# block 1

==> block_1/clk_routes.png <==
The bar under the picture is 20 um long.
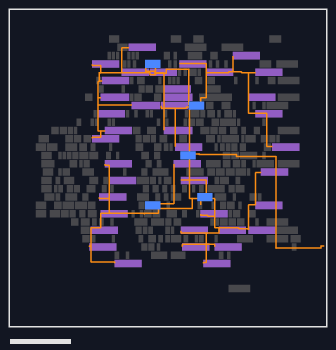

$ cat config.mk
export PLATFORM = sky130hd
export DESIGN_NAME = shift_pipe
export DESIGN_NICKNAME = d
export VERILOG_FILES = /design/src/rtl/shift_pipe.sv
export SDC_FILE = /design/constraint.sdc
export NUM_CORES = 1
export LEC_CHECK = 0
export CORE_MARGIN = 8
export CORE_UTILIZATION = 30
export DETAILED_ROUTE_END_ITERATION = 8
export PLACE_DENSITY = 0.55
export SKIP_CTS_REPAIR_TIMING = 1
export SLEW_MARGIN = 20
export SYNTH_ARGS = -nofsm -noshare
export SYNTH_HDL_FRONTEND = slang
export SYNTH_SLANG_ARGS = --single-unit
$ cat constraint.sdc
create_clock -name i_clk -period 1.5 [get_ports i_clk]
set_clock_uncertainty 0.05 [all_clocks]
set_input_delay 0.225 -clock i_clk [delete_from_list [all_inputs] [get_ports i_clk]]
set_output_delay 0.225 -clock i_clk [all_outputs]
set_load 0.05 [all_outputs]
$ cat src/rtl/shift_pipe.sv
// Pipelined barrel shifter/rotator (SHL/SHR/ROL/ROR/ASR), one stage per shift-amount bit, SHW-cycle latency.
// Stalls whole pipe (bubbles kept) when output valid and not ready; optional out_carry under SHIFT_CARRY_EN.
module shift_pipe #(
   parameter int WIDTH = 8
) (
   input  logic                     i_clk,
   input  logic                     i_rst_n,
   input  logic                     i_in_valid,
   output logic                     o_in_ready,
   input  logic [WIDTH-1:0]         i_in_data,
   input  logic [$clog2(WIDTH)-1:0] i_in_amt,
   input  logic [2:0]               i_in_op,
   output logic                     o_out_valid,
   input  logic                     i_out_ready,
   output logic [WIDTH-1:0]         o_out_data,
   output logic                     o_out_zero,
   output logic                     o_out_err
`ifdef SHIFT_CARRY_EN
   ,
   output logic                     o_out_carry
`endif
);

   localparam int SHW = $clog2(WIDTH);

   localparam logic [2:0] OP_SHL = 3'b000;
   localparam logic [2:0] OP_SHR = 3'b001;
   localparam logic [2:0] OP_ROL = 3'b010;
   localparam logic [2:0] OP_ROR = 3'b011;
   localparam logic [2:0] OP_ASR = 3'b100;

   typedef struct packed {
      logic             vld;
      logic             err;
      logic [2:0]       op;
      logic [SHW-1:0]   amt;
      logic [WIDTH-1:0] dat;
`ifdef SHIFT_CARRY_EN
      logic             cy;
`endif
   } stg_t;

   logic w_adv;
   stg_t w_in;
   logic r_zero;

   always_comb begin
      w_in     = '0;
      w_in.vld = i_in_valid;
      w_in.err = (i_in_op > OP_ASR);
      w_in.op  = i_in_op;
      w_in.amt = i_in_amt;
      w_in.dat = i_in_data;
   end

   for (genvar k = 0; k < SHW; k++) begin : g_stg
      localparam int S = 1 << k;
      stg_t w_src;
      stg_t w_nxt;
      stg_t r_q;
      logic w_unused;

      if (k == 0) begin : g_first
         assign w_src = w_in;
      end else begin : g_rest
         assign w_src = g_stg[k-1].r_q;
      end

      // Reserved ops never shift, so data passes through and carry stays 0.
      always_comb begin
         w_nxt = w_src;
         if (w_src.amt[k] && !w_src.err) begin
            case (w_src.op)
               OP_SHL:  w_nxt.dat = w_src.dat << S;
               OP_SHR:  w_nxt.dat = w_src.dat >> S;
               OP_ROL:  w_nxt.dat = (w_src.dat << S) | (w_src.dat >> (WIDTH - S));
               OP_ROR:  w_nxt.dat = (w_src.dat >> S) | (w_src.dat << (WIDTH - S));
               OP_ASR:  w_nxt.dat = $signed(w_src.dat) >>> S;
               default: w_nxt.dat = w_src.dat;
            endcase
`ifdef SHIFT_CARRY_EN
            w_nxt.cy = (w_src.op == OP_SHL || w_src.op == OP_ROL) ? w_src.dat[WIDTH-S]
                                                                  : w_src.dat[S-1];
`endif
         end
      end

      always_ff @(posedge i_clk or negedge i_rst_n) begin
         if (!i_rst_n) begin
            r_q <= '0;
         end else if (w_adv) begin
            r_q <= w_nxt;
         end
      end

      assign w_unused = ^{r_q.op, r_q.amt};
   end

   // Whole pipe advances together; a stalled output freezes every stage, bubbles included.
   assign w_adv      = !g_stg[SHW-1].r_q.vld || i_out_ready;
   assign o_in_ready = w_adv;

   always_ff @(posedge i_clk or negedge i_rst_n) begin
      if (!i_rst_n) begin
         r_zero <= 1'b0;
      end else if (w_adv) begin
         r_zero <= (g_stg[SHW-1].w_nxt.dat == '0);
      end
   end

   assign o_out_valid = g_stg[SHW-1].r_q.vld;
   assign o_out_data  = g_stg[SHW-1].r_q.dat;
   assign o_out_err   = g_stg[SHW-1].r_q.err;
   assign o_out_zero  = r_zero;
`ifdef SHIFT_CARRY_EN
   assign o_out_carry = g_stg[SHW-1].r_q.cy;
`endif

endmodule
# block 2

`src/rtl/pc_pkg.sv`:
```
// Shared encodings for the PC sequencer: next-PC select, sequencer state and the reset vector.
// Pure declarations; no logic, no latency, no flow control.
package pc_pkg;

  typedef enum logic [1:0] {
    SEL_SEQ    = 2'b00,
    SEL_BRANCH = 2'b01,
    SEL_JUMP   = 2'b10,
    SEL_JR     = 2'b11
  } pc_sel_e;

  typedef enum logic [1:0] {
    ST_RUN     = 2'b00,
    ST_DELAY   = 2'b01,
    ST_HALTED  = 2'b10
  } state_e;

  localparam logic [31:0] PC_RESET_VECTOR = 32'hBFC0_0000;

endpackage

```
`src/rtl/pc_sequencer_if.sv`:
```
// Instruction-control bundle between the decode/commit logic (master) and the PC sequencer (slave).
// No logic; advance=0 is the stall that holds all sequencer state.
interface pc_sequencer_if #(
  parameter int ADDR_W = 32
);
  import pc_pkg::*;

  logic              advance;
  pc_sel_e           pc_sel;
  logic              is_true;
  logic [ADDR_W-1:0] extended_imm;
  logic [25:0]       j_addr;
  logic [ADDR_W-1:0] reg_data_a;
  logic [ADDR_W-1:0] pc;
  logic [ADDR_W-1:0] link_pc;
  logic              in_delay_slot;
  logic              active;

  modport master (
    output advance, pc_sel, is_true, extended_imm, j_addr, reg_data_a,
    input  pc, link_pc, in_delay_slot, active
  );

  modport slave (
    input  advance, pc_sel, is_true, extended_imm, j_addr, reg_data_a,
    output pc, link_pc, in_delay_slot, active
  );

endinterface

```
`src/rtl/pc_target.sv`:
```
// Combinational next-PC arithmetic: pc+4 plus the branch, jump and register transfer targets.
// Zero latency; no state, so no backpressure.
module pc_target
  import pc_pkg::*;
#(
  parameter int ADDR_W = 32
) (
  input  logic [ADDR_W-1:0] i_pc,
  input  pc_sel_e           i_pc_sel,
  input  logic [ADDR_W-1:0] i_extended_imm,
  input  logic [25:0]       i_j_addr,
  input  logic [ADDR_W-1:0] i_reg_data_a,
  output logic [ADDR_W-1:0] o_pc_plus4,
  output logic [ADDR_W-1:0] o_target
);

  // Jumps keep the region bits above bit 27 of the delay-slot address.
  localparam logic [ADDR_W-1:0] LOW28_MASK = ADDR_W'(28'hFFF_FFFF);

  logic [ADDR_W-1:0] w_pc_plus4;
  logic [ADDR_W-1:0] w_branch;
  logic [ADDR_W-1:0] w_jump;

  assign w_pc_plus4 = i_pc + ADDR_W'(4);
  assign w_branch   = w_pc_plus4 + (i_extended_imm << 2);
  assign w_jump     = (w_pc_plus4 & ~LOW28_MASK) | ADDR_W'({i_j_addr, 2'b00});

  assign o_pc_plus4 = w_pc_plus4;

  always_comb begin
    o_target = w_pc_plus4;
    case (i_pc_sel)
      SEL_BRANCH: o_target = w_branch;
      SEL_JUMP:   o_target = w_jump;
      SEL_JR:     o_target = i_reg_data_a;
      default:    o_target = w_pc_plus4;
    endcase
  end

endmodule

```
`src/rtl/pc_sequencer.sv`:
```
// MIPS-style PC sequencer with one architectural delay slot and halt-on-target detection.
// Outputs update one cycle after an advancing edge; advance=0 holds pc, state and latched target.
module pc_sequencer
  import pc_pkg::*;
#(
  parameter int                ADDR_W       = 32,
  parameter logic [ADDR_W-1:0] RESET_VECTOR = ADDR_W'(PC_RESET_VECTOR),
  parameter logic [ADDR_W-1:0] HALT_ADDR    = '0
) (
  input logic          clk,
  input logic          rst_n,
  pc_sequencer_if.slave bus
);

  state_e            r_state;
  logic [ADDR_W-1:0] r_pc;
  logic [ADDR_W-1:0] r_target;
  logic              r_in_delay;
  logic              r_active;

  logic [ADDR_W-1:0] w_pc_plus4;
  logic [ADDR_W-1:0] w_target;
  logic              w_taken;

  pc_target #(
    .ADDR_W (ADDR_W)
  ) u_pc_target (
    .i_pc           (r_pc),
    .i_pc_sel       (bus.pc_sel),
    .i_extended_imm (bus.extended_imm),
    .i_j_addr       (bus.j_addr),
    .i_reg_data_a   (bus.reg_data_a),
    .o_pc_plus4     (w_pc_plus4),
    .o_target       (w_target)
  );

  assign w_taken = ((bus.pc_sel == SEL_BRANCH) && bus.is_true) ||
                   (bus.pc_sel == SEL_JUMP) ||
                   (bus.pc_sel == SEL_JR);

  always_ff @(posedge clk or negedge rst_n) begin
    if (!rst_n) begin
      r_state    <= ST_RUN;
      r_pc       <= RESET_VECTOR;
      r_target   <= '0;
      r_in_delay <= 1'b0;
      r_active   <= 1'b1;
    end else if (bus.advance) begin
      case (r_state)
        ST_RUN: begin
          r_pc <= w_pc_plus4;
          if (w_taken) begin
            r_target   <= w_target;
            r_state    <= ST_DELAY;
            r_in_delay <= 1'b1;
          end
        end
        // A transfer decoded in the delay slot is deliberately dropped.
        ST_DELAY: begin
          r_in_delay <= 1'b0;
          if (r_target == HALT_ADDR) begin
            r_state  <= ST_HALTED;
            r_active <= 1'b0;
          end else begin
            r_pc    <= r_target;
            r_state <= ST_RUN;
          end
        end
        default: begin
        end
      endcase
    end
  end

  assign bus.pc            = r_pc;
  assign bus.link_pc       = r_pc + ADDR_W'(8);
  assign bus.in_delay_slot = r_in_delay;
  assign bus.active        = r_active;

endmodule

```
`src/flat_wrapper.sv`:
```
// flat-port wrapper written by rule: the top's interface ports become plain ports
module pc_sequencer_flat import pc_pkg::*;
#(
  parameter int                ADDR_W       = 32,
  parameter logic [ADDR_W-1:0] RESET_VECTOR = ADDR_W'(PC_RESET_VECTOR),
  parameter logic [ADDR_W-1:0] HALT_ADDR    = '0
)
  (clk, rst_n, bus_advance, bus_pc_sel, bus_is_true, bus_extended_imm, bus_j_addr, bus_reg_data_a, bus_pc, bus_link_pc, bus_in_delay_slot, bus_active);
  pc_sequencer_if #(.ADDR_W(ADDR_W)) bus_i ();
  input logic clk;
  input logic rst_n;
  input wire logic [$bits(bus_i.advance)-1:0] bus_advance;
  input wire logic [$bits(bus_i.pc_sel)-1:0] bus_pc_sel;
  input wire logic [$bits(bus_i.is_true)-1:0] bus_is_true;
  input wire logic [$bits(bus_i.extended_imm)-1:0] bus_extended_imm;
  input wire logic [$bits(bus_i.j_addr)-1:0] bus_j_addr;
  input wire logic [$bits(bus_i.reg_data_a)-1:0] bus_reg_data_a;
  output wire logic [$bits(bus_i.pc)-1:0] bus_pc;
  output wire logic [$bits(bus_i.link_pc)-1:0] bus_link_pc;
  output wire logic [$bits(bus_i.in_delay_slot)-1:0] bus_in_delay_slot;
  output wire logic [$bits(bus_i.active)-1:0] bus_active;
  assign bus_i.advance = bus_advance;
  assign bus_i.pc_sel = bus_pc_sel;
  assign bus_i.is_true = bus_is_true;
  assign bus_i.extended_imm = bus_extended_imm;
  assign bus_i.j_addr = bus_j_addr;
  assign bus_i.reg_data_a = bus_reg_data_a;
  assign bus_pc = bus_i.pc;
  assign bus_link_pc = bus_i.link_pc;
  assign bus_in_delay_slot = bus_i.in_delay_slot;
  assign bus_active = bus_i.active;
  pc_sequencer #(.ADDR_W(ADDR_W), .RESET_VECTOR(RESET_VECTOR), .HALT_ADDR(HALT_ADDR)) u_core (.clk(clk), .rst_n(rst_n), .bus(bus_i));
endmodule
```
`config.mk`:
```
export PLATFORM = sky130hd
export DESIGN_NAME = pc_sequencer_flat
export DESIGN_NICKNAME = d
export VERILOG_FILES = /design/src/rtl/pc_pkg.sv /design/src/rtl/pc_sequencer_if.sv /design/src/rtl/pc_target.sv /design/src/rtl/pc_sequencer.sv /design/src/flat_wrapper.sv
export SDC_FILE = /design/constraint.sdc
export NUM_CORES = 1
export LEC_CHECK = 0
export CAP_MARGIN = 40
export CORE_UTILIZATION = 45
export DETAILED_ROUTE_END_ITERATION = 8
export GPL_TIMING_DRIVEN = 0
export PLACE_DENSITY = 0.74
export SETUP_SLACK_MARGIN = 0.1
export SLEW_MARGIN = 40
export SYNTH_ARGS = -nofsm -noshare
export SYNTH_HDL_FRONTEND = slang
export SYNTH_HIERARCHICAL = 1
export SYNTH_SLANG_ARGS = --single-unit
```
`constraint.sdc`:
```
create_clock -name clk -period 12.08 [get_ports clk]
set_clock_uncertainty 0.05 [all_clocks]
set_input_delay 1.812 -clock clk [delete_from_list [all_inputs] [get_ports clk]]
set_output_delay 1.812 -clock clk [all_outputs]
set_load 0.01 [all_outputs]
```
==> block_1/logic_types.png <==
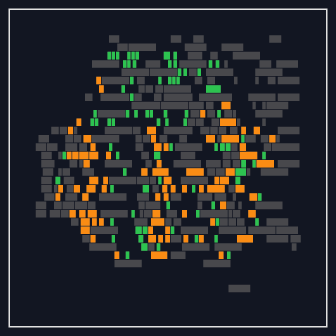
orange -> aoi and oai cells  # cells 77, most used o21ai_0
green -> nand cells  # cells 80, most used nand2_1
final cell count without fillers: 441
most frequent logic cell in the layout: nand2_1

About block_1/clk_routes.png:
orange -> clock wires  # length 565 um
purple -> flip-flops  # count 40
blue -> clock drivers  # count 5
routed clock nets = 6
Clk network pwr share: 14.1%
clk latency late pin: 0.29 ns
Clock Power: 0.880 mW

==> notes.md, block 1 <==
run metrics: status=finished with violations, failing checks=negative setup slack, first-pass GRT wire length=9570 um, Detail Route Antenna Nets=0, worst slew pin tran=0.3603 ns, logic share of the area=38.74%, Placer Congestion=0.8541, Max Slew Vio Count=0, Top Ports=30, crit path DAT=1.72 ns, cts bufs inserted=5, top cell type by total area after synthesis=dfrtp_1, Crit. End Element=flop, GR Util met2=19.55%, Synth top cell by count=nand2_1, Fmax=0.6355 GHz, via count=2133, setup ws final=-0.07348 ns, endpoints failing setup=6, #MultiIn Comb=210
-- block 1: worst register-to-register path, stage by stage (launching register included) --
cell and delay (ns):
dfrtp_1 0.43, or2_4 0.31, o32ai_2 0.24, nand3_1 0.14
o41ai_2 0.32
-- block 1: flip-flops by register name (all words and copies together), names as in the netlist --
register,cells
g_stg.r_q,29
o_out_data,8
o_out_err,1
o_out_valid,1
o_out_zero,1
-- block 1: cells in the final DEF, fill, tap and decap left out, drive strengths merged, types with 2 or more instances in the layout --
cell type,n
o21ai,31
o2bb2ai,7
nand2,67
nor2b,11
o22ai,8
a221oi,6
o31ai,3
a21oi,8
nand3,8
clkdlybuf4s50,15
mux2i,5
inv,3
buf,61
nor3b,2
nor2,18
mux2,7
a21boi,2
dfrtp,40
a32oi,2
a31oi,3
or2,2
clkbuf,5
o32ai,2
nand2b,5
a211oi,3
-- block 1: through the flow --
step           cell area (um^2)  power [mW]  hold WS (ns)  utilization (%)
4_1_cts                    3188       6.009       -0.1590            42.13
2_1_floorplan              2311       3.668       -0.1206                -
3_3_place_gp               3077       5.056        0.1632            40.66
6_report                   3339       6.262        0.3666            44.13
5_1_grt                    3339       6.680        0.4100            44.13
3_5_place_dp               3077       5.103        0.1629            40.66
==> block_2/placement.png <==
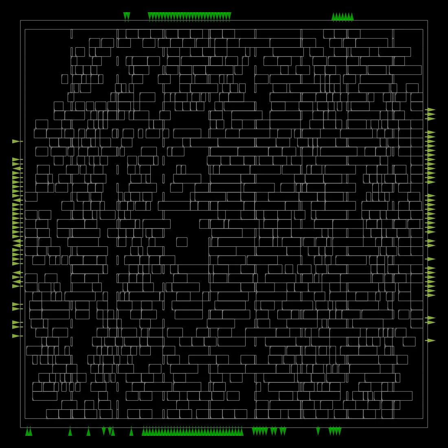
Fillers: 1194
final cell count without fillers: 997

==> block_2/clk_routes.png <==
The bar under the picture is 20 um long.
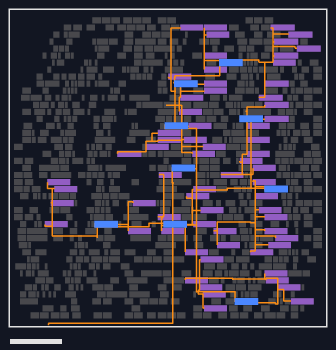
purple -> flip-flops  # count 67
orange -> clock wires  # length 953 um
blue -> clock drivers  # count 9
routed clock nets = 10
Clock Power: 0.310 mW
Clk network pwr share: 13.6%

==> notes.md, block 2 <==
run metrics: status=complete, no violations, maxcap violations=0, clk latency late pin=0.34 ns, Required @ worst endpoint=12.26 ns, final setup TNS=0 ns, Mapped Area=6521 um^2, Hold EP=u_core/bus.active, Area growth, synth to finish=33.65%, Crit. End Element=flop, count of different cell masters after synthesis=67, Non-Clock Buffer Count=191, Crit Reg-Reg Startpoint=u_core/bus.pc[2], top cell family by delay on the critical path=AND-OR/OR-AND gates, via count=5797, Placer Congestion=0.9339
==> block 2: cell families after synthesis <==
family / count (synthesis) / share of synthesized area [%]
AND-OR/OR-AND: 89 / 9.574
XOR/XNOR: 78 / 10.48
adder cells (fa/ha/maj): 36 / 7.022
buffers and inverters: 50 / 3.703
flip-flops: 67 / 25.90
multiplexers: 126 / 27.44
AND/OR/NAND/NOR: 194 / 15.89
==> block 2: report_power, final <==
group / total [mW] / switching [mW] / internal [mW]
registers: 0.537 / 0.191 / 0.346
logic: 1.44 / 0.681 / 0.755
clock network: 0.310 / 0.102 / 0.207
total: 2.28 / 0.974 / 1.31
==> block 2: stage by stage <==
stage	total power [mW]	std cells	utilization (%)	hold slack, ns	worst slack (ns)
floorplan	1.394	640	-	0.3997	7.453
global placement	1.918	979	59.61	0.4133	6.425
detailed placement	1.943	981	59.79	0.4036	6.475
CTS	2.265	997	62.31	0.4177	6.823
global route	2.426	997	62.31	0.4313	6.683
finish	2.283	997	62.31	0.4225	6.796
==> block 2: metal layers <==
layer	vias up	wire length (um)	track usage, %	share of wire (%)
met5	-	0	0	0
met4	0	328	7.317	1.6
met3	27	1107	4.507	5.3
met2	218	9272	43.68	44
met1	2836	10240	43.40	49
li1	2716	-	-	-

# block 3

## src/rtl/ram_wport_sched_pkg.sv

```systemverilog
// Shared definitions for the RAM write-port scheduler: FSM encoding,
// requester count and packed-slice helpers.
`ifndef DATA_LEN
`define DATA_LEN 32
`endif

`define WPS_SLICE(vec, i, w) vec[(i)*(w) +: (w)]

package ram_wport_sched_pkg;

    typedef enum logic {
        ST_INIT = 1'b0,
        ST_RUN  = 1'b1
    } state_t;

    localparam int unsigned NREQ = 4;

    function automatic logic [1:0] rr_after(input logic [1:0] idx);
        return idx + 2'd1;
    endfunction

endpackage

```

## src/rtl/ram_wport_sched_rr_pick4.sv

```systemverilog
// Round-robin picker for four requesters: first valid from rr gets port 1,
// next valid one with a different address gets port 2.
module rr_pick4
    import ram_wport_sched_pkg::*;
(
    input  logic [3:0]  valid,
    input  logic [1:0]  rr,
    input  logic [15:0] eq,     // eq[i*4+j] = (addr_i == addr_j)
    output logic [1:0]  a_idx,
    output logic [1:0]  b_idx,
    output logic        a_vld,
    output logic        b_vld
);

    logic [1:0] idx;

    always_comb begin
        a_idx = '0;
        b_idx = '0;
        a_vld = 1'b0;
        b_vld = 1'b0;
        idx   = '0;
        for (int unsigned k = 0; k < NREQ; k++) begin
            idx = rr + 2'(k);
            if (valid[idx]) begin
                if (!a_vld) begin
                    a_vld = 1'b1;
                    a_idx = idx;
                end else if (!b_vld && !eq[{a_idx, idx}]) begin
                    b_vld = 1'b1;
                    b_idx = idx;
                end
            end
        end
    end

endmodule

```

## src/rtl/ram_wport_sched.sv

```systemverilog
// Shares the two RAM write ports among four writeback requesters and
// zero-fills the RAM after reset or on clear.
module ram_wport_sched
    import ram_wport_sched_pkg::*;
#(
    parameter int ADDR_WIDTH = 5,
    parameter int DATA_WIDTH = `DATA_LEN,
    parameter int DEPTH      = 32
) (
    input  logic                    clk,
    input  logic                    reset_x,
    input  logic                    clear,
    input  logic [3:0]              req_valid,
    input  logic [4*ADDR_WIDTH-1:0] req_addr,
    input  logic [4*DATA_WIDTH-1:0] req_data,
    output logic [3:0]              req_ready,
    output logic                    we1,
    output logic                    we2,
    output logic [ADDR_WIDTH-1:0]   waddr1,
    output logic [ADDR_WIDTH-1:0]   waddr2,
    output logic [DATA_WIDTH-1:0]   wdata1,
    output logic [DATA_WIDTH-1:0]   wdata2,
    output logic                    init_busy
);

    localparam int unsigned CNT_LAST = DEPTH / 2 - 1;

    state_t                  state, state_nxt;
    logic [ADDR_WIDTH-1:0]   cnt, cnt_nxt;
    logic [1:0]              rr, rr_nxt;
    logic [15:0]             eq;
    logic [1:0]              a_idx, b_idx;
    logic                    a_vld, b_vld;
    logic [ADDR_WIDTH-1:0]   addr_a, addr_b;
    logic [DATA_WIDTH-1:0]   data_a, data_b;

    always_comb begin
        eq = '0;
        for (int unsigned i = 0; i < NREQ; i++) begin
            for (int unsigned j = 0; j < NREQ; j++) begin
                eq[i*NREQ + j] = (`WPS_SLICE(req_addr, i, ADDR_WIDTH) ==
                                  `WPS_SLICE(req_addr, j, ADDR_WIDTH));
            end
        end
    end

    rr_pick4 u_pick (
        .valid (req_valid),
        .rr    (rr),
        .eq    (eq),
        .a_idx (a_idx),
        .b_idx (b_idx),
        .a_vld (a_vld),
        .b_vld (b_vld)
    );

    always_comb begin
        addr_a = '0;
        addr_b = '0;
        data_a = '0;
        data_b = '0;
        for (int unsigned i = 0; i < NREQ; i++) begin
            if (a_idx == 2'(i)) begin
                addr_a = `WPS_SLICE(req_addr, i, ADDR_WIDTH);
                data_a = `WPS_SLICE(req_data, i, DATA_WIDTH);
            end
            if (b_idx == 2'(i)) begin
                addr_b = `WPS_SLICE(req_addr, i, ADDR_WIDTH);
                data_b = `WPS_SLICE(req_data, i, DATA_WIDTH);
            end
        end
    end

    always_comb begin
        state_nxt = state;
        cnt_nxt   = cnt;
        rr_nxt    = rr;
        req_ready = '0;
        case (state)
            ST_INIT: begin
                if (clear) begin
                    cnt_nxt = '0;
                end else if (cnt == ADDR_WIDTH'(CNT_LAST)) begin
                    state_nxt = ST_RUN;
                    cnt_nxt   = '0;
                end else begin
                    cnt_nxt = cnt + 1'b1;
                end
            end
            ST_RUN: begin
                if (clear) begin
                    state_nxt = ST_INIT;
                    cnt_nxt   = '0;
                end else begin
                    if (a_vld) begin
                        req_ready[a_idx] = 1'b1;
                        rr_nxt           = rr_after(a_idx);
                    end
                    if (b_vld) begin
                        req_ready[b_idx] = 1'b1;
                        rr_nxt           = rr_after(b_idx);
                    end
                end
            end
            default: state_nxt = ST_INIT;
        endcase
    end

    assign init_busy = (state == ST_INIT);

    always_ff @(posedge clk or negedge reset_x) begin
        if (!reset_x) begin
            state  <= ST_INIT;
            cnt    <= '0;
            rr     <= '0;
            we1    <= 1'b0;
            we2    <= 1'b0;
            waddr1 <= '0;
            waddr2 <= '0;
            wdata1 <= '0;
            wdata2 <= '0;
        end else begin
            state <= state_nxt;
            cnt   <= cnt_nxt;
            rr    <= rr_nxt;
            if (state == ST_INIT) begin
                we1    <= 1'b1;
                we2    <= 1'b1;
                waddr1 <= ADDR_WIDTH'({cnt, 1'b0});
                waddr2 <= ADDR_WIDTH'({cnt, 1'b1});
                wdata1 <= '0;
                wdata2 <= '0;
            end else if (clear) begin
                we1 <= 1'b0;
                we2 <= 1'b0;
            end else begin
                // Addresses and data hold their last value on idle ports.
                we1 <= a_vld;
                we2 <= b_vld;
                if (a_vld) begin
                    waddr1 <= addr_a;
                    wdata1 <= data_a;
                end
                if (b_vld) begin
                    waddr2 <= addr_b;
                    wdata2 <= data_b;
                end
            end
        end
    end

endmodule

```

## config.mk

```make
export PLATFORM = sky130hd
export DESIGN_NAME = ram_wport_sched
export DESIGN_NICKNAME = d
export VERILOG_FILES = /design/src/rtl/ram_wport_sched_pkg.sv /design/src/rtl/ram_wport_sched_rr_pick4.sv /design/src/rtl/ram_wport_sched.sv
export SDC_FILE = /design/constraint.sdc
export NUM_CORES = 1
export LEC_CHECK = 0
export ABC_AREA = 1
export CAP_MARGIN = 20
export CORE_UTILIZATION = 48
export DETAILED_ROUTE_END_ITERATION = 8
export GPL_TIMING_DRIVEN = 1
export HOLD_SLACK_MARGIN = 0.06
export PLACE_DENSITY_LB_ADDON = 0.12
export SLEW_MARGIN = 25
export SYNTH_ARGS = -nofsm -noshare
export SYNTH_HDL_FRONTEND = slang
export SYNTH_HIERARCHICAL = 1
export SYNTH_SLANG_ARGS = --single-unit
```

## constraint.sdc

```tcl
create_clock -name clk -period 4.5 [get_ports clk]
set_clock_uncertainty 0.1 [all_clocks]
set_input_delay 0.9 -clock clk [delete_from_list [all_inputs] [get_ports clk]]
set_output_delay 0.9 -clock clk [all_outputs]
set_load 0.005 [all_outputs]
```

# block 4

==> config.mk <==
export PLATFORM = sky130hd
export DESIGN_NAME = axis_packet_aggregator
export DESIGN_NICKNAME = d
export VERILOG_FILES = /design/src/rtl/axis_packet_aggregator_pkg.sv /design/src/rtl/axis_skid_buffer.sv /design/src/rtl/axis_packet_aggregator.sv
export SDC_FILE = /design/constraint.sdc
export NUM_CORES = 1
export LEC_CHECK = 0
export ABC_CLOCK_PERIOD_IN_PS = 16000
export CAP_MARGIN = 0
export CORE_ASPECT_RATIO = 0.8
export CORE_MARGIN = 8
export CORE_UTILIZATION = 35
export CTS_BUF_LIST = sky130_fd_sc_hd__clkbuf_8
export DETAILED_ROUTE_END_ITERATION = 10
export SETUP_SLACK_MARGIN = 0.5
export SLEW_MARGIN = 5
export SYNTH_ARGS = -nofsm -noshare
export SYNTH_HDL_FRONTEND = slang
export SYNTH_SLANG_ARGS = --single-unit
==> constraint.sdc <==
create_clock -name axis_aclk -period 16 [get_ports axis_aclk]
set_input_delay 3.2 -clock axis_aclk [delete_from_list [all_inputs] [get_ports axis_aclk]]
set_output_delay 3.2 -clock axis_aclk [all_outputs]
set_load 0.1 [all_outputs]
==> src/rtl/axis_packet_aggregator_pkg.sv <==
// Shared types and helpers for the AXI4-Stream packet aggregator.
package axis_packet_aggregator_pkg;

    typedef enum logic [1:0] {
        UNSYNC    = 2'd0,
        SYNC_IDLE = 2'd1,
        SYNC_RUN  = 2'd2
    } agg_state_e;

    // Group size limited to 1..max_n; zero is treated as one.
    function automatic int unsigned clamp_n(input int unsigned cfg, input int unsigned max_n);
        if (cfg == 0) begin
            return 1;
        end else if (cfg > max_n) begin
            return max_n;
        end else begin
            return cfg;
        end
    endfunction

endpackage

==> src/rtl/axis_skid_buffer.sv <==
// Two-entry skid buffer with registered input ready; full rate under backpressure.
module axis_skid_buffer #(
    parameter int unsigned DATA_WIDTH = 34
) (
    input  logic                  axis_aclk,
    input  logic                  axis_areset,
    input  logic [DATA_WIDTH-1:0] in_data,
    input  logic                  in_valid,
    output logic                  in_ready,
    output logic [DATA_WIDTH-1:0] out_data,
    output logic                  out_valid,
    input  logic                  out_ready
);

    logic [DATA_WIDTH-1:0] out_data_q, out_data_d;
    logic                  out_valid_q, out_valid_d;
    logic [DATA_WIDTH-1:0] skid_data_q, skid_data_d;
    logic                  skid_valid_q, skid_valid_d;
    logic                  rdy_q, rdy_d;
    logic                  in_hs_c;

    assign in_ready  = rdy_q;
    assign out_data  = out_data_q;
    assign out_valid = out_valid_q;

    always_ff @(posedge axis_aclk or posedge axis_areset) begin
        if (axis_areset) begin
            out_data_q   <= '0;
            out_valid_q  <= 1'b0;
            skid_data_q  <= '0;
            skid_valid_q <= 1'b0;
            rdy_q        <= 1'b0;
        end else begin
            out_data_q   <= out_data_d;
            out_valid_q  <= out_valid_d;
            skid_data_q  <= skid_data_d;
            skid_valid_q <= skid_valid_d;
            rdy_q        <= rdy_d;
        end
    end

    // Skid entry only fills when the output register is stalled.
    always_comb begin
        out_data_d   = out_data_q;
        out_valid_d  = out_valid_q;
        skid_data_d  = skid_data_q;
        skid_valid_d = skid_valid_q;
        in_hs_c      = in_valid & rdy_q;

        if (!skid_valid_q) begin
            if (in_hs_c) begin
                if (!out_valid_q || out_ready) begin
                    out_data_d  = in_data;
                    out_valid_d = 1'b1;
                end else begin
                    skid_data_d  = in_data;
                    skid_valid_d = 1'b1;
                end
            end else if (out_ready) begin
                out_valid_d = 1'b0;
            end
        end else if (out_ready) begin
            out_data_d   = skid_data_q;
            skid_valid_d = 1'b0;
        end

        rdy_d = !skid_valid_d;
    end

endmodule

==> src/rtl/axis_packet_aggregator.sv <==
// Merges N consecutive AXI4-Stream packets into one, aligning to a TLAST
// boundary after reset/resync; output is registered through a skid buffer.
module axis_packet_aggregator
    import axis_packet_aggregator_pkg::*;
#(
    parameter int unsigned AXIS_TDATA_WIDTH       = 32,
    parameter int unsigned MAX_PACKETS_PER_PACKET = 16,
    parameter int unsigned DISCARD_FIRST_PACKET   = 1,
    parameter int unsigned CNT_WIDTH              = $clog2(MAX_PACKETS_PER_PACKET + 1),
    parameter int unsigned STAT_WIDTH             = 32
) (
    input  logic                        axis_aclk,
    input  logic                        axis_areset,
    input  logic [CNT_WIDTH-1:0]        cfg_packets_per_packet,
    input  logic                        cfg_resync,
    input  logic [AXIS_TDATA_WIDTH-1:0] s_axis_tdata,
    input  logic                        s_axis_tvalid,
    output logic                        s_axis_tready,
    input  logic                        s_axis_tlast,
    output logic [AXIS_TDATA_WIDTH-1:0] m_axis_tdata,
    output logic                        m_axis_tvalid,
    input  logic                        m_axis_tready,
    output logic                        m_axis_tlast,
    output logic                        m_axis_tuser,
    output logic                        stat_synced,
    output logic [STAT_WIDTH-1:0]       stat_dropped_beats,
    output logic [STAT_WIDTH-1:0]       stat_groups
);

    localparam int unsigned SKID_WIDTH = AXIS_TDATA_WIDTH + 2;
    localparam agg_state_e  RESET_STATE = (DISCARD_FIRST_PACKET != 0) ? UNSYNC : SYNC_IDLE;

    agg_state_e            state_q, state_d;
    logic [CNT_WIDTH-1:0]  n_lat_q, n_lat_d;
    logic [CNT_WIDTH-1:0]  pkt_cnt_q, pkt_cnt_d;
    logic                  resync_pend_q, resync_pend_d;
    logic                  synced_q, synced_d;
    logic                  live_q;
    logic [STAT_WIDTH-1:0] dropped_q, dropped_d;
    logic [STAT_WIDTH-1:0] groups_q, groups_d;

    logic                  skid_rdy;
    logic                  s_rdy_c;
    logic                  s_hs_c;
    logic                  fwd_valid_c;
    logic                  fwd_last_c;
    logic                  fwd_user_c;
    logic [CNT_WIDTH-1:0]  n_new_c;

    // Ready is a decode of registered state only; held low through reset.
    assign s_rdy_c = live_q & ((state_q == UNSYNC)
                             | ((state_q == SYNC_RUN) & skid_rdy)
                             | ((state_q == SYNC_IDLE) & !resync_pend_q & skid_rdy));

    assign s_axis_tready      = s_rdy_c;
    assign stat_synced        = synced_q;
    assign stat_dropped_beats = dropped_q;
    assign stat_groups        = groups_q;

    always_ff @(posedge axis_aclk or posedge axis_areset) begin
        if (axis_areset) begin
            state_q       <= RESET_STATE;
            n_lat_q       <= CNT_WIDTH'(1);
            pkt_cnt_q     <= '0;
            resync_pend_q <= 1'b0;
            synced_q      <= (DISCARD_FIRST_PACKET == 0);
            live_q        <= 1'b0;
            dropped_q     <= '0;
            groups_q      <= '0;
        end else begin
            state_q       <= state_d;
            n_lat_q       <= n_lat_d;
            pkt_cnt_q     <= pkt_cnt_d;
            resync_pend_q <= resync_pend_d;
            synced_q      <= synced_d;
            live_q        <= 1'b1;
            dropped_q     <= dropped_d;
            groups_q      <= groups_d;
        end
    end

    always_comb begin
        state_d       = state_q;
        n_lat_d       = n_lat_q;
        pkt_cnt_d     = pkt_cnt_q;
        resync_pend_d = resync_pend_q;
        dropped_d     = dropped_q;
        groups_d      = groups_q;
        fwd_valid_c   = 1'b0;
        fwd_last_c    = 1'b0;
        fwd_user_c    = 1'b0;
        s_hs_c        = s_axis_tvalid & s_rdy_c;
        n_new_c       = CNT_WIDTH'(clamp_n(32'(cfg_packets_per_packet), MAX_PACKETS_PER_PACKET));

        case (state_q)
            UNSYNC: begin
                if (s_hs_c) begin
                    if (dropped_q != {STAT_WIDTH{1'b1}}) begin
                        dropped_d = dropped_q + STAT_WIDTH'(1);
                    end
                    if (s_axis_tlast) begin
                        state_d = SYNC_IDLE;
                    end
                end
            end
            SYNC_IDLE: begin
                if (resync_pend_q) begin
                    state_d       = UNSYNC;
                    resync_pend_d = 1'b0;
                end else if (s_hs_c) begin
                    fwd_valid_c = 1'b1;
                    fwd_user_c  = 1'b1;
                    n_lat_d     = n_new_c;
                    pkt_cnt_d   = '0;
                    state_d     = SYNC_RUN;
                    if (s_axis_tlast) begin
                        if (n_new_c == CNT_WIDTH'(1)) begin
                            fwd_last_c = 1'b1;
                            groups_d   = groups_q + STAT_WIDTH'(1);
                            state_d    = SYNC_IDLE;
                        end else begin
                            pkt_cnt_d = CNT_WIDTH'(1);
                        end
                    end
                end
            end
            SYNC_RUN: begin
                if (s_hs_c) begin
                    fwd_valid_c = 1'b1;
                    if (s_axis_tlast) begin
                        if (pkt_cnt_q == n_lat_q - CNT_WIDTH'(1)) begin
                            fwd_last_c = 1'b1;
                            pkt_cnt_d  = '0;
                            groups_d   = groups_q + STAT_WIDTH'(1);
                            state_d    = SYNC_IDLE;
                        end else begin
                            pkt_cnt_d = pkt_cnt_q + CNT_WIDTH'(1);
                        end
                    end
                end
            end
            default: begin
                state_d = RESET_STATE;
            end
        endcase

        // A new request wins over the clear so a pulse is never lost.
        if (cfg_resync && (DISCARD_FIRST_PACKET != 0)) begin
            resync_pend_d = 1'b1;
        end

        synced_d = (state_d != UNSYNC);
    end

    axis_skid_buffer #(
        .DATA_WIDTH (SKID_WIDTH)
    ) u_skid (
        .axis_aclk   (axis_aclk),
        .axis_areset (axis_areset),
        .in_data     ({fwd_user_c, fwd_last_c, s_axis_tdata}),
        .in_valid    (fwd_valid_c),
        .in_ready    (skid_rdy),
        .out_data    ({m_axis_tuser, m_axis_tlast, m_axis_tdata}),
        .out_valid   (m_axis_tvalid),
        .out_ready   (m_axis_tready)
    );

endmodule

# block 5

**config.mk**
```make
export PLATFORM = sky130hd
export DESIGN_NAME = dispatch_flat
export DESIGN_NICKNAME = d
export VERILOG_FILES = /design/src/rtl/dispatch_pkg.sv /design/src/rtl/dispatch_if.sv /design/src/rtl/scoreboard.sv /design/src/rtl/dispatch.sv /design/src/flat_wrapper.sv
export SDC_FILE = /design/constraint.sdc
export NUM_CORES = 1
export LEC_CHECK = 0
export CORE_AREA = 2 2 250 252
export CTS_CLUSTER_SIZE = 25
export DETAILED_ROUTE_END_ITERATION = 16
export DIE_AREA = 0 0 252 254
export PLACE_DENSITY = 0.75
export RECOVER_POWER = 100
export SETUP_SLACK_MARGIN = 0.15
export SYNTH_ARGS = -nofsm -noshare
export SYNTH_HDL_FRONTEND = slang
export SYNTH_SLANG_ARGS = --single-unit
```
**constraint.sdc**
```tcl
create_clock -name clk -period 24.9 [get_ports clk]
set_input_delay 2.49 -clock clk [delete_from_list [all_inputs] [get_ports clk]]
set_output_delay 2.49 -clock clk [all_outputs]
set_load 0.03 [all_outputs]
```
**src/rtl/dispatch_pkg.sv**
```systemverilog
// Shared types and constants for the dual-issue dispatch stage.
package dispatch_pkg;
  localparam int NUM_SLOTS = 2;
  localparam int SB_CNT_W  = 2;
  localparam int SB_DEPTH  = 32;
  localparam int RD_PORTS  = 2 * NUM_SLOTS;

  localparam logic [2:0] ALUSEL_NOP   = 3'b000;
  localparam logic [2:0] ALUSEL_LOGIC = 3'b001;
  localparam logic [2:0] ALUSEL_SHIFT = 3'b010;
  localparam logic [2:0] ALUSEL_ARITH = 3'b100;

  localparam logic [7:0] ALUOP_NOP = 8'h00;
  localparam logic [7:0] ALUOP_AND = 8'h24;
  localparam logic [7:0] ALUOP_OR  = 8'h25;
  localparam logic [7:0] ALUOP_ADD = 8'h20;
  localparam logic [7:0] ALUOP_SUB = 8'h22;
  localparam logic [7:0] ALUOP_SLL = 8'h7c;

  // One decoded instruction as it travels from the queue head to execute.
  typedef struct packed {
    logic [31:0] pc;
    logic [31:0] inst;
    logic [7:0]  aluop;
    logic [2:0]  alusel;
    logic [31:0] imm;
    logic        reg_write_en;
    logic        reg1_read_en;
    logic        reg2_read_en;
    logic [4:0]  reg1_read_addr;
    logic [4:0]  reg2_read_addr;
    logic [4:0]  reg_write_addr;
  } dec_inst_t;
endpackage

```
**src/rtl/dispatch_if.sv**
```systemverilog
// Queue-head / execute / writeback bundle around the dispatch stage.
interface dispatch_if;
  import dispatch_pkg::*;
  logic [1:0]       in_valid;
  logic [1:0][31:0] in_pc, in_inst, in_imm;
  logic [1:0][7:0]  in_aluop;
  logic [1:0][2:0]  in_alusel;
  logic [1:0]       in_reg_write_en, in_reg1_read_en, in_reg2_read_en;
  logic [1:0][4:0]  in_reg1_read_addr, in_reg2_read_addr, in_reg_write_addr;
  logic             ex_ready;
  logic [1:0]       wb_en;
  logic [1:0][4:0]  wb_addr;
  logic [1:0]       consume;
  logic [1:0]       issue_valid;
  logic [1:0][31:0] issue_pc, issue_inst, issue_imm;
  logic [1:0][7:0]  issue_aluop;
  logic [1:0][2:0]  issue_alusel;
  logic [1:0]       issue_reg_write_en, issue_reg1_read_en, issue_reg2_read_en;
  logic [1:0][4:0]  issue_reg1_read_addr, issue_reg2_read_addr, issue_reg_write_addr;

  modport slave (
    input  in_valid, in_pc, in_inst, in_imm, in_aluop, in_alusel,
           in_reg_write_en, in_reg1_read_en, in_reg2_read_en,
           in_reg1_read_addr, in_reg2_read_addr, in_reg_write_addr,
           ex_ready, wb_en, wb_addr,
    output consume, issue_valid, issue_pc, issue_inst, issue_imm, issue_aluop,
           issue_alusel, issue_reg_write_en, issue_reg1_read_en, issue_reg2_read_en,
           issue_reg1_read_addr, issue_reg2_read_addr, issue_reg_write_addr
  );

  modport master (
    output in_valid, in_pc, in_inst, in_imm, in_aluop, in_alusel,
           in_reg_write_en, in_reg1_read_en, in_reg2_read_en,
           in_reg1_read_addr, in_reg2_read_addr, in_reg_write_addr,
           ex_ready, wb_en, wb_addr,
    input  consume, issue_valid, issue_pc, issue_inst, issue_imm, issue_aluop,
           issue_alusel, issue_reg_write_en, issue_reg1_read_en, issue_reg2_read_en,
           issue_reg1_read_addr, issue_reg2_read_addr, issue_reg_write_addr
  );
endinterface

```
**src/rtl/scoreboard.sv**
```systemverilog
// Pending-write scoreboard: a saturating counter per architectural register.
// Entry 0 is hardwired to zero so r0 never creates a dependency.
module scoreboard
  import dispatch_pkg::*;
(
  input  logic                               clk,
  input  logic                               rst,
  input  logic                               flush,
  input  logic [NUM_SLOTS-1:0]               set_en,
  input  logic [NUM_SLOTS-1:0][4:0]          set_addr,
  input  logic [NUM_SLOTS-1:0]               clr_en,
  input  logic [NUM_SLOTS-1:0][4:0]          clr_addr,
  input  logic [RD_PORTS-1:0][4:0]           rd_addr,
  output logic [RD_PORTS-1:0][SB_CNT_W-1:0]  rd_cnt,
  output logic [NUM_SLOTS-1:0]               set_full
);
  localparam int NW = SB_CNT_W + 2;
  localparam logic signed [NW-1:0] CNT_MAX = NW'((1 << SB_CNT_W) - 1);

  logic [SB_CNT_W-1:0] cnt     [SB_DEPTH];
  logic [SB_CNT_W-1:0] cnt_nxt [SB_DEPTH];

  // Read ports; full flags look at the current count (before this edge's updates).
  always_comb begin
    for (int r = 0; r < RD_PORTS; r++)
      rd_cnt[r] = (rd_addr[r] == 5'd0) ? '0 : cnt[rd_addr[r]];
    for (int s = 0; s < NUM_SLOTS; s++)
      set_full[s] = (set_addr[s] != 5'd0) && (cnt[set_addr[s]] == '1);
  end

  // Net of all increments/decrements hitting an entry, clamped to the counter range.
  always_comb begin
    logic signed [NW-1:0] net;
    net = '0;
    for (int e = 0; e < SB_DEPTH; e++) begin
      net = signed'(NW'(cnt[e]));
      for (int s = 0; s < NUM_SLOTS; s++) begin
        if (set_en[s] && set_addr[s] == 5'(e)) net = net + NW'(1);
        if (clr_en[s] && clr_addr[s] == 5'(e)) net = net - NW'(1);
      end
      if (net < 0)            cnt_nxt[e] = '0;
      else if (net > CNT_MAX) cnt_nxt[e] = '1;
      else                    cnt_nxt[e] = net[SB_CNT_W-1:0];
    end
    cnt_nxt[0] = '0;
  end

  // Counter state; flush wipes everything regardless of pending updates.
  always_ff @(posedge clk or posedge rst) begin
    if (rst) begin
      for (int e = 0; e < SB_DEPTH; e++) cnt[e] <= '0;
    end else if (flush) begin
      for (int e = 0; e < SB_DEPTH; e++) cnt[e] <= '0;
    end else begin
      cnt <= cnt_nxt;
    end
  end
endmodule

```
**src/rtl/dispatch.sv**
```systemverilog
// Dual in-order issue stage: checks the two queue-head slots against the
// scoreboard, pops what can go, and registers the issue bundle for execute.
module dispatch
  import dispatch_pkg::*;
(
  input logic        clk,
  input logic        rst,
  input logic        flush,
  dispatch_if.slave  bus
);
  logic [NUM_SLOTS-1:0]              src_ok, dst_ok, slot_ok, take, set_en;
  logic [RD_PORTS-1:0][4:0]          rd_addr;
  logic [RD_PORTS-1:0][SB_CNT_W-1:0] rd_cnt;
  logic [NUM_SLOTS-1:0]              set_full;
  logic                              raw_hazard, can_issue;
  dec_inst_t [NUM_SLOTS-1:0]         slot_in, slot_q;
  logic [NUM_SLOTS-1:0]              vld_q;

  for (genvar i = 0; i < NUM_SLOTS; i++) begin : g_slot
    assign slot_in[i] = '{
      pc:             bus.in_pc[i],
      inst:           bus.in_inst[i],
      aluop:          bus.in_aluop[i],
      alusel:         bus.in_alusel[i],
      imm:            bus.in_imm[i],
      reg_write_en:   bus.in_reg_write_en[i],
      reg1_read_en:   bus.in_reg1_read_en[i],
      reg2_read_en:   bus.in_reg2_read_en[i],
      reg1_read_addr: bus.in_reg1_read_addr[i],
      reg2_read_addr: bus.in_reg2_read_addr[i],
      reg_write_addr: bus.in_reg_write_addr[i]
    };
    assign rd_addr[2*i]   = slot_in[i].reg1_read_addr;
    assign rd_addr[2*i+1] = slot_in[i].reg2_read_addr;
    assign src_ok[i]  = (!slot_in[i].reg1_read_en || rd_cnt[2*i]   == '0) &&
                        (!slot_in[i].reg2_read_en || rd_cnt[2*i+1] == '0);
    assign dst_ok[i]  = !slot_in[i].reg_write_en || !set_full[i];
    assign slot_ok[i] = bus.in_valid[i] && src_ok[i] && dst_ok[i];
    assign set_en[i]  = take[i] && slot_in[i].reg_write_en;

    assign bus.issue_pc[i]             = slot_q[i].pc;
    assign bus.issue_inst[i]           = slot_q[i].inst;
    assign bus.issue_aluop[i]          = slot_q[i].aluop;
    assign bus.issue_alusel[i]         = slot_q[i].alusel;
    assign bus.issue_imm[i]            = slot_q[i].imm;
    assign bus.issue_reg_write_en[i]   = slot_q[i].reg_write_en;
    assign bus.issue_reg1_read_en[i]   = slot_q[i].reg1_read_en;
    assign bus.issue_reg2_read_en[i]   = slot_q[i].reg2_read_en;
    assign bus.issue_reg1_read_addr[i] = slot_q[i].reg1_read_addr;
    assign bus.issue_reg2_read_addr[i] = slot_q[i].reg2_read_addr;
    assign bus.issue_reg_write_addr[i] = slot_q[i].reg_write_addr;
  end

  // Intra-pair RAW: slot 1 may not read what slot 0 is about to write (r0 exempt).
  always_comb begin
    raw_hazard = slot_in[0].reg_write_en && slot_in[0].reg_write_addr != 5'd0 &&
                 ((slot_in[1].reg1_read_en && slot_in[1].reg1_read_addr == slot_in[0].reg_write_addr) ||
                  (slot_in[1].reg2_read_en && slot_in[1].reg2_read_addr == slot_in[0].reg_write_addr));
    can_issue  = bus.ex_ready && !flush && !rst;
    take[0]    = can_issue && slot_ok[0];
    take[1]    = take[0] && slot_ok[1] && !raw_hazard;
  end

  assign bus.consume     = take;
  assign bus.issue_valid = vld_q;

  // Issue register: loads whenever execute accepts; flush only kills the valids.
  always_ff @(posedge clk or posedge rst) begin
    if (rst) begin
      vld_q  <= '0;
      slot_q <= '0;
    end else if (flush) begin
      vld_q  <= '0;
    end else if (bus.ex_ready) begin
      vld_q  <= take;
      slot_q <= slot_in;
    end
  end

  scoreboard u_sb (
    .clk      (clk),
    .rst      (rst),
    .flush    (flush),
    .set_en   (set_en),
    .set_addr ({slot_in[1].reg_write_addr, slot_in[0].reg_write_addr}),
    .clr_en   (bus.wb_en),
    .clr_addr (bus.wb_addr),
    .rd_addr  (rd_addr),
    .rd_cnt   (rd_cnt),
    .set_full (set_full)
  );
endmodule
```
**src/flat_wrapper.sv**
```systemverilog
// flat-port wrapper written by rule: the top's interface ports become plain ports
module dispatch_flat import dispatch_pkg::*;
  (clk, rst, flush, bus_in_valid, bus_in_pc, bus_in_inst, bus_in_imm, bus_in_aluop, bus_in_alusel, bus_in_reg_write_en, bus_in_reg1_read_en, bus_in_reg2_read_en, bus_in_reg1_read_addr, bus_in_reg2_read_addr, bus_in_reg_write_addr, bus_ex_ready, bus_wb_en, bus_wb_addr, bus_consume, bus_issue_valid, bus_issue_pc, bus_issue_inst, bus_issue_imm, bus_issue_aluop, bus_issue_alusel, bus_issue_reg_write_en, bus_issue_reg1_read_en, bus_issue_reg2_read_en, bus_issue_reg1_read_addr, bus_issue_reg2_read_addr, bus_issue_reg_write_addr);
  dispatch_if bus_i ();
  input logic clk;
  input logic rst;
  input logic flush;
  input wire logic [$bits(bus_i.in_valid)-1:0] bus_in_valid;
  input wire logic [$bits(bus_i.in_pc)-1:0] bus_in_pc;
  input wire logic [$bits(bus_i.in_inst)-1:0] bus_in_inst;
  input wire logic [$bits(bus_i.in_imm)-1:0] bus_in_imm;
  input wire logic [$bits(bus_i.in_aluop)-1:0] bus_in_aluop;
  input wire logic [$bits(bus_i.in_alusel)-1:0] bus_in_alusel;
  input wire logic [$bits(bus_i.in_reg_write_en)-1:0] bus_in_reg_write_en;
  input wire logic [$bits(bus_i.in_reg1_read_en)-1:0] bus_in_reg1_read_en;
  input wire logic [$bits(bus_i.in_reg2_read_en)-1:0] bus_in_reg2_read_en;
  input wire logic [$bits(bus_i.in_reg1_read_addr)-1:0] bus_in_reg1_read_addr;
  input wire logic [$bits(bus_i.in_reg2_read_addr)-1:0] bus_in_reg2_read_addr;
  input wire logic [$bits(bus_i.in_reg_write_addr)-1:0] bus_in_reg_write_addr;
  input wire logic [$bits(bus_i.ex_ready)-1:0] bus_ex_ready;
  input wire logic [$bits(bus_i.wb_en)-1:0] bus_wb_en;
  input wire logic [$bits(bus_i.wb_addr)-1:0] bus_wb_addr;
  output wire logic [$bits(bus_i.consume)-1:0] bus_consume;
  output wire logic [$bits(bus_i.issue_valid)-1:0] bus_issue_valid;
  output wire logic [$bits(bus_i.issue_pc)-1:0] bus_issue_pc;
  output wire logic [$bits(bus_i.issue_inst)-1:0] bus_issue_inst;
  output wire logic [$bits(bus_i.issue_imm)-1:0] bus_issue_imm;
  output wire logic [$bits(bus_i.issue_aluop)-1:0] bus_issue_aluop;
  output wire logic [$bits(bus_i.issue_alusel)-1:0] bus_issue_alusel;
  output wire logic [$bits(bus_i.issue_reg_write_en)-1:0] bus_issue_reg_write_en;
  output wire logic [$bits(bus_i.issue_reg1_read_en)-1:0] bus_issue_reg1_read_en;
  output wire logic [$bits(bus_i.issue_reg2_read_en)-1:0] bus_issue_reg2_read_en;
  output wire logic [$bits(bus_i.issue_reg1_read_addr)-1:0] bus_issue_reg1_read_addr;
  output wire logic [$bits(bus_i.issue_reg2_read_addr)-1:0] bus_issue_reg2_read_addr;
  output wire logic [$bits(bus_i.issue_reg_write_addr)-1:0] bus_issue_reg_write_addr;
  assign bus_i.in_valid = bus_in_valid;
  assign bus_i.in_pc = bus_in_pc;
  assign bus_i.in_inst = bus_in_inst;
  assign bus_i.in_imm = bus_in_imm;
  assign bus_i.in_aluop = bus_in_aluop;
  assign bus_i.in_alusel = bus_in_alusel;
  assign bus_i.in_reg_write_en = bus_in_reg_write_en;
  assign bus_i.in_reg1_read_en = bus_in_reg1_read_en;
  assign bus_i.in_reg2_read_en = bus_in_reg2_read_en;
  assign bus_i.in_reg1_read_addr = bus_in_reg1_read_addr;
  assign bus_i.in_reg2_read_addr = bus_in_reg2_read_addr;
  assign bus_i.in_reg_write_addr = bus_in_reg_write_addr;
  assign bus_i.ex_ready = bus_ex_ready;
  assign bus_i.wb_en = bus_wb_en;
  assign bus_i.wb_addr = bus_wb_addr;
  assign bus_consume = bus_i.consume;
  assign bus_issue_valid = bus_i.issue_valid;
  assign bus_issue_pc = bus_i.issue_pc;
  assign bus_issue_inst = bus_i.issue_inst;
  assign bus_issue_imm = bus_i.issue_imm;
  assign bus_issue_aluop = bus_i.issue_aluop;
  assign bus_issue_alusel = bus_i.issue_alusel;
  assign bus_issue_reg_write_en = bus_i.issue_reg_write_en;
  assign bus_issue_reg1_read_en = bus_i.issue_reg1_read_en;
  assign bus_issue_reg2_read_en = bus_i.issue_reg2_read_en;
  assign bus_issue_reg1_read_addr = bus_i.issue_reg1_read_addr;
  assign bus_issue_reg2_read_addr = bus_i.issue_reg2_read_addr;
  assign bus_issue_reg_write_addr = bus_i.issue_reg_write_addr;
  dispatch u_core (.clk(clk), .rst(rst), .flush(flush), .bus(bus_i));
endmodule
```
==> block_3/clk_routes.png <==
The bar under the picture is 20 um long.
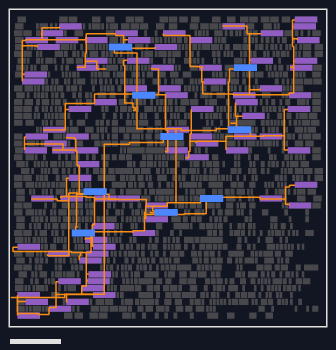
blue -> clock drivers  # count 9
purple -> flip-flops  # count 84
orange -> clock wires  # length 1280 um
flops lie = all over the die
Clock Power: 0.808 mW
Clk network pwr share: 10.0%

==> block_3/placement.png <==
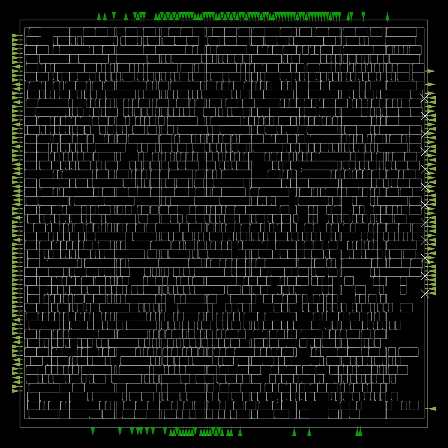
Seq area share: 19.71%
CORE AREA: 14640 um^2

==> notes.md, block 3 <==
run metrics: DRC Markers=24, Final Cycle Share=96.47%, Detail Route Antenna Nets=0, Top Ports=236, Slew headroom=39.31%, wl on met1=10870 um, top cell type by total area after synthesis=dfrtp_1, busiest metal layer after global routing=met2, logic share of the area=42.00%, CP max stage delay=0.26 ns, Hold Path Stages=2, status=finished with violations, Fmax=0.2303 GHz, VDD IR max=0.8923 mV, worst slew pin tran=0.9103 ns, initial antenna violation count=0, Seq cells post-synth=84, Placer Congestion=0.9337, failing checks=design-rule violations, Top cells excl fill/tap=457 x nand2_1, 206 x clkdlybuf4s50_1, 132 x inv_1
-- block 3: logic make-up (layout without fill, tap and decap cells) --
kind of cell,Yosys count,count (layout),share of synthesized area (%)
and+or+nand+nor,728,728,43.80
buffers and inverters,210,487,12.85
AOI/OAI and AO/OA,140,140,10.98
DFF,84,84,29.05
xor gates and xnor gates,23,23,2.784
adders and majority gates,2,2,0.3458
other,1,5,0.05183
muxes,1,1,0.1383
-- block 3: power groups by stage --
stage                     clock network, mW  logic (mW)  registers, mW
after global placement                    0        6.10          0.811
after global routing                  0.852        7.05          0.802
after detailed placement                  0        6.12          0.812
after CTS                             0.817        6.28          0.799
final                                 0.808        6.50          0.800
after floorplan                           0        4.02          0.802
-- block 3: timing repair --
item,CTS,global route
resized,80,78
setup buffers,1,1
pin swaps,16,30
hold buffers,0,0
setup endpoints to repair,4,4
-- block 3: worst min-delay path: stages (launching register included) --
cell and delay [ns]:
dfrtp_1 0.34, nand2_1 0.05, nand2_1 0.05
-- block 3: sequential cells by signal, summed over array words and instances, names as in the netlist --
register and count:
state 1, we1 1, we2 1, waddr2 5
wdata1 32, waddr1 5, cnt 5, wdata2 32
rr 2
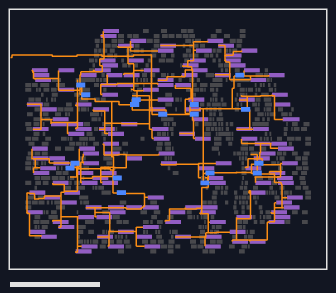
(block_4/clk_routes.png)
The bar under the picture is 50 um long.
purple -> flip-flops  # count 150
blue -> clock drivers  # count 17
orange -> clock wires  # length 2000 um
routed clock nets = 18
flops lie = all over the die
Fin Clk Skew: 0.02334 ns
clk latency late pin: 0.43 ns
Clk network pwr share: 22.4%
Clock Power: 0.297 mW

==> block_4/layer_met2.png <==
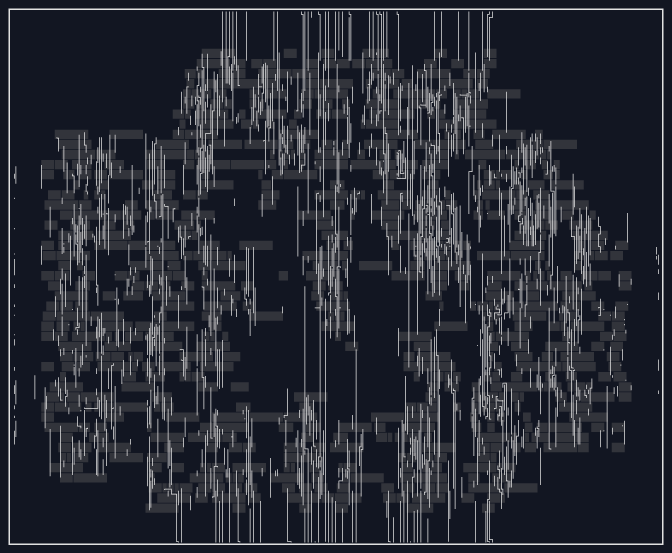
longest straight run = 65.3 um
share of all routed wire = 46%
wire length on this layer = 8000 um
GR Util met2: 22.21%
Total Routed Length: 17430 um

==> notes.md, block 4 <==
run metrics: crit path DAT=3.20 ns, Max Slew Vio Count=0, status=complete, no violations, share of cells above drive strength 1=11.24%, Yosys chip area=7126 um^2, FP Util=35.78%, Gate Count Post-Synth=621, drt first pass iters=4, Seq pwr share=36.1%, final cell count without fillers=1038, worst slew pin tran=1.055 ns, via count=5154, largest net degree at the start of global routing=93, wire length on met2=7996 um, htree depth=4, Finished Cell Area=9169 um^2, mux frac, synth=11.54%, clock buffer count=20, Non-Clock Buffer Count=146, Fin. Hold Viols=0, nets=813, Synth top cell by count=dfrtp_1, critical-path maximum fanout=20, Max clock buf depth=2, Dominant comb cell=simple AND/OR/NAND/NOR gates
-- block 4: cells in the final DEF, fill, tap and decap left out, types with 2 or more instances in the layout --
master           instances
a211oi_4                 2
a21o_1                   4
a21oi_1                 10
a31oi_1                  2
and2_1                   6
and2b_1                  2
and3_1                  13
and4_1                   7
buf_4                    3
bufinv_16                2
clkbuf_8                20
clkdlybuf4s50_1        143
clkinv_2                 2
clkinvlp_4               3
dfrtp_1                148
ha_1                     8
inv_1                   11
inv_6                    4
mux2_1                   7
mux2_2                  10
mux2_4                  20
mux2i_1                 33
nand2_1                 61
nand2b_1                 8
nand3_1                 32
nand3b_1                 2
nand4_1                 22
nor2_1                  24
nor3_1                  10
nor3b_1                  2
nor4_1                   4
o2111a_1                 2
o211ai_1                 2
o21ai_0                 42
o31ai_1                  2
or2_2                    5
or3_1                    3
xnor2_1                 48
xor2_1                  18
-- block 4: worst max-delay path: cells and delay by family (launching register included) --
kind                     cells  cell delay (ns)
flip-flops                   1             0.45
adder cells (fa/ha/maj)      1             0.64
buffers and inverters        2             1.31
AND/OR/NAND/NOR              2             0.39
==> block_5/clk_routes.png <==
The bar under the picture is 100 um long.
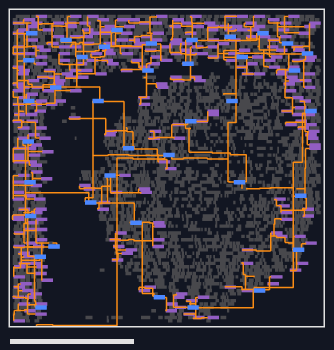
purple -> flip-flops  # count 314
blue -> clock drivers  # count 39
orange -> clock wires  # length 5130 um
routed clock nets = 40
flops lie = all over the die

==> notes.md, block 5 <==
run metrics: drt first-iter violations=2622, Die Height=254 um, Synth top cell by count=dfrtp_1, Log Warnings=29, Total Routed Length=97490 um, Hold EP=u_core.bus.issue_aluop[10], largest class=multi-input combinational cells, PwrDens=55.90 nW/um^2, via count=23010, Area growth, synth to finish=29.57%, port bufs=521, Mapped Area=24230 um^2, maxcap violations=12, failing checks=max-capacitance violations, max-slew violations, Placer Congestion=1.065, Yosys chip area=24230 um^2, Clock Power=0.611 mW, Max Slew Vio Count=688, Crit. End Element=flop, asr flop ratio synth=100.0%, startpoint types=primary input, area occupied by multi-input gates=15570 um^2, status=finished with violations, Pwr Total=1.755 mW
## block 5: per-layer routing
layer / vias to the layer above / wire (um) / global-route usage, %
met5: - / 62 / 0
li1: 10338 / - / -
met3: 321 / 10430 / 8.030
met2: 1251 / 43840 / 45.98
met1: 11090 / 37440 / 37.22
met4: 10 / 5718 / 15.23
## block 5: registers in the layout (all words and copies together), names as in the netlist
signal and count:
u_core.bus.issue_reg2_read_en 2, u_core.bus.issue_reg_write_addr 10, u_core.bus.issue_alusel 6, u_core.bus.issue_pc 64, u_core.bus.issue_aluop 16, u_core.u_sb.cnt 62, u_core.bus.issue_reg_write_en 2, u_core.bus.issue_imm 64
u_core.bus.issue_inst 64, u_core.bus.issue_reg1_read_en 2, u_core.bus.issue_reg1_read_addr 10, u_core.bus.issue_valid 2, u_core.bus.issue_reg2_read_addr 10
## block 5: worst max-delay path, cell delays in order
cell	delay, ns
buf_2	0.09
clkbuf_1	1.22
nor2b_1	1.08
clkbuf_1	2.15
clkbuf_1	5.31
clkbuf_1	2.92
mux2_2	0.51

==> layout pictures side by side <==
Placement by cell class.
shot_01.png
The bar under the picture is 20 um long.
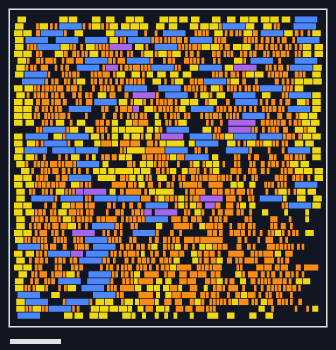
shot_02.png
The bar under the picture is 100 um long.
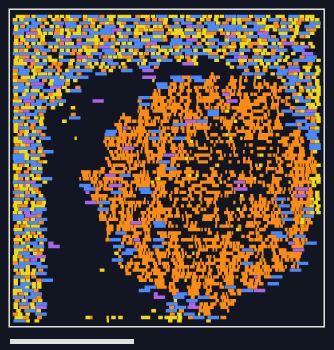
shot_03.png
The bar under the picture is 50 um long.
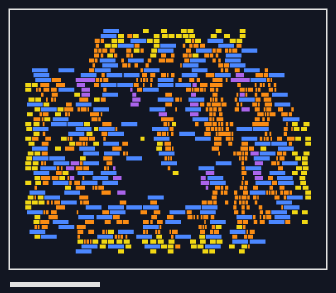
- fewest cells: shot_03.png
- largest die: shot_02.png
- shot_02.png = block 5
- shot_01.png = block 3
- shot_03.png = block 4


# block 6

==> block_6/placement.png <==
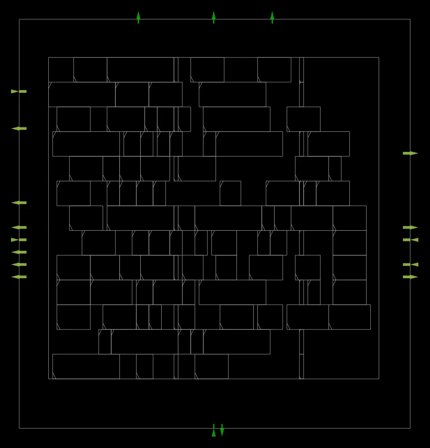

## config.mk

```make
export PLATFORM = sky130hd
export DESIGN_NAME = mealy_1101_detector
export DESIGN_NICKNAME = d
export VERILOG_FILES = /design/src/rtl/mealy_pkg.sv /design/src/rtl/mealy_1101_detector_state_reg.sv /design/src/rtl/mealy_1101_detector.sv
export SDC_FILE = /design/constraint.sdc
export NUM_CORES = 1
export LEC_CHECK = 0
export ABC_CLOCK_PERIOD_IN_PS = 2600
export CORE_AREA = 3 3 40 42
export CTS_BUF_LIST = sky130_fd_sc_hd__clkbuf_2
export CTS_CLUSTER_DIAMETER = 200
export DETAILED_ROUTE_END_ITERATION = 8
export DIE_AREA = 0 0 43 45
export PLACE_DENSITY = 0.87
export RECOVER_POWER = 25
export SLEW_MARGIN = 10
export SYNTH_ARGS = -nofsm -noshare
export SYNTH_HDL_FRONTEND = slang
export SYNTH_HIERARCHICAL = 1
export SYNTH_SLANG_ARGS = --single-unit
```

## constraint.sdc

```tcl
create_clock -name clk -period 2.6 [get_ports clk]
set_input_delay 0.78 -clock clk [delete_from_list [all_inputs] [get_ports clk]]
set_output_delay 0.78 -clock clk [all_outputs]
set_load 0.01 [all_outputs]
```

## src/rtl/mealy_pkg.sv

```systemverilog
// mealy_pkg
// Shared definitions for the 1101 Mealy detector: state register width
// and the 2-bit state encoding used by the FSM and exposed on the debug
// state port.
package mealy_pkg;

   localparam int STATE_W = 2;

   typedef enum logic [STATE_W-1:0] {
      S0   = 2'b00,  // no progress
      S1   = 2'b01,  // seen 1
      S11  = 2'b10,  // seen 11
      S110 = 2'b11   // seen 110
   } state_t;

endpackage : mealy_pkg

```

## src/rtl/mealy_1101_detector_state_reg.sv

```systemverilog
// state_reg
// Bank of W rising-edge D flip-flops with a synchronous active-low reset
// to S0 and a load enable. The detector loads it only on valid input bits,
// so gaps in the input stream leave the state untouched.
// Ports:
//   clk      in  1   clock
//   reset_n  in  1   synchronous reset, active low (loads S0)
//   load     in  1   capture d on this edge when high
//   d        in  W   next state
//   q        out W   current state
module state_reg
   import mealy_pkg::*;
#(
   parameter int W = STATE_W
) (
   input  logic         clk,
   input  logic         reset_n,
   input  logic         load,
   input  logic [W-1:0] d,
   output logic [W-1:0] q
);

   localparam logic [W-1:0] RESET_VALUE = W'(S0);

   logic [W-1:0] q_reg;

   genvar gi;
   generate
      for (gi = 0; gi < W; gi++) begin : g_bit
         always_ff @(posedge clk) begin
            if (!reset_n) begin
               q_reg[gi] <= RESET_VALUE[gi];
            end else if (load) begin
               q_reg[gi] <= d[gi];
            end
         end
      end
   endgenerate

   assign q = q_reg;

endmodule : state_reg

```

## src/rtl/mealy_1101_detector.sv

```systemverilog
// mealy_1101_detector
// Overlapping serial detector for the bit pattern 1101, built as a Mealy
// machine. detect is combinational from the current state and the
// incoming bit; detect_q, a saturating detection counter and a sticky
// flag are registered versions for downstream logic.
// Ports:
//   clk        in  1        clock, rising edge
//   reset_n    in  1        synchronous reset, active low
//   din        in  1        serial data bit
//   din_valid  in  1        qualifies din; FSM advances only when high
//   count_clr  in  1        synchronous clear of count and sticky
//   detect     out 1        high in the cycle the final 1 of 1101 arrives
//   detect_q   out 1        detect delayed by one cycle
//   sticky     out 1        set by the first detect, held until cleared
//   state      out 2        current FSM state (debug)
//   count      out COUNT_W  saturating number of detections
module mealy_1101_detector
   import mealy_pkg::*;
#(
   parameter int COUNT_W = 8
) (
   input  logic               clk,
   input  logic               reset_n,
   input  logic               din,
   input  logic               din_valid,
   input  logic               count_clr,
   output logic               detect,
   output logic               detect_q,
   output logic               sticky,
   output logic [STATE_W-1:0] state,
   output logic [COUNT_W-1:0] count
);

   localparam logic [COUNT_W-1:0] COUNT_MAX = {COUNT_W{1'b1}};

   logic [STATE_W-1:0] state_q;
   logic [STATE_W-1:0] state_next;
   logic               detect_next;
   logic               detect_q_reg;
   logic               sticky_reg;
   logic [COUNT_W-1:0] count_reg;

   // State register; only valid bits advance the machine.
   state_reg #(
      .W (STATE_W)
   ) u_state_reg (
      .clk     (clk),
      .reset_n (reset_n),
      .load    (din_valid),
      .d       (state_next),
      .q       (state_q)
   );

   // Next-state logic. din is only examined under din_valid so an
   // undriven bit during a gap cannot disturb the state.
   always_comb begin
      state_next = state_q;
      if (din_valid) begin
         case (state_t'(state_q))
            S0:      state_next = din ? S1  : S0;
            S1:      state_next = din ? S11 : S0;
            S11:     state_next = din ? S11 : S110;
            S110:    state_next = din ? S1  : S0;  // trailing 1 restarts a prefix
            default: state_next = S0;
         endcase
      end
   end

   // Mealy output; gated by reset_n so it stays low throughout reset.
   always_comb begin
      detect_next = 1'b0;
      if (reset_n && din_valid && (state_t'(state_q) == S110)) begin
         detect_next = din;
      end
   end

   assign detect = detect_next;

   always_ff @(posedge clk) begin
      if (!reset_n) begin
         detect_q_reg <= 1'b0;
      end else begin
         detect_q_reg <= detect_next;
      end
   end

   // Clear beats a coincident detect: that detection is not counted.
   always_ff @(posedge clk) begin
      if (!reset_n) begin
         count_reg  <= '0;
         sticky_reg <= 1'b0;
      end else if (count_clr) begin
         count_reg  <= '0;
         sticky_reg <= 1'b0;
      end else if (detect_next) begin
         sticky_reg <= 1'b1;
         if (count_reg != COUNT_MAX) begin
            count_reg <= count_reg + 1'b1;
         end
      end
   end

   assign state    = state_q;
   assign detect_q = detect_q_reg;
   assign sticky   = sticky_reg;
   assign count    = count_reg;

endmodule : mealy_1101_detector

```

# block 7

--- config.mk ---
export PLATFORM = sky130hd
export DESIGN_NAME = bit_shift_engine
export DESIGN_NICKNAME = d
export VERILOG_FILES = /design/src/rtl/bit_shift_engine.sv
export SDC_FILE = /design/constraint.sdc
export NUM_CORES = 1
export LEC_CHECK = 0
export CORE_MARGIN = 3
export CORE_UTILIZATION = 53
export CTS_BUF_LIST = sky130_fd_sc_hd__clkbuf_8
export DETAILED_ROUTE_END_ITERATION = 7
export GPL_ROUTABILITY_DRIVEN = 0
export HOLD_SLACK_MARGIN = 0.15
export PLACE_DENSITY = 0.83
export SETUP_SLACK_MARGIN = 0.2
export SLEW_MARGIN = 15
export SYNTH_ARGS = -nofsm -noshare
export SYNTH_HDL_FRONTEND = slang
export SYNTH_SLANG_ARGS = --single-unit
--- constraint.sdc ---
create_clock -name clk -period 2.5 [get_ports clk]
set_input_delay 0.625 -clock clk [delete_from_list [all_inputs] [get_ports clk]]
set_output_delay 0.625 -clock clk [all_outputs]
set_load 0.005 [all_outputs]
--- src/rtl/bit_shift_engine.sv ---
// bit_shift_engine: button-driven WIDTH-bit LED pattern with saturate/rotate
// shifting, restore, invert and hold-to-repeat auto-shifting.
//
// Handshake note: there is no valid/ready traffic here. Buttons are raw
// asynchronous levels. Every output is a registered level, except at_left and
// at_right, which are direct taps of the registered pattern. shift_pulse is a
// one-cycle strobe aligned with the edge that changed bits.
module bit_shift_engine #(
  parameter int               WIDTH         = 8,
  parameter logic [WIDTH-1:0] START_BITS    = 8'b00011000,
  parameter int               BUTTON_COUNT  = 24,
  parameter int               SYNC_STAGES   = 2,
  parameter int               REPEAT_DELAY  = 20,
  parameter int               REPEAT_PERIOD = 5
) (
  input  logic                    clk,
  input  logic                    rst_n,
  input  logic [BUTTON_COUNT-1:0] buttons,
  output logic [WIDTH-1:0]        bits,
  output logic                    wrap_mode,
  output logic                    at_left,
  output logic                    at_right,
  output logic                    shift_pulse
);

  // Button bit positions inside the 5-bit working vector.
  localparam int BTN_RIGHT   = 0;
  localparam int BTN_LEFT    = 1;
  localparam int BTN_RESTORE = 2;
  localparam int BTN_INVERT  = 3;
  localparam int BTN_WRAP    = 4;

  // Repeat FSM encoding.
  localparam logic [1:0] ST_IDLE   = 2'd0;
  localparam logic [1:0] ST_DELAY  = 2'd1;
  localparam logic [1:0] ST_REPEAT = 2'd2;

  // The counter is shared by DELAY and REPEAT. It must reach the larger of the
  // two terminal values.
  localparam int CNT_MAX = (REPEAT_DELAY > REPEAT_PERIOD) ? REPEAT_DELAY : REPEAT_PERIOD;
  localparam int CNT_W   = (CNT_MAX > 1) ? $clog2(CNT_MAX) : 1;
  localparam logic [CNT_W-1:0] DELAY_LAST  = CNT_W'((REPEAT_DELAY > 0) ? REPEAT_DELAY - 1 : 0);
  localparam logic [CNT_W-1:0] PERIOD_LAST = CNT_W'((REPEAT_PERIOD > 0) ? REPEAT_PERIOD - 1 : 0);

  // Buttons above index 4 carry no function. They are folded into a sink so
  // that the intent is explicit.
  generate
    if (BUTTON_COUNT > 5) begin : g_unused_buttons
      logic unused_buttons;
      assign unused_buttons = ^buttons[BUTTON_COUNT-1:5];
    end
  endgenerate

  logic [4:0]       sync_q [SYNC_STAGES];
  logic [4:0]       btn_s;
  logic [4:0]       btn_p;
  logic [4:0]       press;

  logic [WIDTH-1:0] bits_q;
  logic [WIDTH-1:0] bits_d;
  logic             wrap_q;
  logic             pulse_q;
  logic             pulse_d;

  logic [1:0]       state_q;
  logic [1:0]       state_d;
  logic [CNT_W-1:0] cnt_q;
  logic [CNT_W-1:0] cnt_d;
  logic             dir_q;     // 0 = right, 1 = left
  logic             dir_d;
  logic             fsm_shift;
  logic             dir_held;
  logic             both_held;

  logic [WIDTH-1:0] shift_right_val;
  logic [WIDTH-1:0] shift_left_val;
  logic [WIDTH-1:0] shift_val;

  // Internal probe of the repeat FSM state, available for checkers to bind to.
  logic [1:0]       dbg_state;
  assign dbg_state = state_q;

  // Synchroniser chain: each button passes through SYNC_STAGES flops.
  always_ff @(posedge clk) begin
    if (!rst_n) begin
      for (int i = 0; i < SYNC_STAGES; i++) sync_q[i] <= '0;
    end else begin
      sync_q[0] <= buttons[4:0];
      for (int i = 1; i < SYNC_STAGES; i++) sync_q[i] <= sync_q[i-1];
    end
  end

  assign btn_s = sync_q[SYNC_STAGES-1];

  // Previous-sample register used for rising-edge (press) detection.
  always_ff @(posedge clk) begin
    if (!rst_n) btn_p <= '0;
    else        btn_p <= btn_s;
  end

  assign press     = btn_s & ~btn_p;
  assign dir_held  = dir_q ? btn_s[BTN_LEFT] : btn_s[BTN_RIGHT];
  assign both_held = btn_s[BTN_LEFT] & btn_s[BTN_RIGHT];

  // Repeat FSM next-state logic.
  // It decides whether a shift is requested this cycle, and in which direction.
  always_comb begin
    state_d   = state_q;
    cnt_d     = cnt_q;
    dir_d     = dir_q;
    fsm_shift = 1'b0;
    case (state_q)
      ST_IDLE: begin
        if (press[BTN_RIGHT] && !btn_s[BTN_LEFT]) begin
          fsm_shift = 1'b1;
          dir_d     = 1'b0;
          if (REPEAT_DELAY > 0) begin
            state_d = ST_DELAY;
            cnt_d   = '0;
          end
        end else if (press[BTN_LEFT] && !btn_s[BTN_RIGHT]) begin
          fsm_shift = 1'b1;
          dir_d     = 1'b1;
          if (REPEAT_DELAY > 0) begin
            state_d = ST_DELAY;
            cnt_d   = '0;
          end
        end
      end
      ST_DELAY: begin
        if (!dir_held || both_held) begin
          state_d = ST_IDLE;
          cnt_d   = '0;
        end else if (cnt_q == DELAY_LAST) begin
          fsm_shift = 1'b1;
          state_d   = ST_REPEAT;
          cnt_d     = '0;
        end else begin
          cnt_d = cnt_q + 1'b1;
        end
      end
      ST_REPEAT: begin
        if (!dir_held || both_held) begin
          state_d = ST_IDLE;
          cnt_d   = '0;
        end else if (cnt_q == PERIOD_LAST) begin
          fsm_shift = 1'b1;
          cnt_d     = '0;
        end else begin
          cnt_d = cnt_q + 1'b1;
        end
      end
      default: begin
        state_d = ST_IDLE;
        cnt_d   = '0;
      end
    endcase
  end

  // Repeat FSM state registers.
  always_ff @(posedge clk) begin
    if (!rst_n) begin
      state_q <= ST_IDLE;
      cnt_q   <= '0;
      dir_q   <= 1'b0;
    end else begin
      state_q <= state_d;
      cnt_q   <= cnt_d;
      dir_q   <= dir_d;
    end
  end

  // Candidate shifted patterns.
  // In saturate mode a set edge bit blocks the shift. An all-zero pattern maps
  // to itself in both modes, so it can never count as a change.
  always_comb begin
    if (wrap_q) begin
      shift_right_val = {bits_q[0], bits_q[WIDTH-1:1]};
      shift_left_val  = {bits_q[WIDTH-2:0], bits_q[WIDTH-1]};
    end else begin
      shift_right_val = bits_q[0]       ? bits_q : (bits_q >> 1);
      shift_left_val  = bits_q[WIDTH-1] ? bits_q : (bits_q << 1);
    end
    shift_val = dir_d ? shift_left_val : shift_right_val;
  end

  // Pattern update with priority restore > invert > shift.
  // A lower-priority event in the same cycle is simply dropped.
  always_comb begin
    bits_d  = bits_q;
    pulse_d = 1'b0;
    if (press[BTN_RESTORE]) begin
      bits_d = START_BITS;
    end else if (press[BTN_INVERT]) begin
      bits_d = ~bits_q;
    end else if (fsm_shift) begin
      bits_d  = shift_val;
      pulse_d = (shift_val != bits_q);
    end
  end

  // Pattern, mode and strobe registers.
  always_ff @(posedge clk) begin
    if (!rst_n) begin
      bits_q  <= START_BITS;
      wrap_q  <= 1'b0;
      pulse_q <= 1'b0;
    end else begin
      bits_q  <= bits_d;
      wrap_q  <= wrap_q ^ press[BTN_WRAP];
      pulse_q <= pulse_d;
    end
  end

  assign bits        = bits_q;
  assign wrap_mode   = wrap_q;
  assign at_left     = bits_q[WIDTH-1];
  assign at_right    = bits_q[0];
  assign shift_pulse = pulse_q;

endmodule

# block 8

[src/rtl/alu_control_pipe_pkg.sv]
// Shared ALU opcode encoding, funct7/ALUctrl constants and decode helpers
// for the pipelined ALU-op decoder.
package alu_control_pipe_pkg;

  localparam int ALUOP_WIDTH = 5;

  typedef enum logic [ALUOP_WIDTH-1:0] {
    ADD_OP = 5'd0, SUB_OP, SLL_OP, SLT_OP, SLTU_OP, XOR_OP, SRL_OP, SRA_OP,
    OR_OP, AND_OP, PASS_OP,
    MUL_OP, MULH_OP, MULHSU_OP, MULHU_OP, DIV_OP, DIVU_OP, REM_OP, REMU_OP
  } alu_op_e;

  localparam logic [6:0] FUNCT7_BASE   = 7'b0000000;
  localparam logic [6:0] FUNCT7_ALT    = 7'b0100000;
  localparam logic [6:0] FUNCT7_MULDIV = 7'b0000001;

  localparam logic [1:0] ALUCTRL_ADD   = 2'b00;
  localparam logic [1:0] ALUCTRL_SUB   = 2'b01;
  localparam logic [1:0] ALUCTRL_FUNCT = 2'b10;
  localparam logic [1:0] ALUCTRL_PASS  = 2'b11;

  // alt selects arithmetic right shift for funct3=101
  function automatic alu_op_e base_op(input logic [2:0] f3, input logic alt);
    case (f3)
      3'b000:  return ADD_OP;
      3'b001:  return SLL_OP;
      3'b010:  return SLT_OP;
      3'b011:  return SLTU_OP;
      3'b100:  return XOR_OP;
      3'b101:  return alt ? SRA_OP : SRL_OP;
      3'b110:  return OR_OP;
      default: return AND_OP;
    endcase
  endfunction

  function automatic alu_op_e muldiv_op(input logic [2:0] f3);
    case (f3)
      3'b000:  return MUL_OP;
      3'b001:  return MULH_OP;
      3'b010:  return MULHSU_OP;
      3'b011:  return MULHU_OP;
      3'b100:  return DIV_OP;
      3'b101:  return DIVU_OP;
      3'b110:  return REM_OP;
      default: return REMU_OP;
    endcase
  endfunction

endpackage

[src/rtl/alu_control_pipe_if.sv]
// Decode-request / decoded-result bundle between control unit and ALU pipe.
interface alu_control_pipe_if
  import alu_control_pipe_pkg::*;
#(
  parameter int TID_W     = 4,
  parameter int CNT_WIDTH = 16
);
  logic                   i_valid;
  logic                   i_stall;
  logic [TID_W-1:0]       i_tid;
  logic [1:0]             i_ALUctrl;
  logic [2:0]             i_funct3;
  logic [6:0]             i_funct7;
  logic                   i_rtype;
  logic                   i_flush_valid;
  logic [TID_W-1:0]       i_flush_tid;
  logic                   o_valid;
  logic [TID_W-1:0]       o_tid;
  logic [ALUOP_WIDTH-1:0] o_ALUOp;
  logic                   o_illegal;
  logic [CNT_WIDTH-1:0]   o_illegal_count;

  modport master (
    output i_valid, i_stall, i_tid, i_ALUctrl, i_funct3, i_funct7, i_rtype,
           i_flush_valid, i_flush_tid,
    input  o_valid, o_tid, o_ALUOp, o_illegal, o_illegal_count
  );

  modport slave (
    input  i_valid, i_stall, i_tid, i_ALUctrl, i_funct3, i_funct7, i_rtype,
           i_flush_valid, i_flush_tid,
    output o_valid, o_tid, o_ALUOp, o_illegal, o_illegal_count
  );
endinterface

[src/rtl/alu_control_pipe_decode.sv]
// Combinational ALU-op decoder: {ALUctrl, funct3, funct7, rtype} -> op + illegal.
module alu_op_decode
  import alu_control_pipe_pkg::*;
#(
  parameter bit ENABLE_M      = 1'b0,
  parameter bit STRICT_DECODE = 1'b1
) (
  input  logic [1:0] alu_ctrl_i,
  input  logic [2:0] funct3_i,
  input  logic [6:0] funct7_i,
  input  logic       rtype_i,
  output alu_op_e    alu_op_o,
  output logic       illegal_o
);
  alu_op_e op;
  logic    ill;

  always_comb begin
    op  = ADD_OP;
    ill = 1'b0;
    case (alu_ctrl_i)
      ALUCTRL_ADD:  op = ADD_OP;
      ALUCTRL_SUB:  op = SUB_OP;
      ALUCTRL_PASS: op = PASS_OP;
      default: begin
        if (!rtype_i) begin
          // immediate forms: funct7 only matters for the shift encodings
          op = base_op(funct3_i, funct7_i[5]);
          if (STRICT_DECODE && (funct3_i == 3'b001 || funct3_i == 3'b101) &&
              funct7_i != FUNCT7_BASE && funct7_i != FUNCT7_ALT)
            ill = 1'b1;
        end else begin
          case (funct7_i)
            FUNCT7_BASE: op = base_op(funct3_i, 1'b0);
            FUNCT7_ALT: begin
              if (funct3_i == 3'b000)      op = SUB_OP;
              else if (funct3_i == 3'b101) op = SRA_OP;
              else if (STRICT_DECODE)      ill = 1'b1;
              else                         op = base_op(funct3_i, 1'b0);
            end
            FUNCT7_MULDIV: begin
              if (ENABLE_M) op = muldiv_op(funct3_i);
              else          ill = 1'b1;
            end
            default: begin
              if (STRICT_DECODE) ill = 1'b1;
              else               op = base_op(funct3_i, 1'b0);
            end
          endcase
        end
      end
    endcase
    alu_op_o  = ill ? ADD_OP : op;
    illegal_o = ill;
  end
endmodule

[src/rtl/alu_control_pipe.sv]
// Decoded ALU-op pipeline with stall, per-hart flush and saturating illegal-op counter.
module alu_control_pipe
  import alu_control_pipe_pkg::*;
#(
  parameter int LATENCY       = 1,
  parameter int NUM_THREADS   = 16,
  parameter bit ENABLE_M      = 1'b0,
  parameter bit STRICT_DECODE = 1'b1,
  parameter int CNT_WIDTH     = 16
) (
  input logic clk,
  input logic reset,
  alu_control_pipe_if.slave bus
);
  localparam int TID_W = (NUM_THREADS > 1) ? $clog2(NUM_THREADS) : 1;

  alu_op_e dec_op;
  logic    dec_ill;

  alu_op_decode #(.ENABLE_M(ENABLE_M), .STRICT_DECODE(STRICT_DECODE)) u_dec (
    .alu_ctrl_i (bus.i_ALUctrl),
    .funct3_i   (bus.i_funct3),
    .funct7_i   (bus.i_funct7),
    .rtype_i    (bus.i_rtype),
    .alu_op_o   (dec_op),
    .illegal_o  (dec_ill)
  );

  logic [LATENCY:1]                  vld_q, vld_d, src_vld;
  logic [LATENCY:1][TID_W-1:0]       tid_q, tid_d, src_tid;
  logic [LATENCY:1][ALUOP_WIDTH-1:0] op_q, op_d, src_op;
  logic [LATENCY:1]                  ill_q, ill_d, src_ill;
  logic [CNT_WIDTH-1:0]              cnt_q, cnt_d;

  logic             fv;
  logic [TID_W-1:0] ftid;
  assign fv   = bus.i_flush_valid;
  assign ftid = bus.i_flush_tid;

  // what each stage would load on an unstalled edge
  always_comb begin
    src_vld    = '0;
    src_tid    = '0;
    src_op     = '0;
    src_ill    = '0;
    src_vld[1] = bus.i_valid;
    src_tid[1] = bus.i_tid;
    src_op[1]  = dec_op;
    src_ill[1] = dec_ill;
    for (int k = 2; k <= LATENCY; k++) begin
      src_vld[k] = vld_q[k-1];
      src_tid[k] = tid_q[k-1];
      src_op[k]  = op_q[k-1];
      src_ill[k] = ill_q[k-1];
    end
  end

  // anything not kept (bubble or flushed) collapses to an all-zero entry
  always_comb begin
    vld_d = '0;
    tid_d = '0;
    op_d  = '0;
    ill_d = '0;
    for (int k = 1; k <= LATENCY; k++) begin
      if (bus.i_stall) begin
        if (vld_q[k] && !(fv && tid_q[k] == ftid)) begin
          vld_d[k] = 1'b1;
          tid_d[k] = tid_q[k];
          op_d[k]  = op_q[k];
          ill_d[k] = ill_q[k];
        end
      end else if (src_vld[k] && !(fv && src_tid[k] == ftid)) begin
        vld_d[k] = 1'b1;
        tid_d[k] = src_tid[k];
        op_d[k]  = src_op[k];
        ill_d[k] = src_ill[k];
      end
    end
  end

  always_comb begin
    cnt_d = cnt_q;
    if (vld_q[LATENCY] && ill_q[LATENCY] && !bus.i_stall &&
        !(fv && tid_q[LATENCY] == ftid) && cnt_q != '1)
      cnt_d = cnt_q + CNT_WIDTH'(1);
  end

  always_ff @(posedge clk or posedge reset) begin
    if (reset) begin
      vld_q <= '0;
      tid_q <= '0;
      op_q  <= '0;
      ill_q <= '0;
      cnt_q <= '0;
    end else begin
      vld_q <= vld_d;
      tid_q <= tid_d;
      op_q  <= op_d;
      ill_q <= ill_d;
      cnt_q <= cnt_d;
    end
  end

  assign bus.o_valid         = vld_q[LATENCY];
  assign bus.o_tid           = tid_q[LATENCY];
  assign bus.o_ALUOp         = op_q[LATENCY];
  assign bus.o_illegal       = ill_q[LATENCY];
  assign bus.o_illegal_count = cnt_q;
endmodule

[src/flat_wrapper.sv]
// flat-port wrapper written by rule: the top's interface ports become plain ports
module alu_control_pipe_flat import alu_control_pipe_pkg::*;
#(
  parameter int LATENCY       = 1,
  parameter int NUM_THREADS   = 16,
  parameter bit ENABLE_M      = 1'b0,
  parameter bit STRICT_DECODE = 1'b1,
  parameter int CNT_WIDTH     = 16
)
  (clk, reset, bus_i_valid, bus_i_stall, bus_i_tid, bus_i_ALUctrl, bus_i_funct3, bus_i_funct7, bus_i_rtype, bus_i_flush_valid, bus_i_flush_tid, bus_o_valid, bus_o_tid, bus_o_ALUOp, bus_o_illegal, bus_o_illegal_count);
  alu_control_pipe_if #(.TID_W(4), .CNT_WIDTH(CNT_WIDTH)) bus_i ();
  input logic clk;
  input logic reset;
  input wire logic [$bits(bus_i.i_valid)-1:0] bus_i_valid;
  input wire logic [$bits(bus_i.i_stall)-1:0] bus_i_stall;
  input wire logic [$bits(bus_i.i_tid)-1:0] bus_i_tid;
  input wire logic [$bits(bus_i.i_ALUctrl)-1:0] bus_i_ALUctrl;
  input wire logic [$bits(bus_i.i_funct3)-1:0] bus_i_funct3;
  input wire logic [$bits(bus_i.i_funct7)-1:0] bus_i_funct7;
  input wire logic [$bits(bus_i.i_rtype)-1:0] bus_i_rtype;
  input wire logic [$bits(bus_i.i_flush_valid)-1:0] bus_i_flush_valid;
  input wire logic [$bits(bus_i.i_flush_tid)-1:0] bus_i_flush_tid;
  output wire logic [$bits(bus_i.o_valid)-1:0] bus_o_valid;
  output wire logic [$bits(bus_i.o_tid)-1:0] bus_o_tid;
  output wire logic [$bits(bus_i.o_ALUOp)-1:0] bus_o_ALUOp;
  output wire logic [$bits(bus_i.o_illegal)-1:0] bus_o_illegal;
  output wire logic [$bits(bus_i.o_illegal_count)-1:0] bus_o_illegal_count;
  assign bus_i.i_valid = bus_i_valid;
  assign bus_i.i_stall = bus_i_stall;
  assign bus_i.i_tid = bus_i_tid;
  assign bus_i.i_ALUctrl = bus_i_ALUctrl;
  assign bus_i.i_funct3 = bus_i_funct3;
  assign bus_i.i_funct7 = bus_i_funct7;
  assign bus_i.i_rtype = bus_i_rtype;
  assign bus_i.i_flush_valid = bus_i_flush_valid;
  assign bus_i.i_flush_tid = bus_i_flush_tid;
  assign bus_o_valid = bus_i.o_valid;
  assign bus_o_tid = bus_i.o_tid;
  assign bus_o_ALUOp = bus_i.o_ALUOp;
  assign bus_o_illegal = bus_i.o_illegal;
  assign bus_o_illegal_count = bus_i.o_illegal_count;
  alu_control_pipe #(.LATENCY(LATENCY), .NUM_THREADS(NUM_THREADS), .ENABLE_M(ENABLE_M), .STRICT_DECODE(STRICT_DECODE), .CNT_WIDTH(CNT_WIDTH)) u_core (.clk(clk), .reset(reset), .bus(bus_i));
endmodule
[config.mk]
export PLATFORM = sky130hd
export DESIGN_NAME = alu_control_pipe_flat
export DESIGN_NICKNAME = d
export VERILOG_FILES = /design/src/rtl/alu_control_pipe_pkg.sv /design/src/rtl/alu_control_pipe_if.sv /design/src/rtl/alu_control_pipe_decode.sv /design/src/rtl/alu_control_pipe.sv /design/src/flat_wrapper.sv
export SDC_FILE = /design/constraint.sdc
export NUM_CORES = 1
export LEC_CHECK = 0
export ABC_AREA = 0
export CAP_MARGIN = 0
export CORE_UTILIZATION = 45
export CTS_CLUSTER_DIAMETER = 50
export CTS_CLUSTER_SIZE = 10
export DETAILED_ROUTE_END_ITERATION = 12
export GPL_TIMING_DRIVEN = 0
export PLACE_DENSITY = 0.86
export SLEW_MARGIN = 20
export SYNTH_ARGS = -nofsm -noshare
export SYNTH_HDL_FRONTEND = slang
export SYNTH_SLANG_ARGS = --single-unit
[constraint.sdc]
create_clock -name clk -period 3.49 [get_ports clk]
set_clock_uncertainty 0.15 [all_clocks]
set_input_delay 0.698 -clock clk [delete_from_list [all_inputs] [get_ports clk]]
set_output_delay 0.698 -clock clk [all_outputs]
set_load 0.01 [all_outputs]
==> block_7/placement_by_type.png <==
The bar under the picture is 20 um long.
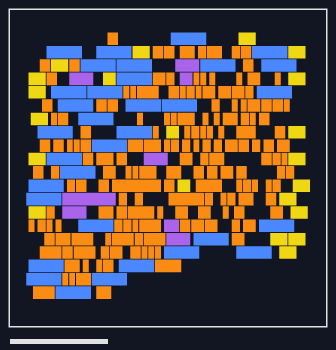
purple -> clock drivers and dummy loads  # cells 8, share of their area 5.6%
blue -> sequential cells  # cells 33, share of their area 32%
orange -> combinational and other logic  # cells 171, share of their area 53%
yellow -> remaining buffers and delay cells  # cells 21, share of their area 9.8%
CORE AREA: 3153 um^2
fin util: 67.42%
Seq area share: 31.08%
FP Rows: 20
Finished Cell Area: 2126 um^2

==> notes.md, block 7 <==
run metrics: GR Util met2=37.50%, clk latency late pin=0.29 ns, crit path DAT=2.33 ns, Crit Path Category=reg -> reg, wire length on met2=1920 um, DP Wirelength=2618 um, Max Slew Vio Count=0, Fin Hold WS=0.4365 ns, status=complete, no violations, Cell area leaders=dfxtp_1 37%, and2_1 5.2%, nor2_1 4.4%, CTS clk-pin slew, worst paths=0.07 ns, Pwr Total=1.330 mW, Detail Route Antenna Nets=0, Crit. End Element=flop, grt total ovfl=0
block 7: report_power, final:
part           internal [mW]  switching (mW)  leakage (nW)
combinational          0.113           0.126         0.505
sequential             0.552          0.0385         0.270
clock                  0.298           0.203        0.0543
block 7: registers in the layout (all words and copies together), names as in the netlist:
signal and cells:
btn_p 5, bits 8, dir_q 1, dbg_state 2, wrap_mode 1, sync_q 10
shift_pulse 1, cnt_q 5
block 7: logic make-up after synthesis:
group / synth area share [%]
flops: 36.62
compound gates: 19.76
simple gates: 30.65
mux: 2.011
xor+xnor: 1.942
fa+ha+maj: 4.161
buf+inv: 4.854
block 7: worst paths after layout:
check                      end  slack (ns)  cells after the start
hold reg to reg   sync_q[0][9]        0.44                      1
setup reg to reg       bits[2]        0.38                      8
hold / removal    sync_q[0][9]        0.44                      1
setup / recovery       bits[2]        0.38                      8
block 7: area by class of cell:
type                            instances  area, um^2  share of cell area, %
Tap cell                               44       55.05                  2.590
Sequential cell                        33       660.6                  31.08
Clock buffer                            5       68.82                  3.237
Clock inverter                          3       46.29                  2.178
Timing Repair Buffer                   21       202.7                  9.535
Inverter                                9       33.78                  1.589
Multi-Input combinational cell        162        1059                  49.79
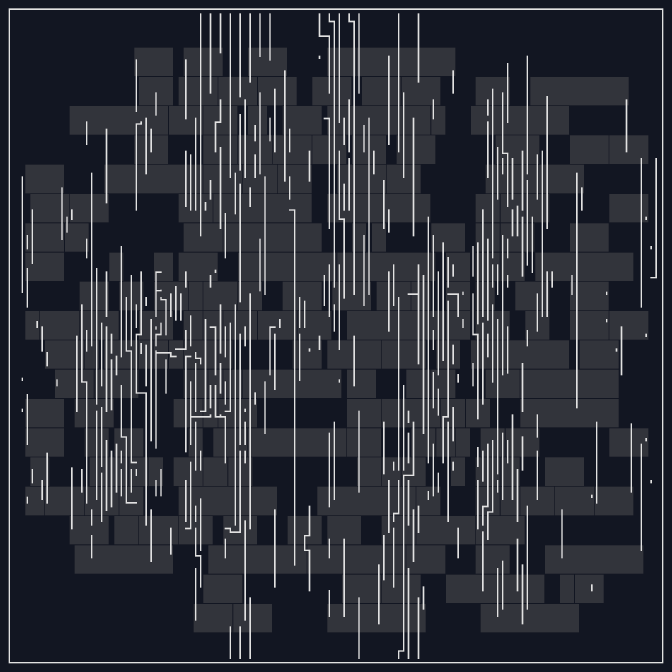
(block_8/layer_met2.png)
wire length on this layer = 1730 um
nets with wire on the layer = 205
longest straight run = 33.0 um
share of all routed wire = 50%
main direction = vertical
GR Util met2: 34.54%
via count: 1379

==> notes.md, block 8 <==
run metrics: drt first pass iters=4, Hold Path Stages=1, logic share of the area=39.92%, dpl ws=0.7886 ns, XOR Share, Synth=13.05%, CP Depth=6, inverter count=3, Hold EP=u_core.bus.o_illegal_count[12], highest routed layer=met4, top cell type by total area after synthesis=dfrtp_1, Log Warnings=26, Seq area share=30.75%, DRC Markers=0, Total Routed Length=3447 um, Top Ports=53, drt first-iter violations=55, Min-Delay Path Class=reg -> reg, #MultiIn Comb=113, Worst Setup EP=u_core.bus.o_illegal_count[1], crit path DAT=2.42 ns, critical path's slowest cell=clkdlybuf4s50_1, largest class=multi-input combinational cells, TritonCTS Sinks=26, top cell family by delay on the critical path=buffers and inverters, status=complete, no violations, Top FF cell, synth=dfrtp_1, Data buffer area share=24.48%, Gate Count Post-Synth=148
==> block 8: layer usage <==
metal / track usage [%] / vias up
met5: 0 / -
met4: 5.844 / 0
met3: 3.625 / 4
met2: 34.54 / 51
met1: 26.20 / 674
li1: - / 650
==> block 8: power by group <==
group	total [mW]	internal [mW]	switching, mW	leakage (nW)
sequential	0.333	0.316	0.0174	0.356
clock	0.156	0.0639	0.0924	0.0210
combinational	0.145	0.0812	0.0633	0.510
==> block 8: worst register-to-register path, cell delays in order, from the launching register on <==
cell and delay [ns]:
dfrtp_1 0.46, ha_1 0.23, and3_1 0.24, nand4_1 0.20, buf_2 0.26, nand4_1 0.15, xnor2_1 0.17
==> block 8: cells in the final DEF, fill, tap and decap left out, types with 4 or more instances in the layout <==
master,n
nand3_1,8
nor2_1,4
a22o_1,8
and2_1,4
nand2_1,9
and3_1,8
nand4_1,10
nand2b_1,4
xnor2_1,17
clkdlybuf4s50_1,48
dfrtp_1,26
xor2_1,6
==> block 8: flip-flops by register name, indices dropped and copies added, names as in the netlist <==
signal and count:
u_core.bus.o_illegal_count 16, u_core.bus.o_ALUOp 4, u_core.bus.o_tid 4, u_core.bus.o_illegal 1, u_core.bus.o_valid 1
==> block_6/logic_types.png <==
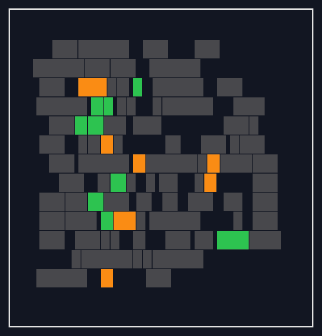
orange -> aoi and oai cells  # cells 7, most used a21oi_1
green -> nand cells  # cells 9, most used nand3_1
final cell count without fillers: 105
logic share of the area: 39.67%
most frequent logic cell in the layout: clkdlybuf4s50_1

About block_6/placement.png:
Tapcells: 15
FP Rows: 13

==> notes.md, block 6 <==
run metrics: Crit Reg-Reg Startpoint=count[0], Fin Hold WS=0.4923 ns, FP Util=46.35%, CORE AREA=1285 um^2, status=complete, no violations, startpoint types=primary input, TritonCTS Sinks=12, Yosys chip area=595.6 um^2, Fin Clk Skew=0.007331 ns, maxcap violations=0, XOR Share, Synth=1.471%, Cell area leaders=dfxtp_1 40%, mux2i_1 10%, ha_1 8.4%, Placed Cells=101, Seq area share=28.96%, Top Ports=18, Synth top cell by count=dfxtp_1, Finished Cell Area=829.5 um^2, Hold Path Origin=sticky, Crit Path Category=in -> out, critical-path maximum fanout=2, worst slew pin tran=0.5129 ns, Tot GR Track Use=15.37%, max reg flops=8, Final Cycle Share=96.39%, Vias/cell=5.286, Slew headroom=65.44%, Complex Gates by Area=15.13%, Gate Count Post-Synth=64, final setup TNS=0 ns, simple share=20.80%
block 6: metrics by stage:
stage	util (%)	worst slack [ns]
floorplan	-	0.7286
global placement	63.97	-0.2186
detailed placement	63.97	-0.2044
CTS	65.34	0.05239
global route	64.56	0.02256
finish	64.56	0.09377
block 6: routing by layer:
layer	global-route usage (%)	vias to the layer above	routed length, um
li1	-	279	-
met1	17.03	250	552
met2	26.35	21	582
met3	3.187	5	74
met4	10.84	0	40
met5	0	-	0
block 6: layout by cell type (no fill, tap or decap), drive strengths merged, types with 2 or more instances in the layout:
master          n
clkdlybuf4s50  16
dfxtp          12
nand3           3
ha              4
inv             6
nor2           10
a21oi           3
o21ai           2
nor2b           2
nand2           2
nand4           3
clkbuf          5
buf             3
mux2i           6
block 6: logic make-up (layout without fill, tap and decap cells):
| group | count (synthesis) | in the layout |
|---|---|---|
| muxes | 6 | 6 |
| buffers and inverters | 6 | 32 |
| DFF | 12 | 12 |
| AOI/OAI and AO/OA | 11 | 11 |
| and+or+nand+nor | 24 | 24 |
| xor gates and xnor gates | 1 | 1 |
| adders and majority gates | 4 | 4 |
block 6: critical path, delay by kind of cell:
kind          cells  cell delay (ns)
simple gates      1             0.12
buf+inv           3             0.82

# block 9

==> block_9/logic_types.png <==
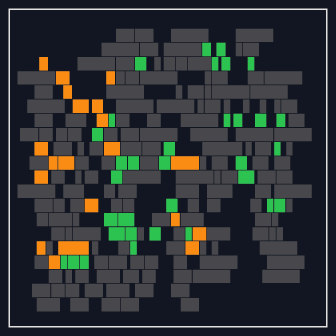

File: src/rtl/ps2_pkg.sv
// Shared constants for the PS/2 command decoder.
//   - scan codes of the five game keys plus the break (F0) and extended (E0) prefixes
//   - 3-bit command codes presented to the game control logic
//   - decoder FSM state encoding
package ps2_pkg;

  localparam logic [7:0] SC_W     = 8'h75;
  localparam logic [7:0] SC_A     = 8'h6B;
  localparam logic [7:0] SC_S     = 8'h72;
  localparam logic [7:0] SC_D     = 8'h74;
  localparam logic [7:0] SC_RST   = 8'h29;
  localparam logic [7:0] SC_BREAK = 8'hF0;
  localparam logic [7:0] SC_EXT   = 8'hE0;

  localparam logic [2:0] CMD_W   = 3'b011;
  localparam logic [2:0] CMD_A   = 3'b010;
  localparam logic [2:0] CMD_S   = 3'b001;
  localparam logic [2:0] CMD_D   = 3'b000;
  localparam logic [2:0] CMD_RST = 3'b100;

  typedef enum logic [1:0] {
    IDLE = 2'd0,
    EXT  = 2'd1,
    BRK  = 2'd2
  } ps2_state_t;

endpackage

File: src/rtl/ps2_keymap.sv
// Combinational scan-code lookup for the five game keys.
//   code_in  : received scan-code byte (prefixes already stripped by the caller)
//   hit      : code_in is one of the game keys
//   cmd      : command code for that key
//   held_idx : bit position of that key in the held-key mask
// The held mask is ordered {rst,w,a,s,d}, which makes held_idx numerically
// equal to the command code; both are still produced so the top does not
// depend on that coincidence.
module ps2_keymap
  import ps2_pkg::*;
(
  input  logic [7:0] code_in,
  output logic       hit,
  output logic [2:0] cmd,
  output logic [2:0] held_idx
);

  always_comb begin
    hit      = 1'b0;
    cmd      = CMD_D;
    held_idx = 3'd0;
    case (code_in)
      SC_W:   begin hit = 1'b1; cmd = CMD_W;   held_idx = 3'd3; end
      SC_A:   begin hit = 1'b1; cmd = CMD_A;   held_idx = 3'd2; end
      SC_S:   begin hit = 1'b1; cmd = CMD_S;   held_idx = 3'd1; end
      SC_D:   begin hit = 1'b1; cmd = CMD_D;   held_idx = 3'd0; end
      SC_RST: begin hit = 1'b1; cmd = CMD_RST; held_idx = 3'd4; end
      default: ;
    endcase
  end

endmodule

File: src/rtl/ps2_cmd_decoder.sv
// PS/2 scan-code to game-command decoder.
//   clk, rst   : system clock, synchronous active-high reset
//   byte_in    : scan-code byte, qualified by the one-cycle byte_valid strobe
//   cmd        : 3-bit command, held stable while cmd_valid and not accepted
//   cmd_valid  : cmd holds an unconsumed command
//   cmd_ready  : consumer accepts cmd when cmd_valid & cmd_ready
//   held       : held-key mask {rst,w,a,s,d}
//   overflow   : one-cycle pulse when a new command had to be dropped
//
// state | meaning
// IDLE  | no prefix pending, next byte starts a sequence
// EXT   | E0 seen, waiting for the key code or F0
// BRK   | F0 seen, next mapped code releases that key
module ps2_cmd_decoder
  import ps2_pkg::*;
#(
  parameter int unsigned PREFIX_TIMEOUT = 50000,
  parameter bit          REPEAT_EN      = 1'b0
) (
  input  logic       clk,
  input  logic       rst,
  input  logic [7:0] byte_in,
  input  logic       byte_valid,
  output logic [2:0] cmd,
  output logic       cmd_valid,
  input  logic       cmd_ready,
  output logic [4:0] held,
  output logic       overflow
);

  localparam int unsigned CNT_W = (PREFIX_TIMEOUT > 1) ? $clog2(PREFIX_TIMEOUT) : 1;
  localparam logic [CNT_W-1:0] CNT_LAST = CNT_W'(PREFIX_TIMEOUT - 1);

  ps2_state_t       state_q, state_d;
  logic [CNT_W-1:0] cnt_q, cnt_d;
  logic [2:0]       cmd_q, cmd_d;
  logic             cmd_valid_q, cmd_valid_d;
  logic [4:0]       held_q, held_d;
  logic             overflow_q, overflow_d;

  logic       km_hit;
  logic [2:0] km_cmd;
  logic [2:0] km_idx;
  logic       make_evt;
  logic       break_evt;
  logic       req;

  ps2_keymap u_keymap (
    .code_in  (byte_in),
    .hit      (km_hit),
    .cmd      (km_cmd),
    .held_idx (km_idx)
  );

  always_comb begin
    state_d     = state_q;
    cnt_d       = cnt_q;
    held_d      = held_q;
    cmd_d       = cmd_q;
    cmd_valid_d = cmd_valid_q;
    overflow_d  = 1'b0;
    make_evt    = 1'b0;
    break_evt   = 1'b0;
    req         = 1'b0;

    case (state_q)
      IDLE: begin
        cnt_d = '0;
        if (byte_valid) begin
          if (byte_in == SC_EXT) begin
            state_d = EXT;
          end else if (byte_in == SC_BREAK) begin
            state_d = BRK;
          end else begin
            make_evt = km_hit;
          end
        end
      end
      EXT, BRK: begin
        if (byte_valid) begin
          cnt_d = '0;
          if (byte_in == SC_EXT) begin
            state_d = EXT;
          end else if ((byte_in == SC_BREAK) && (state_q == EXT)) begin
            state_d = BRK;
          end else begin
            state_d = IDLE;
            if (state_q == EXT) begin
              make_evt = km_hit;
            end else begin
              break_evt = km_hit;
            end
          end
        end else if (cnt_q == CNT_LAST) begin
          // Orphaned prefix: abandon it so the next byte starts fresh.
          state_d = IDLE;
          cnt_d   = '0;
        end else begin
          cnt_d = cnt_q + 1'b1;
        end
      end
      default: begin
        state_d = IDLE;
        cnt_d   = '0;
      end
    endcase

    if (make_evt) begin
      held_d[km_idx] = 1'b1;
      req = !held_q[km_idx] || (REPEAT_EN != 1'b0);
    end
    if (break_evt) begin
      held_d[km_idx] = 1'b0;
    end

    // A request in the accept cycle replaces the consumed command directly.
    if (req) begin
      if (!cmd_valid_q || cmd_ready) begin
        cmd_d       = km_cmd;
        cmd_valid_d = 1'b1;
      end else begin
        overflow_d = 1'b1;
      end
    end else if (cmd_valid_q && cmd_ready) begin
      cmd_valid_d = 1'b0;
    end
  end

  always_ff @(posedge clk) begin
    if (rst) begin
      state_q     <= IDLE;
      cnt_q       <= '0;
      cmd_q       <= CMD_D;
      cmd_valid_q <= 1'b0;
      held_q      <= '0;
      overflow_q  <= 1'b0;
    end else begin
      state_q     <= state_d;
      cnt_q       <= cnt_d;
      cmd_q       <= cmd_d;
      cmd_valid_q <= cmd_valid_d;
      held_q      <= held_d;
      overflow_q  <= overflow_d;
    end
  end

  assign cmd       = cmd_q;
  assign cmd_valid = cmd_valid_q;
  assign held      = held_q;
  assign overflow  = overflow_q;

endmodule

File: config.mk
export PLATFORM = sky130hd
export DESIGN_NAME = ps2_cmd_decoder
export DESIGN_NICKNAME = d
export VERILOG_FILES = /design/src/rtl/ps2_pkg.sv /design/src/rtl/ps2_keymap.sv /design/src/rtl/ps2_cmd_decoder.sv
export SDC_FILE = /design/constraint.sdc
export NUM_CORES = 1
export LEC_CHECK = 0
export CAP_MARGIN = 20
export CORE_UTILIZATION = 45
export CTS_CLUSTER_SIZE = 28
export DETAILED_ROUTE_END_ITERATION = 16
export PLACE_DENSITY_LB_ADDON = 0.2
export SETUP_SLACK_MARGIN = 0.02
export SLEW_MARGIN = 25
export SYNTH_ARGS = -nofsm -noshare
export SYNTH_HDL_FRONTEND = slang
export SYNTH_HIERARCHICAL = 1
export SYNTH_SLANG_ARGS = --single-unit
export TNS_END_PERCENT = 30
File: constraint.sdc
create_clock -name clk -period 2.7 [get_ports clk]
set_clock_uncertainty 0.2 [all_clocks]
set_input_delay 0.405 -clock clk [delete_from_list [all_inputs] [get_ports clk]]
set_output_delay 0.405 -clock clk [all_outputs]
set_load 0.03 [all_outputs]
# block 10

`src/rtl/pipe_stage_pkg.sv`:
```
// Shared definitions for the elastic inter-stage pipeline register:
// state encoding, per-boundary default widths and small decode helpers.
package pipe_stage_pkg;

  typedef enum logic [1:0] {
    ST_EMPTY = 2'd0,
    ST_HALF  = 2'd1,
    ST_FULL  = 2'd2
  } pipe_state_e;

  // Default bundle widths for each ICARUS stage boundary
  localparam int IFID_CTRL_W  = 1;
  localparam int IFID_DATA_W  = 64;
  localparam int IDEX_CTRL_W  = 10;
  localparam int IDEX_DATA_W  = 128;
  localparam int EXMEM_CTRL_W = 4;
  localparam int EXMEM_DATA_W = 101;
  localparam int MEMWB_CTRL_W = 4;
  localparam int MEMWB_DATA_W = 128;

  function automatic pipe_state_e state_of(input logic m_valid, input logic s_valid);
    if (s_valid)      return ST_FULL;
    else if (m_valid) return ST_HALF;
    else              return ST_EMPTY;
  endfunction

  function automatic logic [1:0] occ_of(input pipe_state_e st);
    case (st)
      ST_HALF: return 2'd1;
      ST_FULL: return 2'd2;
      default: return 2'd0;
    endcase
  endfunction

endpackage

```
`src/rtl/pipe_skid_slot.sv`:
```
// One {valid, ctrl, data} storage slot with load and clear enables.
// Clear drops only the valid bit so the data bundle keeps its last value.
module pipe_skid_slot
  import pipe_stage_pkg::*;
#(
  parameter int CTRL_W = 4,
  parameter int DATA_W = 128
) (
  input  logic              clk,
  input  logic              rst_n,
  input  logic              clr,
  input  logic              load,
  input  logic [CTRL_W-1:0] in_ctrl,
  input  logic [DATA_W-1:0] in_data,
  output logic              valid,
  output logic [CTRL_W-1:0] ctrl,
  output logic [DATA_W-1:0] data
);

  logic              valid_d, valid_q;
  logic [CTRL_W-1:0] ctrl_d, ctrl_q;
  logic [DATA_W-1:0] data_d, data_q;

  always_comb begin
    valid_d = valid_q;
    ctrl_d  = ctrl_q;
    data_d  = data_q;
    if (clr) begin
      valid_d = 1'b0;
    end else if (load) begin
      valid_d = 1'b1;
      ctrl_d  = in_ctrl;
      data_d  = in_data;
    end
  end

  always_ff @(posedge clk or negedge rst_n) begin
    if (!rst_n) begin
      valid_q <= 1'b0;
      ctrl_q  <= '0;
      data_q  <= '0;
    end else begin
      valid_q <= valid_d;
      ctrl_q  <= ctrl_d;
      data_q  <= data_d;
    end
  end

  assign valid = valid_q;
  assign ctrl  = ctrl_q;
  assign data  = data_q;

endmodule

```
`src/rtl/pipe_stage_reg.sv`:
```
// Elastic two-entry skid-buffer pipeline register with flush and bubble-safe control.
// Define PIPE_STAGE_PERF_EN to add saturating StallCount/BubbleCount counters.
module pipe_stage_reg
  import pipe_stage_pkg::*;
#(
  parameter int CTRL_W = 4,
  parameter int DATA_W = 128,
  parameter int CNT_W  = 32
) (
  input  logic              Clock,
  input  logic              Reset_n,
  input  logic              Flush,
  input  logic              In_Valid,
  output logic              In_Ready,
  input  logic [CTRL_W-1:0] In_Ctrl,
  input  logic [DATA_W-1:0] In_Data,
  output logic              Out_Valid,
  input  logic              Out_Ready,
  output logic [CTRL_W-1:0] Out_Ctrl,
  output logic [DATA_W-1:0] Out_Data,
  output logic [1:0]        Occupancy
`ifdef PIPE_STAGE_PERF_EN
  ,
  output logic [CNT_W-1:0]  StallCount,
  output logic [CNT_W-1:0]  BubbleCount
`endif
);

  if (CTRL_W < 1 || DATA_W < 1 || CNT_W < 1) begin : g_bad_width
    $error("pipe_stage_reg: widths must be positive");
  end

  logic              m_valid, s_valid;
  logic [CTRL_W-1:0] m_ctrl, s_ctrl, m_ctrl_in;
  logic [DATA_W-1:0] m_data, s_data, m_data_in;
  logic              m_load, m_clr, m_from_s, s_load, s_clr;
  logic              push, pop;
  logic              in_ready_d, in_ready_q;
  pipe_state_e       state, state_d;

  assign state = state_of(m_valid, s_valid);
  assign push  = In_Valid & in_ready_q;
  assign pop   = m_valid & Out_Ready;

  always_comb begin
    m_load   = 1'b0;
    m_clr    = 1'b0;
    m_from_s = 1'b0;
    s_load   = 1'b0;
    s_clr    = 1'b0;
    state_d  = state;
    if (Flush) begin
      m_clr   = 1'b1;
      s_clr   = 1'b1;
      state_d = ST_EMPTY;
    end else begin
      case (state)
        ST_EMPTY: begin
          if (push) begin
            m_load  = 1'b1;
            state_d = ST_HALF;
          end
        end
        ST_HALF: begin
          if (push && pop) begin
            m_load = 1'b1;
          end else if (push) begin
            s_load  = 1'b1;
            state_d = ST_FULL;
          end else if (pop) begin
            m_clr   = 1'b1;
            state_d = ST_EMPTY;
          end
        end
        ST_FULL: begin
          // In_Ready is low here, so the only event is draining S into M
          if (pop) begin
            m_load   = 1'b1;
            m_from_s = 1'b1;
            s_clr    = 1'b1;
            state_d  = ST_HALF;
          end
        end
        default: state_d = ST_EMPTY;
      endcase
    end
  end

  assign m_ctrl_in  = m_from_s ? s_ctrl : In_Ctrl;
  assign m_data_in  = m_from_s ? s_data : In_Data;
  assign in_ready_d = (state_d != ST_FULL);

  always_ff @(posedge Clock or negedge Reset_n) begin
    if (!Reset_n) in_ready_q <= 1'b1;
    else          in_ready_q <= in_ready_d;
  end

  pipe_skid_slot #(.CTRL_W(CTRL_W), .DATA_W(DATA_W)) u_main (
    .clk    (Clock),
    .rst_n  (Reset_n),
    .clr    (m_clr),
    .load   (m_load),
    .in_ctrl(m_ctrl_in),
    .in_data(m_data_in),
    .valid  (m_valid),
    .ctrl   (m_ctrl),
    .data   (m_data)
  );

  pipe_skid_slot #(.CTRL_W(CTRL_W), .DATA_W(DATA_W)) u_skid (
    .clk    (Clock),
    .rst_n  (Reset_n),
    .clr    (s_clr),
    .load   (s_load),
    .in_ctrl(In_Ctrl),
    .in_data(In_Data),
    .valid  (s_valid),
    .ctrl   (s_ctrl),
    .data   (s_data)
  );

  assign In_Ready  = in_ready_q;
  assign Out_Valid = m_valid;
  assign Out_Ctrl  = m_valid ? m_ctrl : '0;
  assign Out_Data  = m_data;
  assign Occupancy = occ_of(state);

`ifdef PIPE_STAGE_PERF_EN
  logic [CNT_W-1:0] stall_cnt_d, stall_cnt_q;
  logic [CNT_W-1:0] bubble_cnt_d, bubble_cnt_q;

  function automatic logic [CNT_W-1:0] sat_inc(input logic [CNT_W-1:0] v);
    return (&v) ? v : v + {{(CNT_W-1){1'b0}}, 1'b1};
  endfunction

  always_comb begin
    stall_cnt_d  = stall_cnt_q;
    bubble_cnt_d = bubble_cnt_q;
    if (m_valid && !Out_Ready) stall_cnt_d = sat_inc(stall_cnt_q);
    if (!m_valid)              bubble_cnt_d = sat_inc(bubble_cnt_q);
  end

  always_ff @(posedge Clock or negedge Reset_n) begin
    if (!Reset_n) begin
      stall_cnt_q  <= '0;
      bubble_cnt_q <= '0;
    end else begin
      stall_cnt_q  <= stall_cnt_d;
      bubble_cnt_q <= bubble_cnt_d;
    end
  end

  assign StallCount  = stall_cnt_q;
  assign BubbleCount = bubble_cnt_q;
`endif

endmodule

```
`config.mk`:
```
export PLATFORM = sky130hd
export DESIGN_NAME = pipe_stage_reg
export DESIGN_NICKNAME = d
export VERILOG_FILES = /design/src/rtl/pipe_stage_pkg.sv /design/src/rtl/pipe_skid_slot.sv /design/src/rtl/pipe_stage_reg.sv
export SDC_FILE = /design/constraint.sdc
export NUM_CORES = 1
export LEC_CHECK = 0
export CAP_MARGIN = 15
export CORE_MARGIN = 2
export CORE_UTILIZATION = 47
export DETAILED_ROUTE_END_ITERATION = 6
export PLACE_DENSITY = 0.74
export REMOVE_ABC_BUFFERS = 1
export SLEW_MARGIN = 40
export SYNTH_ARGS = -nofsm -noshare
export SYNTH_HDL_FRONTEND = slang
export SYNTH_SLANG_ARGS = --single-unit
```
`constraint.sdc`:
```
create_clock -name Clock -period 2.1 [get_ports Clock]
set_input_delay 0.63 -clock Clock [delete_from_list [all_inputs] [get_ports Clock]]
set_output_delay 0.63 -clock Clock [all_outputs]
set_load 0.02 [all_outputs]
```
==> block_9/placement.png <==
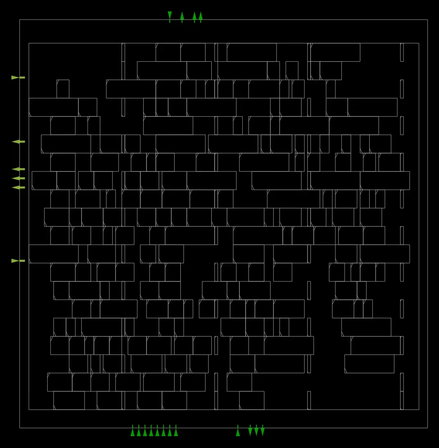
CORE AREA: 3153 um^2
sequential cell count: 28
FP Rows: 20

## Picture notes: block_9/logic_types.png
orange -> aoi and oai cells  # cells 20, most used a21oi_1
green -> nand cells  # cells 33, most used nand2_1
final cell count without fillers: 248
most frequent logic cell in the layout: dfxtp_1
logic share of the area: 47.49%

==> notes.md, block 9 <==
run metrics: GR Util met2=35.16%, syn nets=187, grt total ovfl=0, worst slew pin tran=0.5302 ns, nets=222, Critical path buffers and inverters=1, setup ws final=0.1319 ns, clock buffer count=3, Clock Power=0.167 mW, Yosys chip area=1546 um^2, Area growth, synth to finish=24.19%, highest routed layer=met4, status=complete, no violations, htree depth=1, DP Wirelength=2602 um, Top cell area share=36.25%, Top FF cell, synth=dfxtp_1, Tmin final=2.568 ns, VDD IR max=0.2431 mV, Comb group=0.0822 mW, Slew headroom=64.65%, critical-path maximum fanout=3, startpoint types=primary input, Die Height=60.62 um, crit path DAT=2.62 ns, postcts setup bufs=0, top cells by count, synth=28 x dfxtp_1, 22 x nor2_1, 10 x xor2_1, Clk network pwr share=25.0%, initial antenna violation count=0
block 9: path summary, 6_finish.rpt:
check / start / to / slack (ns) / cells past startpoint
worst min-delay path: cnt_q[0] / cnt_q[0] / 0.27 / 1
worst max register to register: cnt_q[12] / cnt_q[8] / 0.52 / 4
worst min register to register: cnt_q[0] / cnt_q[0] / 0.27 / 1
worst max-delay path: byte_in[1] / cmd[2] / 0.13 / 9
block 9: metrics by stage:
stage	hold slack [ns]	std cells	power (mW)	utilization (%)	instance area (um^2)
3_3_place_gp	0.2391	244	0.5051	59.21	1867
3_5_place_dp	0.2455	244	0.5076	59.21	1867
5_1_grt	0.2855	248	0.7011	60.91	1921
2_1_floorplan	0.2274	171	0.4725	-	1546
4_1_cts	0.2749	247	0.6777	60.08	1894
6_report	0.2673	248	0.6677	60.91	1921
block 9: registers in the layout (all words and copies together) (netlist names):
| register | cells |
|---|---|
| cnt_q | 16 |
| held | 5 |
| cmd | 3 |
| state_q | 2 |
| cmd_valid | 1 |
| overflow | 1 |
==> block_10/clk_routes.png <==
The bar under the picture is 50 um long.
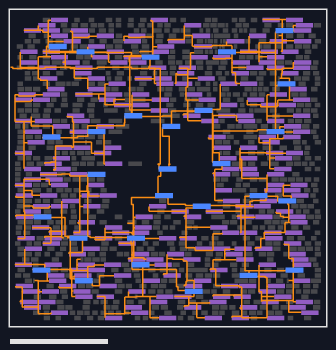
orange -> clock wires  # length 3200 um
purple -> flip-flops  # count 267
blue -> clock drivers  # count 28
flops lie = all over the die
routed clock nets = 29
clk latency late pin: 0.53 ns
Clock Power: 4.94 mW
Fin Clk Skew: 0.01398 ns
Clk network pwr share: 29.9%

==> notes.md, block 10 <==
run metrics: status=complete, no violations, TritonCTS Sinks=267, M3 GR Usage=5.367%, mux frac, synth=38.59%, GR Util met2=30.46%, wl on met1=10740 um, Avg WL per Cell=17.80 um, Top FF cell, synth=dfrtp_1, XOR Share, Synth=0%, Finished Cell Area=15810 um^2, Switching Fraction=28.10%, root buffer selected by CTS=clkbuf_16, Die Height=161.5 um, CORE AREA=24320 um^2, top cells by count, synth=362 x mux2_2, 266 x dfrtp_1, 24 x mux2_1, Gate Count Post-Synth=726, drt first-iter violations=238, Setup crit start=In_Ready
[block 10: layout make-up]
class / count / area [um^2]
Fill cell: 1874 / 8511
Sequential cell: 267 / 6685
Multi-Input combinational cell: 413 / 4632
Timing Repair Buffer: 321 / 3136
Clock buffer: 42 / 834.6
Tap cell: 324 / 405.4
Clock inverter: 10 / 108.9
Inverter: 2 / 7.507
[block 10: cells in the final DEF, fill, tap and decap left out, drive strengths merged, types with 2 or more instances in the layout]
| cell | Yosys | final |
|---|---|---|
| clkinvlp | 0 | 2 |
| mux2 | 396 | 396 |
| clkinv | 0 | 6 |
| buf | 38 | 49 |
| a21oi | 2 | 2 |
| dlygate4sd2 | 0 | 131 |
| or2 | 2 | 2 |
| and2 | 4 | 4 |
| clkdlybuf4s15 | 0 | 5 |
| inv | 2 | 2 |
| dfrtp | 266 | 266 |
| bufinv | 0 | 2 |
| nand2 | 2 | 2 |
| clkdlybuf4s50 | 0 | 135 |
| clkbuf | 6 | 42 |

# block 11

==> block_11/placement.png <==
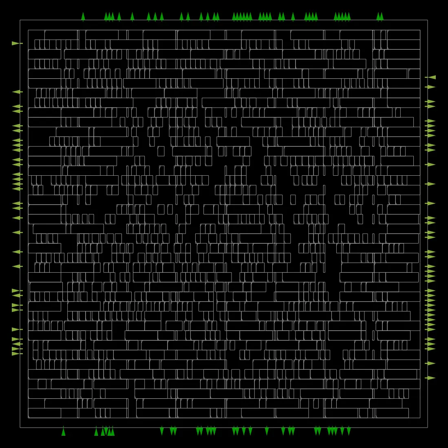

$ cat src/rtl/dll_priority_dec.sv
// dll_priority_dec: rebuilds a linear magnitude from an MSB position code
// plus mantissa bits. It also produces a one-hot mask and a thermometer mask.
// Two register stages: stage 1 classifies the code, stage 2 holds the result.
// Ports:
//   clk, reset                  clock and async active-high reset
//   in_valid/in_ready, pos/mant input handshake and code
//   out_valid/out_ready         output handshake
//   value/onehot/therm          results
//   sat/err                     per-result flags
module dll_priority_dec #(
  parameter int WIDTH  = 39,
  parameter int POS_W  = 6,
  parameter int FLOOR  = 13,
  parameter int MANT_W = 4
) (
  input  logic              clk,
  input  logic              reset,
  input  logic              in_valid,
  output logic              in_ready,
  input  logic [POS_W-1:0]  pos,
  input  logic [MANT_W-1:0] mant,
  output logic              out_valid,
  input  logic              out_ready,
  output logic [WIDTH-1:0]  value,
  output logic [WIDTH-1:0]  onehot,
  output logic [WIDTH-1:0]  therm,
  output logic              sat,
  output logic              err
);

  typedef enum logic [1:0] {
    C_NORM  = 2'd0,
    C_FLOOR = 2'd1,
    C_SAT   = 2'd2
  } cls_e;

  localparam logic [POS_W-1:0] MAX_P   = POS_W'(WIDTH - 1);
  localparam logic [POS_W-1:0] FLOOR_P = POS_W'(FLOOR);
  localparam logic [POS_W-1:0] MANT_P  = POS_W'(MANT_W);
  localparam logic [WIDTH-1:0] FLOOR_T =
    {{(WIDTH-FLOOR-1){1'b0}}, {(FLOOR+1){1'b1}}};

  logic en;

  logic              v1_q, v1_d;
  cls_e              cls1_q, cls1_d;
  logic [POS_W-1:0]  p1_q, p1_d;
  logic [MANT_W-1:0] mant1_q, mant1_d;
  logic              sat1_q, sat1_d;
  logic              err1_q, err1_d;

  logic              ov_q, ov_d;
  logic [WIDTH-1:0]  val_q, val_d;
  logic [WIDTH-1:0]  oh_q, oh_d;
  logic [WIDTH-1:0]  th_q, th_d;
  logic              sat_q, sat_d;
  logic              err_q, err_d;
  logic [WIDTH-1:0]  m_sh;

  // One global enable stalls every stage together.
  assign en       = !ov_q | out_ready;
  assign in_ready = en;

  always_comb begin
    v1_d    = in_valid;
    p1_d    = pos;
    mant1_d = mant;
    cls1_d  = C_NORM;
    sat1_d  = 1'b0;
    err1_d  = 1'b0;
    unique case (1'b1)
      (pos > MAX_P): begin
        cls1_d = C_SAT;
        sat1_d = 1'b1;
      end
      (pos < FLOOR_P): begin
        cls1_d = C_FLOOR;
        err1_d = 1'b1;
      end
      (pos == FLOOR_P): begin
        cls1_d = C_FLOOR;
      end
      default: begin
        cls1_d = C_NORM;
      end
    endcase
  end

  // Mantissa sits directly under the MSB. Bits that would fall
  // below bit 0 are shifted out.
  always_comb begin
    m_sh = '0;
    if (p1_q >= MANT_P) begin
      m_sh = WIDTH'(mant1_q) << (p1_q - MANT_P);
    end else begin
      m_sh = WIDTH'(mant1_q) >> (MANT_P - p1_q);
    end
  end

  always_comb begin
    ov_d  = v1_q;
    sat_d = sat1_q;
    err_d = err1_q;
    oh_d  = '0;
    th_d  = '0;
    val_d = '0;
    unique case (cls1_q)
      C_NORM: begin
        oh_d  = WIDTH'(1) << p1_q;
        // Bits [p:0] are set, so therm = onehot | (onehot - 1).
        th_d  = oh_d | (oh_d - WIDTH'(1));
        val_d = oh_d | m_sh;
      end
      C_FLOOR: begin
        th_d  = FLOOR_T;
      end
      default: begin
        th_d  = '1;
        val_d = '1;
      end
    endcase
  end

  always_ff @(posedge clk or posedge reset) begin
    if (reset) begin
      v1_q    <= 1'b0;
      cls1_q  <= C_NORM;
      p1_q    <= '0;
      mant1_q <= '0;
      sat1_q  <= 1'b0;
      err1_q  <= 1'b0;
      ov_q    <= 1'b0;
      val_q   <= '0;
      oh_q    <= '0;
      th_q    <= '0;
      sat_q   <= 1'b0;
      err_q   <= 1'b0;
    end else if (en) begin
      v1_q    <= v1_d;
      cls1_q  <= cls1_d;
      p1_q    <= p1_d;
      mant1_q <= mant1_d;
      sat1_q  <= sat1_d;
      err1_q  <= err1_d;
      ov_q    <= ov_d;
      val_q   <= val_d;
      oh_q    <= oh_d;
      th_q    <= th_d;
      sat_q   <= sat_d;
      err_q   <= err_d;
    end
  end

  assign out_valid = ov_q;
  assign value     = val_q;
  assign onehot    = oh_q;
  assign therm     = th_q;
  assign sat       = sat_q;
  assign err       = err_q;

endmodule

$ cat config.mk
export PLATFORM = sky130hd
export DESIGN_NAME = dll_priority_dec
export DESIGN_NICKNAME = d
export VERILOG_FILES = /design/src/rtl/dll_priority_dec.sv
export SDC_FILE = /design/constraint.sdc
export NUM_CORES = 1
export LEC_CHECK = 0
export ABC_AREA = 1
export CAP_MARGIN = 10
export CORE_MARGIN = 2
export CORE_UTILIZATION = 62
export DETAILED_ROUTE_END_ITERATION = 6
export DONT_BUFFER_PORTS = 1
export GPL_TIMING_DRIVEN = 0
export PLACE_DENSITY = 0.78
export SYNTH_ARGS = -nofsm -noshare
export SYNTH_HDL_FRONTEND = slang
export SYNTH_SLANG_ARGS = --single-unit
$ cat constraint.sdc
create_clock -name clk -period 5.8 [get_ports clk]
set_input_delay 1.45 -clock clk [delete_from_list [all_inputs] [get_ports clk]]
set_output_delay 1.45 -clock clk [all_outputs]
set_load 0.02 [all_outputs]
# block 12

File: src/rtl/pipe_stage_elastic.sv
// Elastic pipeline register chain: DEPTH valid/data stages under a valid/ready
// handshake. Bubbles collapse, with synchronous flush and a registered occupancy count.
module pipe_stage_elastic #(
    parameter int WIDTH      = 64,
    parameter int DEPTH      = 2,
    parameter int CLEAR_DATA = 1
) (
    input  logic                       clk,
    input  logic                       rst,
    input  logic                       flush,
    input  logic                       in_valid,
    input  logic [WIDTH-1:0]           in_data,
    output logic                       in_ready,
    output logic                       out_valid,
    output logic [WIDTH-1:0]           out_data,
    input  logic                       out_ready,
    output logic [$clog2(DEPTH+1)-1:0] count
);

    localparam int CW = $clog2(DEPTH+1);

    logic [DEPTH-1:0]            v_reg;
    logic [DEPTH-1:0]            v_next;
    logic [DEPTH-1:0][WIDTH-1:0] d_reg;
    logic [DEPTH-1:0][WIDTH-1:0] d_next;
    logic [DEPTH:0]              mv;
    logic [CW-1:0]               count_reg;
    logic [CW-1:0]               count_next;
    logic                        in_xfer;

    // A stage may advance if it is empty or the stage ahead of it advances;
    // this is purely combinational all the way from out_ready to in_ready.
    always_comb begin
        mv        = '0;
        mv[DEPTH] = out_ready;
        for (int i = DEPTH - 1; i >= 0; i--) begin
            mv[i] = !v_reg[i] | mv[i+1];
        end
    end

    assign in_ready = mv[0] & !flush;
    assign in_xfer  = in_valid & in_ready;

    for (genvar gi = 0; gi < DEPTH; gi++) begin : g_stage
        logic             src_v;
        logic [WIDTH-1:0] src_d;

        if (gi == 0) begin : g_head
            assign src_v = in_xfer;
            assign src_d = in_data;
        end else begin : g_body
            assign src_v = v_reg[gi-1];
            assign src_d = d_reg[gi-1];
        end

        assign v_next[gi] = mv[gi] ? src_v : v_reg[gi];
        // A stage that holds is always valid, so clearing only ever hits emptied stages.
        assign d_next[gi] = (CLEAR_DATA != 0 && !v_next[gi]) ? '0
                          : (mv[gi] ? src_d : d_reg[gi]);
    end

    always_comb begin
        count_next = '0;
        for (int k = 0; k < DEPTH; k++) begin
            count_next = count_next + CW'(v_next[k]);
        end
    end

    always_ff @(posedge clk) begin
        if (rst || flush) begin
            v_reg     <= '0;
            count_reg <= '0;
        end else begin
            v_reg     <= v_next;
            count_reg <= count_next;
        end
    end

    if (CLEAR_DATA != 0) begin : g_clear
        always_ff @(posedge clk) begin
            if (rst || flush) begin
                d_reg <= '0;
            end else begin
                d_reg <= d_next;
            end
        end
    end else begin : g_noclear
        always_ff @(posedge clk) begin
            d_reg <= d_next;
        end
    end

    assign out_valid = v_reg[DEPTH-1] & !flush;
    assign out_data  = d_reg[DEPTH-1];
    assign count     = count_reg;

endmodule

File: config.mk
export PLATFORM = sky130hd
export DESIGN_NAME = pipe_stage_elastic
export DESIGN_NICKNAME = d
export VERILOG_FILES = /design/src/rtl/pipe_stage_elastic.sv
export SDC_FILE = /design/constraint.sdc
export NUM_CORES = 1
export LEC_CHECK = 0
export CORE_ASPECT_RATIO = 0.6
export CORE_MARGIN = 2
export CORE_UTILIZATION = 50
export CTS_CLUSTER_SIZE = 28
export DETAILED_ROUTE_END_ITERATION = 8
export HOLD_SLACK_MARGIN = 0.12
export PLACE_DENSITY = 0.81
export SLEW_MARGIN = 20
export SYNTH_ARGS = -nofsm -noshare
export SYNTH_HDL_FRONTEND = slang
export SYNTH_SLANG_ARGS = --single-unit
File: constraint.sdc
create_clock -name clk -period 2.8 [get_ports clk]
set_clock_uncertainty 0.15 [all_clocks]
set_input_delay 0.42 -clock clk [delete_from_list [all_inputs] [get_ports clk]]
set_output_delay 0.42 -clock clk [all_outputs]
set_load 0.05 [all_outputs]
# block 13

File: src/rtl/prng_feed_sched.sv
// Round-robin scheduler sharing one randomness word stream between NREQ
// consumers; grants one burst at a time and routes the handshake to the winner.
module prng_feed_sched #(
  parameter int NREQ     = 3,
  parameter int BUS_SIZE = 32,
  parameter int LEN_W    = 8
) (
  input  logic                  clk,
  input  logic                  rst,
  input  logic [NREQ-1:0]       req,
  input  logic [NREQ*LEN_W-1:0] req_len,
  input  logic                  hold,
  input  logic                  flush,
  input  logic [BUS_SIZE-1:0]   src_data,
  input  logic                  src_valid,
  output logic                  src_ready,
  output logic [BUS_SIZE-1:0]   dst_data,
  output logic [NREQ-1:0]       dst_valid,
  input  logic [NREQ-1:0]       dst_ready,
  output logic [NREQ-1:0]       grant,
  output logic                  busy,
  output logic [NREQ-1:0]       done,
  output logic [LEN_W-1:0]      words_left
);

  localparam int PTR_W = (NREQ > 1) ? $clog2(NREQ) : 1;

  typedef enum logic [1:0] {IDLE = 2'd0, XFER = 2'd1, DONE = 2'd2} state_t;

  state_t           state_q, state_d;
  logic [NREQ-1:0]  grant_q, grant_d;
  logic [PTR_W-1:0] gidx_q, gidx_d;
  logic [PTR_W-1:0] rr_ptr_q, rr_ptr_d;
  logic [LEN_W-1:0] words_left_q, words_left_d;

  logic             sel_found;
  logic [PTR_W-1:0] sel_idx;
  logic             hs;

  always_ff @(posedge clk or posedge rst) begin
    if (rst) begin
      state_q      <= IDLE;
      grant_q      <= '0;
      gidx_q       <= '0;
      rr_ptr_q     <= '0;
      words_left_q <= '0;
    end else begin
      state_q      <= state_d;
      grant_q      <= grant_d;
      gidx_q       <= gidx_d;
      rr_ptr_q     <= rr_ptr_d;
      words_left_q <= words_left_d;
    end
  end

  // Search starts at rr_ptr and wraps, so the last-served requester goes last.
  always_comb begin
    int idx;
    sel_found = 1'b0;
    sel_idx   = '0;
    idx       = 0;
    for (int k = 0; k < NREQ; k++) begin
      idx = int'(rr_ptr_q) + k;
      if (idx >= NREQ) idx = idx - NREQ;
      if (!sel_found && req[idx]) begin
        sel_found = 1'b1;
        sel_idx   = PTR_W'(idx);
      end
    end
  end

  always_comb begin
    state_d      = state_q;
    grant_d      = grant_q;
    gidx_d       = gidx_q;
    rr_ptr_d     = rr_ptr_q;
    words_left_d = words_left_q;
    case (state_q)
      IDLE: begin
        if (!hold && sel_found) begin
          state_d      = XFER;
          grant_d      = NREQ'(1) << sel_idx;
          gidx_d       = sel_idx;
          words_left_d = req_len[sel_idx*LEN_W +: LEN_W];
        end
      end
      XFER: begin
        if (hs) begin
          if (words_left_q == '0) state_d = DONE;
          else                    words_left_d = words_left_q - 1'b1;
        end
      end
      DONE: begin
        state_d  = IDLE;
        grant_d  = '0;
        rr_ptr_d = (gidx_q == PTR_W'(NREQ-1)) ? '0 : gidx_q + 1'b1;
      end
      default: begin
        state_d = IDLE;
        grant_d = '0;
      end
    endcase
    // Abort wins over everything and leaves the fairness pointer alone.
    if (flush) begin
      state_d      = IDLE;
      grant_d      = '0;
      words_left_d = '0;
      rr_ptr_d     = rr_ptr_q;
    end
  end

  always_comb begin
    src_ready = (state_q == XFER) && dst_ready[gidx_q];
    dst_valid = (state_q == XFER && src_valid) ? grant_q : '0;
    done      = (state_q == DONE) ? grant_q : '0;
    dst_data  = src_data;
    grant     = grant_q;
    busy      = (state_q != IDLE);
    words_left = words_left_q;
  end

  assign hs = src_valid & src_ready;

endmodule
File: config.mk
export PLATFORM = sky130hd
export DESIGN_NAME = prng_feed_sched
export DESIGN_NICKNAME = d
export VERILOG_FILES = /design/src/rtl/prng_feed_sched.sv
export SDC_FILE = /design/constraint.sdc
export NUM_CORES = 1
export LEC_CHECK = 0
export ABC_AREA = 1
export CORE_MARGIN = 2
export CORE_UTILIZATION = 38
export CTS_CLUSTER_SIZE = 14
export DETAILED_ROUTE_END_ITERATION = 10
export PLACE_DENSITY = 0.82
export SETUP_SLACK_MARGIN = 0.05
export SLEW_MARGIN = 40
export SYNTH_ARGS = -nofsm -noshare
export SYNTH_HDL_FRONTEND = slang
export SYNTH_SLANG_ARGS = --single-unit
File: constraint.sdc
create_clock -name clk -period 2 [get_ports clk]
set_input_delay 0.2 -clock clk [delete_from_list [all_inputs] [get_ports clk]]
set_output_delay 0.2 -clock clk [all_outputs]
set_load 0.02 [all_outputs]
# block 14

`config.mk`:
```
export PLATFORM = sky130hd
export DESIGN_NAME = uart_tx_arbiter
export DESIGN_NICKNAME = d
export VERILOG_FILES = /design/src/rtl/uart_arb_pkg.sv /design/src/rtl/uart_rr_pick.sv /design/src/rtl/uart_tx_arbiter.sv
export SDC_FILE = /design/constraint.sdc
export NUM_CORES = 1
export LEC_CHECK = 0
export ABC_AREA = 1
export CAP_MARGIN = 5
export CORE_ASPECT_RATIO = 1.75
export CORE_MARGIN = 3
export CORE_UTILIZATION = 34
export CTS_CLUSTER_DIAMETER = 100
export DETAILED_ROUTE_END_ITERATION = 6
export PLACE_DENSITY_LB_ADDON = 0.25
export SKIP_CTS_REPAIR_TIMING = 1
export SLEW_MARGIN = 20
export SYNTH_ARGS = -nofsm -noshare
export SYNTH_HDL_FRONTEND = slang
export SYNTH_SLANG_ARGS = --single-unit
```
`constraint.sdc`:
```
create_clock -name clk -period 1.3 [get_ports clk]
set_input_delay 0.26 -clock clk [delete_from_list [all_inputs] [get_ports clk]]
set_output_delay 0.26 -clock clk [all_outputs]
set_load 0.05 [all_outputs]
```
`src/rtl/uart_arb_pkg.sv`:
```
// uart_arb_pkg: shared defaults, state encoding and index-width helper for the UART TX arbiter
package uart_arb_pkg;
  localparam int NREQ_DEF = 4;
  localparam int MAX_BURST_DEF = 8;
  typedef enum logic {IDLE = 1'b0, XFER = 1'b1} state_t;
  function automatic int idx_w(input int n);
    return n > 1 ? $clog2(n) : 1;
  endfunction
endpackage

```
`src/rtl/uart_rr_pick.sv`:
```
// uart_rr_pick: combinational round-robin pick of the first set request at or after ptr
module uart_rr_pick
  import uart_arb_pkg::*;
#(
  parameter int N = NREQ_DEF,
  localparam int IW = idx_w(N)
) (
  input  logic [N-1:0]  req,
  input  logic [IW-1:0] ptr,
  output logic [IW-1:0] idx,
  output logic          any
);
  logic [IW-1:0] j;
  always_comb begin
    idx = '0;
    j = '0;
    for (int i = N - 1; i >= 0; i--) begin
      j = IW'((int'(ptr) + i) % N);
      if (req[j]) idx = j;
    end
  end
  assign any = |req;
endmodule

```
`src/rtl/uart_tx_arbiter.sv`:
```
// uart_tx_arbiter: round-robin arbiter sharing one UART transmitter among NREQ byte requesters
module uart_tx_arbiter
  import uart_arb_pkg::*;
#(
  parameter int NREQ = NREQ_DEF,
  parameter int MAX_BURST = MAX_BURST_DEF,
  localparam int IW = idx_w(NREQ),
  localparam int BW = $clog2(MAX_BURST + 1)
) (
  input  logic              clk,
  input  logic              rst,
  input  logic [NREQ-1:0]   req,
  input  logic [8*NREQ-1:0] req_data,
  input  logic [NREQ-1:0]   req_last,
  output logic [NREQ-1:0]   gnt,
  output logic              tx_valid,
  output logic [7:0]        tx_data,
  input  logic              tx_ready,
  output logic              busy,
  output logic [IW-1:0]     owner
);
  state_t state, state_nx;
  logic [IW-1:0] ptr, pick;
  logic [BW-1:0] cnt;
  logic any, accept, done;
  uart_rr_pick #(.N(NREQ)) u_pick (
    .req(req),
    .ptr(ptr),
    .idx(pick),
    .any(any)
  );
  assign accept = state == XFER && req[owner] && tx_ready;
  assign done = accept && (req_last[owner] || cnt == BW'(MAX_BURST - 1));
  always_ff @(posedge clk or posedge rst) begin
    if (rst) state <= IDLE;
    else state <= state_nx;
  end
  always_comb begin
    state_nx = state == IDLE ? (any ? XFER : IDLE) : (!req[owner] || done ? IDLE : XFER);
  end
  always_comb begin
    busy = state == XFER;
    tx_valid = busy && req[owner];
    tx_data = req_data[{owner, 3'b000} +: 8];
    gnt = accept ? NREQ'(1) << owner : '0;
  end
  always_ff @(posedge clk or posedge rst) begin
    if (rst) begin
      ptr <= '0;
      owner <= '0;
      cnt <= '0;
    end else begin
      if (state == IDLE && any) begin
        owner <= pick;
        cnt <= '0;
      end else if (accept) cnt <= cnt + 1'b1;
      if (state == XFER && state_nx == IDLE) ptr <= owner == IW'(NREQ - 1) ? '0 : owner + 1'b1;
    end
  end
endmodule

```
==> block_12/placement.png <==
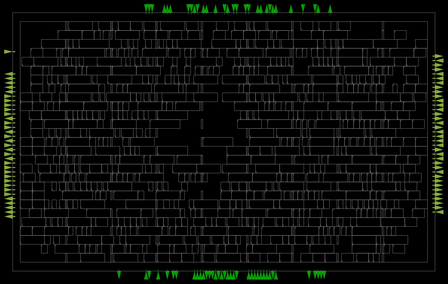
final cell count without fillers: 823
Fillers: 694
Tapcells: 116

==> block_12/layer_met2.png <==
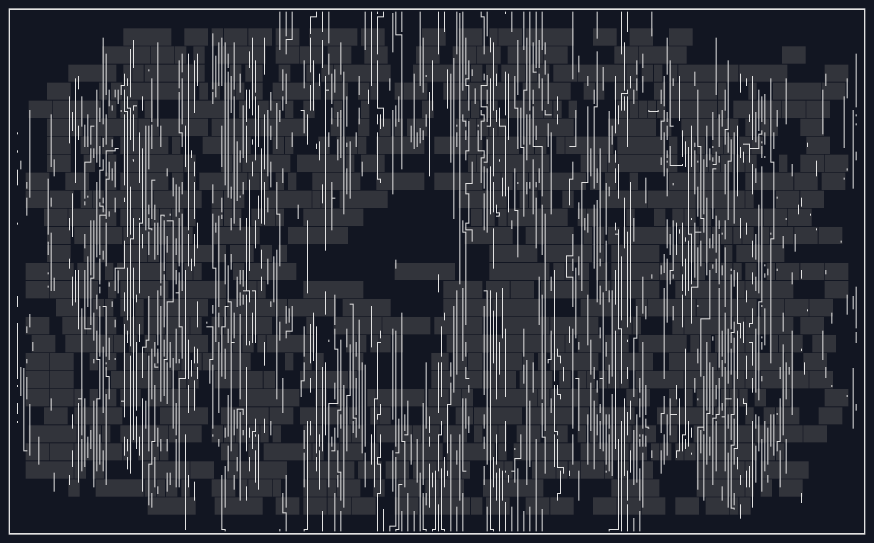
longest straight run = 40.8 um
wire length on this layer = 5650 um
share of all routed wire = 44%
nets with wire on the layer = 645
via count: 4413
GR Util met2: 38.41%
Total Routed Length: 12740 um

==> notes.md, block 12 <==
run metrics: CP max stage delay=0.81 ns, flop-to-flop setup slack=1.22 ns, status=complete, no violations, Vias/cell=5.362, TritonCTS Sinks=132, share of cells above drive strength 1=5.941%, PwrDens=630.3 nW/um^2, final setup TNS=0 ns, critical-path maximum fanout=5, Detail Route Antenna Nets=0, Top cell area share=56.55%, asr flop ratio synth=0%, Top FF cell, synth=dfxtp_1, ANT cells=0, DRC Markers=0, worst path cell trace=clkdlybuf4s50_1 -> nor2b_1 -> clkdlybuf4s50_1, Die Height=78.89 um, Crit Path Category=in -> out, Max clock buf depth=2, crit path DAT=1.85 ns, Hold Path Origin=g_stage[1].src_d[45]
block 12: critical path, delay by kind of cell:
family	cells	cell delay (ns)
buffers and inverters	2	1.28
and+or+nand+nor	1	0.14
block 12: area by class of cell:
class	instances	area [um^2]
clock buffers	24	481.7
inverters	2	7.507
multi-input cells	399	1794
clock inverters	5	52.55
fillers	694	2501
repair buffers	145	1496
flip-flops and latches	132	2643
well taps	116	145.1
block 12: metal layers:
layer,vias up,GRT usage (%)
li1,2144,-
met2,216,38.41
met3,12,7.278
met1,2041,36.06
met4,0,8.478
met5,-,0
block 12: per-stage QoR:
stage	worst slack, ns	hold WS (ns)	cells	power (mW)	cell area, um^2
global placement	0.3970	0.2881	794	2.187	6086
floorplan	0.7917	0.2821	582	2.056	4673
detailed placement	0.3935	0.2934	794	2.192	6086
finish	0.3833	0.2975	823	4.173	6620
CTS	0.3823	0.2997	823	4.187	6620
global route	0.3399	0.3133	823	4.292	6620
block 12: synth_stat cells, types with 2 or more instances:
cell and count:
nand2b_1 2, dfxtp_1 132, o21ai_1 2, nor2_1 2
buf_1 4, buf_4 7, nand3_1 64, and2_1 2
a21oi_1 129, nand2_1 192, clkbuf_1 10, buf_2 28
==> block_13/clk_routes.png <==
The bar under the picture is 20 um long.
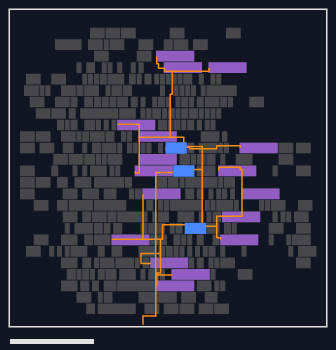
blue -> clock drivers  # count 3
purple -> flip-flops  # count 17
orange -> clock wires  # length 253 um
routed clock nets = 4
Fin Clk Skew: 0.001747 ns
clk latency late pin: 0.26 ns
Clk network pwr share: 6.5%
Clock Power: 0.266 mW

==> notes.md, block 13 <==
run metrics: status=finished with violations, failing checks=negative setup slack, CP Depth=13, final cell count without fillers=397, highest routed layer=met4, RSZ-0062 raised after global routing=true, Required @ worst endpoint=2.20 ns, setup ws final=-0.04466 ns, XOR Share, Synth=0%, fin util=56.55%, Seq cells post-synth=17, Die Height=74.84 um, syn nets=361, startpoint types=flop, grt total ovfl=0, Seq share, synth=22.31%, cts bufs inserted=3, Fin. Hold Viols=0, placed inst area=2356 um^2, Area growth, synth to finish=41.93%, clock buffer count=4, met3 WL=445 um, endpoints failing setup=3, max reg flops=8, Crit Path Category=reg -> reg, Fin Hold WS=0.3475 ns, Mapped Area=1907 um^2
-- block 13: layer usage --
metal | track usage [%] | up-vias
met1 | 24.07 | 931
li1 | - | 970
met5 | 0 | -
met4 | 8.730 | 0
met2 | 30.60 | 124
met3 | 1.740 | 23
-- block 13: power by group through the flow --
stage / clock network [mW] / logic [mW] / registers [mW]
floorplan: 0 / 1.77 / 0.656
global placement: 0 / 2.48 / 0.581
detailed placement: 0 / 2.53 / 0.585
CTS: 0.262 / 2.87 / 0.579
global route: 0.277 / 3.50 / 0.605
finish: 0.266 / 3.23 / 0.589
-- block 13: cells in the mapped netlist (all sizes together) --
library cell  number  area [um^2]
clkinv             1        5.000
nor2              29        123.9
nor3b              1        12.51
o211a              1        10.01
nor3               2        10.01
o211ai             2        20.02
or2                1        6.260
nand4              6        73.82
o21ai             13        68.82
a21oi             10        65.07
ha                 6        75.07
nand2             88        380.4
nand3             35        195.2
nand3b             2        18.77
dfrtp             17        425.4
buf               35        267.8
inv               39        148.9
-- block 13: cell families after synthesis --
family	count (synthesis)
buf+inv	75
flops	17
simple gates	164
fa+ha+maj	6
compound gates	26
==> block_14/placement.png <==
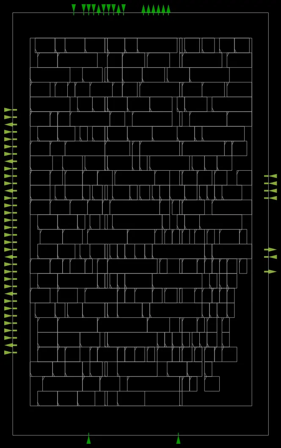
Tapcells: 27
final cell count without fillers: 285
CORE AREA: 2784 um^2
Fillers: 158
fin util: 83.78%

==> notes.md, block 14 <==
run metrics: Crit Path Category=reg -> out, critical-path maximum fanout=7, Crit. End Element=output port, flop-to-flop setup slack=-0.24 ns, endpoints failing setup=22, FP Util=36.31%, root buffer selected by CTS=clkbuf_8, CTS clk-pin slew, worst paths=0.04 ns, Placed Cells=276, Fmax=0.5358 GHz, failing checks=negative setup slack, status=finished with violations, largest net degree at the start of global routing=20, setup ws final=-0.5665 ns, vias in the first global route=1521, Log Warnings=31, ys cells=166, RSZ-0062 raised after global routing=true, VDD IR max=1.711 mV, largest class=non-clock buffers, logic share of the area=40.02%, htree depth=1
block 14: sequential cells by signal (all words and copies together) (netlist names):
signal and count:
cnt 4, busy 1, ptr 2, owner 2
block 14: cells by family after synthesis:
logic type,share of synthesized area [%]
fa+ha+maj,6.188
xor+xnor,1.733
compound gates,18.32
flops,22.28
buf+inv,11.26
simple gates,40.22
block 14: where the power goes:
group | switching (mW) | leakage, nW | internal, mW | total (mW)
combinational | 2.70 | 0.954 | 2.23 | 4.93
sequential | 0.190 | 0.113 | 0.389 | 0.578
clock | 0.109 | 0.0228 | 0.213 | 0.323
total | 3.00 | 1.09 | 2.83 | 5.83
block 14: critical path: cells and delay by family (launching register included):
kind | cells | cell delay (ns)
flip-flops | 1 | 0.51
buffers and inverters | 2 | 0.30
AND-OR/OR-AND | 2 | 0.29
AND/OR/NAND/NOR | 2 | 0.27
block 14: layer usage:
metal / track usage (%) / part of all wire [%] / up-vias
met5: 0 / 0 / -
met4: 8.033 / 4.1 / 0
met3: 3.211 / 5.5 / 19
met2: 43.68 / 60 / 76
met1: 21.83 / 30 / 714
li1: - / - / 727
==> block_11/logic_types.png <==
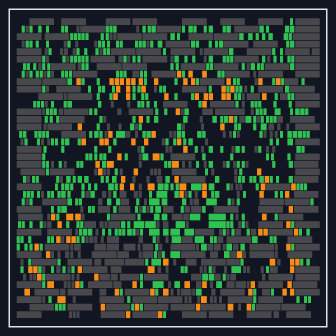
green -> nand cells  # cells 519, most used nand2_1, where all over the die
orange -> aoi and oai cells  # cells 118, most used o21ai_0, where all over the die

==> block_11/layer_met2.png <==
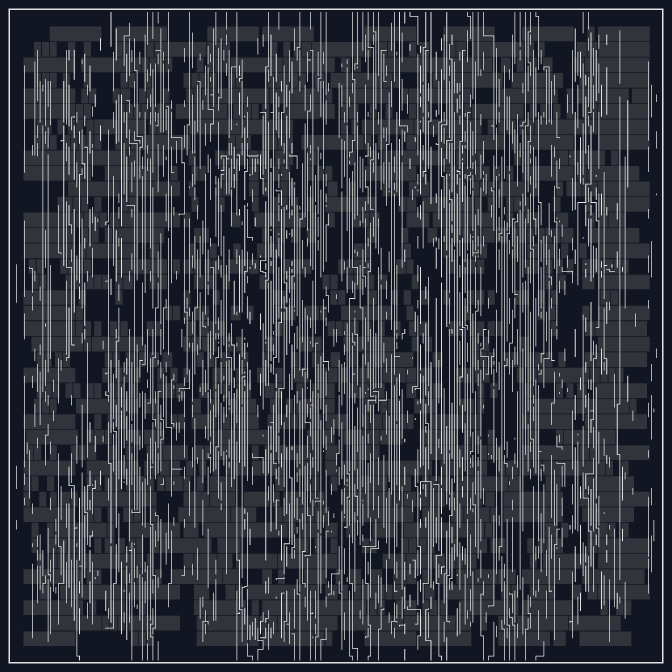
share of all routed wire = 45%
main direction = vertical
Total Routed Length: 24140 um
GR Util met2: 58.81%
via count: 7058

## Picture notes: block_11/placement.png
Seq area share: 40.34%
Tapcells: 147
CORE AREA: 11960 um^2
sequential cell count: 134

==> notes.md, block 11 <==
run metrics: Placed Cells=1179, status=complete, no violations, Seq pwr share=42.8%, DP Wirelength=17840 um, Crit Reg-Reg Startpoint=p1_q[0], post-cts gate resize count=0, Fin Clk Skew=0.009069 ns, top cell family by delay on the critical path=buffers and inverters, DRC Markers=0, Critical path buffers and inverters=3, #MultiIn Comb=759, r2r worst-path depth=15, RR Endpoint=therm[33], nets=1074, startpoint types=primary input, asr flop ratio synth=100.0%, Hold Path Origin=ov_d, Tot GR Track Use=38.20%, simple share=37.13%, Top Ports=135, root buffer selected by CTS=clkbuf_16, fraction of area in clock buffers and inverters=6.592%, Finished Cell Area=8313 um^2, final cell count without fillers=1208, share of cells above drive strength 1=11.59%, largest class=multi-input combinational cells
[block 11: cell usage in the layout (no fill, tap or decap), types with 3 or more instances in the layout]
cell	netlist	final
nand2_1	405	405
dfrtp_1	134	134
o21ai_0	81	81
inv_1	80	79
nor2_1	73	73
nand3_1	71	71
clkbuf_1	28	29
nand2_2	20	20
nor2_2	18	18
clkbuf_16	0	17
a21oi_1	10	10
nand3_2	9	9
nand2_4	9	9
buf_2	9	9
o21ai_1	9	9
ha_1	9	9
nor2_4	7	7
a31oi_1	7	7
buf_6	6	6
inv_2	5	5
nor3_1	5	5
clkinvlp_4	0	5
buf_1	4	4
o22a_1	4	4
o21bai_1	4	4
nor2_8	3	3
nand4_1	3	3
a21boi_0	3	3
clkbuf_8	0	3
[block 11: tightest hold or removal path, cell delays in order, from the launching register on]
cell     delay, ns
dfrtp_1       0.32
inv_1         0.05
nand2_1       0.06
[block 11: power groups by stage]
stage                     logic [mW]  registers [mW]  clock network, mW
after floorplan                0.600            1.37                  0
after global placement         0.811            1.41                  0
after detailed placement       0.822            1.41                  0
after CTS                      0.831            1.40               1.01
after global routing           0.943            1.42               1.05
final                          0.850            1.40               1.02

# block 15

==> block_15/placement_by_type.png <==
The bar under the picture is 20 um long.
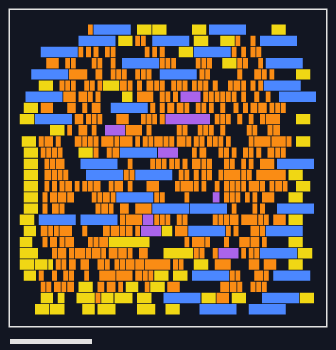

<file path="config.mk">
export PLATFORM = sky130hd
export DESIGN_NAME = multicycle_controller
export DESIGN_NICKNAME = d
export VERILOG_FILES = /design/src/rtl/multicycle_controller.sv
export SDC_FILE = /design/constraint.sdc
export NUM_CORES = 1
export LEC_CHECK = 0
export ABC_AREA = 1
export CORE_MARGIN = 2
export CORE_UTILIZATION = 51
export DETAILED_ROUTE_END_ITERATION = 6
export GPL_TIMING_DRIVEN = 0
export HOLD_SLACK_MARGIN = 0.08
export PLACE_DENSITY_LB_ADDON = 0.1
export SLEW_MARGIN = 20
export SYNTH_ARGS = -nofsm -noshare
export SYNTH_HDL_FRONTEND = slang
export SYNTH_SLANG_ARGS = --single-unit
export TNS_END_PERCENT = 30
</file>
<file path="constraint.sdc">
create_clock -name clk -period 2.23 [get_ports clk]
set_clock_uncertainty 0.15 [all_clocks]
set_input_delay 0.223 -clock clk [delete_from_list [all_inputs] [get_ports clk]]
set_output_delay 0.223 -clock clk [all_outputs]
set_load 0.02 [all_outputs]
</file>
<file path="src/rtl/multicycle_controller.sv">
`default_nettype none
// +----------------------------------------------------------------------------+
// | multicycle_controller                                                      |
// | Sequencing FSM for the multicycle RV32I datapath: mux selects, write       |
// | enables, memory handshake, retired-instruction counter and halt.           |
// | Revision: 1.0                                                              |
// +----------------------------------------------------------------------------+
module multicycle_controller #(
  parameter int CNT_W = 32
) (
  input  logic             clk,
  input  logic             rst,
  input  logic [6:0]       opcode,
  input  logic             zero,
  input  logic             mem_ready,
  output logic             mem_req,
  output logic             AdrSrc,
  output logic             MemWrite,
  output logic             IRWrite,
  output logic             PCWrite,
  output logic             RegWrite,
  output logic [1:0]       ResultSrc,
  output logic [1:0]       ALUSrcA,
  output logic [1:0]       ALUSrcB,
  output logic [1:0]       ALU_Op,
  output logic [1:0]       ImmSrc,
  output logic             halted,
  output logic [CNT_W-1:0] instret
);

  localparam logic [3:0] c_fetch    = 4'd0;
  localparam logic [3:0] c_decode   = 4'd1;
  localparam logic [3:0] c_memadr   = 4'd2;
  localparam logic [3:0] c_memread  = 4'd3;
  localparam logic [3:0] c_memwb    = 4'd4;
  localparam logic [3:0] c_memwrite = 4'd5;
  localparam logic [3:0] c_execr    = 4'd6;
  localparam logic [3:0] c_execi    = 4'd7;
  localparam logic [3:0] c_aluwb    = 4'd8;
  localparam logic [3:0] c_beq      = 4'd9;
  localparam logic [3:0] c_jal      = 4'd10;
  localparam logic [3:0] c_halt     = 4'd11;

  localparam logic [6:0] c_op_load   = 7'b0000011;
  localparam logic [6:0] c_op_store  = 7'b0100011;
  localparam logic [6:0] c_op_rtype  = 7'b0110011;
  localparam logic [6:0] c_op_itype  = 7'b0010011;
  localparam logic [6:0] c_op_branch = 7'b1100011;
  localparam logic [6:0] c_op_jal    = 7'b1101111;

  logic [3:0]       state_q;
  logic [3:0]       state_d;
  logic [CNT_W-1:0] instret_q;
  logic             w_retire;

  always_comb begin
    state_d = state_q;
    case (state_q)
      c_fetch:    if (mem_ready) state_d = c_decode;
      c_decode: begin
        case (opcode)
          c_op_load, c_op_store: state_d = c_memadr;
          c_op_rtype:            state_d = c_execr;
          c_op_itype:            state_d = c_execi;
          c_op_branch:           state_d = c_beq;
          c_op_jal:              state_d = c_jal;
          default:               state_d = c_halt;
        endcase
      end
      c_memadr:   state_d = (opcode == c_op_store) ? c_memwrite : c_memread;
      c_memread:  if (mem_ready) state_d = c_memwb;
      c_memwb:    state_d = c_fetch;
      c_memwrite: if (mem_ready) state_d = c_fetch;
      c_execr:    state_d = c_aluwb;
      c_execi:    state_d = c_aluwb;
      c_aluwb:    state_d = c_fetch;
      c_beq:      state_d = c_fetch;
      c_jal:      state_d = c_aluwb;
      c_halt:     state_d = c_halt;
      default:    state_d = c_halt;
    endcase
  end

  // An instruction retires on its final transition back into FETCH.
  assign w_retire = (state_q == c_memwb) || (state_q == c_aluwb) ||
                    (state_q == c_beq) || ((state_q == c_memwrite) && mem_ready);

  always_ff @(posedge clk or posedge rst) begin
    if (rst) begin
      state_q   <= c_fetch;
      instret_q <= '0;
    end else begin
      state_q <= state_d;
      if (w_retire) instret_q <= instret_q + CNT_W'(1);
    end
  end

  always_comb begin
    mem_req   = 1'b0;
    AdrSrc    = 1'b0;
    MemWrite  = 1'b0;
    IRWrite   = 1'b0;
    PCWrite   = 1'b0;
    RegWrite  = 1'b0;
    ResultSrc = 2'b00;
    ALUSrcA   = 2'b00;
    ALUSrcB   = 2'b00;
    ALU_Op    = 2'b00;
    halted    = 1'b0;
    case (state_q)
      c_fetch: begin
        mem_req   = 1'b1;
        ALUSrcB   = 2'b10;
        ResultSrc = 2'b10;
        IRWrite   = mem_ready;
        PCWrite   = mem_ready;
      end
      c_decode: begin
        ALUSrcA = 2'b01;
        ALUSrcB = 2'b01;
      end
      c_memadr: begin
        ALUSrcA = 2'b10;
        ALUSrcB = 2'b01;
      end
      c_memread: begin
        mem_req = 1'b1;
        AdrSrc  = 1'b1;
      end
      c_memwb: begin
        ResultSrc = 2'b01;
        RegWrite  = 1'b1;
      end
      c_memwrite: begin
        mem_req  = 1'b1;
        AdrSrc   = 1'b1;
        MemWrite = 1'b1;
      end
      c_execr: begin
        ALUSrcA = 2'b10;
        ALU_Op  = 2'b10;
      end
      c_execi: begin
        ALUSrcA = 2'b10;
        ALUSrcB = 2'b01;
        ALU_Op  = 2'b10;
      end
      c_aluwb:  RegWrite = 1'b1;
      c_beq: begin
        ALUSrcA = 2'b10;
        ALU_Op  = 2'b01;
        PCWrite = zero;
      end
      c_jal: begin
        ALUSrcA = 2'b01;
        ALUSrcB = 2'b10;
        PCWrite = 1'b1;
      end
      c_halt:   halted = 1'b1;
      default: ;
    endcase
    // Reset overrides the FETCH decode so nothing is requested or written.
    if (rst) begin
      mem_req   = 1'b0;
      AdrSrc    = 1'b0;
      MemWrite  = 1'b0;
      IRWrite   = 1'b0;
      PCWrite   = 1'b0;
      RegWrite  = 1'b0;
      ResultSrc = 2'b00;
      ALUSrcA   = 2'b00;
      ALUSrcB   = 2'b00;
      ALU_Op    = 2'b00;
      halted    = 1'b0;
    end
  end

  always_comb begin
    ImmSrc = 2'b00;
    case (opcode)
      c_op_store:  ImmSrc = 2'b01;
      c_op_branch: ImmSrc = 2'b10;
      c_op_jal:    ImmSrc = 2'b11;
      default:     ImmSrc = 2'b00;
    endcase
    if (rst) ImmSrc = 2'b00;
  end

  assign instret = instret_q;

endmodule
`default_nettype wire

</file>
# block 16

File: src/rtl/seg7_digit_counter_if.sv
`default_nettype none
// ============================================================================
// Module      : seg7_digit_counter_if
// Description : Signal bundle between a controller/stimulus side (master)
//               and the seg7_digit_counter core (slave).
//   btn_i  : raw pushbutton, active-high, bouncy, asynchronous
//   dir_i  : count direction level, 1 = up, 0 = down, asynchronous
//   num_o  : current BCD digit 0..9 for the 7-segment decoder
//   tick_o : one-cycle pulse coincident with every num_o update
//   run_o  : 1 = counting, 0 = paused
// Revision    : 1.0 - initial release
// ============================================================================
interface seg7_digit_counter_if;
  logic       btn_i;
  logic       dir_i;
  logic [3:0] num_o;
  logic       tick_o;
  logic       run_o;

  modport master (output btn_i, dir_i, input num_o, tick_o, run_o);
  modport slave  (input btn_i, dir_i, output num_o, tick_o, run_o);
endinterface
`default_nettype wire

File: src/rtl/seg7_digit_counter.sv
`default_nettype none
// ============================================================================
// Module      : seg7_digit_counter
// Description : Single BCD digit counter stepping once every TICK_DIV clocks.
//               A debounced pushbutton toggles run/pause; dir selects up or
//               down counting with 9<->0 wrap.
//   clk  : system clock, rising edge
//   rst  : synchronous active-high reset
//   bus  : seg7_digit_counter_if.slave (btn_i, dir_i in; num_o, tick_o,
//          run_o out)
// Revision    : 1.0 - initial release
// ============================================================================
module seg7_digit_counter #(
  parameter int TICK_DIV        = 12000000,
  parameter int DEBOUNCE_CYCLES = 120000
) (
  input  wire                   clk,
  input  wire                   rst,
  seg7_digit_counter_if.slave   bus
);

  localparam int DW = $clog2(DEBOUNCE_CYCLES + 1);
  localparam int PW = $clog2(TICK_DIV);
  localparam logic [DW-1:0] CNT_MAX    = '1;
  localparam logic [PW-1:0] PRESC_LAST = PW'(TICK_DIV - 1);
  // The entry cycle counts as the first stable cycle and the deciding cycle
  // as the last, so the counter only has to cover the cycles in between.
  localparam int            DEB_THRESH = (DEBOUNCE_CYCLES > 2) ? DEBOUNCE_CYCLES - 2 : 0;
  localparam logic [DW-1:0] DEB_LAST   = DW'(DEB_THRESH);

  typedef enum logic [1:0] {
    S_LOW       = 2'd0,
    S_WAIT_HIGH = 2'd1,
    S_HIGH      = 2'd2,
    S_WAIT_LOW  = 2'd3
  } deb_state_t;

  // Two-flop synchronizers
  logic btn_s1_q, btn_s2_q;
  logic dir_s1_q, dir_s2_q;

  always_ff @(posedge clk) begin
    if (rst) begin
      btn_s1_q <= 1'b0;
      btn_s2_q <= 1'b0;
      dir_s1_q <= 1'b0;
      dir_s2_q <= 1'b0;
    end else begin
      btn_s1_q <= bus.btn_i;
      btn_s2_q <= btn_s1_q;
      dir_s1_q <= bus.dir_i;
      dir_s2_q <= dir_s1_q;
    end
  end

  // Debounce FSM
  deb_state_t    deb_st_q;
  logic [DW-1:0] deb_cnt_q;
  logic          press_q;
  logic          deb_done;

  assign deb_done = (deb_cnt_q >= DEB_LAST);

  always_ff @(posedge clk) begin
    if (rst) begin
      deb_st_q  <= S_LOW;
      deb_cnt_q <= '0;
      press_q   <= 1'b0;
    end else begin
      press_q <= 1'b0;
      case (deb_st_q)
        S_LOW: begin
          if (btn_s2_q) begin
            deb_st_q  <= S_WAIT_HIGH;
            deb_cnt_q <= '0;
          end
        end
        S_WAIT_HIGH: begin
          if (!btn_s2_q) begin
            deb_st_q <= S_LOW;
          end else if (deb_done) begin
            deb_st_q <= S_HIGH;
            press_q  <= 1'b1;
          end else if (deb_cnt_q != CNT_MAX) begin
            deb_cnt_q <= deb_cnt_q + DW'(1);
          end
        end
        S_HIGH: begin
          if (!btn_s2_q) begin
            deb_st_q  <= S_WAIT_LOW;
            deb_cnt_q <= '0;
          end
        end
        S_WAIT_LOW: begin
          if (btn_s2_q) begin
            deb_st_q <= S_HIGH;
          end else if (deb_done) begin
            deb_st_q <= S_LOW;
          end else if (deb_cnt_q != CNT_MAX) begin
            deb_cnt_q <= deb_cnt_q + DW'(1);
          end
        end
        default: deb_st_q <= S_LOW;
      endcase
    end
  end

  // Prescaler, run flag and digit
  logic [PW-1:0] presc_q;
  logic          run_q;
  logic          tick_q;
  logic [3:0]    num_q;
  logic [3:0]    num_d;
  logic          term;

  // Terminal count uses the pre-toggle run flag, so a press landing on the
  // terminal cycle still produces its tick.
  assign term = run_q && (presc_q == PRESC_LAST);

  always_comb begin
    num_d = 4'd0;
    if (num_q > 4'd9) begin
      num_d = 4'd0;
    end else if (dir_s2_q) begin
      num_d = (num_q == 4'd9) ? 4'd0 : num_q + 4'd1;
    end else begin
      num_d = (num_q == 4'd0) ? 4'd9 : num_q - 4'd1;
    end
  end

  always_ff @(posedge clk) begin
    if (rst) begin
      presc_q <= '0;
      run_q   <= 1'b1;
      tick_q  <= 1'b0;
      num_q   <= 4'd0;
    end else begin
      tick_q <= term;
      if (run_q) begin
        presc_q <= term ? '0 : presc_q + PW'(1);
      end
      if (term) begin
        num_q <= num_d;
      end
      if (press_q) begin
        run_q <= ~run_q;
      end
    end
  end

  assign bus.num_o  = num_q;
  assign bus.tick_o = tick_q;
  assign bus.run_o  = run_q;

endmodule
`default_nettype wire

File: src/flat_wrapper.sv
// flat-port wrapper written by rule: the top's interface ports become plain ports
module seg7_digit_counter_flat 
#(
  parameter int TICK_DIV        = 12000000,
  parameter int DEBOUNCE_CYCLES = 120000
)
  (clk, rst, bus_btn_i, bus_dir_i, bus_num_o, bus_tick_o, bus_run_o);
  seg7_digit_counter_if bus_i ();
  input  wire clk;
  input  wire rst;
  input wire logic [$bits(bus_i.btn_i)-1:0] bus_btn_i;
  input wire logic [$bits(bus_i.dir_i)-1:0] bus_dir_i;
  output wire logic [$bits(bus_i.num_o)-1:0] bus_num_o;
  output wire logic [$bits(bus_i.tick_o)-1:0] bus_tick_o;
  output wire logic [$bits(bus_i.run_o)-1:0] bus_run_o;
  assign bus_i.btn_i = bus_btn_i;
  assign bus_i.dir_i = bus_dir_i;
  assign bus_num_o = bus_i.num_o;
  assign bus_tick_o = bus_i.tick_o;
  assign bus_run_o = bus_i.run_o;
  seg7_digit_counter #(.TICK_DIV(TICK_DIV), .DEBOUNCE_CYCLES(DEBOUNCE_CYCLES)) u_core (.clk(clk), .rst(rst), .bus(bus_i));
endmodule
File: config.mk
export PLATFORM = sky130hd
export DESIGN_NAME = seg7_digit_counter_flat
export DESIGN_NICKNAME = d
export VERILOG_FILES = /design/src/rtl/seg7_digit_counter_if.sv /design/src/rtl/seg7_digit_counter.sv /design/src/flat_wrapper.sv
export SDC_FILE = /design/constraint.sdc
export NUM_CORES = 1
export LEC_CHECK = 0
export ABC_AREA = 1
export CAP_MARGIN = 5
export CORE_UTILIZATION = 60
export CTS_CLUSTER_SIZE = 24
export DETAILED_ROUTE_END_ITERATION = 6
export GPL_TIMING_DRIVEN = 0
export HOLD_SLACK_MARGIN = 0.05
export PLACE_DENSITY = 0.89
export SETUP_SLACK_MARGIN = 0.05
export SKIP_CTS_REPAIR_TIMING = 1
export SYNTH_ARGS = -nofsm -noshare
export SYNTH_HDL_FRONTEND = slang
export SYNTH_SLANG_ARGS = --single-unit
export TNS_END_PERCENT = 1
File: constraint.sdc
create_clock -name clk -period 2.1 [get_ports clk]
set_clock_uncertainty 0.05 [all_clocks]
set_input_delay 0.63 -clock clk [delete_from_list [all_inputs] [get_ports clk]]
set_output_delay 0.63 -clock clk [all_outputs]
set_load 0.03 [all_outputs]
# block 17

<file path="src/rtl/ram_sp_param.sv">
// ram_sp_param: DEPTH x WIDTH single-port RAM with post-reset clear sequencer, registered read and range check.
// Define RAM_SP_PARITY_EN to store an even-parity bit per word and flag read mismatches on par_err.
module ram_sp_param #(
    parameter int WIDTH  = 8,
    parameter int DEPTH  = 4,
    parameter int ADDR_W = 2
) (
    input  logic              clk,
    input  logic              rst,
    input  logic              en,
    input  logic              r_w,
    input  logic [ADDR_W-1:0] addr,
    input  logic [WIDTH-1:0]  data_in,
    output logic [WIDTH-1:0]  data_out,
    output logic              rd_valid,
    output logic              busy,
    output logic              addr_err,
    output logic              par_err
);
`ifdef RAM_SP_PARITY_EN
    localparam int WW = WIDTH + 1;
`else
    localparam int WW = WIDTH;
`endif
    typedef enum logic {CLEAR, READY} state_t;
    state_t            state, state_n;
    logic [ADDR_W-1:0] ptr, ptr_n;
    logic [WW-1:0]     mem [DEPTH];
    logic [WW-1:0]     wr_word, rd_word;
    logic              in_range, accept, rd_acc;
    assign busy     = state == CLEAR;
    assign in_range = {1'b0, addr} < (ADDR_W+1)'(DEPTH);
    assign accept   = en && !busy;
    assign rd_acc   = accept && !r_w;
    assign rd_word  = in_range ? mem[addr] : '0;
`ifdef RAM_SP_PARITY_EN
    assign wr_word = {^data_in, data_in};
`else
    assign wr_word = data_in;
`endif
    always_comb begin
        state_n = (busy && ptr == ADDR_W'(DEPTH - 1)) ? READY : state;
        ptr_n   = busy ? ptr + 1'b1 : ptr;
    end
    always_ff @(posedge clk) begin
        if (!rst) begin
            state <= CLEAR;
            ptr   <= '0;
        end else begin
            state <= state_n;
            ptr   <= ptr_n;
        end
    end
    // The array itself has no reset; the clear sequencer zeroes it word by word.
    always_ff @(posedge clk) begin
        if (rst) begin
            if (busy)
                mem[ptr] <= '0;
            else if (accept && r_w && in_range)
                mem[addr] <= wr_word;
        end
    end
    always_ff @(posedge clk) begin
        if (!rst) begin
            data_out <= '0;
            rd_valid <= 1'b0;
            addr_err <= 1'b0;
        end else begin
            rd_valid <= rd_acc;
            addr_err <= accept && !in_range;
            if (rd_acc)
                data_out <= rd_word[WIDTH-1:0];
        end
    end
`ifdef RAM_SP_PARITY_EN
    always_ff @(posedge clk) begin
        if (!rst)
            par_err <= 1'b0;
        else
            par_err <= rd_acc && in_range && (^rd_word);
    end
`else
    assign par_err = 1'b0;
`endif
endmodule
</file>
<file path="config.mk">
export PLATFORM = sky130hd
export DESIGN_NAME = ram_sp_param
export DESIGN_NICKNAME = d
export VERILOG_FILES = /design/src/rtl/ram_sp_param.sv
export SDC_FILE = /design/constraint.sdc
export NUM_CORES = 1
export LEC_CHECK = 0
export CAP_MARGIN = 15
export CORE_AREA = 2 2 68 70
export CTS_CLUSTER_DIAMETER = 150
export DETAILED_ROUTE_END_ITERATION = 6
export DIE_AREA = 0 0 70 72
export GPL_TIMING_DRIVEN = 0
export PLACE_DENSITY = 0.66
export SLEW_MARGIN = 30
export SYNTH_ARGS = -nofsm -noshare
export SYNTH_HDL_FRONTEND = slang
export SYNTH_SLANG_ARGS = --single-unit
export TNS_END_PERCENT = 5
</file>
<file path="constraint.sdc">
create_clock -name clk -period 2.09 [get_ports clk]
set_clock_uncertainty 0.2 [all_clocks]
set_input_delay 0.209 -clock clk [delete_from_list [all_inputs] [get_ports clk]]
set_output_delay 0.209 -clock clk [all_outputs]
set_load 0.01 [all_outputs]
</file>
==> block_17/placement_by_type.png <==
The bar under the picture is 20 um long.
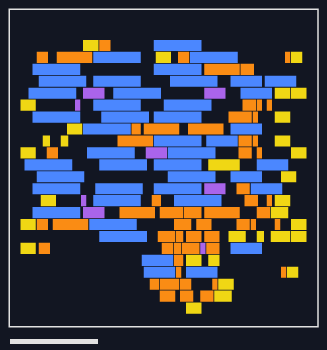
yellow -> remaining buffers and delay cells  # cells 31, share of their area 14%
purple -> clock drivers and dummy loads  # cells 8, share of their area 3.8%
blue -> sequential cells  # cells 44, share of their area 56%
orange -> combinational and other logic  # cells 56, share of their area 26%
Finished Cell Area: 2195 um^2
Seq area share: 54.73%
FP Rows: 24
CORE AREA: 4264 um^2

==> notes.md, block 17 <==
run metrics: Area growth, synth to finish=23.17%, top cell type by total area after synthesis=edfxtp_1, Fmax=0.5136 GHz, wl on met1=1205 um, Top Ports=26, nets=153, met3 WL=211 um, share of cells above drive strength 1=26.62%, Switching Fraction=22.25%, inverter count=1, status=complete, no violations, Crit Reg-Reg Startpoint=state, sequential cell count=44, Clock Power=0.485 mW, maxcap violations=0, Clk network pwr share=27.9%, GR met1 Demand/Resource=16.13%, CP max stage delay=0.35 ns
## block 17: repair_timing
item / in CTS / in global routing
resized: 6 / 5
pin swaps: 0 / 2
hold buffers: 0 / 0
endpoints found under the setup margin: 32 / 32
buffers inserted: 0 / 1
## block 17: metrics by stage
step / worst slack [ns] / cells
after floorplan: 0.1090 / 109
after CTS: -0.1395 / 190
after detailed placement: -0.6741 / 182
final: 0.1431 / 191
after global placement: -0.6287 / 182
after global routing: 0.06097 / 191
## block 17: sequential cells by signal (all words and copies together), names as in the netlist
register  flops
state         1
ptr           2
data_out      8
rd_valid      1
mem          32
## block 17: synthesized netlist by cell type, types with 2 or more instances
cell type	count
and2_1	3
and2_2	6
buf_2	2
buf_4	3
buf_6	3
dfxtp_1	12
edfxtp_1	32
mux2i_1	2
mux4_2	8
nand2_1	8
nor2_1	5
o21ai_0	2
o2bb2ai_1	7
## block 17: worst max path at each step
stage / cells after the start / start / to
2_1_floorplan: 5 / state / mem[0][0]
3_3_place_gp: 5 / rst / mem[0][1]
3_5_place_dp: 5 / rst / mem[0][5]
4_1_cts: 5 / rst / mem[0][5]
5_1_grt: 5 / state / mem[2][4]
6_report: 5 / state / mem[2][1]
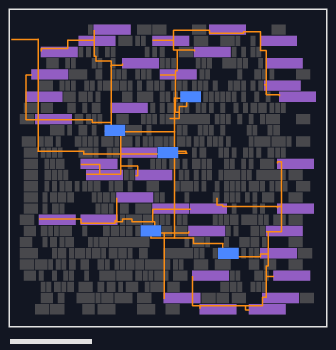
(block_15/clk_routes.png)
The bar under the picture is 20 um long.
orange -> clock wires  # length 530 um
blue -> clock drivers  # count 5
purple -> flip-flops  # count 36
routed clock nets = 6
flops lie = all over the die

## Picture notes: block_15/placement_by_type.png
yellow -> remaining buffers and delay cells  # cells 65, share of their area 19%
purple -> clock drivers and dummy loads  # cells 8, share of their area 3.2%
blue -> sequential cells  # cells 36, share of their area 26%
orange -> combinational and other logic  # cells 381, share of their area 51%

==> notes.md, block 15 <==
run metrics: ys cells=422, Crit Path Category=in -> out, asr flop ratio synth=100.0%, Required @ worst endpoint=1.86 ns, Avg WL per Cell=12.19 um, critical-path maximum fanout=10, Complex Gates by Area=3.651%, DP Wirelength=5490 um, Fmax=0.4552 GHz, status=complete, no violations, busiest metal layer after global routing=met2, number of synthesis warnings=0, adder and majority cell fraction of the synthesized area=0.4621%, largest net degree at the start of global routing=24, ANT cells=0, final cell count without fillers=560, Top cell area share=33.27%, chip area=5907 um^2, root buffer selected by CTS=clkbuf_8, Crit. End Element=output port, FP Rows=26, final setup TNS=0 ns
block 15: kinds of logic after synthesis:
group,count (synthesis)
fa+ha+maj,1
xor+xnor,14
simple gates,292
buf+inv,61
flops,36
compound gates,18
block 15: final timing paths:
check / from / endpoint / slack [ns] / cells past startpoint
min in group clk: instret[11] / instret[11] / 0.38 / 1
setup reg to reg: instret[0] / instret[10] / 0.36 / 7
hold reg to reg: instret[11] / instret[11] / 0.38 / 1
setup / recovery: rst / halted / 0.03 / 4
hold / removal: rst / instret[9] / 0.20 / 2
max in group asynchronous: rst / instret[24] / 1.29 / 3
block 15: layout make-up:
cell class	count	area, um^2
Inverter	56	215.2
Sequential cell	36	900.9
Clock inverter	3	42.54
Multi-Input combinational cell	325	1562
Timing Repair Buffer	60	615.6
Clock buffer	5	68.82
Tap cell	70	87.58
Fill cell	485	1565
Buffer	5	50.05
block 15: report_power, final:
group	total, mW	switching, mW	internal [mW]
clock	0.585	0.254	0.331
combinational	0.0614	0.0349	0.0265
sequential	0.652	0	0.652
total	1.30	0.289	1.01
block 15: registers in the layout (all words and copies together), names as in the netlist:
signal,flops
state_q,4
instret,32
==> block_16/logic_types.png <==
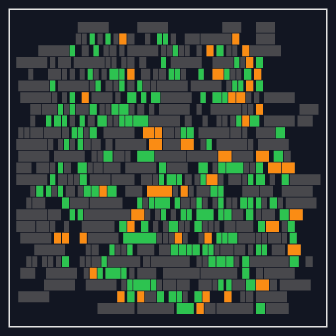
orange -> aoi and oai cells  # cells 43, most used a21oi_1
green -> nand cells  # cells 150, most used nand2_1

==> notes.md, block 16 <==
run metrics: #MultiIn Comb=340, wl on met1=3074 um, Max Slew Vio Count=0, initial antenna violation count=0, VDD IR max=0.4716 mV, Seq share, synth=35.35%, FP Rows=25, largest class=multi-input combinational cells, setup ws final=-0.1581 ns, TritonCTS Sinks=54, failing checks=negative setup slack, endpoints failing setup=17, status=finished with violations, drt first-iter violations=248, area occupied by multi-input gates=1822 um^2, critical-path maximum fanout=7, Die X=73.39 um, logic share of the area=51.20%, worst slew pin tran=0.6250 ns, sequential cell count=54
## block 16: layout by cell type, fill, tap and decap left out, drive strengths merged, types with 7 or more instances in the layout
cell / count
o21ai: 14
inv: 47
dfxtp: 54
xnor2: 7
xor2: 12
nor3: 19
nand4: 12
buf: 14
nor2: 96
clkbuf: 10
nand2: 93
a21oi: 25
nand3: 45
## block 16: final timing paths
check | from | slack [ns] | to
hold / removal | u_core.dir_s1_q | 0.36 | u_core.dir_s2_q
hold reg to reg | u_core.dir_s1_q | 0.36 | u_core.dir_s2_q
setup / recovery | u_core.deb_cnt_q[2] | -0.16 | u_core.deb_cnt_q[8]
setup reg to reg | u_core.deb_cnt_q[2] | -0.16 | u_core.deb_cnt_q[8]
## block 16: per-stage QoR
step	worst slack (ns)	utilization [%]
4_1_cts	-0.2533	69.53
5_1_grt	-0.2335	73.87
2_1_floorplan	0.1855	-
3_3_place_gp	-0.3066	67.09
6_report	-0.1581	73.87
3_5_place_dp	-0.3780	67.09
## block 16: per-layer routing
layer  track usage, %  vias up
met1            33.62     1410
met5                0        -
met3            5.075       16
met4            9.615        0
li1                 -     1514
met2            47.43       88

## Gallery

Met2 routing.
Plate I
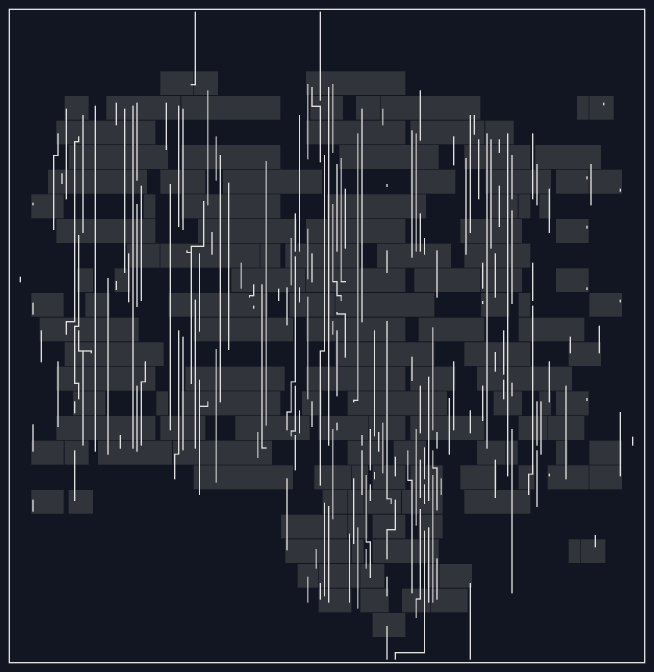
Plate II
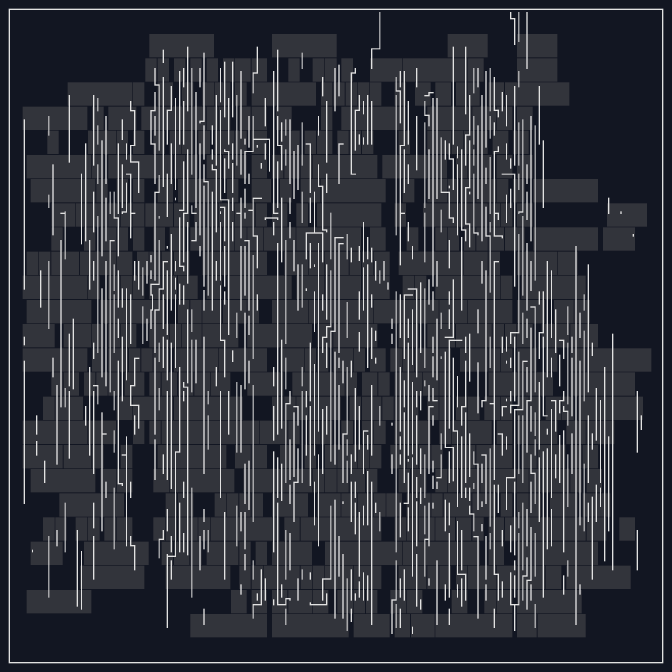
Plate III
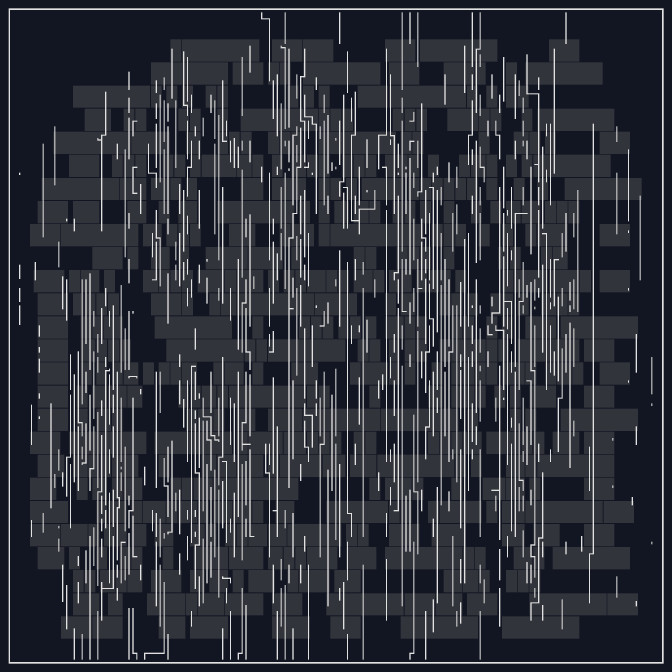
Plate II -> block 16
Plate III -> block 15
Plate I -> block 17

Key to Plate I:
nets with wire on the layer = 128
main direction = vertical
share of all routed wire = 51%
longest straight run = 39.4 um


# block 18

==> block_18/placement_by_type.png <==
The bar under the picture is 20 um long.
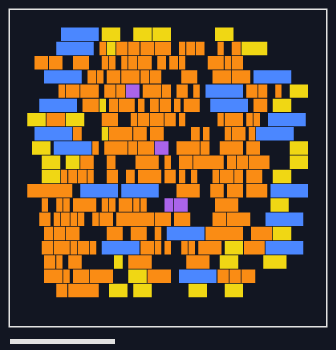

[config.mk]
export PLATFORM = sky130hd
export DESIGN_NAME = blackjack_engine
export DESIGN_NICKNAME = d
export VERILOG_FILES = /design/src/rtl/blackjack_engine.sv
export SDC_FILE = /design/constraint.sdc
export NUM_CORES = 1
export LEC_CHECK = 0
export CORE_MARGIN = 3
export CORE_UTILIZATION = 53
export DETAILED_ROUTE_END_ITERATION = 16
export GPL_TIMING_DRIVEN = 0
export PLACE_DENSITY = 0.77
export SLEW_MARGIN = 0
export SYNTH_ARGS = -nofsm -noshare
export SYNTH_HDL_FRONTEND = slang
export SYNTH_SLANG_ARGS = --single-unit
[constraint.sdc]
create_clock -name clock -period 3.1 [get_ports clock]
set_clock_uncertainty 0.2 [all_clocks]
set_input_delay 0.465 -clock clock [delete_from_list [all_inputs] [get_ports clock]]
set_output_delay 0.465 -clock clock [all_outputs]
set_load 0.05 [all_outputs]
[src/rtl/blackjack_engine.sv]
// Blackjack game engine: deals two cards each, runs the player turn, then draws for the dealer.
// Soft aces are counted only when SOFT_ACE_EN is defined. A card is consumed on any edge where it is accepted; otherwise the state waits.
module blackjack_engine #(
  parameter int CARD_W       = 4,
  parameter int SUM_W        = 6,
  parameter int TARGET       = 21,
  parameter int DEALER_STAND = 17,
  parameter int CARD_MAX     = 11
) (
  input  logic              clock,
  input  logic              reset,
  input  logic              hit,
  input  logic              stay,
  input  logic [CARD_W-1:0] card,
  output logic              dhit,
  output logic              dstay,
  output logic              win,
  output logic              lose,
  output logic              tie,
  output logic [SUM_W-1:0]  player_sum,
  output logic [SUM_W-1:0]  dealer_sum
);

  localparam int EW = SUM_W + 1;
  localparam logic [EW-1:0] TGT   = EW'(TARGET);
  localparam logic [EW-1:0] STAND = EW'(DEALER_STAND);
  localparam logic [EW-1:0] SMAX  = EW'((1 << SUM_W) - 1);
  localparam logic [EW-1:0] CMAX  = EW'(CARD_MAX);

  generate
    if ((TARGET + CARD_MAX > (1 << SUM_W) - 1) || (DEALER_STAND > TARGET)) begin : g_param_check
      $error("blackjack_engine: SUM_W too narrow for TARGET+CARD_MAX, or DEALER_STAND > TARGET");
    end
  endgenerate

  typedef enum logic [3:0] {
    DEAL_P0, DEAL_D0, DEAL_P1, DEAL_D1, CHECK, PLAYER, D_EVAL, D_REQ, DONE
  } state_t;

  state_t              state, state_nxt;
  logic                p_load, d_load;
  logic                set_win, set_lose, set_tie;
  logic                card_ok;
  logic [EW-1:0]       card_e, p_e, d_e;
  logic [SUM_W-1:0]    p_add, d_add;

  assign card_ok = (card != '0);
  assign card_e  = (EW'(card) > CMAX) ? CMAX : EW'(card);
  assign p_e     = EW'(player_sum);
  assign d_e     = EW'(dealer_sum);

  // Sums are computed one bit wider so the saturation compare sees the carry.
  function automatic logic [SUM_W-1:0] sat(input logic [EW-1:0] v);
    return (v > SMAX) ? SMAX[SUM_W-1:0] : v[SUM_W-1:0];
  endfunction

`ifdef SOFT_ACE_EN
  logic p_soft, d_soft, p_soft_nxt, d_soft_nxt;

  function automatic logic [SUM_W-1:0] add_soft(input  logic [EW-1:0] sum,
                                                input  logic [EW-1:0] cv,
                                                input  logic          soft_in,
                                                output logic          soft_out);
    logic [EW-1:0] t;
    logic          s;
    s = soft_in;
    if (cv == EW'(1) && sum + EW'(11) <= TGT) begin
      t = sum + EW'(11);
      s = 1'b1;
    end else begin
      t = sum + cv;
    end
    if (s && t > TGT) begin
      t = t - EW'(10);
      s = 1'b0;
    end
    soft_out = s;
    return sat(t);
  endfunction

  always_comb begin
    p_add = add_soft(p_e, card_e, p_soft, p_soft_nxt);
    d_add = add_soft(d_e, card_e, d_soft, d_soft_nxt);
  end

  always_ff @(posedge clock) begin
    if (reset) begin
      p_soft <= 1'b0;
      d_soft <= 1'b0;
    end else begin
      if (p_load) p_soft <= p_soft_nxt;
      if (d_load) d_soft <= d_soft_nxt;
    end
  end
`else
  always_comb begin
    p_add = sat(p_e + card_e);
    d_add = sat(d_e + card_e);
  end
`endif

  always_ff @(posedge clock) begin
    if (reset) begin
      state      <= DEAL_P0;
      player_sum <= '0;
      dealer_sum <= '0;
      win        <= 1'b0;
      lose       <= 1'b0;
      tie        <= 1'b0;
    end else begin
      state <= state_nxt;
      if (p_load)   player_sum <= p_add;
      if (d_load)   dealer_sum <= d_add;
      if (set_win)  win  <= 1'b1;
      if (set_lose) lose <= 1'b1;
      if (set_tie)  tie  <= 1'b1;
    end
  end

  always_comb begin
    state_nxt = state;
    p_load    = 1'b0;
    d_load    = 1'b0;
    set_win   = 1'b0;
    set_lose  = 1'b0;
    set_tie   = 1'b0;
    dhit      = (state == D_REQ);
    dstay     = (state == DONE);
    case (state)
      DEAL_P0: if (hit && card_ok) begin p_load = 1'b1; state_nxt = DEAL_D0; end
      DEAL_D0: if (hit && card_ok) begin d_load = 1'b1; state_nxt = DEAL_P1; end
      DEAL_P1: if (hit && card_ok) begin p_load = 1'b1; state_nxt = DEAL_D1; end
      DEAL_D1: if (hit && card_ok) begin d_load = 1'b1; state_nxt = CHECK;   end
      CHECK: begin
        if (p_e > TGT) begin
          set_lose  = 1'b1;
          state_nxt = DONE;
        end else if (d_e > TGT) begin
          set_win   = 1'b1;
          state_nxt = DONE;
        end else begin
          state_nxt = PLAYER;
        end
      end
      PLAYER: begin
        // Stay wins over a simultaneous hit; a busting hit ends the game at once.
        if (stay) begin
          state_nxt = D_EVAL;
        end else if (hit && card_ok) begin
          p_load = 1'b1;
          if (EW'(p_add) > TGT) begin
            set_lose  = 1'b1;
            state_nxt = DONE;
          end
        end
      end
      D_EVAL: begin
        if (d_e > TGT) begin
          set_win   = 1'b1;
          state_nxt = DONE;
        end else if (d_e >= STAND) begin
          set_win   = (p_e > d_e);
          set_lose  = (p_e < d_e);
          set_tie   = (p_e == d_e);
          state_nxt = DONE;
        end else begin
          state_nxt = D_REQ;
        end
      end
      D_REQ: if (card_ok) begin d_load = 1'b1; state_nxt = D_EVAL; end
      DONE:    state_nxt = DONE;
      default: state_nxt = DEAL_P0;
    endcase
  end

endmodule

# block 19

==> src/rtl/sram_arbiter.sv <==
// ---------------------------------------------------------------------------
// sram_arbiter
//
// Shares one asynchronous 2K x 8 SRAM between two requesters with
// round-robin arbitration. Each granted access runs a fixed
// SETUP / ACCESS / HOLD sequence on the SRAM strobes. The top level builds
// the tri-state data bus from sram_wdata and sram_drive.
//
// Ports:
//   clk, rst            system clock, synchronous active-low reset
//   req0/wr0/addr0/wdata0 -> ack0/rdata0   port 0 request interface
//   req1/wr1/addr1/wdata1 -> ack1/rdata1   port 1 request interface
//   sram_addr           SRAM address
//   sram_wdata          data driven onto the SRAM bus
//   sram_drive          1 = controller drives the bus, 0 = tri-stated
//   sram_rdata          SRAM bus as seen by the controller
//   we, oe              SRAM write / output enables, active-low
//   busy                1 whenever an access is in progress
// ---------------------------------------------------------------------------
module sram_arbiter #(
    parameter int ADDR_W        = 11,
    parameter int DATA_W        = 8,
    parameter int ACCESS_CYCLES = 1
) (
    input  logic              clk,
    input  logic              rst,
    input  logic              req0,
    input  logic              wr0,
    input  logic [ADDR_W-1:0] addr0,
    input  logic [DATA_W-1:0] wdata0,
    output logic              ack0,
    output logic [DATA_W-1:0] rdata0,
    input  logic              req1,
    input  logic              wr1,
    input  logic [ADDR_W-1:0] addr1,
    input  logic [DATA_W-1:0] wdata1,
    output logic              ack1,
    output logic [DATA_W-1:0] rdata1,
    output logic [ADDR_W-1:0] sram_addr,
    output logic [DATA_W-1:0] sram_wdata,
    output logic              sram_drive,
    input  logic [DATA_W-1:0] sram_rdata,
    output logic              we,
    output logic              oe,
    output logic              busy
);

    localparam int CNT_W = (ACCESS_CYCLES > 1) ? $clog2(ACCESS_CYCLES) : 1;
    localparam logic [CNT_W-1:0] CNT_LOAD = CNT_W'(ACCESS_CYCLES - 1);

    typedef enum logic [1:0] {
        IDLE,
        SETUP,
        ACCESS,
        HOLD
    } state_t;

    state_t           state;
    state_t           state_next;
    logic [CNT_W-1:0] cnt;
    logic             lat_wr;
    logic             owner;
    logic             pri;
    logic             grant;
    logic             grant_port;

    // State register. Reset drops any access in flight, so an aborted
    // access never reaches HOLD and never produces an ack.
    always_ff @(posedge clk) begin
        if (!rst) begin
            state <= IDLE;
        end else begin
            state <= state_next;
        end
    end

    // Next-state and strobe decode. The strobes and acks depend only on
    // registered state, so they are glitch-free with respect to the request
    // inputs. In IDLE a tie between both ports goes to the port named by the
    // round-robin pointer; a lone request is granted directly.
    always_comb begin
        state_next = state;
        grant      = 1'b0;
        grant_port = 1'b0;
        we         = 1'b1;
        oe         = 1'b1;
        ack0       = 1'b0;
        ack1       = 1'b0;
        busy       = (state != IDLE);
        case (state)
            IDLE: begin
                if (req0 || req1) begin
                    grant      = 1'b1;
                    grant_port = (req0 && req1) ? pri : req1;
                    state_next = SETUP;
                end
            end
            SETUP: begin
                state_next = ACCESS;
            end
            ACCESS: begin
                we = ~lat_wr;
                oe = lat_wr;
                if (cnt == '0) begin
                    state_next = HOLD;
                end
            end
            HOLD: begin
                ack0       = ~owner;
                ack1       = owner;
                state_next = IDLE;
            end
            default: begin
                state_next = IDLE;
            end
        endcase
    end

    // Datapath: latches the winning request at grant time and keeps address,
    // data and bus direction stable until the access ends. sram_drive stays
    // up through HOLD so write data has hold time after we rises, then drops
    // on the way back to IDLE. The access counter is loaded in SETUP and
    // counts down to zero across the ACCESS cycles; read data is captured on
    // the edge that ends the last ACCESS cycle while oe is still low.
    always_ff @(posedge clk) begin
        if (!rst) begin
            cnt        <= '0;
            lat_wr     <= 1'b0;
            owner      <= 1'b0;
            pri        <= 1'b0;
            sram_addr  <= '0;
            sram_wdata <= '0;
            sram_drive <= 1'b0;
            rdata0     <= '0;
            rdata1     <= '0;
        end else begin
            if (grant) begin
                owner      <= grant_port;
                pri        <= ~grant_port;
                lat_wr     <= grant_port ? wr1 : wr0;
                sram_addr  <= grant_port ? addr1 : addr0;
                sram_wdata <= grant_port ? wdata1 : wdata0;
                sram_drive <= grant_port ? wr1 : wr0;
            end
            if (state == SETUP) begin
                cnt <= CNT_LOAD;
            end else if ((state == ACCESS) && (cnt != '0)) begin
                cnt <= cnt - CNT_W'(1);
            end
            if ((state == ACCESS) && (cnt == '0) && !lat_wr) begin
                if (owner) begin
                    rdata1 <= sram_rdata;
                end else begin
                    rdata0 <= sram_rdata;
                end
            end
            if (state == HOLD) begin
                sram_drive <= 1'b0;
            end
        end
    end

endmodule

==> config.mk <==
export PLATFORM = sky130hd
export DESIGN_NAME = sram_arbiter
export DESIGN_NICKNAME = d
export VERILOG_FILES = /design/src/rtl/sram_arbiter.sv
export SDC_FILE = /design/constraint.sdc
export NUM_CORES = 1
export LEC_CHECK = 0
export CAP_MARGIN = 0
export CORE_AREA = 5 5 98 77
export CTS_BUF_LIST = sky130_fd_sc_hd__clkbuf_4 sky130_fd_sc_hd__clkbuf_8
export CTS_CLUSTER_DIAMETER = 100
export CTS_CLUSTER_SIZE = 20
export DETAILED_ROUTE_END_ITERATION = 12
export DIE_AREA = 0 0 103 82
export PLACE_DENSITY = 0.68
export SYNTH_ARGS = -nofsm -noshare
export SYNTH_HDL_FRONTEND = slang
export SYNTH_SLANG_ARGS = --single-unit
==> constraint.sdc <==
create_clock -name clk -period 3.25 [get_ports clk]
set_input_delay 0.65 -clock clk [delete_from_list [all_inputs] [get_ports clk]]
set_output_delay 0.65 -clock clk [all_outputs]
set_load 0.005 [all_outputs]
# block 20

<file path="src/rtl/regfile_dual_read.sv">
`default_nettype none
// ============================================================================
// Module      : regfile_dual_read
// Description : 32x32 MIPS register file, one write port, two pipelined read
//               ports with same-cycle write-through bypass; reg 0 reads zero.
// Revision    : 1.0 - initial release
// ============================================================================
module regfile_dual_read #(
    parameter int DATA_W   = 32,
    parameter int ADDR_W   = 5,
    parameter int NUM_REGS = 32
) (
    input  logic              clk,
    input  logic              rst_n,
    input  logic [ADDR_W-1:0] RW,
    input  logic              E,
    input  logic [DATA_W-1:0] PW,
    input  logic              rd_req,
    input  logic [ADDR_W-1:0] RA,
    input  logic [ADDR_W-1:0] RB,
    output logic [DATA_W-1:0] PA,
    output logic [DATA_W-1:0] PB,
    output logic              rd_valid
);

    localparam logic [ADDR_W-1:0] c_zero_addr = '0;

    logic [DATA_W-1:0] w_regs [NUM_REGS];
    logic [DATA_W-1:0] w_val_a;
    logic [DATA_W-1:0] w_val_b;
    logic              w_byp_a;
    logic              w_byp_b;
    logic [DATA_W-1:0] r_pa;
    logic [DATA_W-1:0] r_pb;
    logic              r_valid;

    // Entry 0 is a constant, so $zero has no flops behind it.
    genvar gi;
    generate
        for (gi = 0; gi < NUM_REGS; gi++) begin : g_reg
            if (gi == 0) begin : g_zero
                assign w_regs[gi] = '0;
            end else begin : g_store
                logic              w_we;
                logic [DATA_W-1:0] r_q;

                assign w_we = E && (RW == ADDR_W'(gi));

                always_ff @(posedge clk) begin
                    if (!rst_n) begin
                        r_q <= '0;
                    end else if (w_we) begin
                        r_q <= PW;
                    end
                end

                assign w_regs[gi] = r_q;
            end
        end
    endgenerate

    // A write landing this cycle wins over the stale stored value.
    assign w_byp_a = E && (RW == RA) && (RA != c_zero_addr);
    assign w_byp_b = E && (RW == RB) && (RB != c_zero_addr);
    assign w_val_a = w_byp_a ? PW : w_regs[RA];
    assign w_val_b = w_byp_b ? PW : w_regs[RB];

    always_ff @(posedge clk) begin
        if (!rst_n) begin
            r_pa    <= '0;
            r_pb    <= '0;
            r_valid <= 1'b0;
        end else begin
            r_valid <= rd_req;
            if (rd_req) begin
                r_pa <= w_val_a;
                r_pb <= w_val_b;
            end
        end
    end

    assign PA       = r_pa;
    assign PB       = r_pb;
    assign rd_valid = r_valid;

endmodule
`default_nettype wire
</file>
<file path="config.mk">
export PLATFORM = sky130hd
export DESIGN_NAME = regfile_dual_read
export DESIGN_NICKNAME = d
export VERILOG_FILES = /design/src/rtl/regfile_dual_read.sv
export SDC_FILE = /design/constraint.sdc
export NUM_CORES = 2
export LEC_CHECK = 0
export CORE_ASPECT_RATIO = 1.4
export CORE_UTILIZATION = 50
export DETAILED_ROUTE_END_ITERATION = 12
export GPL_TIMING_DRIVEN = 0
export PLACE_DENSITY = 0.73
export SLEW_MARGIN = 20
export SYNTH_ARGS = -nofsm -noshare
export SYNTH_HDL_FRONTEND = slang
export SYNTH_SLANG_ARGS = --single-unit
</file>
<file path="constraint.sdc">
create_clock -name clk -period 3.62 [get_ports clk]
set_input_delay 0.543 -clock clk [delete_from_list [all_inputs] [get_ports clk]]
set_output_delay 0.543 -clock clk [all_outputs]
set_load 0.05 [all_outputs]
</file>
# block 21

<file path="src/rtl/display_value_sequencer.sv">
`default_nettype none
// +----------------------------------------------------------------------------+
// | display_value_sequencer                                                    |
// | Every FRAME_DIV VGA frames: capture clamped temperature/humidity, convert  |
// | to BCD (double-dabble, 1 bit/cycle), commit. Optional FREEZE input is      |
// | enabled by macro DISP_SEQ_FREEZE_EN.                                       |
// | Rev 1.0                                                                    |
// +----------------------------------------------------------------------------+
module display_value_sequencer #(
  parameter int FRAME_DIV = 30,
  parameter int TEMP_MAX  = 999,
  parameter int HUM_MAX   = 99
) (
  input  logic        CLOCK_50,
  input  logic        RESET_N,
  input  logic        VGA_VS,
`ifdef DISP_SEQ_FREEZE_EN
  input  logic        FREEZE,
`endif
  input  logic [9:0]  TEMP_RAW,
  input  logic [6:0]  HUM_RAW,
  output logic [11:0] TEMP_BCD,
  output logic [7:0]  HUM_BCD,
  output logic        TEMP_OVR,
  output logic        HUM_OVR,
  output logic        UPDATE_PULSE,
  output logic        BUSY
);

  localparam logic [7:0] DIV_LAST     = 8'(FRAME_DIV - 1);
  localparam logic [9:0] TEMP_CEIL    = 10'(TEMP_MAX);
  localparam logic [6:0] HUM_CEIL     = 7'(HUM_MAX);
  localparam logic [3:0] T_STEP_LAST  = 4'd9;
  localparam logic [3:0] H_STEP_LAST  = 4'd6;

  typedef enum logic [2:0] {
    S_IDLE    = 3'd0,
    S_CAPTURE = 3'd1,
    S_CONV_T  = 3'd2,
    S_CONV_H  = 3'd3,
    S_COMMIT  = 3'd4
  } state_t;

  function automatic logic [3:0] dabble(input logic [3:0] d);
    return (d >= 4'd5) ? d + 4'd3 : d;
  endfunction

  logic        freeze;
`ifdef DISP_SEQ_FREEZE_EN
  assign freeze = FREEZE;
`else
  assign freeze = 1'b0;
`endif

  logic        vs_q;
  logic [7:0]  frame_cnt_q, frame_cnt_d;
  state_t      state_q, state_d;
  logic [3:0]  step_q, step_d;
  logic [9:0]  t_bin_q, t_bin_d;
  logic [11:0] t_bcd_q, t_bcd_d;
  logic [6:0]  h_bin_q, h_bin_d;
  logic [7:0]  h_bcd_q, h_bcd_d;
  logic        t_ovr_q, t_ovr_d;
  logic        h_ovr_q, h_ovr_d;
  logic [11:0] temp_bcd_q, temp_bcd_d;
  logic [7:0]  hum_bcd_q, hum_bcd_d;
  logic        temp_ovr_q, temp_ovr_d;
  logic        hum_ovr_q, hum_ovr_d;
  logic        pulse_q, pulse_d;

  logic        trigger;
  logic        update_req;
  logic [11:0] t_adj;
  logic [7:0]  h_adj;

  // Falling edge of the active-low vertical sync starts a frame.
  assign trigger    = vs_q & ~VGA_VS;
  assign update_req = trigger & (frame_cnt_q == DIV_LAST);

  assign t_adj = {dabble(t_bcd_q[11:8]), dabble(t_bcd_q[7:4]), dabble(t_bcd_q[3:0])};
  assign h_adj = {dabble(h_bcd_q[7:4]), dabble(h_bcd_q[3:0])};

  always_comb begin
    frame_cnt_d = frame_cnt_q;
    if (trigger) begin
      frame_cnt_d = (frame_cnt_q == DIV_LAST) ? 8'd0 : frame_cnt_q + 8'd1;
    end
  end

  always_comb begin
    state_d = state_q;
    step_d  = step_q;
    case (state_q)
      S_IDLE: begin
        // Requests outside IDLE are dropped; freeze only blocks new starts.
        if (update_req && !freeze) begin
          state_d = S_CAPTURE;
        end
      end
      S_CAPTURE: begin
        state_d = S_CONV_T;
        step_d  = 4'd0;
      end
      S_CONV_T: begin
        if (step_q == T_STEP_LAST) begin
          state_d = S_CONV_H;
          step_d  = 4'd0;
        end else begin
          step_d = step_q + 4'd1;
        end
      end
      S_CONV_H: begin
        if (step_q == H_STEP_LAST) begin
          state_d = S_COMMIT;
          step_d  = 4'd0;
        end else begin
          step_d = step_q + 4'd1;
        end
      end
      S_COMMIT: begin
        state_d = S_IDLE;
      end
      default: begin
        state_d = S_IDLE;
        step_d  = 4'd0;
      end
    endcase
  end

  always_comb begin
    t_bin_d    = t_bin_q;
    t_bcd_d    = t_bcd_q;
    h_bin_d    = h_bin_q;
    h_bcd_d    = h_bcd_q;
    t_ovr_d    = t_ovr_q;
    h_ovr_d    = h_ovr_q;
    temp_bcd_d = temp_bcd_q;
    hum_bcd_d  = hum_bcd_q;
    temp_ovr_d = temp_ovr_q;
    hum_ovr_d  = hum_ovr_q;
    pulse_d    = 1'b0;
    case (state_q)
      S_CAPTURE: begin
        t_ovr_d = (TEMP_RAW > TEMP_CEIL);
        h_ovr_d = (HUM_RAW > HUM_CEIL);
        t_bin_d = (TEMP_RAW > TEMP_CEIL) ? TEMP_CEIL : TEMP_RAW;
        h_bin_d = (HUM_RAW > HUM_CEIL) ? HUM_CEIL : HUM_RAW;
        t_bcd_d = '0;
        h_bcd_d = '0;
      end
      S_CONV_T: begin
        {t_bcd_d, t_bin_d} = {t_adj, t_bin_q} << 1;
      end
      S_CONV_H: begin
        {h_bcd_d, h_bin_d} = {h_adj, h_bin_q} << 1;
      end
      S_COMMIT: begin
        temp_bcd_d = t_bcd_q;
        hum_bcd_d  = h_bcd_q;
        temp_ovr_d = t_ovr_q;
        hum_ovr_d  = h_ovr_q;
        pulse_d    = 1'b1;
      end
      default: begin
      end
    endcase
  end

  always_ff @(posedge CLOCK_50 or negedge RESET_N) begin
    if (!RESET_N) begin
      vs_q        <= 1'b1;
      frame_cnt_q <= '0;
      state_q     <= S_IDLE;
      step_q      <= '0;
      t_bin_q     <= '0;
      t_bcd_q     <= '0;
      h_bin_q     <= '0;
      h_bcd_q     <= '0;
      t_ovr_q     <= 1'b0;
      h_ovr_q     <= 1'b0;
      temp_bcd_q  <= '0;
      hum_bcd_q   <= '0;
      temp_ovr_q  <= 1'b0;
      hum_ovr_q   <= 1'b0;
      pulse_q     <= 1'b0;
    end else begin
      vs_q        <= VGA_VS;
      frame_cnt_q <= frame_cnt_d;
      state_q     <= state_d;
      step_q      <= step_d;
      t_bin_q     <= t_bin_d;
      t_bcd_q     <= t_bcd_d;
      h_bin_q     <= h_bin_d;
      h_bcd_q     <= h_bcd_d;
      t_ovr_q     <= t_ovr_d;
      h_ovr_q     <= h_ovr_d;
      temp_bcd_q  <= temp_bcd_d;
      hum_bcd_q   <= hum_bcd_d;
      temp_ovr_q  <= temp_ovr_d;
      hum_ovr_q   <= hum_ovr_d;
      pulse_q     <= pulse_d;
    end
  end

  assign TEMP_BCD     = temp_bcd_q;
  assign HUM_BCD      = hum_bcd_q;
  assign TEMP_OVR     = temp_ovr_q;
  assign HUM_OVR      = hum_ovr_q;
  assign UPDATE_PULSE = pulse_q;
  assign BUSY         = (state_q != S_IDLE);

endmodule
`default_nettype wire

</file>
<file path="config.mk">
export PLATFORM = sky130hd
export DESIGN_NAME = display_value_sequencer
export DESIGN_NICKNAME = d
export VERILOG_FILES = /design/src/rtl/display_value_sequencer.sv
export SDC_FILE = /design/constraint.sdc
export NUM_CORES = 1
export LEC_CHECK = 0
export ABC_AREA = 1
export CORE_ASPECT_RATIO = 1.25
export CORE_MARGIN = 5
export CORE_UTILIZATION = 55
export CTS_CLUSTER_DIAMETER = 60
export DETAILED_ROUTE_END_ITERATION = 10
export PLACE_DENSITY = 0.79
export SYNTH_ARGS = -nofsm -noshare
export SYNTH_HDL_FRONTEND = slang
export SYNTH_SLANG_ARGS = --single-unit
</file>
<file path="constraint.sdc">
create_clock -name CLOCK_50 -period 1.8 [get_ports CLOCK_50]
set_input_delay 0.54 -clock CLOCK_50 [delete_from_list [all_inputs] [get_ports CLOCK_50]]
set_output_delay 0.54 -clock CLOCK_50 [all_outputs]
set_load 0.03 [all_outputs]
</file>
# block 22

===== config.mk =====
export PLATFORM = sky130hd
export DESIGN_NAME = jk_mod_counter
export DESIGN_NICKNAME = d
export VERILOG_FILES = /design/src/rtl/jk_pkg.sv /design/src/rtl/jk_cell.sv /design/src/rtl/jk_mod_counter.sv
export SDC_FILE = /design/constraint.sdc
export NUM_CORES = 1
export LEC_CHECK = 0
export ABC_AREA = 1
export CORE_MARGIN = 1.5
export CORE_UTILIZATION = 41
export DETAILED_ROUTE_END_ITERATION = 12
export PLACE_DENSITY = 0.74
export SYNTH_ARGS = -nofsm -noshare
export SYNTH_HDL_FRONTEND = slang
export SYNTH_SLANG_ARGS = --single-unit
export TNS_END_PERCENT = 100

===== constraint.sdc =====
create_clock -name clk -period 1.9 [get_ports clk]
set_input_delay 0.38 -clock clk [delete_from_list [all_inputs] [get_ports clk]]
set_output_delay 0.38 -clock clk [all_outputs]
set_load 0.05 [all_outputs]

===== src/rtl/jk_pkg.sv =====
// Shared JK excitation encodings and helper for the JK-based counters.
// Exports JK_* {J,K} codes and jk_excite(q, nxt) -> {J,K}.
package jk_pkg;

    localparam logic [1:0] JK_HOLD = 2'b00;
    localparam logic [1:0] JK_RST  = 2'b01;
    localparam logic [1:0] JK_SET  = 2'b10;
    localparam logic [1:0] JK_TOG  = 2'b11;

    // Only set/clear/hold are ever produced; toggle is never needed.
    function automatic logic [1:0] jk_excite(input logic q,
                                             input logic nxt);
        return {~q & nxt, q & ~nxt};
    endfunction

endpackage


===== src/rtl/jk_cell.sv =====
// One JK flip-flop with synchronous active-low reset (q=0).
// Ports: clk, reset, j, k in; q, qb out.
module jk_cell
    import jk_pkg::*;
(
    input  logic clk,
    input  logic reset,
    input  logic j,
    input  logic k,
    output logic q,
    output logic qb
);

    always_ff @(posedge clk) begin
        if (!reset) begin
            q <= 1'b0;
        end else begin
            unique case ({j, k})
                JK_HOLD: q <= q;
                JK_RST:  q <= 1'b0;
                JK_SET:  q <= 1'b1;
                JK_TOG:  q <= ~q;
            endcase
        end
    end

    assign qb = ~q;

endmodule


===== src/rtl/jk_mod_counter.sv =====
// Modulo-N up/down counter built from JK cells, with load, tc, wrap, lerr.
// Ports: clk, reset, en, up, load, d in; q, qb, tc, wrap, lerr out.
module jk_mod_counter
    import jk_pkg::*;
#(
    parameter int WIDTH   = 4,
    parameter int MODULUS = 10
) (
    input  logic             clk,
    input  logic             reset,
    input  logic             en,
    input  logic             up,
    input  logic             load,
    input  logic [WIDTH-1:0] d,
    output logic [WIDTH-1:0] q,
    output logic [WIDTH-1:0] qb,
    output logic             tc,
    output logic             wrap,
    output logic             lerr
);

    // Range compares use one extra bit so MODULUS = 2**WIDTH fits.
    localparam logic [WIDTH:0]   MOD_W = (WIDTH+1)'(MODULUS);
    localparam logic [WIDTH-1:0] MAX   = WIDTH'(MODULUS - 1);
    localparam logic [WIDTH-1:0] ZERO  = '0;

    logic [WIDTH-1:0] nxt;
    logic [WIDTH-1:0] j_w;
    logic [WIDTH-1:0] k_w;
    logic             wrap_d;
    logic             lerr_d;
    logic             wrap_q;
    logic             lerr_q;
    logic             d_ok;
    logic             q_oor;

    assign d_ok  = ({1'b0, d} < MOD_W);
    assign q_oor = ({1'b0, q} >= MOD_W);

    always_comb begin
        nxt    = q;
        wrap_d = 1'b0;
        lerr_d = 1'b0;
        if (load) begin
            if (d_ok) begin
                nxt = d;
            end else begin
                nxt    = ZERO;
                lerr_d = 1'b1;
            end
        end else if (en) begin
            if (q_oor) begin
                // Recover from a forced illegal state.
                nxt = ZERO;
            end else if (up) begin
                if (q == MAX) begin
                    nxt    = ZERO;
                    wrap_d = 1'b1;
                end else begin
                    nxt = q + WIDTH'(1);
                end
            end else begin
                if (q == ZERO) begin
                    nxt    = MAX;
                    wrap_d = 1'b1;
                end else begin
                    nxt = q - WIDTH'(1);
                end
            end
        end
    end

    for (genvar i = 0; i < WIDTH; i++) begin : g_bit
        assign {j_w[i], k_w[i]} = jk_excite(q[i], nxt[i]);

        jk_cell u_cell (
            .clk   (clk),
            .reset (reset),
            .j     (j_w[i]),
            .k     (k_w[i]),
            .q     (q[i]),
            .qb    (qb[i])
        );
    end

    always_ff @(posedge clk) begin
        if (!reset) begin
            wrap_q <= 1'b0;
            lerr_q <= 1'b0;
        end else begin
            wrap_q <= wrap_d;
            lerr_q <= lerr_d;
        end
    end

    // Combinational so a cascaded stage sees it in the same cycle.
    assign tc   = en & ((up & (q == MAX)) | (~up & (q == ZERO)));
    assign wrap = wrap_q;
    assign lerr = lerr_q;

endmodule


==> block_19/clk_routes.png <==
The bar under the picture is 20 um long.
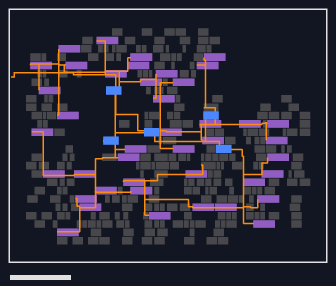
blue -> clock drivers  # count 5
purple -> flip-flops  # count 42
orange -> clock wires  # length 593 um
routed clock nets = 6
Clock Power: 0.394 mW
Fin Clk Skew: 0.006720 ns
clk latency late pin: 0.29 ns
Clk network pwr share: 20.5%

==> notes.md, block 19 <==
run metrics: Max Slew Vio Count=0, GR met1 Demand/Resource=17.68%, Tmin final=2.535 ns, status=complete, no violations, Required @ worst endpoint=2.60 ns, drt first pass iters=4, cts bufs inserted=5, critical-path maximum fanout=15, Setup crit start=state[0], port bufs=92, top cell type by total area after synthesis=dfxtp_1, htree depth=2, Synth top cell by count=dfxtp_1, count of different cell masters after synthesis=34, Avg WL per Cell=14.83 um, drt first-iter violations=137, final setup TNS=0 ns, Top cells excl fill/tap=91 x clkdlybuf4s50_1, 42 x dfxtp_1, 33 x nor3_1
block 19: critical path, cell delays in order, from the launching register on:
cell	delay [ns]
dfxtp_1	0.39
inv_1	0.10
ha_1	0.29
inv_1	0.08
buf_4	0.21
clkdlybuf4s50_1	0.53
block 19: final cells by class:
class | instances | share of cell area [%]
inverter | 3 | 0.3827
sequential | 42 | 28.57
multi-input combinational | 148 | 31.34
tap | 84 | 3.571
clock buffer | 8 | 3.742
timing repair buffer | 97 | 32.40
block 19: registers in the layout, indices dropped and copies added (netlist names):
signal      count
owner           1
sram_addr      11
pri             1
sram_drive      1
state           2
cnt             1
rdata0          8
rdata1          8
lat_wr          1
sram_wdata      8
block 19: cells by family after synthesis:
family	after synthesis	synth area share (%)
mux	1	0.5284
buf+inv	24	6.935
simple gates	82	22.59
flops	42	44.39
compound gates	60	22.26
fa+ha+maj	5	3.303
block 19: power by group:
part	internal [mW]	switching, mW
Sequential	0.642	0.0747
Combinational	0.428	0.385
Clock	0.215	0.179
Total	1.28	0.638
block 19: metrics by stage:
step	cells	setup slack, ns
2_1_floorplan	214	1.524
3_3_place_gp	374	1.078
3_5_place_dp	374	1.014
4_1_cts	382	0.6825
5_1_grt	382	0.5869
6_report	382	0.7149
==> block_18/placement.png <==
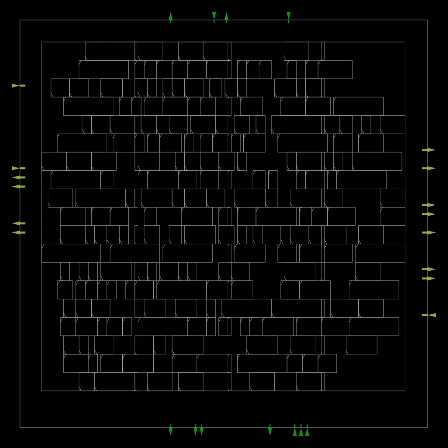
CORE AREA: 2781 um^2
sequential cell count: 19
fin util: 68.29%

==> block_18/clk_routes.png <==
The bar under the picture is 20 um long.
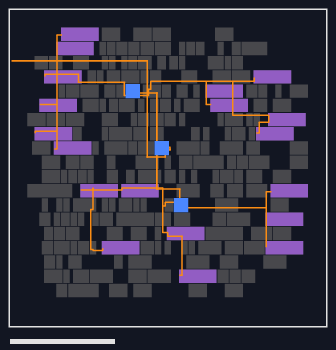
purple -> flip-flops  # count 19
orange -> clock wires  # length 272 um
blue -> clock drivers  # count 3
routed clock nets = 4

About block_18/placement_by_type.png:
yellow -> remaining buffers and delay cells  # cells 30, share of their area 15%
blue -> sequential cells  # cells 19, share of their area 20%
purple -> clock drivers and dummy loads  # cells 4, share of their area 1.5%
orange -> combinational and other logic  # cells 167, share of their area 63%

==> notes.md, block 18 <==
run metrics: CP Depth=11, CTS tree=done, Slew headroom=53.12%, Die Height=60.39 um, Seq pwr share=30.9%, Comb pwr share=56.6%, cts bufs inserted=3, startpoint types=primary input, Top FF cell, synth=dfxtp_1, chip area=3646 um^2, CP max stage delay=0.53 ns, Log Warnings=26, flop-to-flop setup slack=0.60 ns, port bufs=23, DRC Markers=0, CTS clk-pin slew, worst paths=0.13 ns, critical path's slowest cell=clkdlybuf4s50_1, dpl ws=-0.5116 ns, status=complete, no violations, Crit. End Element=flop, Fmax=0.3359 GHz, endpoints failing setup=0, Yosys chip area=1568 um^2, final cell count without fillers=251, cts hold-fix bufs=0, worst path cell trace=clkdlybuf4s50_1 -> a21o_1 -> ha_1 -> inv_1 -> fa_1 -> nand2b_1 -> a21oi_4 -> nor3_1 -> o21ai_0 -> nor4b_4 -> o31ai_1
block 18: cells in the mapped netlist (all sizes together) (3+ instances only):
library cell / number / share of area (%)
dfxtp: 19 / 24
mux2i: 3 / 1.9
nor2: 17 / 4.1
a211oi: 4 / 1.9
nor4: 3 / 1.2
o221a: 4 / 2.9
nor2b: 6 / 2.4
a211o: 3 / 1.7
a221oi: 4 / 2.2
nand2: 13 / 3.3
a21oi: 12 / 3.8
o21ai: 6 / 1.9
inv: 20 / 4.8
ha: 14 / 11
a21o: 10 / 4.8
clkbuf: 3 / 1.4
o31ai: 4 / 1.9
nand2b: 5 / 2.0
nor3: 9 / 3.5
block 18: sequential cells by signal (all words and copies together) (netlist names):
signal	flops
lose	1
state	4
tie	1
win	1
dealer_sum	6
player_sum	6
block 18: per-layer routing:
| metal | global-route usage, % | up-vias | wire [um] |
|---|---|---|---|
| met3 | 4.255 | 7 | 242 |
| met1 | 32.77 | 727 | 1769 |
| met5 | 0 | - | 0 |
| met4 | 6.646 | 0 | 44 |
| met2 | 34.26 | 56 | 1799 |
| li1 | - | 763 | - |
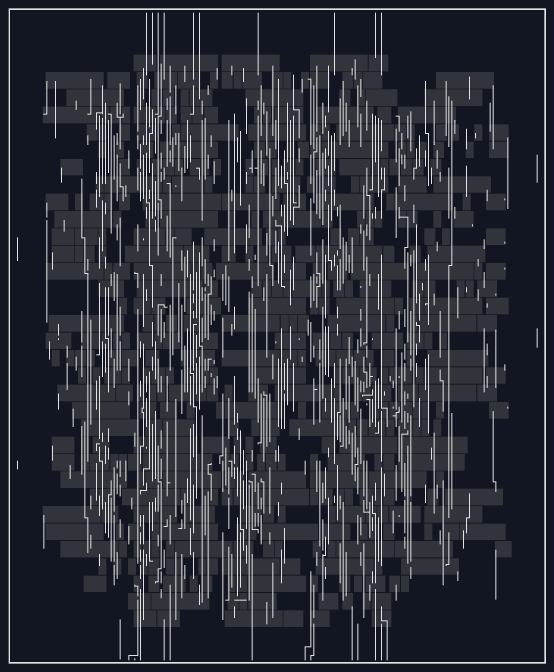
(block_21/layer_met2.png)
share of all routed wire = 50%
nets with wire on the layer = 436

==> notes.md, block 21 <==
run metrics: Die Height=102.1 um, Max Slew Vio Count=0, FP Util=56.55%, root buffer selected by CTS=clkbuf_8, DP Wirelength=5526 um, M3 GR Usage=4.597%, highest routed layer=met4, htree depth=3, status=complete, no violations, syn nets=489, simple share=22.67%, RR Endpoint=t_bin_q[2], grt total ovfl=0, Non-Clock Buffer Count=59, sequential cell count=78, CTS tree=done, via count=3164, Dominant comb cell=simple AND/OR/NAND/NOR gates, Fmax=0.5739 GHz, Placer Congestion=0.8680, inverter count=60, logic share of the area=33.15%, first-pass GRT wire length=13370 um, fin util=69.19%, CTS clk-pin slew, worst paths=0.08 ns, startpoint types=flop, Crit path top cell by count=inv_2, Leak Pwr=2.276 nW, Data buffer area share=11.94%
[block 21: worst register-to-register path: cells and delay by family, from the launching register on]
kind	cells	cell delay, ns
flip-flops	1	0.42
buffers and inverters	3	0.42
AND/OR/NAND/NOR	4	0.68
[block 21: metrics by stage]
stage	setup TNS, ns	setup slack [ns]	total power, mW	cell area (um^2)
finish	0	0.05746	7.277	4571
global route	-0.03487	-0.03487	7.834	4571
CTS	-0.1328	-0.1328	7.278	4563
detailed placement	-0.07624	-0.07624	5.866	4365
global placement	-0.05212	-0.05212	5.731	4365
floorplan	0	0.3471	4.775	3736
[block 21: worst min path at each step]
stage / from / end / cells past startpoint
3_5_place_dp: TEMP_BCD[2] / TEMP_BCD[2] / 2
2_1_floorplan: RESET_N / HUM_BCD[0] / 0
5_1_grt: RESET_N / h_bcd_q[3] / 2
3_3_place_gp: TEMP_BCD[2] / TEMP_BCD[2] / 2
4_1_cts: RESET_N / TEMP_BCD[5] / 2
6_report: RESET_N / h_bcd_q[3] / 2
[block 21: report_power, final]
group / total (mW) / leakage (nW) / internal [mW] / switching [mW]
sequential: 2.71 / 1.01 / 2.32 / 0.381
clock: 1.47 / 0.110 / 0.822 / 0.644
combinational: 3.11 / 1.16 / 1.13 / 1.98
==> block_20/clk_routes.png <==
The bar under the picture is 100 um long.
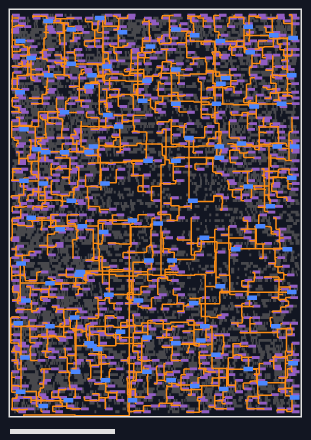
purple -> flip-flops  # count 1057
orange -> clock wires  # length 14800 um
blue -> clock drivers  # count 106
flops lie = all over the die
Clock Power: 12.1 mW
clk latency late pin: 0.80 ns
Fin Clk Skew: 0.04697 ns
Clk network pwr share: 44.4%

==> notes.md, block 20 <==
run metrics: Finished Cell Area=59350 um^2, setup ws final=-0.3661 ns, worst path cell trace=buf_2 -> buf_2 -> clkbuf_1 -> mux4_2 -> a22oi_1 -> o21ai_0 -> nor4_1 -> o21ai_0, Leak Pwr=19.02 nW, Die X=277.1 um, ys cells=6104, CP max stage delay=1.01 ns, asr flop ratio synth=0%, Top FF cell, synth=dfxtp_1, average cell area after synthesis=8.680 um^2, status=finished with violations, Max clock buf depth=3, RR Endpoint=PB[23], Area growth, synth to finish=12.03%, failing checks=negative setup slack, Vias/cell=7.153, CTS tree=done, endpoints failing setup=32, Min-Delay Path Class=in -> reg, share of cells above drive strength 1=14.21%, Fin. Hold Viols=0, maxcap violations=0, busiest metal layer after global routing=met2
==> block 20: placed cells by master (no fill, tap or decap), drive strengths merged, types with 43 or more instances in the layout <==
| master | count |
|---|---|
| nor2b | 57 |
| mux2i | 109 |
| o22ai | 58 |
| a22oi | 43 |
| mux2 | 88 |
| a211oi | 55 |
| a22o | 47 |
| buf | 156 |
| mux4 | 407 |
| clkbuf | 649 |
| nand2 | 2063 |
| clkdlybuf4s50 | 72 |
| nor2 | 53 |
| dfxtp | 1057 |
| nor3 | 84 |
| a21oi | 1027 |
| o221ai | 47 |
| a221oi | 48 |
==> block 20: where the power goes <==
part	switching [mW]	internal [mW]
logic	2.57	0.744
registers	0.172	11.7
clock network	5.46	6.69
==> block 20: layout make-up <==
type                    instances  area share (%)
inverters                      21          0.1328
repair buffers                 74           1.294
flip-flops and latches       1057           35.65
multi-input cells            4369           48.79
diodes                         30          0.1265
plain buffers                 657           4.979
clock buffers                 146           5.129
clock inverters                44           1.052
well taps                    1349           2.844
==> block 20: repair_timing <==
item	4_1_cts	5_1_grt
gates resized	8	12
pin swaps	0	0
setup endpoints to repair	8	13
==> block_22/placement_by_type.png <==
The bar under the picture is 10 um long.
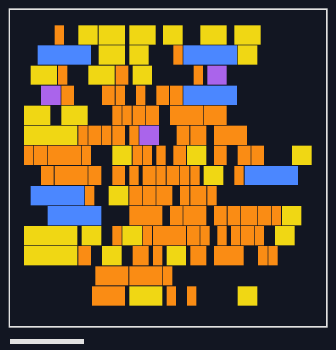
purple -> clock drivers  # cells 3, share of their area 2.5%
yellow -> remaining buffers and delay cells  # cells 30, share of their area 32%
orange -> combinational and other logic  # cells 84, share of their area 52%
blue -> sequential cells  # cells 6, share of their area 13%
fin util: 61.51%
Seq area share: 13.11%
FP Rows: 14
CORE AREA: 1489 um^2

==> block_22/clk_routes.png <==
The bar under the picture is 10 um long.
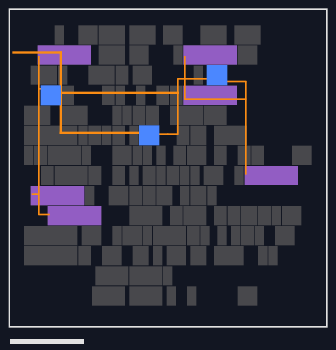
purple -> flip-flops  # count 6
blue -> clock drivers  # count 3
orange -> clock wires  # length 119 um
routed clock nets = 4
Fin Clk Skew: 0.003836 ns
Clk network pwr share: 8.8%
clk latency late pin: 0.25 ns
Clock Power: 0.120 mW

==> notes.md, block 22 <==
run metrics: Fillers=128, mux frac, synth=0%, RR Endpoint=g_bit[3].u_cell.q, RSZ-0062 raised after global routing=true, Sw Pwr=0.7255 mW, cts hold-fix bufs=0, root buffer selected by CTS=clkbuf_4, port bufs=19, DP Wirelength=1140 um, nets=143, Gate Count Post-Synth=99, Fin Hold WS=0.6548 ns, status=complete, no violations, Vias/cell=4.993, Total Routed Length=1403 um, Crit path top cell by count=nand2_1, average cell area after synthesis=6.572 um^2, ANT cells=0, chip area=1835 um^2, Pint=0.6297 mW, CP max stage delay=0.30 ns, Hold Path Origin=g_bit[3].u_cell.q, Switching Fraction=53.53%, number of synthesis warnings=0, htree depth=1, Die X=42.84 um, VDD IR max=1.207 mV, critical path's slowest cell=dfxtp_1, via count=694
==> block 22: Yosys cell counts <==
master	n	share of area [%]
nand3_1	14	11
nand4_1	2	1.9
inv_1	10	5.8
o21ai_2	1	1.3
or2_1	1	0.96
nor2_1	6	3.5
dfxtp_1	6	18
ha_1	9	17
buf_4	8	9.2
nand2_1	19	11
nand2_2	2	1.9
a21oi_1	10	7.7
inv_2	2	1.2
buf_6	1	1.7
o21ai_0	6	4.6
nor2_4	1	1.7
or2_2	1	0.96
==> block 22: sequential cells by signal, summed over array words and instances, names as in the netlist <==
signal and count:
g_bit.u_cell.q 4, lerr 1, wrap 1
==> block 22: power by group through the flow <==
| stage | sequential (mW) | clock [mW] | combinational [mW] |
|---|---|---|---|
| finish | 0.220 | 0.120 | 1.02 |
| global placement | 0.222 | 0 | 0.995 |
| detailed placement | 0.223 | 0 | 1.01 |
| CTS | 0.221 | 0.126 | 1.01 |
| global route | 0.229 | 0.130 | 1.12 |
| floorplan | 0.221 | 0 | 0.762 |
==> block 22: per-layer routing <==
metal	vias to the layer above	GRT usage, %	part of all wire [%]
li1	369	-	-
met1	308	20.16	45
met2	15	31.21	48
met3	2	6.809	5.3
met4	0	6.250	0.71
met5	-	0	0

# block 23

==> block_23/placement_by_type.png <==
The bar under the picture is 20 um long.
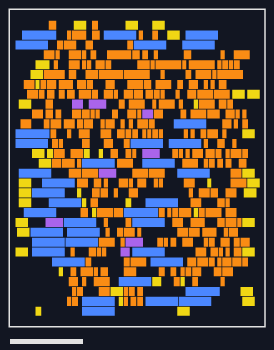

`src/rtl/vga_pkg.sv`:
```
// Shared screen geometry and coordinate clamp used by the player, spawn and draw stages.
package vga_pkg;

  localparam int HOR_PIXELS  = 1024;
  localparam int VER_PIXELS  = 768;
  localparam int PLAYER_SIZE = 16;

  // Legal centre-coordinate window so the whole sprite stays on screen.
  localparam logic signed [11:0] X_LO = 12'(PLAYER_SIZE);
  localparam logic signed [11:0] X_HI = 12'(HOR_PIXELS - 1 - PLAYER_SIZE);
  localparam logic signed [11:0] Y_LO = 12'(PLAYER_SIZE);
  localparam logic signed [11:0] Y_HI = 12'(VER_PIXELS - 1 - PLAYER_SIZE);

  // Saturate a signed 12-bit candidate coordinate into [lo, hi]; never wraps.
  function automatic logic [9:0] clamp_coord(input logic signed [11:0] v,
                                             input logic signed [11:0] lo,
                                             input logic signed [11:0] hi);
    logic signed [11:0] r;
    if (v < lo)      r = lo;
    else if (v > hi) r = hi;
    else             r = v;
    return r[9:0];
  endfunction

endpackage

```
`src/rtl/btn_sync.sv`:
```
// Two-flop synchronizer for asynchronous level inputs, any width.
module btn_sync #(
  parameter int WIDTH = 4
) (
  input  logic             clk,
  input  logic             rst,
  input  logic [WIDTH-1:0] d,
  output logic [WIDTH-1:0] q
);

  logic [WIDTH-1:0] meta;

  // Two-stage capture of raw inputs into the clk domain.
  always_ff @(posedge clk or negedge rst) begin
    if (!rst) begin
      meta <= '0;
      q    <= '0;
    end else begin
      meta <= d;
      q    <= meta;
    end
  end

endmodule

```
`src/rtl/player_move.sv`:
```
// Player position controller: one move per frame, speed ramps while held,
// centre clamped to the visible area.
//   state | meaning
//   IDLE  | no effective direction at last tick; speed parked at SPEED_MIN
//   MOVE  | a direction was active at last tick; ramping speed
module player_move
  import vga_pkg::*;
#(
  parameter int START_X      = 512,
  parameter int START_Y      = 384,
  parameter int SPEED_MIN    = 1,
  parameter int SPEED_MAX    = 8,
  parameter int ACCEL_FRAMES = 8
) (
  input  logic       clk,
  input  logic       rst,
  input  logic       frame_tick,
  input  logic       btn_up,
  input  logic       btn_down,
  input  logic       btn_left,
  input  logic       btn_right,
  output logic [9:0] player_x,
  output logic [9:0] player_y,
  output logic       moving
);

  localparam int SPD_W = $clog2(SPEED_MAX + 1);
  localparam int CNT_W = $clog2(ACCEL_FRAMES + 1);
  localparam logic [SPD_W-1:0] SPD_MIN_V = SPD_W'(SPEED_MIN);
  localparam logic [SPD_W-1:0] SPD_MAX_V = SPD_W'(SPEED_MAX);
  localparam logic [CNT_W-1:0] CNT_LAST  = CNT_W'(ACCEL_FRAMES - 1);

  typedef enum logic {IDLE, MOVE} state_t;

  state_t           state_q, state_d;
  logic [9:0]       x_q, x_d, y_q, y_d;
  logic [SPD_W-1:0] spd_q, spd_d;
  logic [CNT_W-1:0] cnt_q, cnt_d;
  logic [3:0]       btn_s;  // {up, down, left, right}
  logic             go_r, go_l, go_d, go_u;
  logic signed [11:0] step, x_sum, y_sum;

  btn_sync #(.WIDTH(4)) u_btn_sync (
    .clk (clk),
    .rst (rst),
    .d   ({btn_up, btn_down, btn_left, btn_right}),
    .q   (btn_s)
  );

  // Opposing buttons cancel on each axis.
  assign go_r = btn_s[0] & ~btn_s[1];
  assign go_l = btn_s[1] & ~btn_s[0];
  assign go_d = btn_s[2] & ~btn_s[3];
  assign go_u = btn_s[3] & ~btn_s[2];

  // Next-state, speed ramp and clamped position; everything holds between frame ticks.
  always_comb begin
    state_d = state_q;
    x_d     = x_q;
    y_d     = y_q;
    spd_d   = spd_q;
    cnt_d   = cnt_q;
    step    = $signed(12'(spd_q));
    x_sum   = $signed({2'b00, x_q});
    y_sum   = $signed({2'b00, y_q});
    if (go_r)      x_sum = x_sum + step;
    else if (go_l) x_sum = x_sum - step;
    if (go_d)      y_sum = y_sum + step;
    else if (go_u) y_sum = y_sum - step;

    if (frame_tick) begin
      if (go_r | go_l | go_d | go_u) begin
        // IDLE always holds speed at SPEED_MIN and count at 0, so one path serves both states.
        state_d = MOVE;
        x_d     = clamp_coord(x_sum, X_LO, X_HI);
        y_d     = clamp_coord(y_sum, Y_LO, Y_HI);
        if (cnt_q == CNT_LAST) begin
          cnt_d = '0;
          if (spd_q < SPD_MAX_V) spd_d = spd_q + SPD_W'(1);
        end else begin
          cnt_d = cnt_q + CNT_W'(1);
        end
      end else begin
        state_d = IDLE;
        spd_d   = SPD_MIN_V;
        cnt_d   = '0;
      end
    end
  end

  // State, position and ramp registers.
  always_ff @(posedge clk or negedge rst) begin
    if (!rst) begin
      state_q <= IDLE;
      x_q     <= 10'(START_X);
      y_q     <= 10'(START_Y);
      spd_q   <= SPD_MIN_V;
      cnt_q   <= '0;
    end else begin
      state_q <= state_d;
      x_q     <= x_d;
      y_q     <= y_d;
      spd_q   <= spd_d;
      cnt_q   <= cnt_d;
    end
  end

  assign player_x = x_q;
  assign player_y = y_q;
  assign moving   = (state_q == MOVE);

endmodule

```
`config.mk`:
```
export PLATFORM = sky130hd
export DESIGN_NAME = player_move
export DESIGN_NICKNAME = d
export VERILOG_FILES = /design/src/rtl/vga_pkg.sv /design/src/rtl/btn_sync.sv /design/src/rtl/player_move.sv
export SDC_FILE = /design/constraint.sdc
export NUM_CORES = 1
export LEC_CHECK = 0
export CORE_ASPECT_RATIO = 1.25
export CORE_UTILIZATION = 50
export DETAILED_ROUTE_END_ITERATION = 16
export GPL_TIMING_DRIVEN = 0
export PLACE_DENSITY = 0.71
export SYNTH_ARGS = -nofsm -noshare
export SYNTH_HDL_FRONTEND = slang
export SYNTH_HIERARCHICAL = 1
export SYNTH_SLANG_ARGS = --single-unit
```
`constraint.sdc`:
```
create_clock -name clk -period 4.1 [get_ports clk]
set_input_delay 0.615 -clock clk [delete_from_list [all_inputs] [get_ports clk]]
set_output_delay 0.615 -clock clk [all_outputs]
set_load 0.03 [all_outputs]
```
# block 24

==> config.mk <==
export PLATFORM = sky130hd
export DESIGN_NAME = lane_dist_ctrl_flat
export DESIGN_NICKNAME = d
export VERILOG_FILES = /design/src/rtl/lane_pkg.sv /design/src/rtl/lane_dist_ctrl_if.sv /design/src/rtl/lane_dist_ctrl_rr_arb2.sv /design/src/rtl/lane_dist_ctrl.sv /design/src/flat_wrapper.sv
export SDC_FILE = /design/constraint.sdc
export NUM_CORES = 1
export LEC_CHECK = 0
export CELL_PAD_IN_SITES_DETAIL_PLACEMENT = 1
export CELL_PAD_IN_SITES_GLOBAL_PLACEMENT = 1
export CORE_MARGIN = 1
export CORE_UTILIZATION = 41
export CTS_CLUSTER_SIZE = 40
export DETAILED_ROUTE_END_ITERATION = 12
export PLACE_DENSITY_LB_ADDON = 0.08
export RECOVER_POWER = 50
export SLEW_MARGIN = 20
export SYNTH_ARGS = -nofsm -noshare
export SYNTH_HDL_FRONTEND = slang
export SYNTH_SLANG_ARGS = --single-unit
==> constraint.sdc <==
create_clock -name clk -period 2.8 [get_ports clk]
set_input_delay 0.28 -clock clk [delete_from_list [all_inputs] [get_ports clk]]
set_output_delay 0.28 -clock clk [all_outputs]
set_load 0.02 [all_outputs]
==> src/rtl/lane_pkg.sv <==
// Shared types and defaults for the lane distributer controller:
// controller state encoding, transfer direction and phase-length defaults.
package lane_pkg;

    typedef enum logic [2:0] {
        ST_IDLE     = 3'd0,
        ST_TX_WARM  = 3'd1,
        ST_TX_RUN   = 3'd2,
        ST_TX_FLUSH = 3'd3,
        ST_RX_RUN   = 3'd4,
        ST_GAP      = 3'd5
    } state_t;

    typedef enum logic {
        DIR_TX = 1'b0,
        DIR_RX = 1'b1
    } dir_t;

    localparam int unsigned WARM_CYC_DEF  = 2;
    localparam int unsigned FLUSH_CYC_DEF = 2;
    localparam int unsigned GAP_CYC_DEF   = 1;

    // Phase counters are 8 bits and a phase always occupies at least one
    // cycle, so phase lengths are clamped into 1..255.
    function automatic logic [7:0] cyc_load(input int unsigned n);
        logic [7:0] v;
        if (n == 0) begin
            v = 8'd1;
        end else if (n > 255) begin
            v = 8'd255;
        end else begin
            v = 8'(n);
        end
        return v;
    endfunction

endpackage

==> src/rtl/lane_dist_ctrl_if.sv <==
// Request/grant/enable bundle between the lane distributer controller
// and its two requesters. The controller is the slave side.
interface lane_dist_ctrl_if;
    logic       link_up;
    logic       tx_req;
    logic       rx_req;
    logic [7:0] tx_len;
    logic [7:0] rx_len;
    logic       enable_t;
    logic       enable_r;
    logic       tx_take;
    logic       rx_take;
    logic       tx_ack;
    logic       rx_ack;
    logic       tx_done;
    logic       rx_done;
    logic       abort;
    logic       len_err;
    logic       busy;

    modport master (
        output link_up, tx_req, rx_req, tx_len, rx_len,
        input  enable_t, enable_r, tx_take, rx_take, tx_ack, rx_ack,
        input  tx_done, rx_done, abort, len_err, busy
    );

    modport slave (
        input  link_up, tx_req, rx_req, tx_len, rx_len,
        output enable_t, enable_r, tx_take, rx_take, tx_ack, rx_ack,
        output tx_done, rx_done, abort, len_err, busy
    );
endinterface

==> src/rtl/lane_dist_ctrl_rr_arb2.sv <==
// Two-requester round-robin arbiter. A lone requester always wins; on a
// tie the side that was not served last wins. The last-grant register
// only moves when the caller reports that a grant was actually taken.
module rr_arb2
    import lane_pkg::*;
(
    input  logic clk,
    input  logic rst,
    input  logic req_tx,
    input  logic req_rx,
    input  logic upd,
    output logic gnt_tx,
    output logic gnt_rx
);

    dir_t last_r;

    // Pick a winner from the current requests and the last-grant history.
    always_comb begin
        gnt_tx = 1'b0;
        gnt_rx = 1'b0;
        if (req_tx && req_rx) begin
            if (last_r == DIR_RX) begin
                gnt_tx = 1'b1;
            end else begin
                gnt_rx = 1'b1;
            end
        end else begin
            gnt_tx = req_tx;
            gnt_rx = req_rx;
        end
    end

    // Last-grant register; starts at RX so that TX wins the first tie.
    always_ff @(posedge clk) begin
        if (rst) begin
            last_r <= DIR_RX;
        end else if (upd) begin
            if (gnt_tx) begin
                last_r <= DIR_TX;
            end else begin
                last_r <= DIR_RX;
            end
        end else begin
            last_r <= last_r;
        end
    end

endmodule

==> src/rtl/lane_dist_ctrl.sv <==
// Half-duplex lane distributer controller. Grants one direction at a
// time, sequences TX warm-up / payload / flush or RX payload, inserts a
// turnaround gap, and aborts cleanly when the link drops. Every output
// is a register loaded with the value belonging to the next state.
module lane_dist_ctrl
    import lane_pkg::*;
#(
    parameter int unsigned WARM_CYC  = WARM_CYC_DEF,
    parameter int unsigned FLUSH_CYC = FLUSH_CYC_DEF,
    parameter int unsigned GAP_CYC   = GAP_CYC_DEF
) (
    input  logic            clk,
    input  logic            rst,
    lane_dist_ctrl_if.slave bus
);

    localparam logic [7:0] WARM_LD  = cyc_load(WARM_CYC);
    localparam logic [7:0] FLUSH_LD = cyc_load(FLUSH_CYC);
    localparam logic [7:0] GAP_LD   = cyc_load(GAP_CYC);

    state_t     state_r;
    logic [7:0] cnt_r;
    logic [7:0] len_r;

    logic enable_t_r, enable_r_r, tx_take_r, rx_take_r;
    logic tx_ack_r, rx_ack_r, tx_done_r, rx_done_r;
    logic abort_r, len_err_r, busy_r;

    logic       gnt_tx_s, gnt_rx_s;
    logic [7:0] sel_len_s;
    logic       grant_s;
    logic       zero_len_s;

    rr_arb2 u_arb (
        .clk    (clk),
        .rst    (rst),
        .req_tx (bus.tx_req),
        .req_rx (bus.rx_req),
        .upd    (grant_s),
        .gnt_tx (gnt_tx_s),
        .gnt_rx (gnt_rx_s)
    );

    // Decide in IDLE whether this edge grants a transfer or rejects a zero length.
    always_comb begin
        grant_s    = 1'b0;
        zero_len_s = 1'b0;
        if (gnt_tx_s) begin
            sel_len_s = bus.tx_len;
        end else begin
            sel_len_s = bus.rx_len;
        end
        if ((state_r == ST_IDLE) && bus.link_up && (gnt_tx_s || gnt_rx_s)) begin
            if (sel_len_s == 8'd0) begin
                zero_len_s = 1'b1;
            end else begin
                grant_s = 1'b1;
            end
        end else begin
            grant_s    = 1'b0;
            zero_len_s = 1'b0;
        end
    end

    // Controller FSM with registered enables, strobes and status pulses.
    always_ff @(posedge clk) begin
        if (rst) begin
            state_r    <= ST_IDLE;
            cnt_r      <= 8'd0;
            len_r      <= 8'd0;
            enable_t_r <= 1'b0;
            enable_r_r <= 1'b0;
            tx_take_r  <= 1'b0;
            rx_take_r  <= 1'b0;
            tx_ack_r   <= 1'b0;
            rx_ack_r   <= 1'b0;
            tx_done_r  <= 1'b0;
            rx_done_r  <= 1'b0;
            abort_r    <= 1'b0;
            len_err_r  <= 1'b0;
            busy_r     <= 1'b0;
        end else begin
            tx_ack_r  <= 1'b0;
            rx_ack_r  <= 1'b0;
            tx_done_r <= 1'b0;
            rx_done_r <= 1'b0;
            abort_r   <= 1'b0;
            len_err_r <= 1'b0;
            if ((state_r != ST_IDLE) && !bus.link_up) begin
                // Link lost mid-transfer: drop everything, report abort, no done.
                state_r    <= ST_IDLE;
                cnt_r      <= 8'd0;
                enable_t_r <= 1'b0;
                enable_r_r <= 1'b0;
                tx_take_r  <= 1'b0;
                rx_take_r  <= 1'b0;
                busy_r     <= 1'b0;
                abort_r    <= 1'b1;
            end else begin
                case (state_r)
                    ST_IDLE: begin
                        if (grant_s) begin
                            busy_r <= 1'b1;
                            if (gnt_tx_s) begin
                                state_r    <= ST_TX_WARM;
                                cnt_r      <= WARM_LD;
                                len_r      <= bus.tx_len;
                                enable_t_r <= 1'b1;
                                tx_ack_r   <= 1'b1;
                            end else begin
                                state_r    <= ST_RX_RUN;
                                cnt_r      <= bus.rx_len;
                                enable_r_r <= 1'b1;
                                rx_take_r  <= 1'b1;
                                rx_ack_r   <= 1'b1;
                            end
                        end else begin
                            len_err_r <= zero_len_s;
                        end
                    end
                    ST_TX_WARM: begin
                        if (cnt_r == 8'd1) begin
                            state_r   <= ST_TX_RUN;
                            cnt_r     <= len_r;
                            tx_take_r <= 1'b1;
                        end else begin
                            cnt_r <= cnt_r - 8'd1;
                        end
                    end
                    ST_TX_RUN: begin
                        if (cnt_r == 8'd1) begin
                            state_r   <= ST_TX_FLUSH;
                            cnt_r     <= FLUSH_LD;
                            tx_take_r <= 1'b0;
                        end else begin
                            cnt_r <= cnt_r - 8'd1;
                        end
                    end
                    ST_TX_FLUSH: begin
                        if (cnt_r == 8'd1) begin
                            state_r    <= ST_GAP;
                            cnt_r      <= GAP_LD;
                            enable_t_r <= 1'b0;
                            tx_done_r  <= 1'b1;
                        end else begin
                            cnt_r <= cnt_r - 8'd1;
                        end
                    end
                    ST_RX_RUN: begin
                        if (cnt_r == 8'd1) begin
                            state_r    <= ST_GAP;
                            cnt_r      <= GAP_LD;
                            enable_r_r <= 1'b0;
                            rx_take_r  <= 1'b0;
                            rx_done_r  <= 1'b1;
                        end else begin
                            cnt_r <= cnt_r - 8'd1;
                        end
                    end
                    ST_GAP: begin
                        // Turnaround only; pending requests wait for IDLE.
                        if (cnt_r == 8'd1) begin
                            state_r <= ST_IDLE;
                            cnt_r   <= 8'd0;
                            busy_r  <= 1'b0;
                        end else begin
                            cnt_r <= cnt_r - 8'd1;
                        end
                    end
                    default: begin
                        state_r    <= ST_IDLE;
                        cnt_r      <= 8'd0;
                        enable_t_r <= 1'b0;
                        enable_r_r <= 1'b0;
                        tx_take_r  <= 1'b0;
                        rx_take_r  <= 1'b0;
                        busy_r     <= 1'b0;
                    end
                endcase
            end
        end
    end

    assign bus.enable_t = enable_t_r;
    assign bus.enable_r = enable_r_r;
    assign bus.tx_take  = tx_take_r;
    assign bus.rx_take  = rx_take_r;
    assign bus.tx_ack   = tx_ack_r;
    assign bus.rx_ack   = rx_ack_r;
    assign bus.tx_done  = tx_done_r;
    assign bus.rx_done  = rx_done_r;
    assign bus.abort    = abort_r;
    assign bus.len_err  = len_err_r;
    assign bus.busy     = busy_r;

endmodule

==> src/flat_wrapper.sv <==
// flat-port wrapper written by rule: the top's interface ports become plain ports
module lane_dist_ctrl_flat import lane_pkg::*;
#(
    parameter int unsigned WARM_CYC  = WARM_CYC_DEF,
    parameter int unsigned FLUSH_CYC = FLUSH_CYC_DEF,
    parameter int unsigned GAP_CYC   = GAP_CYC_DEF
)
  (clk, rst, bus_link_up, bus_tx_req, bus_rx_req, bus_tx_len, bus_rx_len, bus_enable_t, bus_enable_r, bus_tx_take, bus_rx_take, bus_tx_ack, bus_rx_ack, bus_tx_done, bus_rx_done, bus_abort, bus_len_err, bus_busy);
  lane_dist_ctrl_if bus_i ();
  input  logic clk;
  input  logic rst;
  input wire logic [$bits(bus_i.link_up)-1:0] bus_link_up;
  input wire logic [$bits(bus_i.tx_req)-1:0] bus_tx_req;
  input wire logic [$bits(bus_i.rx_req)-1:0] bus_rx_req;
  input wire logic [$bits(bus_i.tx_len)-1:0] bus_tx_len;
  input wire logic [$bits(bus_i.rx_len)-1:0] bus_rx_len;
  output wire logic [$bits(bus_i.enable_t)-1:0] bus_enable_t;
  output wire logic [$bits(bus_i.enable_r)-1:0] bus_enable_r;
  output wire logic [$bits(bus_i.tx_take)-1:0] bus_tx_take;
  output wire logic [$bits(bus_i.rx_take)-1:0] bus_rx_take;
  output wire logic [$bits(bus_i.tx_ack)-1:0] bus_tx_ack;
  output wire logic [$bits(bus_i.rx_ack)-1:0] bus_rx_ack;
  output wire logic [$bits(bus_i.tx_done)-1:0] bus_tx_done;
  output wire logic [$bits(bus_i.rx_done)-1:0] bus_rx_done;
  output wire logic [$bits(bus_i.abort)-1:0] bus_abort;
  output wire logic [$bits(bus_i.len_err)-1:0] bus_len_err;
  output wire logic [$bits(bus_i.busy)-1:0] bus_busy;
  assign bus_i.link_up = bus_link_up;
  assign bus_i.tx_req = bus_tx_req;
  assign bus_i.rx_req = bus_rx_req;
  assign bus_i.tx_len = bus_tx_len;
  assign bus_i.rx_len = bus_rx_len;
  assign bus_enable_t = bus_i.enable_t;
  assign bus_enable_r = bus_i.enable_r;
  assign bus_tx_take = bus_i.tx_take;
  assign bus_rx_take = bus_i.rx_take;
  assign bus_tx_ack = bus_i.tx_ack;
  assign bus_rx_ack = bus_i.rx_ack;
  assign bus_tx_done = bus_i.tx_done;
  assign bus_rx_done = bus_i.rx_done;
  assign bus_abort = bus_i.abort;
  assign bus_len_err = bus_i.len_err;
  assign bus_busy = bus_i.busy;
  lane_dist_ctrl #(.WARM_CYC(WARM_CYC), .FLUSH_CYC(FLUSH_CYC), .GAP_CYC(GAP_CYC)) u_core (.clk(clk), .rst(rst), .bus(bus_i));
endmodule
# block 25

## config.mk

```make
export PLATFORM = sky130hd
export DESIGN_NAME = usb_cfg_loader
export DESIGN_NICKNAME = d
export VERILOG_FILES = /design/src/rtl/usb_cfg_loader.sv
export SDC_FILE = /design/constraint.sdc
export NUM_CORES = 1
export LEC_CHECK = 0
export ABC_AREA = 1
export ABC_CLOCK_PERIOD_IN_PS = 1900
export CORE_UTILIZATION = 30
export CTS_CLUSTER_SIZE = 30
export DETAILED_ROUTE_END_ITERATION = 12
export PLACE_DENSITY = 0.49
export SETUP_SLACK_MARGIN = 0.3
export SKIP_LAST_GASP = 1
export SYNTH_ARGS = -nofsm -noshare
export SYNTH_HDL_FRONTEND = slang
export SYNTH_SLANG_ARGS = --single-unit
```

## constraint.sdc

```tcl
create_clock -name clk_i -period 1.9 [get_ports clk_i]
set_input_delay 0.19 -clock clk_i [delete_from_list [all_inputs] [get_ports clk_i]]
set_output_delay 0.19 -clock clk_i [all_outputs]
set_load 0.02 [all_outputs]
```

## src/rtl/usb_cfg_loader.sv

```systemverilog
// Purpose: USB CDC byte stream -> 32-bit config words (sync hunt, header word count, data). Optional macro: USB_CFG_LOADER_CHECKSUM_EN.
// Latency: a word is presented one cycle after its 4th byte. Backpressure: rx_ready_o = !cfg_valid_o, so no byte is dropped while a word waits.
module usb_cfg_loader #(
    parameter logic [31:0] SYNC_WORD      = 32'hFAB0_C0DE,
    parameter int          TIMEOUT_CYCLES = 1000000,
    parameter int          ADDR_W         = 16
) (
    input  logic              clk_i,
    input  logic              rstn_i,
    input  logic [7:0]        rx_data_i,
    input  logic              rx_valid_i,
    output logic              rx_ready_o,
    output logic [31:0]       cfg_data_o,
    output logic [ADDR_W-1:0] cfg_addr_o,
    output logic              cfg_valid_o,
    input  logic              cfg_ready_i,
    output logic              busy_o,
    output logic              done_o,
    output logic              err_o
);

    localparam int              TMO_W    = $clog2(TIMEOUT_CYCLES + 1);
    localparam logic [TMO_W-1:0] TMO_LAST = TMO_W'(TIMEOUT_CYCLES - 1);

    localparam logic [1:0] HUNT = 2'd0;
    localparam logic [1:0] HDR  = 2'd1;
    localparam logic [1:0] DATA = 2'd2;
`ifdef USB_CFG_LOADER_CHECKSUM_EN
    localparam logic [1:0] CHK  = 2'd3;
`endif

    logic [1:0]        r_state;
    logic [31:0]       r_shift;
    logic [1:0]        r_byte_cnt;
    logic [15:0]       r_n;
    logic [TMO_W-1:0]  r_tmo;
    logic [31:0]       r_cfg_data;
    logic [ADDR_W-1:0] r_addr;
    logic              r_cfg_valid;
    logic              r_done;
    logic              r_err;
`ifdef USB_CFG_LOADER_CHECKSUM_EN
    logic [31:0]       r_sum;
`endif

    logic        w_accept;
    logic [31:0] w_word;
    logic        w_last_byte;
    logic        w_xfer;
    logic        w_tmo_hit;

    assign w_accept    = rx_valid_i & ~r_cfg_valid;
    assign w_word      = {r_shift[23:0], rx_data_i};
    assign w_last_byte = (r_byte_cnt == 2'd3);
    assign w_xfer      = r_cfg_valid & cfg_ready_i;
    // An accepted byte on the expiry cycle wins over the timeout.
    assign w_tmo_hit   = (r_state != HUNT) && !w_accept && !r_cfg_valid && (r_tmo == TMO_LAST);

    always_ff @(posedge clk_i or negedge rstn_i) begin
        if (!rstn_i) begin
            r_state     <= HUNT;
            r_shift     <= '0;
            r_byte_cnt  <= '0;
            r_n         <= '0;
            r_tmo       <= '0;
            r_cfg_data  <= '0;
            r_addr      <= '0;
            r_cfg_valid <= 1'b0;
            r_done      <= 1'b0;
            r_err       <= 1'b0;
`ifdef USB_CFG_LOADER_CHECKSUM_EN
            r_sum       <= '0;
`endif
        end else begin
            r_done <= 1'b0;

            if (r_state == HUNT || w_accept || r_cfg_valid || w_tmo_hit) begin
                r_tmo <= '0;
            end else begin
                r_tmo <= r_tmo + TMO_W'(1);
            end

            if (w_accept) begin
                r_shift    <= w_word;
                r_byte_cnt <= r_byte_cnt + 2'd1;
            end

            case (r_state)
                HUNT: begin
                    if (w_accept && (w_word == SYNC_WORD)) begin
                        r_state    <= HDR;
                        r_byte_cnt <= '0;
                        r_err      <= 1'b0;
                    end
                end
                HDR: begin
                    if (w_accept && w_last_byte) begin
                        r_n    <= w_word[15:0];
                        r_addr <= '0;
`ifdef USB_CFG_LOADER_CHECKSUM_EN
                        r_sum  <= '0;
                        r_state <= (w_word[15:0] == 16'd0) ? CHK : DATA;
`else
                        if (w_word[15:0] == 16'd0) begin
                            r_state <= HUNT;
                            r_done  <= 1'b1;
                            r_shift <= '0;
                        end else begin
                            r_state <= DATA;
                        end
`endif
                    end
                end
                DATA: begin
                    if (w_accept && w_last_byte) begin
                        r_cfg_data  <= w_word;
                        r_cfg_valid <= 1'b1;
                    end
                    if (w_xfer) begin
                        r_cfg_valid <= 1'b0;
                        r_addr      <= r_addr + ADDR_W'(1);
                        r_n         <= r_n - 16'd1;
`ifdef USB_CFG_LOADER_CHECKSUM_EN
                        r_sum       <= r_sum + r_cfg_data;
                        if (r_n == 16'd1) begin
                            r_state <= CHK;
                        end
`else
                        if (r_n == 16'd1) begin
                            r_state <= HUNT;
                            r_done  <= 1'b1;
                            r_shift <= '0;
                        end
`endif
                    end
                end
`ifdef USB_CFG_LOADER_CHECKSUM_EN
                CHK: begin
                    if (w_accept && w_last_byte) begin
                        if (w_word == r_sum) begin
                            r_done <= 1'b1;
                        end else begin
                            r_err <= 1'b1;
                        end
                        r_state <= HUNT;
                        r_shift <= '0;
                    end
                end
`endif
                default: r_state <= HUNT;
            endcase

            // Timeout drops the partial word so stale bytes cannot form a false sync.
            if (w_tmo_hit) begin
                r_err      <= 1'b1;
                r_state    <= HUNT;
                r_byte_cnt <= '0;
                r_shift    <= '0;
            end
        end
    end

    assign rx_ready_o  = ~r_cfg_valid;
    assign cfg_data_o  = r_cfg_data;
    assign cfg_addr_o  = r_addr;
    assign cfg_valid_o = r_cfg_valid;
    assign busy_o      = (r_state != HUNT);
    assign done_o      = r_done;
    assign err_o       = r_err;

endmodule

```


==> notes/layouts.md <==
Pictures saved along the way, in no particular order.

Placed standard cells.
image #1
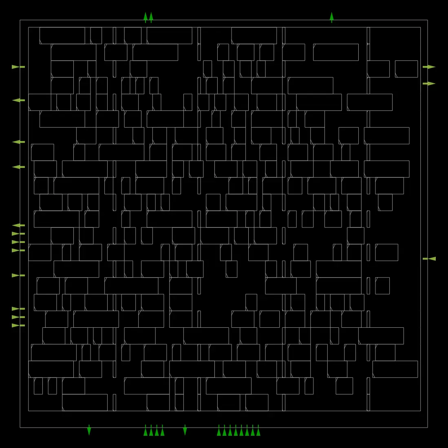
image #2
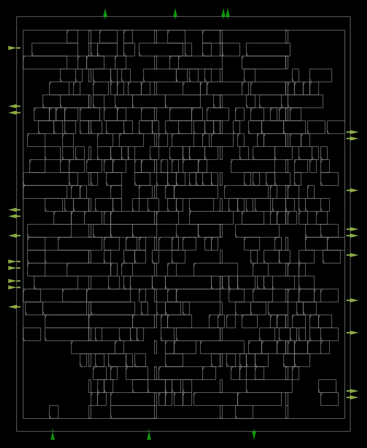
image #3
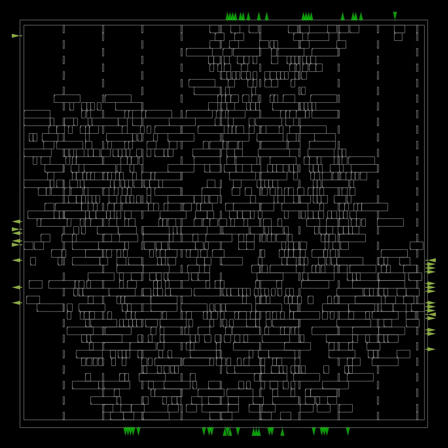
Of these, most sequential cells: image #3
Of these, most cells: image #3
Image #3 is block 25.
Image #1 is block 24.
Image #2 is block 23.

==> block_24/placement_by_type.png <==
The bar under the picture is 20 um long.
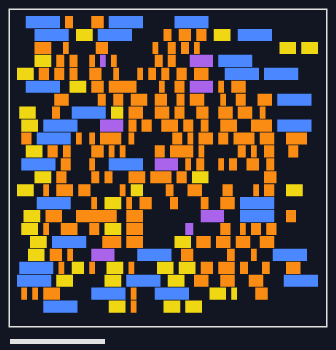
blue -> sequential cells  # cells 30, share of their area 29%
orange -> combinational and other logic  # cells 153, share of their area 50%
purple -> clock drivers and dummy loads  # cells 8, share of their area 4.5%
yellow -> remaining buffers and delay cells  # cells 35, share of their area 16%

==> block_24/clk_routes.png <==
The bar under the picture is 20 um long.
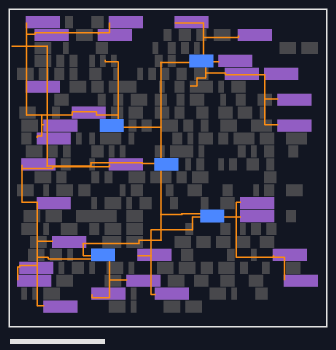
orange -> clock wires  # length 454 um
blue -> clock drivers  # count 5
purple -> flip-flops  # count 30
routed clock nets = 6
flops lie = all over the die

==> notes.md, block 24 <==
run metrics: nets=248, Top cell area share=35.24%, GR Util met2=46.68%, Hold Path Origin=u_core.bus.enable_r, Leak Pwr=0.8467 nW, DP Wirelength=4142 um, status=complete, no violations, Fillers=472, Die X=66.47 um, Top Registers=u_core.cnt_r x8, u_core.len_r x8, u_core.state_r x3, Finished Cell Area=2110 um^2, Final Cycle Share=84.60%, ys cells=196, RSZ-0062 raised after global routing=false, first-pass GRT wire length=8694 um, CTS clk-pin slew, worst paths=0.06 ns, syn nets=219, Top FF cell, synth=dfxtp_1, PwrDens=771.2 nW/um^2
-- block 24: worst max-delay path: stages, from the launching register on --
cell and delay (ns):
dfxtp_1 0.54, nor3_4 0.31, o211ai_1 0.22, o31ai_2 0.67
nand3_2 0.31, o2bb2ai_1 0.22
-- block 24: through the flow --
step	setup WS [ns]	std cells
6_report	0.4311	276
2_1_floorplan	0.9193	196
3_5_place_dp	0.4319	268
3_3_place_gp	0.4580	268
5_1_grt	0.2977	276
4_1_cts	0.5196	276
-- block 24: power by group --
group          total [mW]  switching [mW]  leakage (nW)  internal [mW]
Combinational       0.681           0.394         0.554          0.287
Sequential          0.581          0.0915         0.244          0.490
Clock               0.365           0.167        0.0482          0.198
-- block 24: layout by cell type (no fill, tap or decap), drive strengths merged, types with 3 or more instances in the layout --
master,count
o211ai,3
buf,3
inv,4
dlygate4sd3,11
o21ai,9
nand2,9
nand3,3
a21oi,7
o22ai,5
nand2b,5
nor2,26
clkdlybuf4s50,20
and3,6
mux2i,8
nor2b,3
a211oi,3
or4,5
clkbuf,8
nor3,12
a221oi,4
nor4,3
o2bb2ai,7
dfxtp,30
==> block_25/layer_met2.png <==
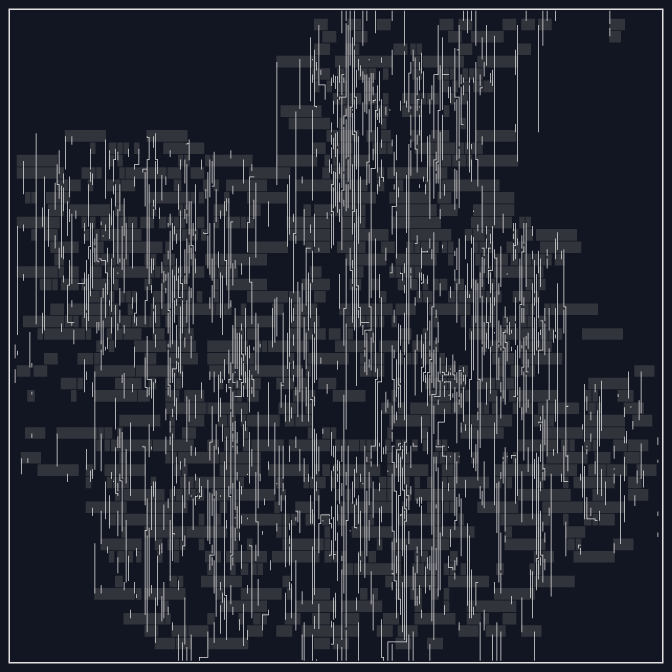
share of all routed wire = 46%
nets with wire on the layer = 705
wire length on this layer = 7750 um

==> notes.md, block 25 <==
run metrics: top cells by count, synth=160 x nand2_1, 130 x nor2_1, 115 x dfrtp_1, setup ws final=0.2936 ns, area occupied by multi-input gates=2934 um^2, Die X=143.3 um, DP Wirelength=11700 um, Critical path buffers and inverters=3, Final Cycle Share=84.55%, CORE AREA=19530 um^2, status=complete, no violations, Clock Power=3.25 mW, drt first-iter violations=376, Max clock buf depth=2, Data buffer area share=13.63%, CTS clk-pin slew, worst paths=0.06 ns, GR Util met2=26.44%, Tapcells=265, logic share of the area=35.80%, worst slew pin tran=0.4241 ns, CTS tree=done, Fin Hold WS=0.2497 ns
[block 25: flip-flops by register name, summed over array words and instances, names as in the netlist]
register / count
r_state: 2
r_shift: 24
cfg_addr_o: 16
r_n: 16
done_o: 1
cfg_data_o: 32
cfg_valid_o: 1
err_o: 1
r_tmo: 20
r_byte_cnt: 2
[block 25: cell families after synthesis]
kind of cell / Yosys count / share of synthesized area [%]
simple gates: 394 / 29.39
flops: 115 / 48.08
compound gates: 111 / 10.01
buf+inv: 110 / 7.713
xor+xnor: 15 / 2.195
fa+ha+maj: 9 / 1.881
mux: 4 / 0.7316
[block 25: path summary, 6_finish.rpt]
kind / to / startpoint / cells past startpoint / slack [ns]
hold reg to reg: cfg_data_o[2] / cfg_data_o[2] / 2 / 0.48
hold / removal: cfg_addr_o[14] / rstn_i / 2 / 0.25
setup reg to reg: cfg_data_o[0] / r_state[1] / 6 / 0.29
setup / recovery: cfg_data_o[0] / r_state[1] / 6 / 0.29
max in group asynchronous: cfg_valid_o / rstn_i / 3 / 1.04
min in group clk_i: r_n[4] / rx_data_i[4] / 3 / 0.46
==> block_23/layer_met2.png <==
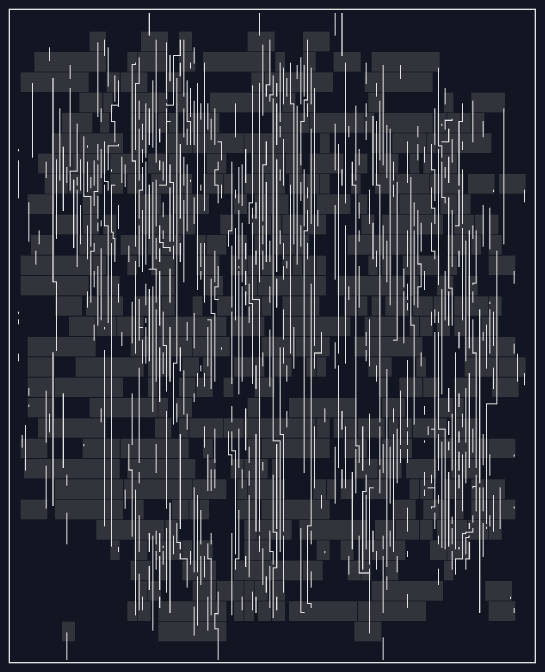
nets with wire on the layer = 330
longest straight run = 45.7 um
wire length on this layer = 3430 um
via count: 2600
GR Util met2: 43.88%
Total Routed Length: 7045 um

Notes on block_23/placement_by_type.png above:
yellow -> remaining buffers and delay cells  # cells 43, share of their area 10%
purple -> clock drivers and dummy loads  # cells 8, share of their area 2.9%
orange -> combinational and other logic  # cells 282, share of their area 58%
blue -> sequential cells  # cells 37, share of their area 29%
CORE AREA: 5518 um^2
Finished Cell Area: 3341 um^2
FP Rows: 30

==> notes.md, block 23 <==
run metrics: status=complete, no violations, wl on met1=3186 um, first-pass GRT wire length=11850 um, most frequent logic cell in the layout=dfrtp_1, area occupied by multi-input gates=1805 um^2, VDD IR max=0.3209 mV, EDFF count, synth=0, Mapped Area=2902 um^2, Crit. End Element=flop, Crit Reg-Reg Startpoint=spd_q[3], clk latency late pin=0.30 ns, largest class=multi-input combinational cells, endpoints failing setup=0, post-cts gate resize count=0, syn nets=366, htree depth=2, Area growth, synth to finish=15.14%, Leak Pwr=1.369 nW, chip area=6114 um^2, r2r worst-path depth=11, CTS clk-pin slew, worst paths=0.08 ns
==> block 23: state kept, by name, summed over array words and instances, names as in the netlist <==
name and flops:
cnt_q 4, spd_q 4, moving 1, player_x 10, u_btn_sync/meta 4, u_btn_sync/q 4
player_y 10
==> block 23: kinds of logic after synthesis <==
family	synth area share (%)
XOR/XNOR	3.321
flip-flops	32.08
AND/OR/NAND/NOR	19.58
buffers and inverters	5.692
multiplexers	1.423
AND-OR/OR-AND	26.52
adder cells (fa/ha/maj)	11.38
==> block 23: power by group through the flow <==
stage / Sequential, mW / Clock [mW] / Combinational (mW)
finish: 0.630 / 0.269 / 1.30
floorplan: 0.787 / 0 / 0.746
CTS: 0.631 / 0.274 / 1.30
global route: 0.654 / 0.291 / 1.44
detailed placement: 0.639 / 0 / 1.30
global placement: 0.635 / 0 / 1.28
==> block 23: stage by stage <==
step	power [mW]	util [%]
floorplan	1.533	-
global placement	1.912	58.93
detailed placement	1.935	58.84
CTS	2.208	60.54
global route	2.383	60.54
finish	2.202	60.54
==> block 23: layer usage <==
layer  track usage [%]  vias to the layer above
met2             43.88                       66
met4             8.727                        0
met5                 0                        -
li1                  -                     1294
met3             2.894                       13
met1             31.39                     1227


## Gallery

Placed standard cells.
(a)
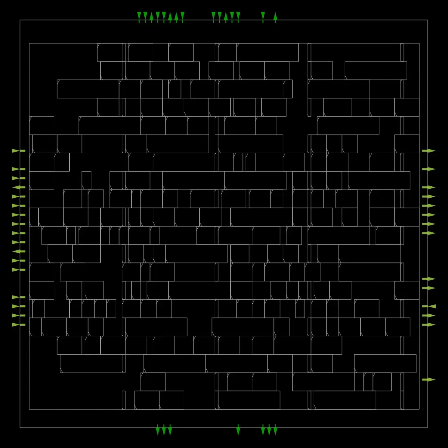
(b)
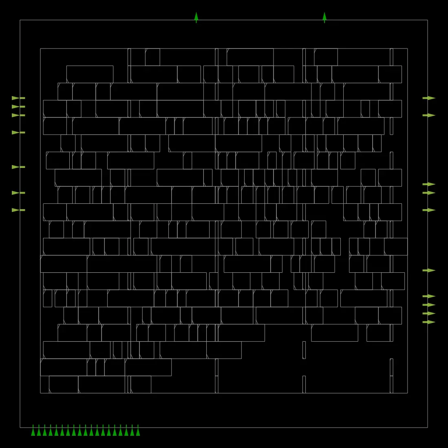
(c)
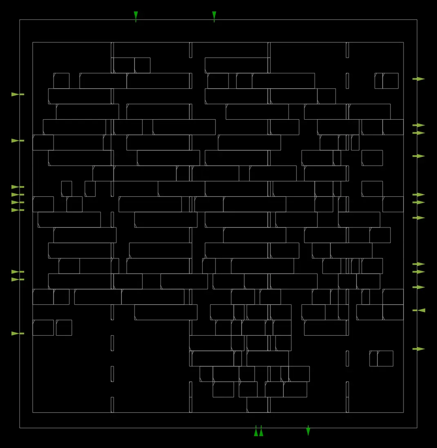
(d)
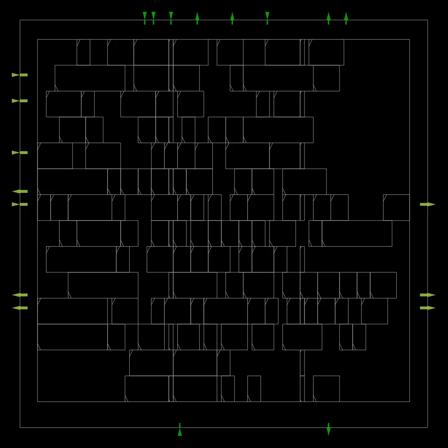
(e)
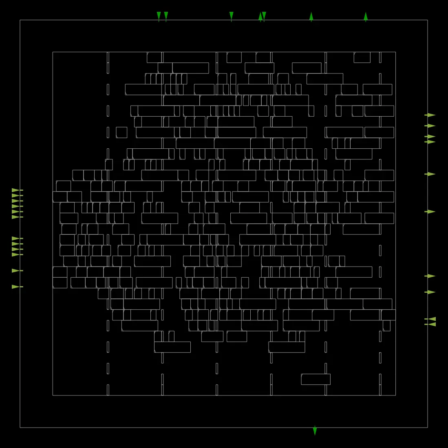
(f)
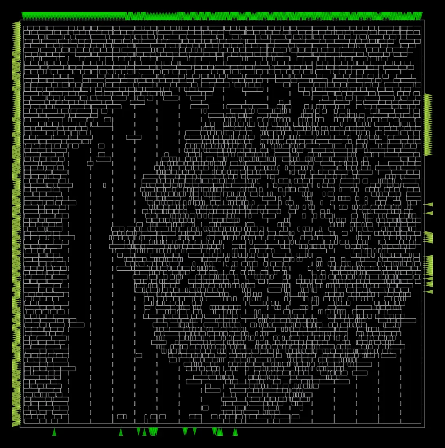
For block 7, see (b).
For block 8, see (a).
For block 1, see (e).
For block 5, see (f).
For block 17, see (c).
For block 22, see (d).


==> layout pictures side by side <==
Clock network drawn from the DEF.
panel A
The bar under the picture is 10 um long.
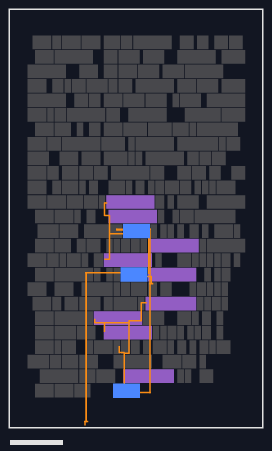
panel B
The bar under the picture is 20 um long.
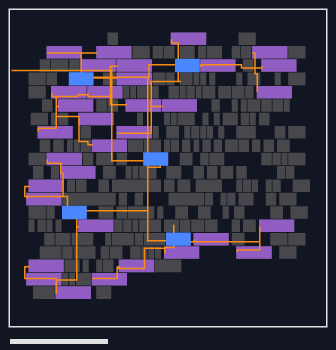
panel C
The bar under the picture is 20 um long.
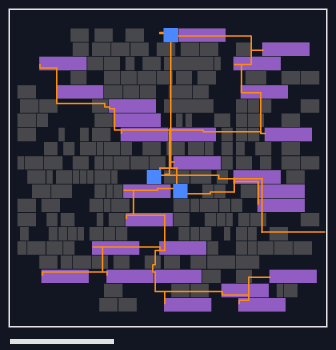
panel D
The bar under the picture is 20 um long.
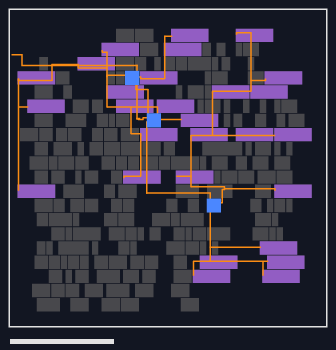
panel E
The bar under the picture is 50 um long.
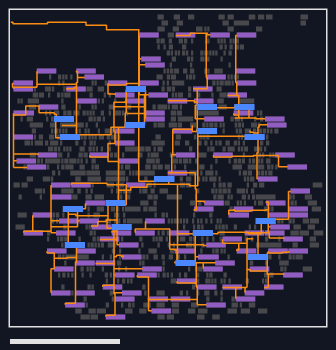
panel F
The bar under the picture is 10 um long.
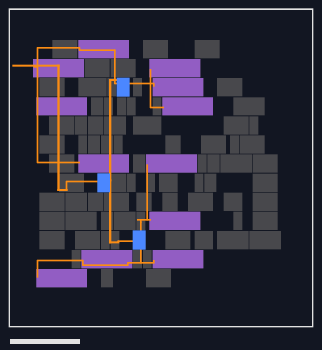
block 8 -> panel C
block 7 -> panel B
block 14 -> panel A
block 25 -> panel E
block 9 -> panel D
block 6 -> panel F

Power is estimated from default activity; no workload was simulated.
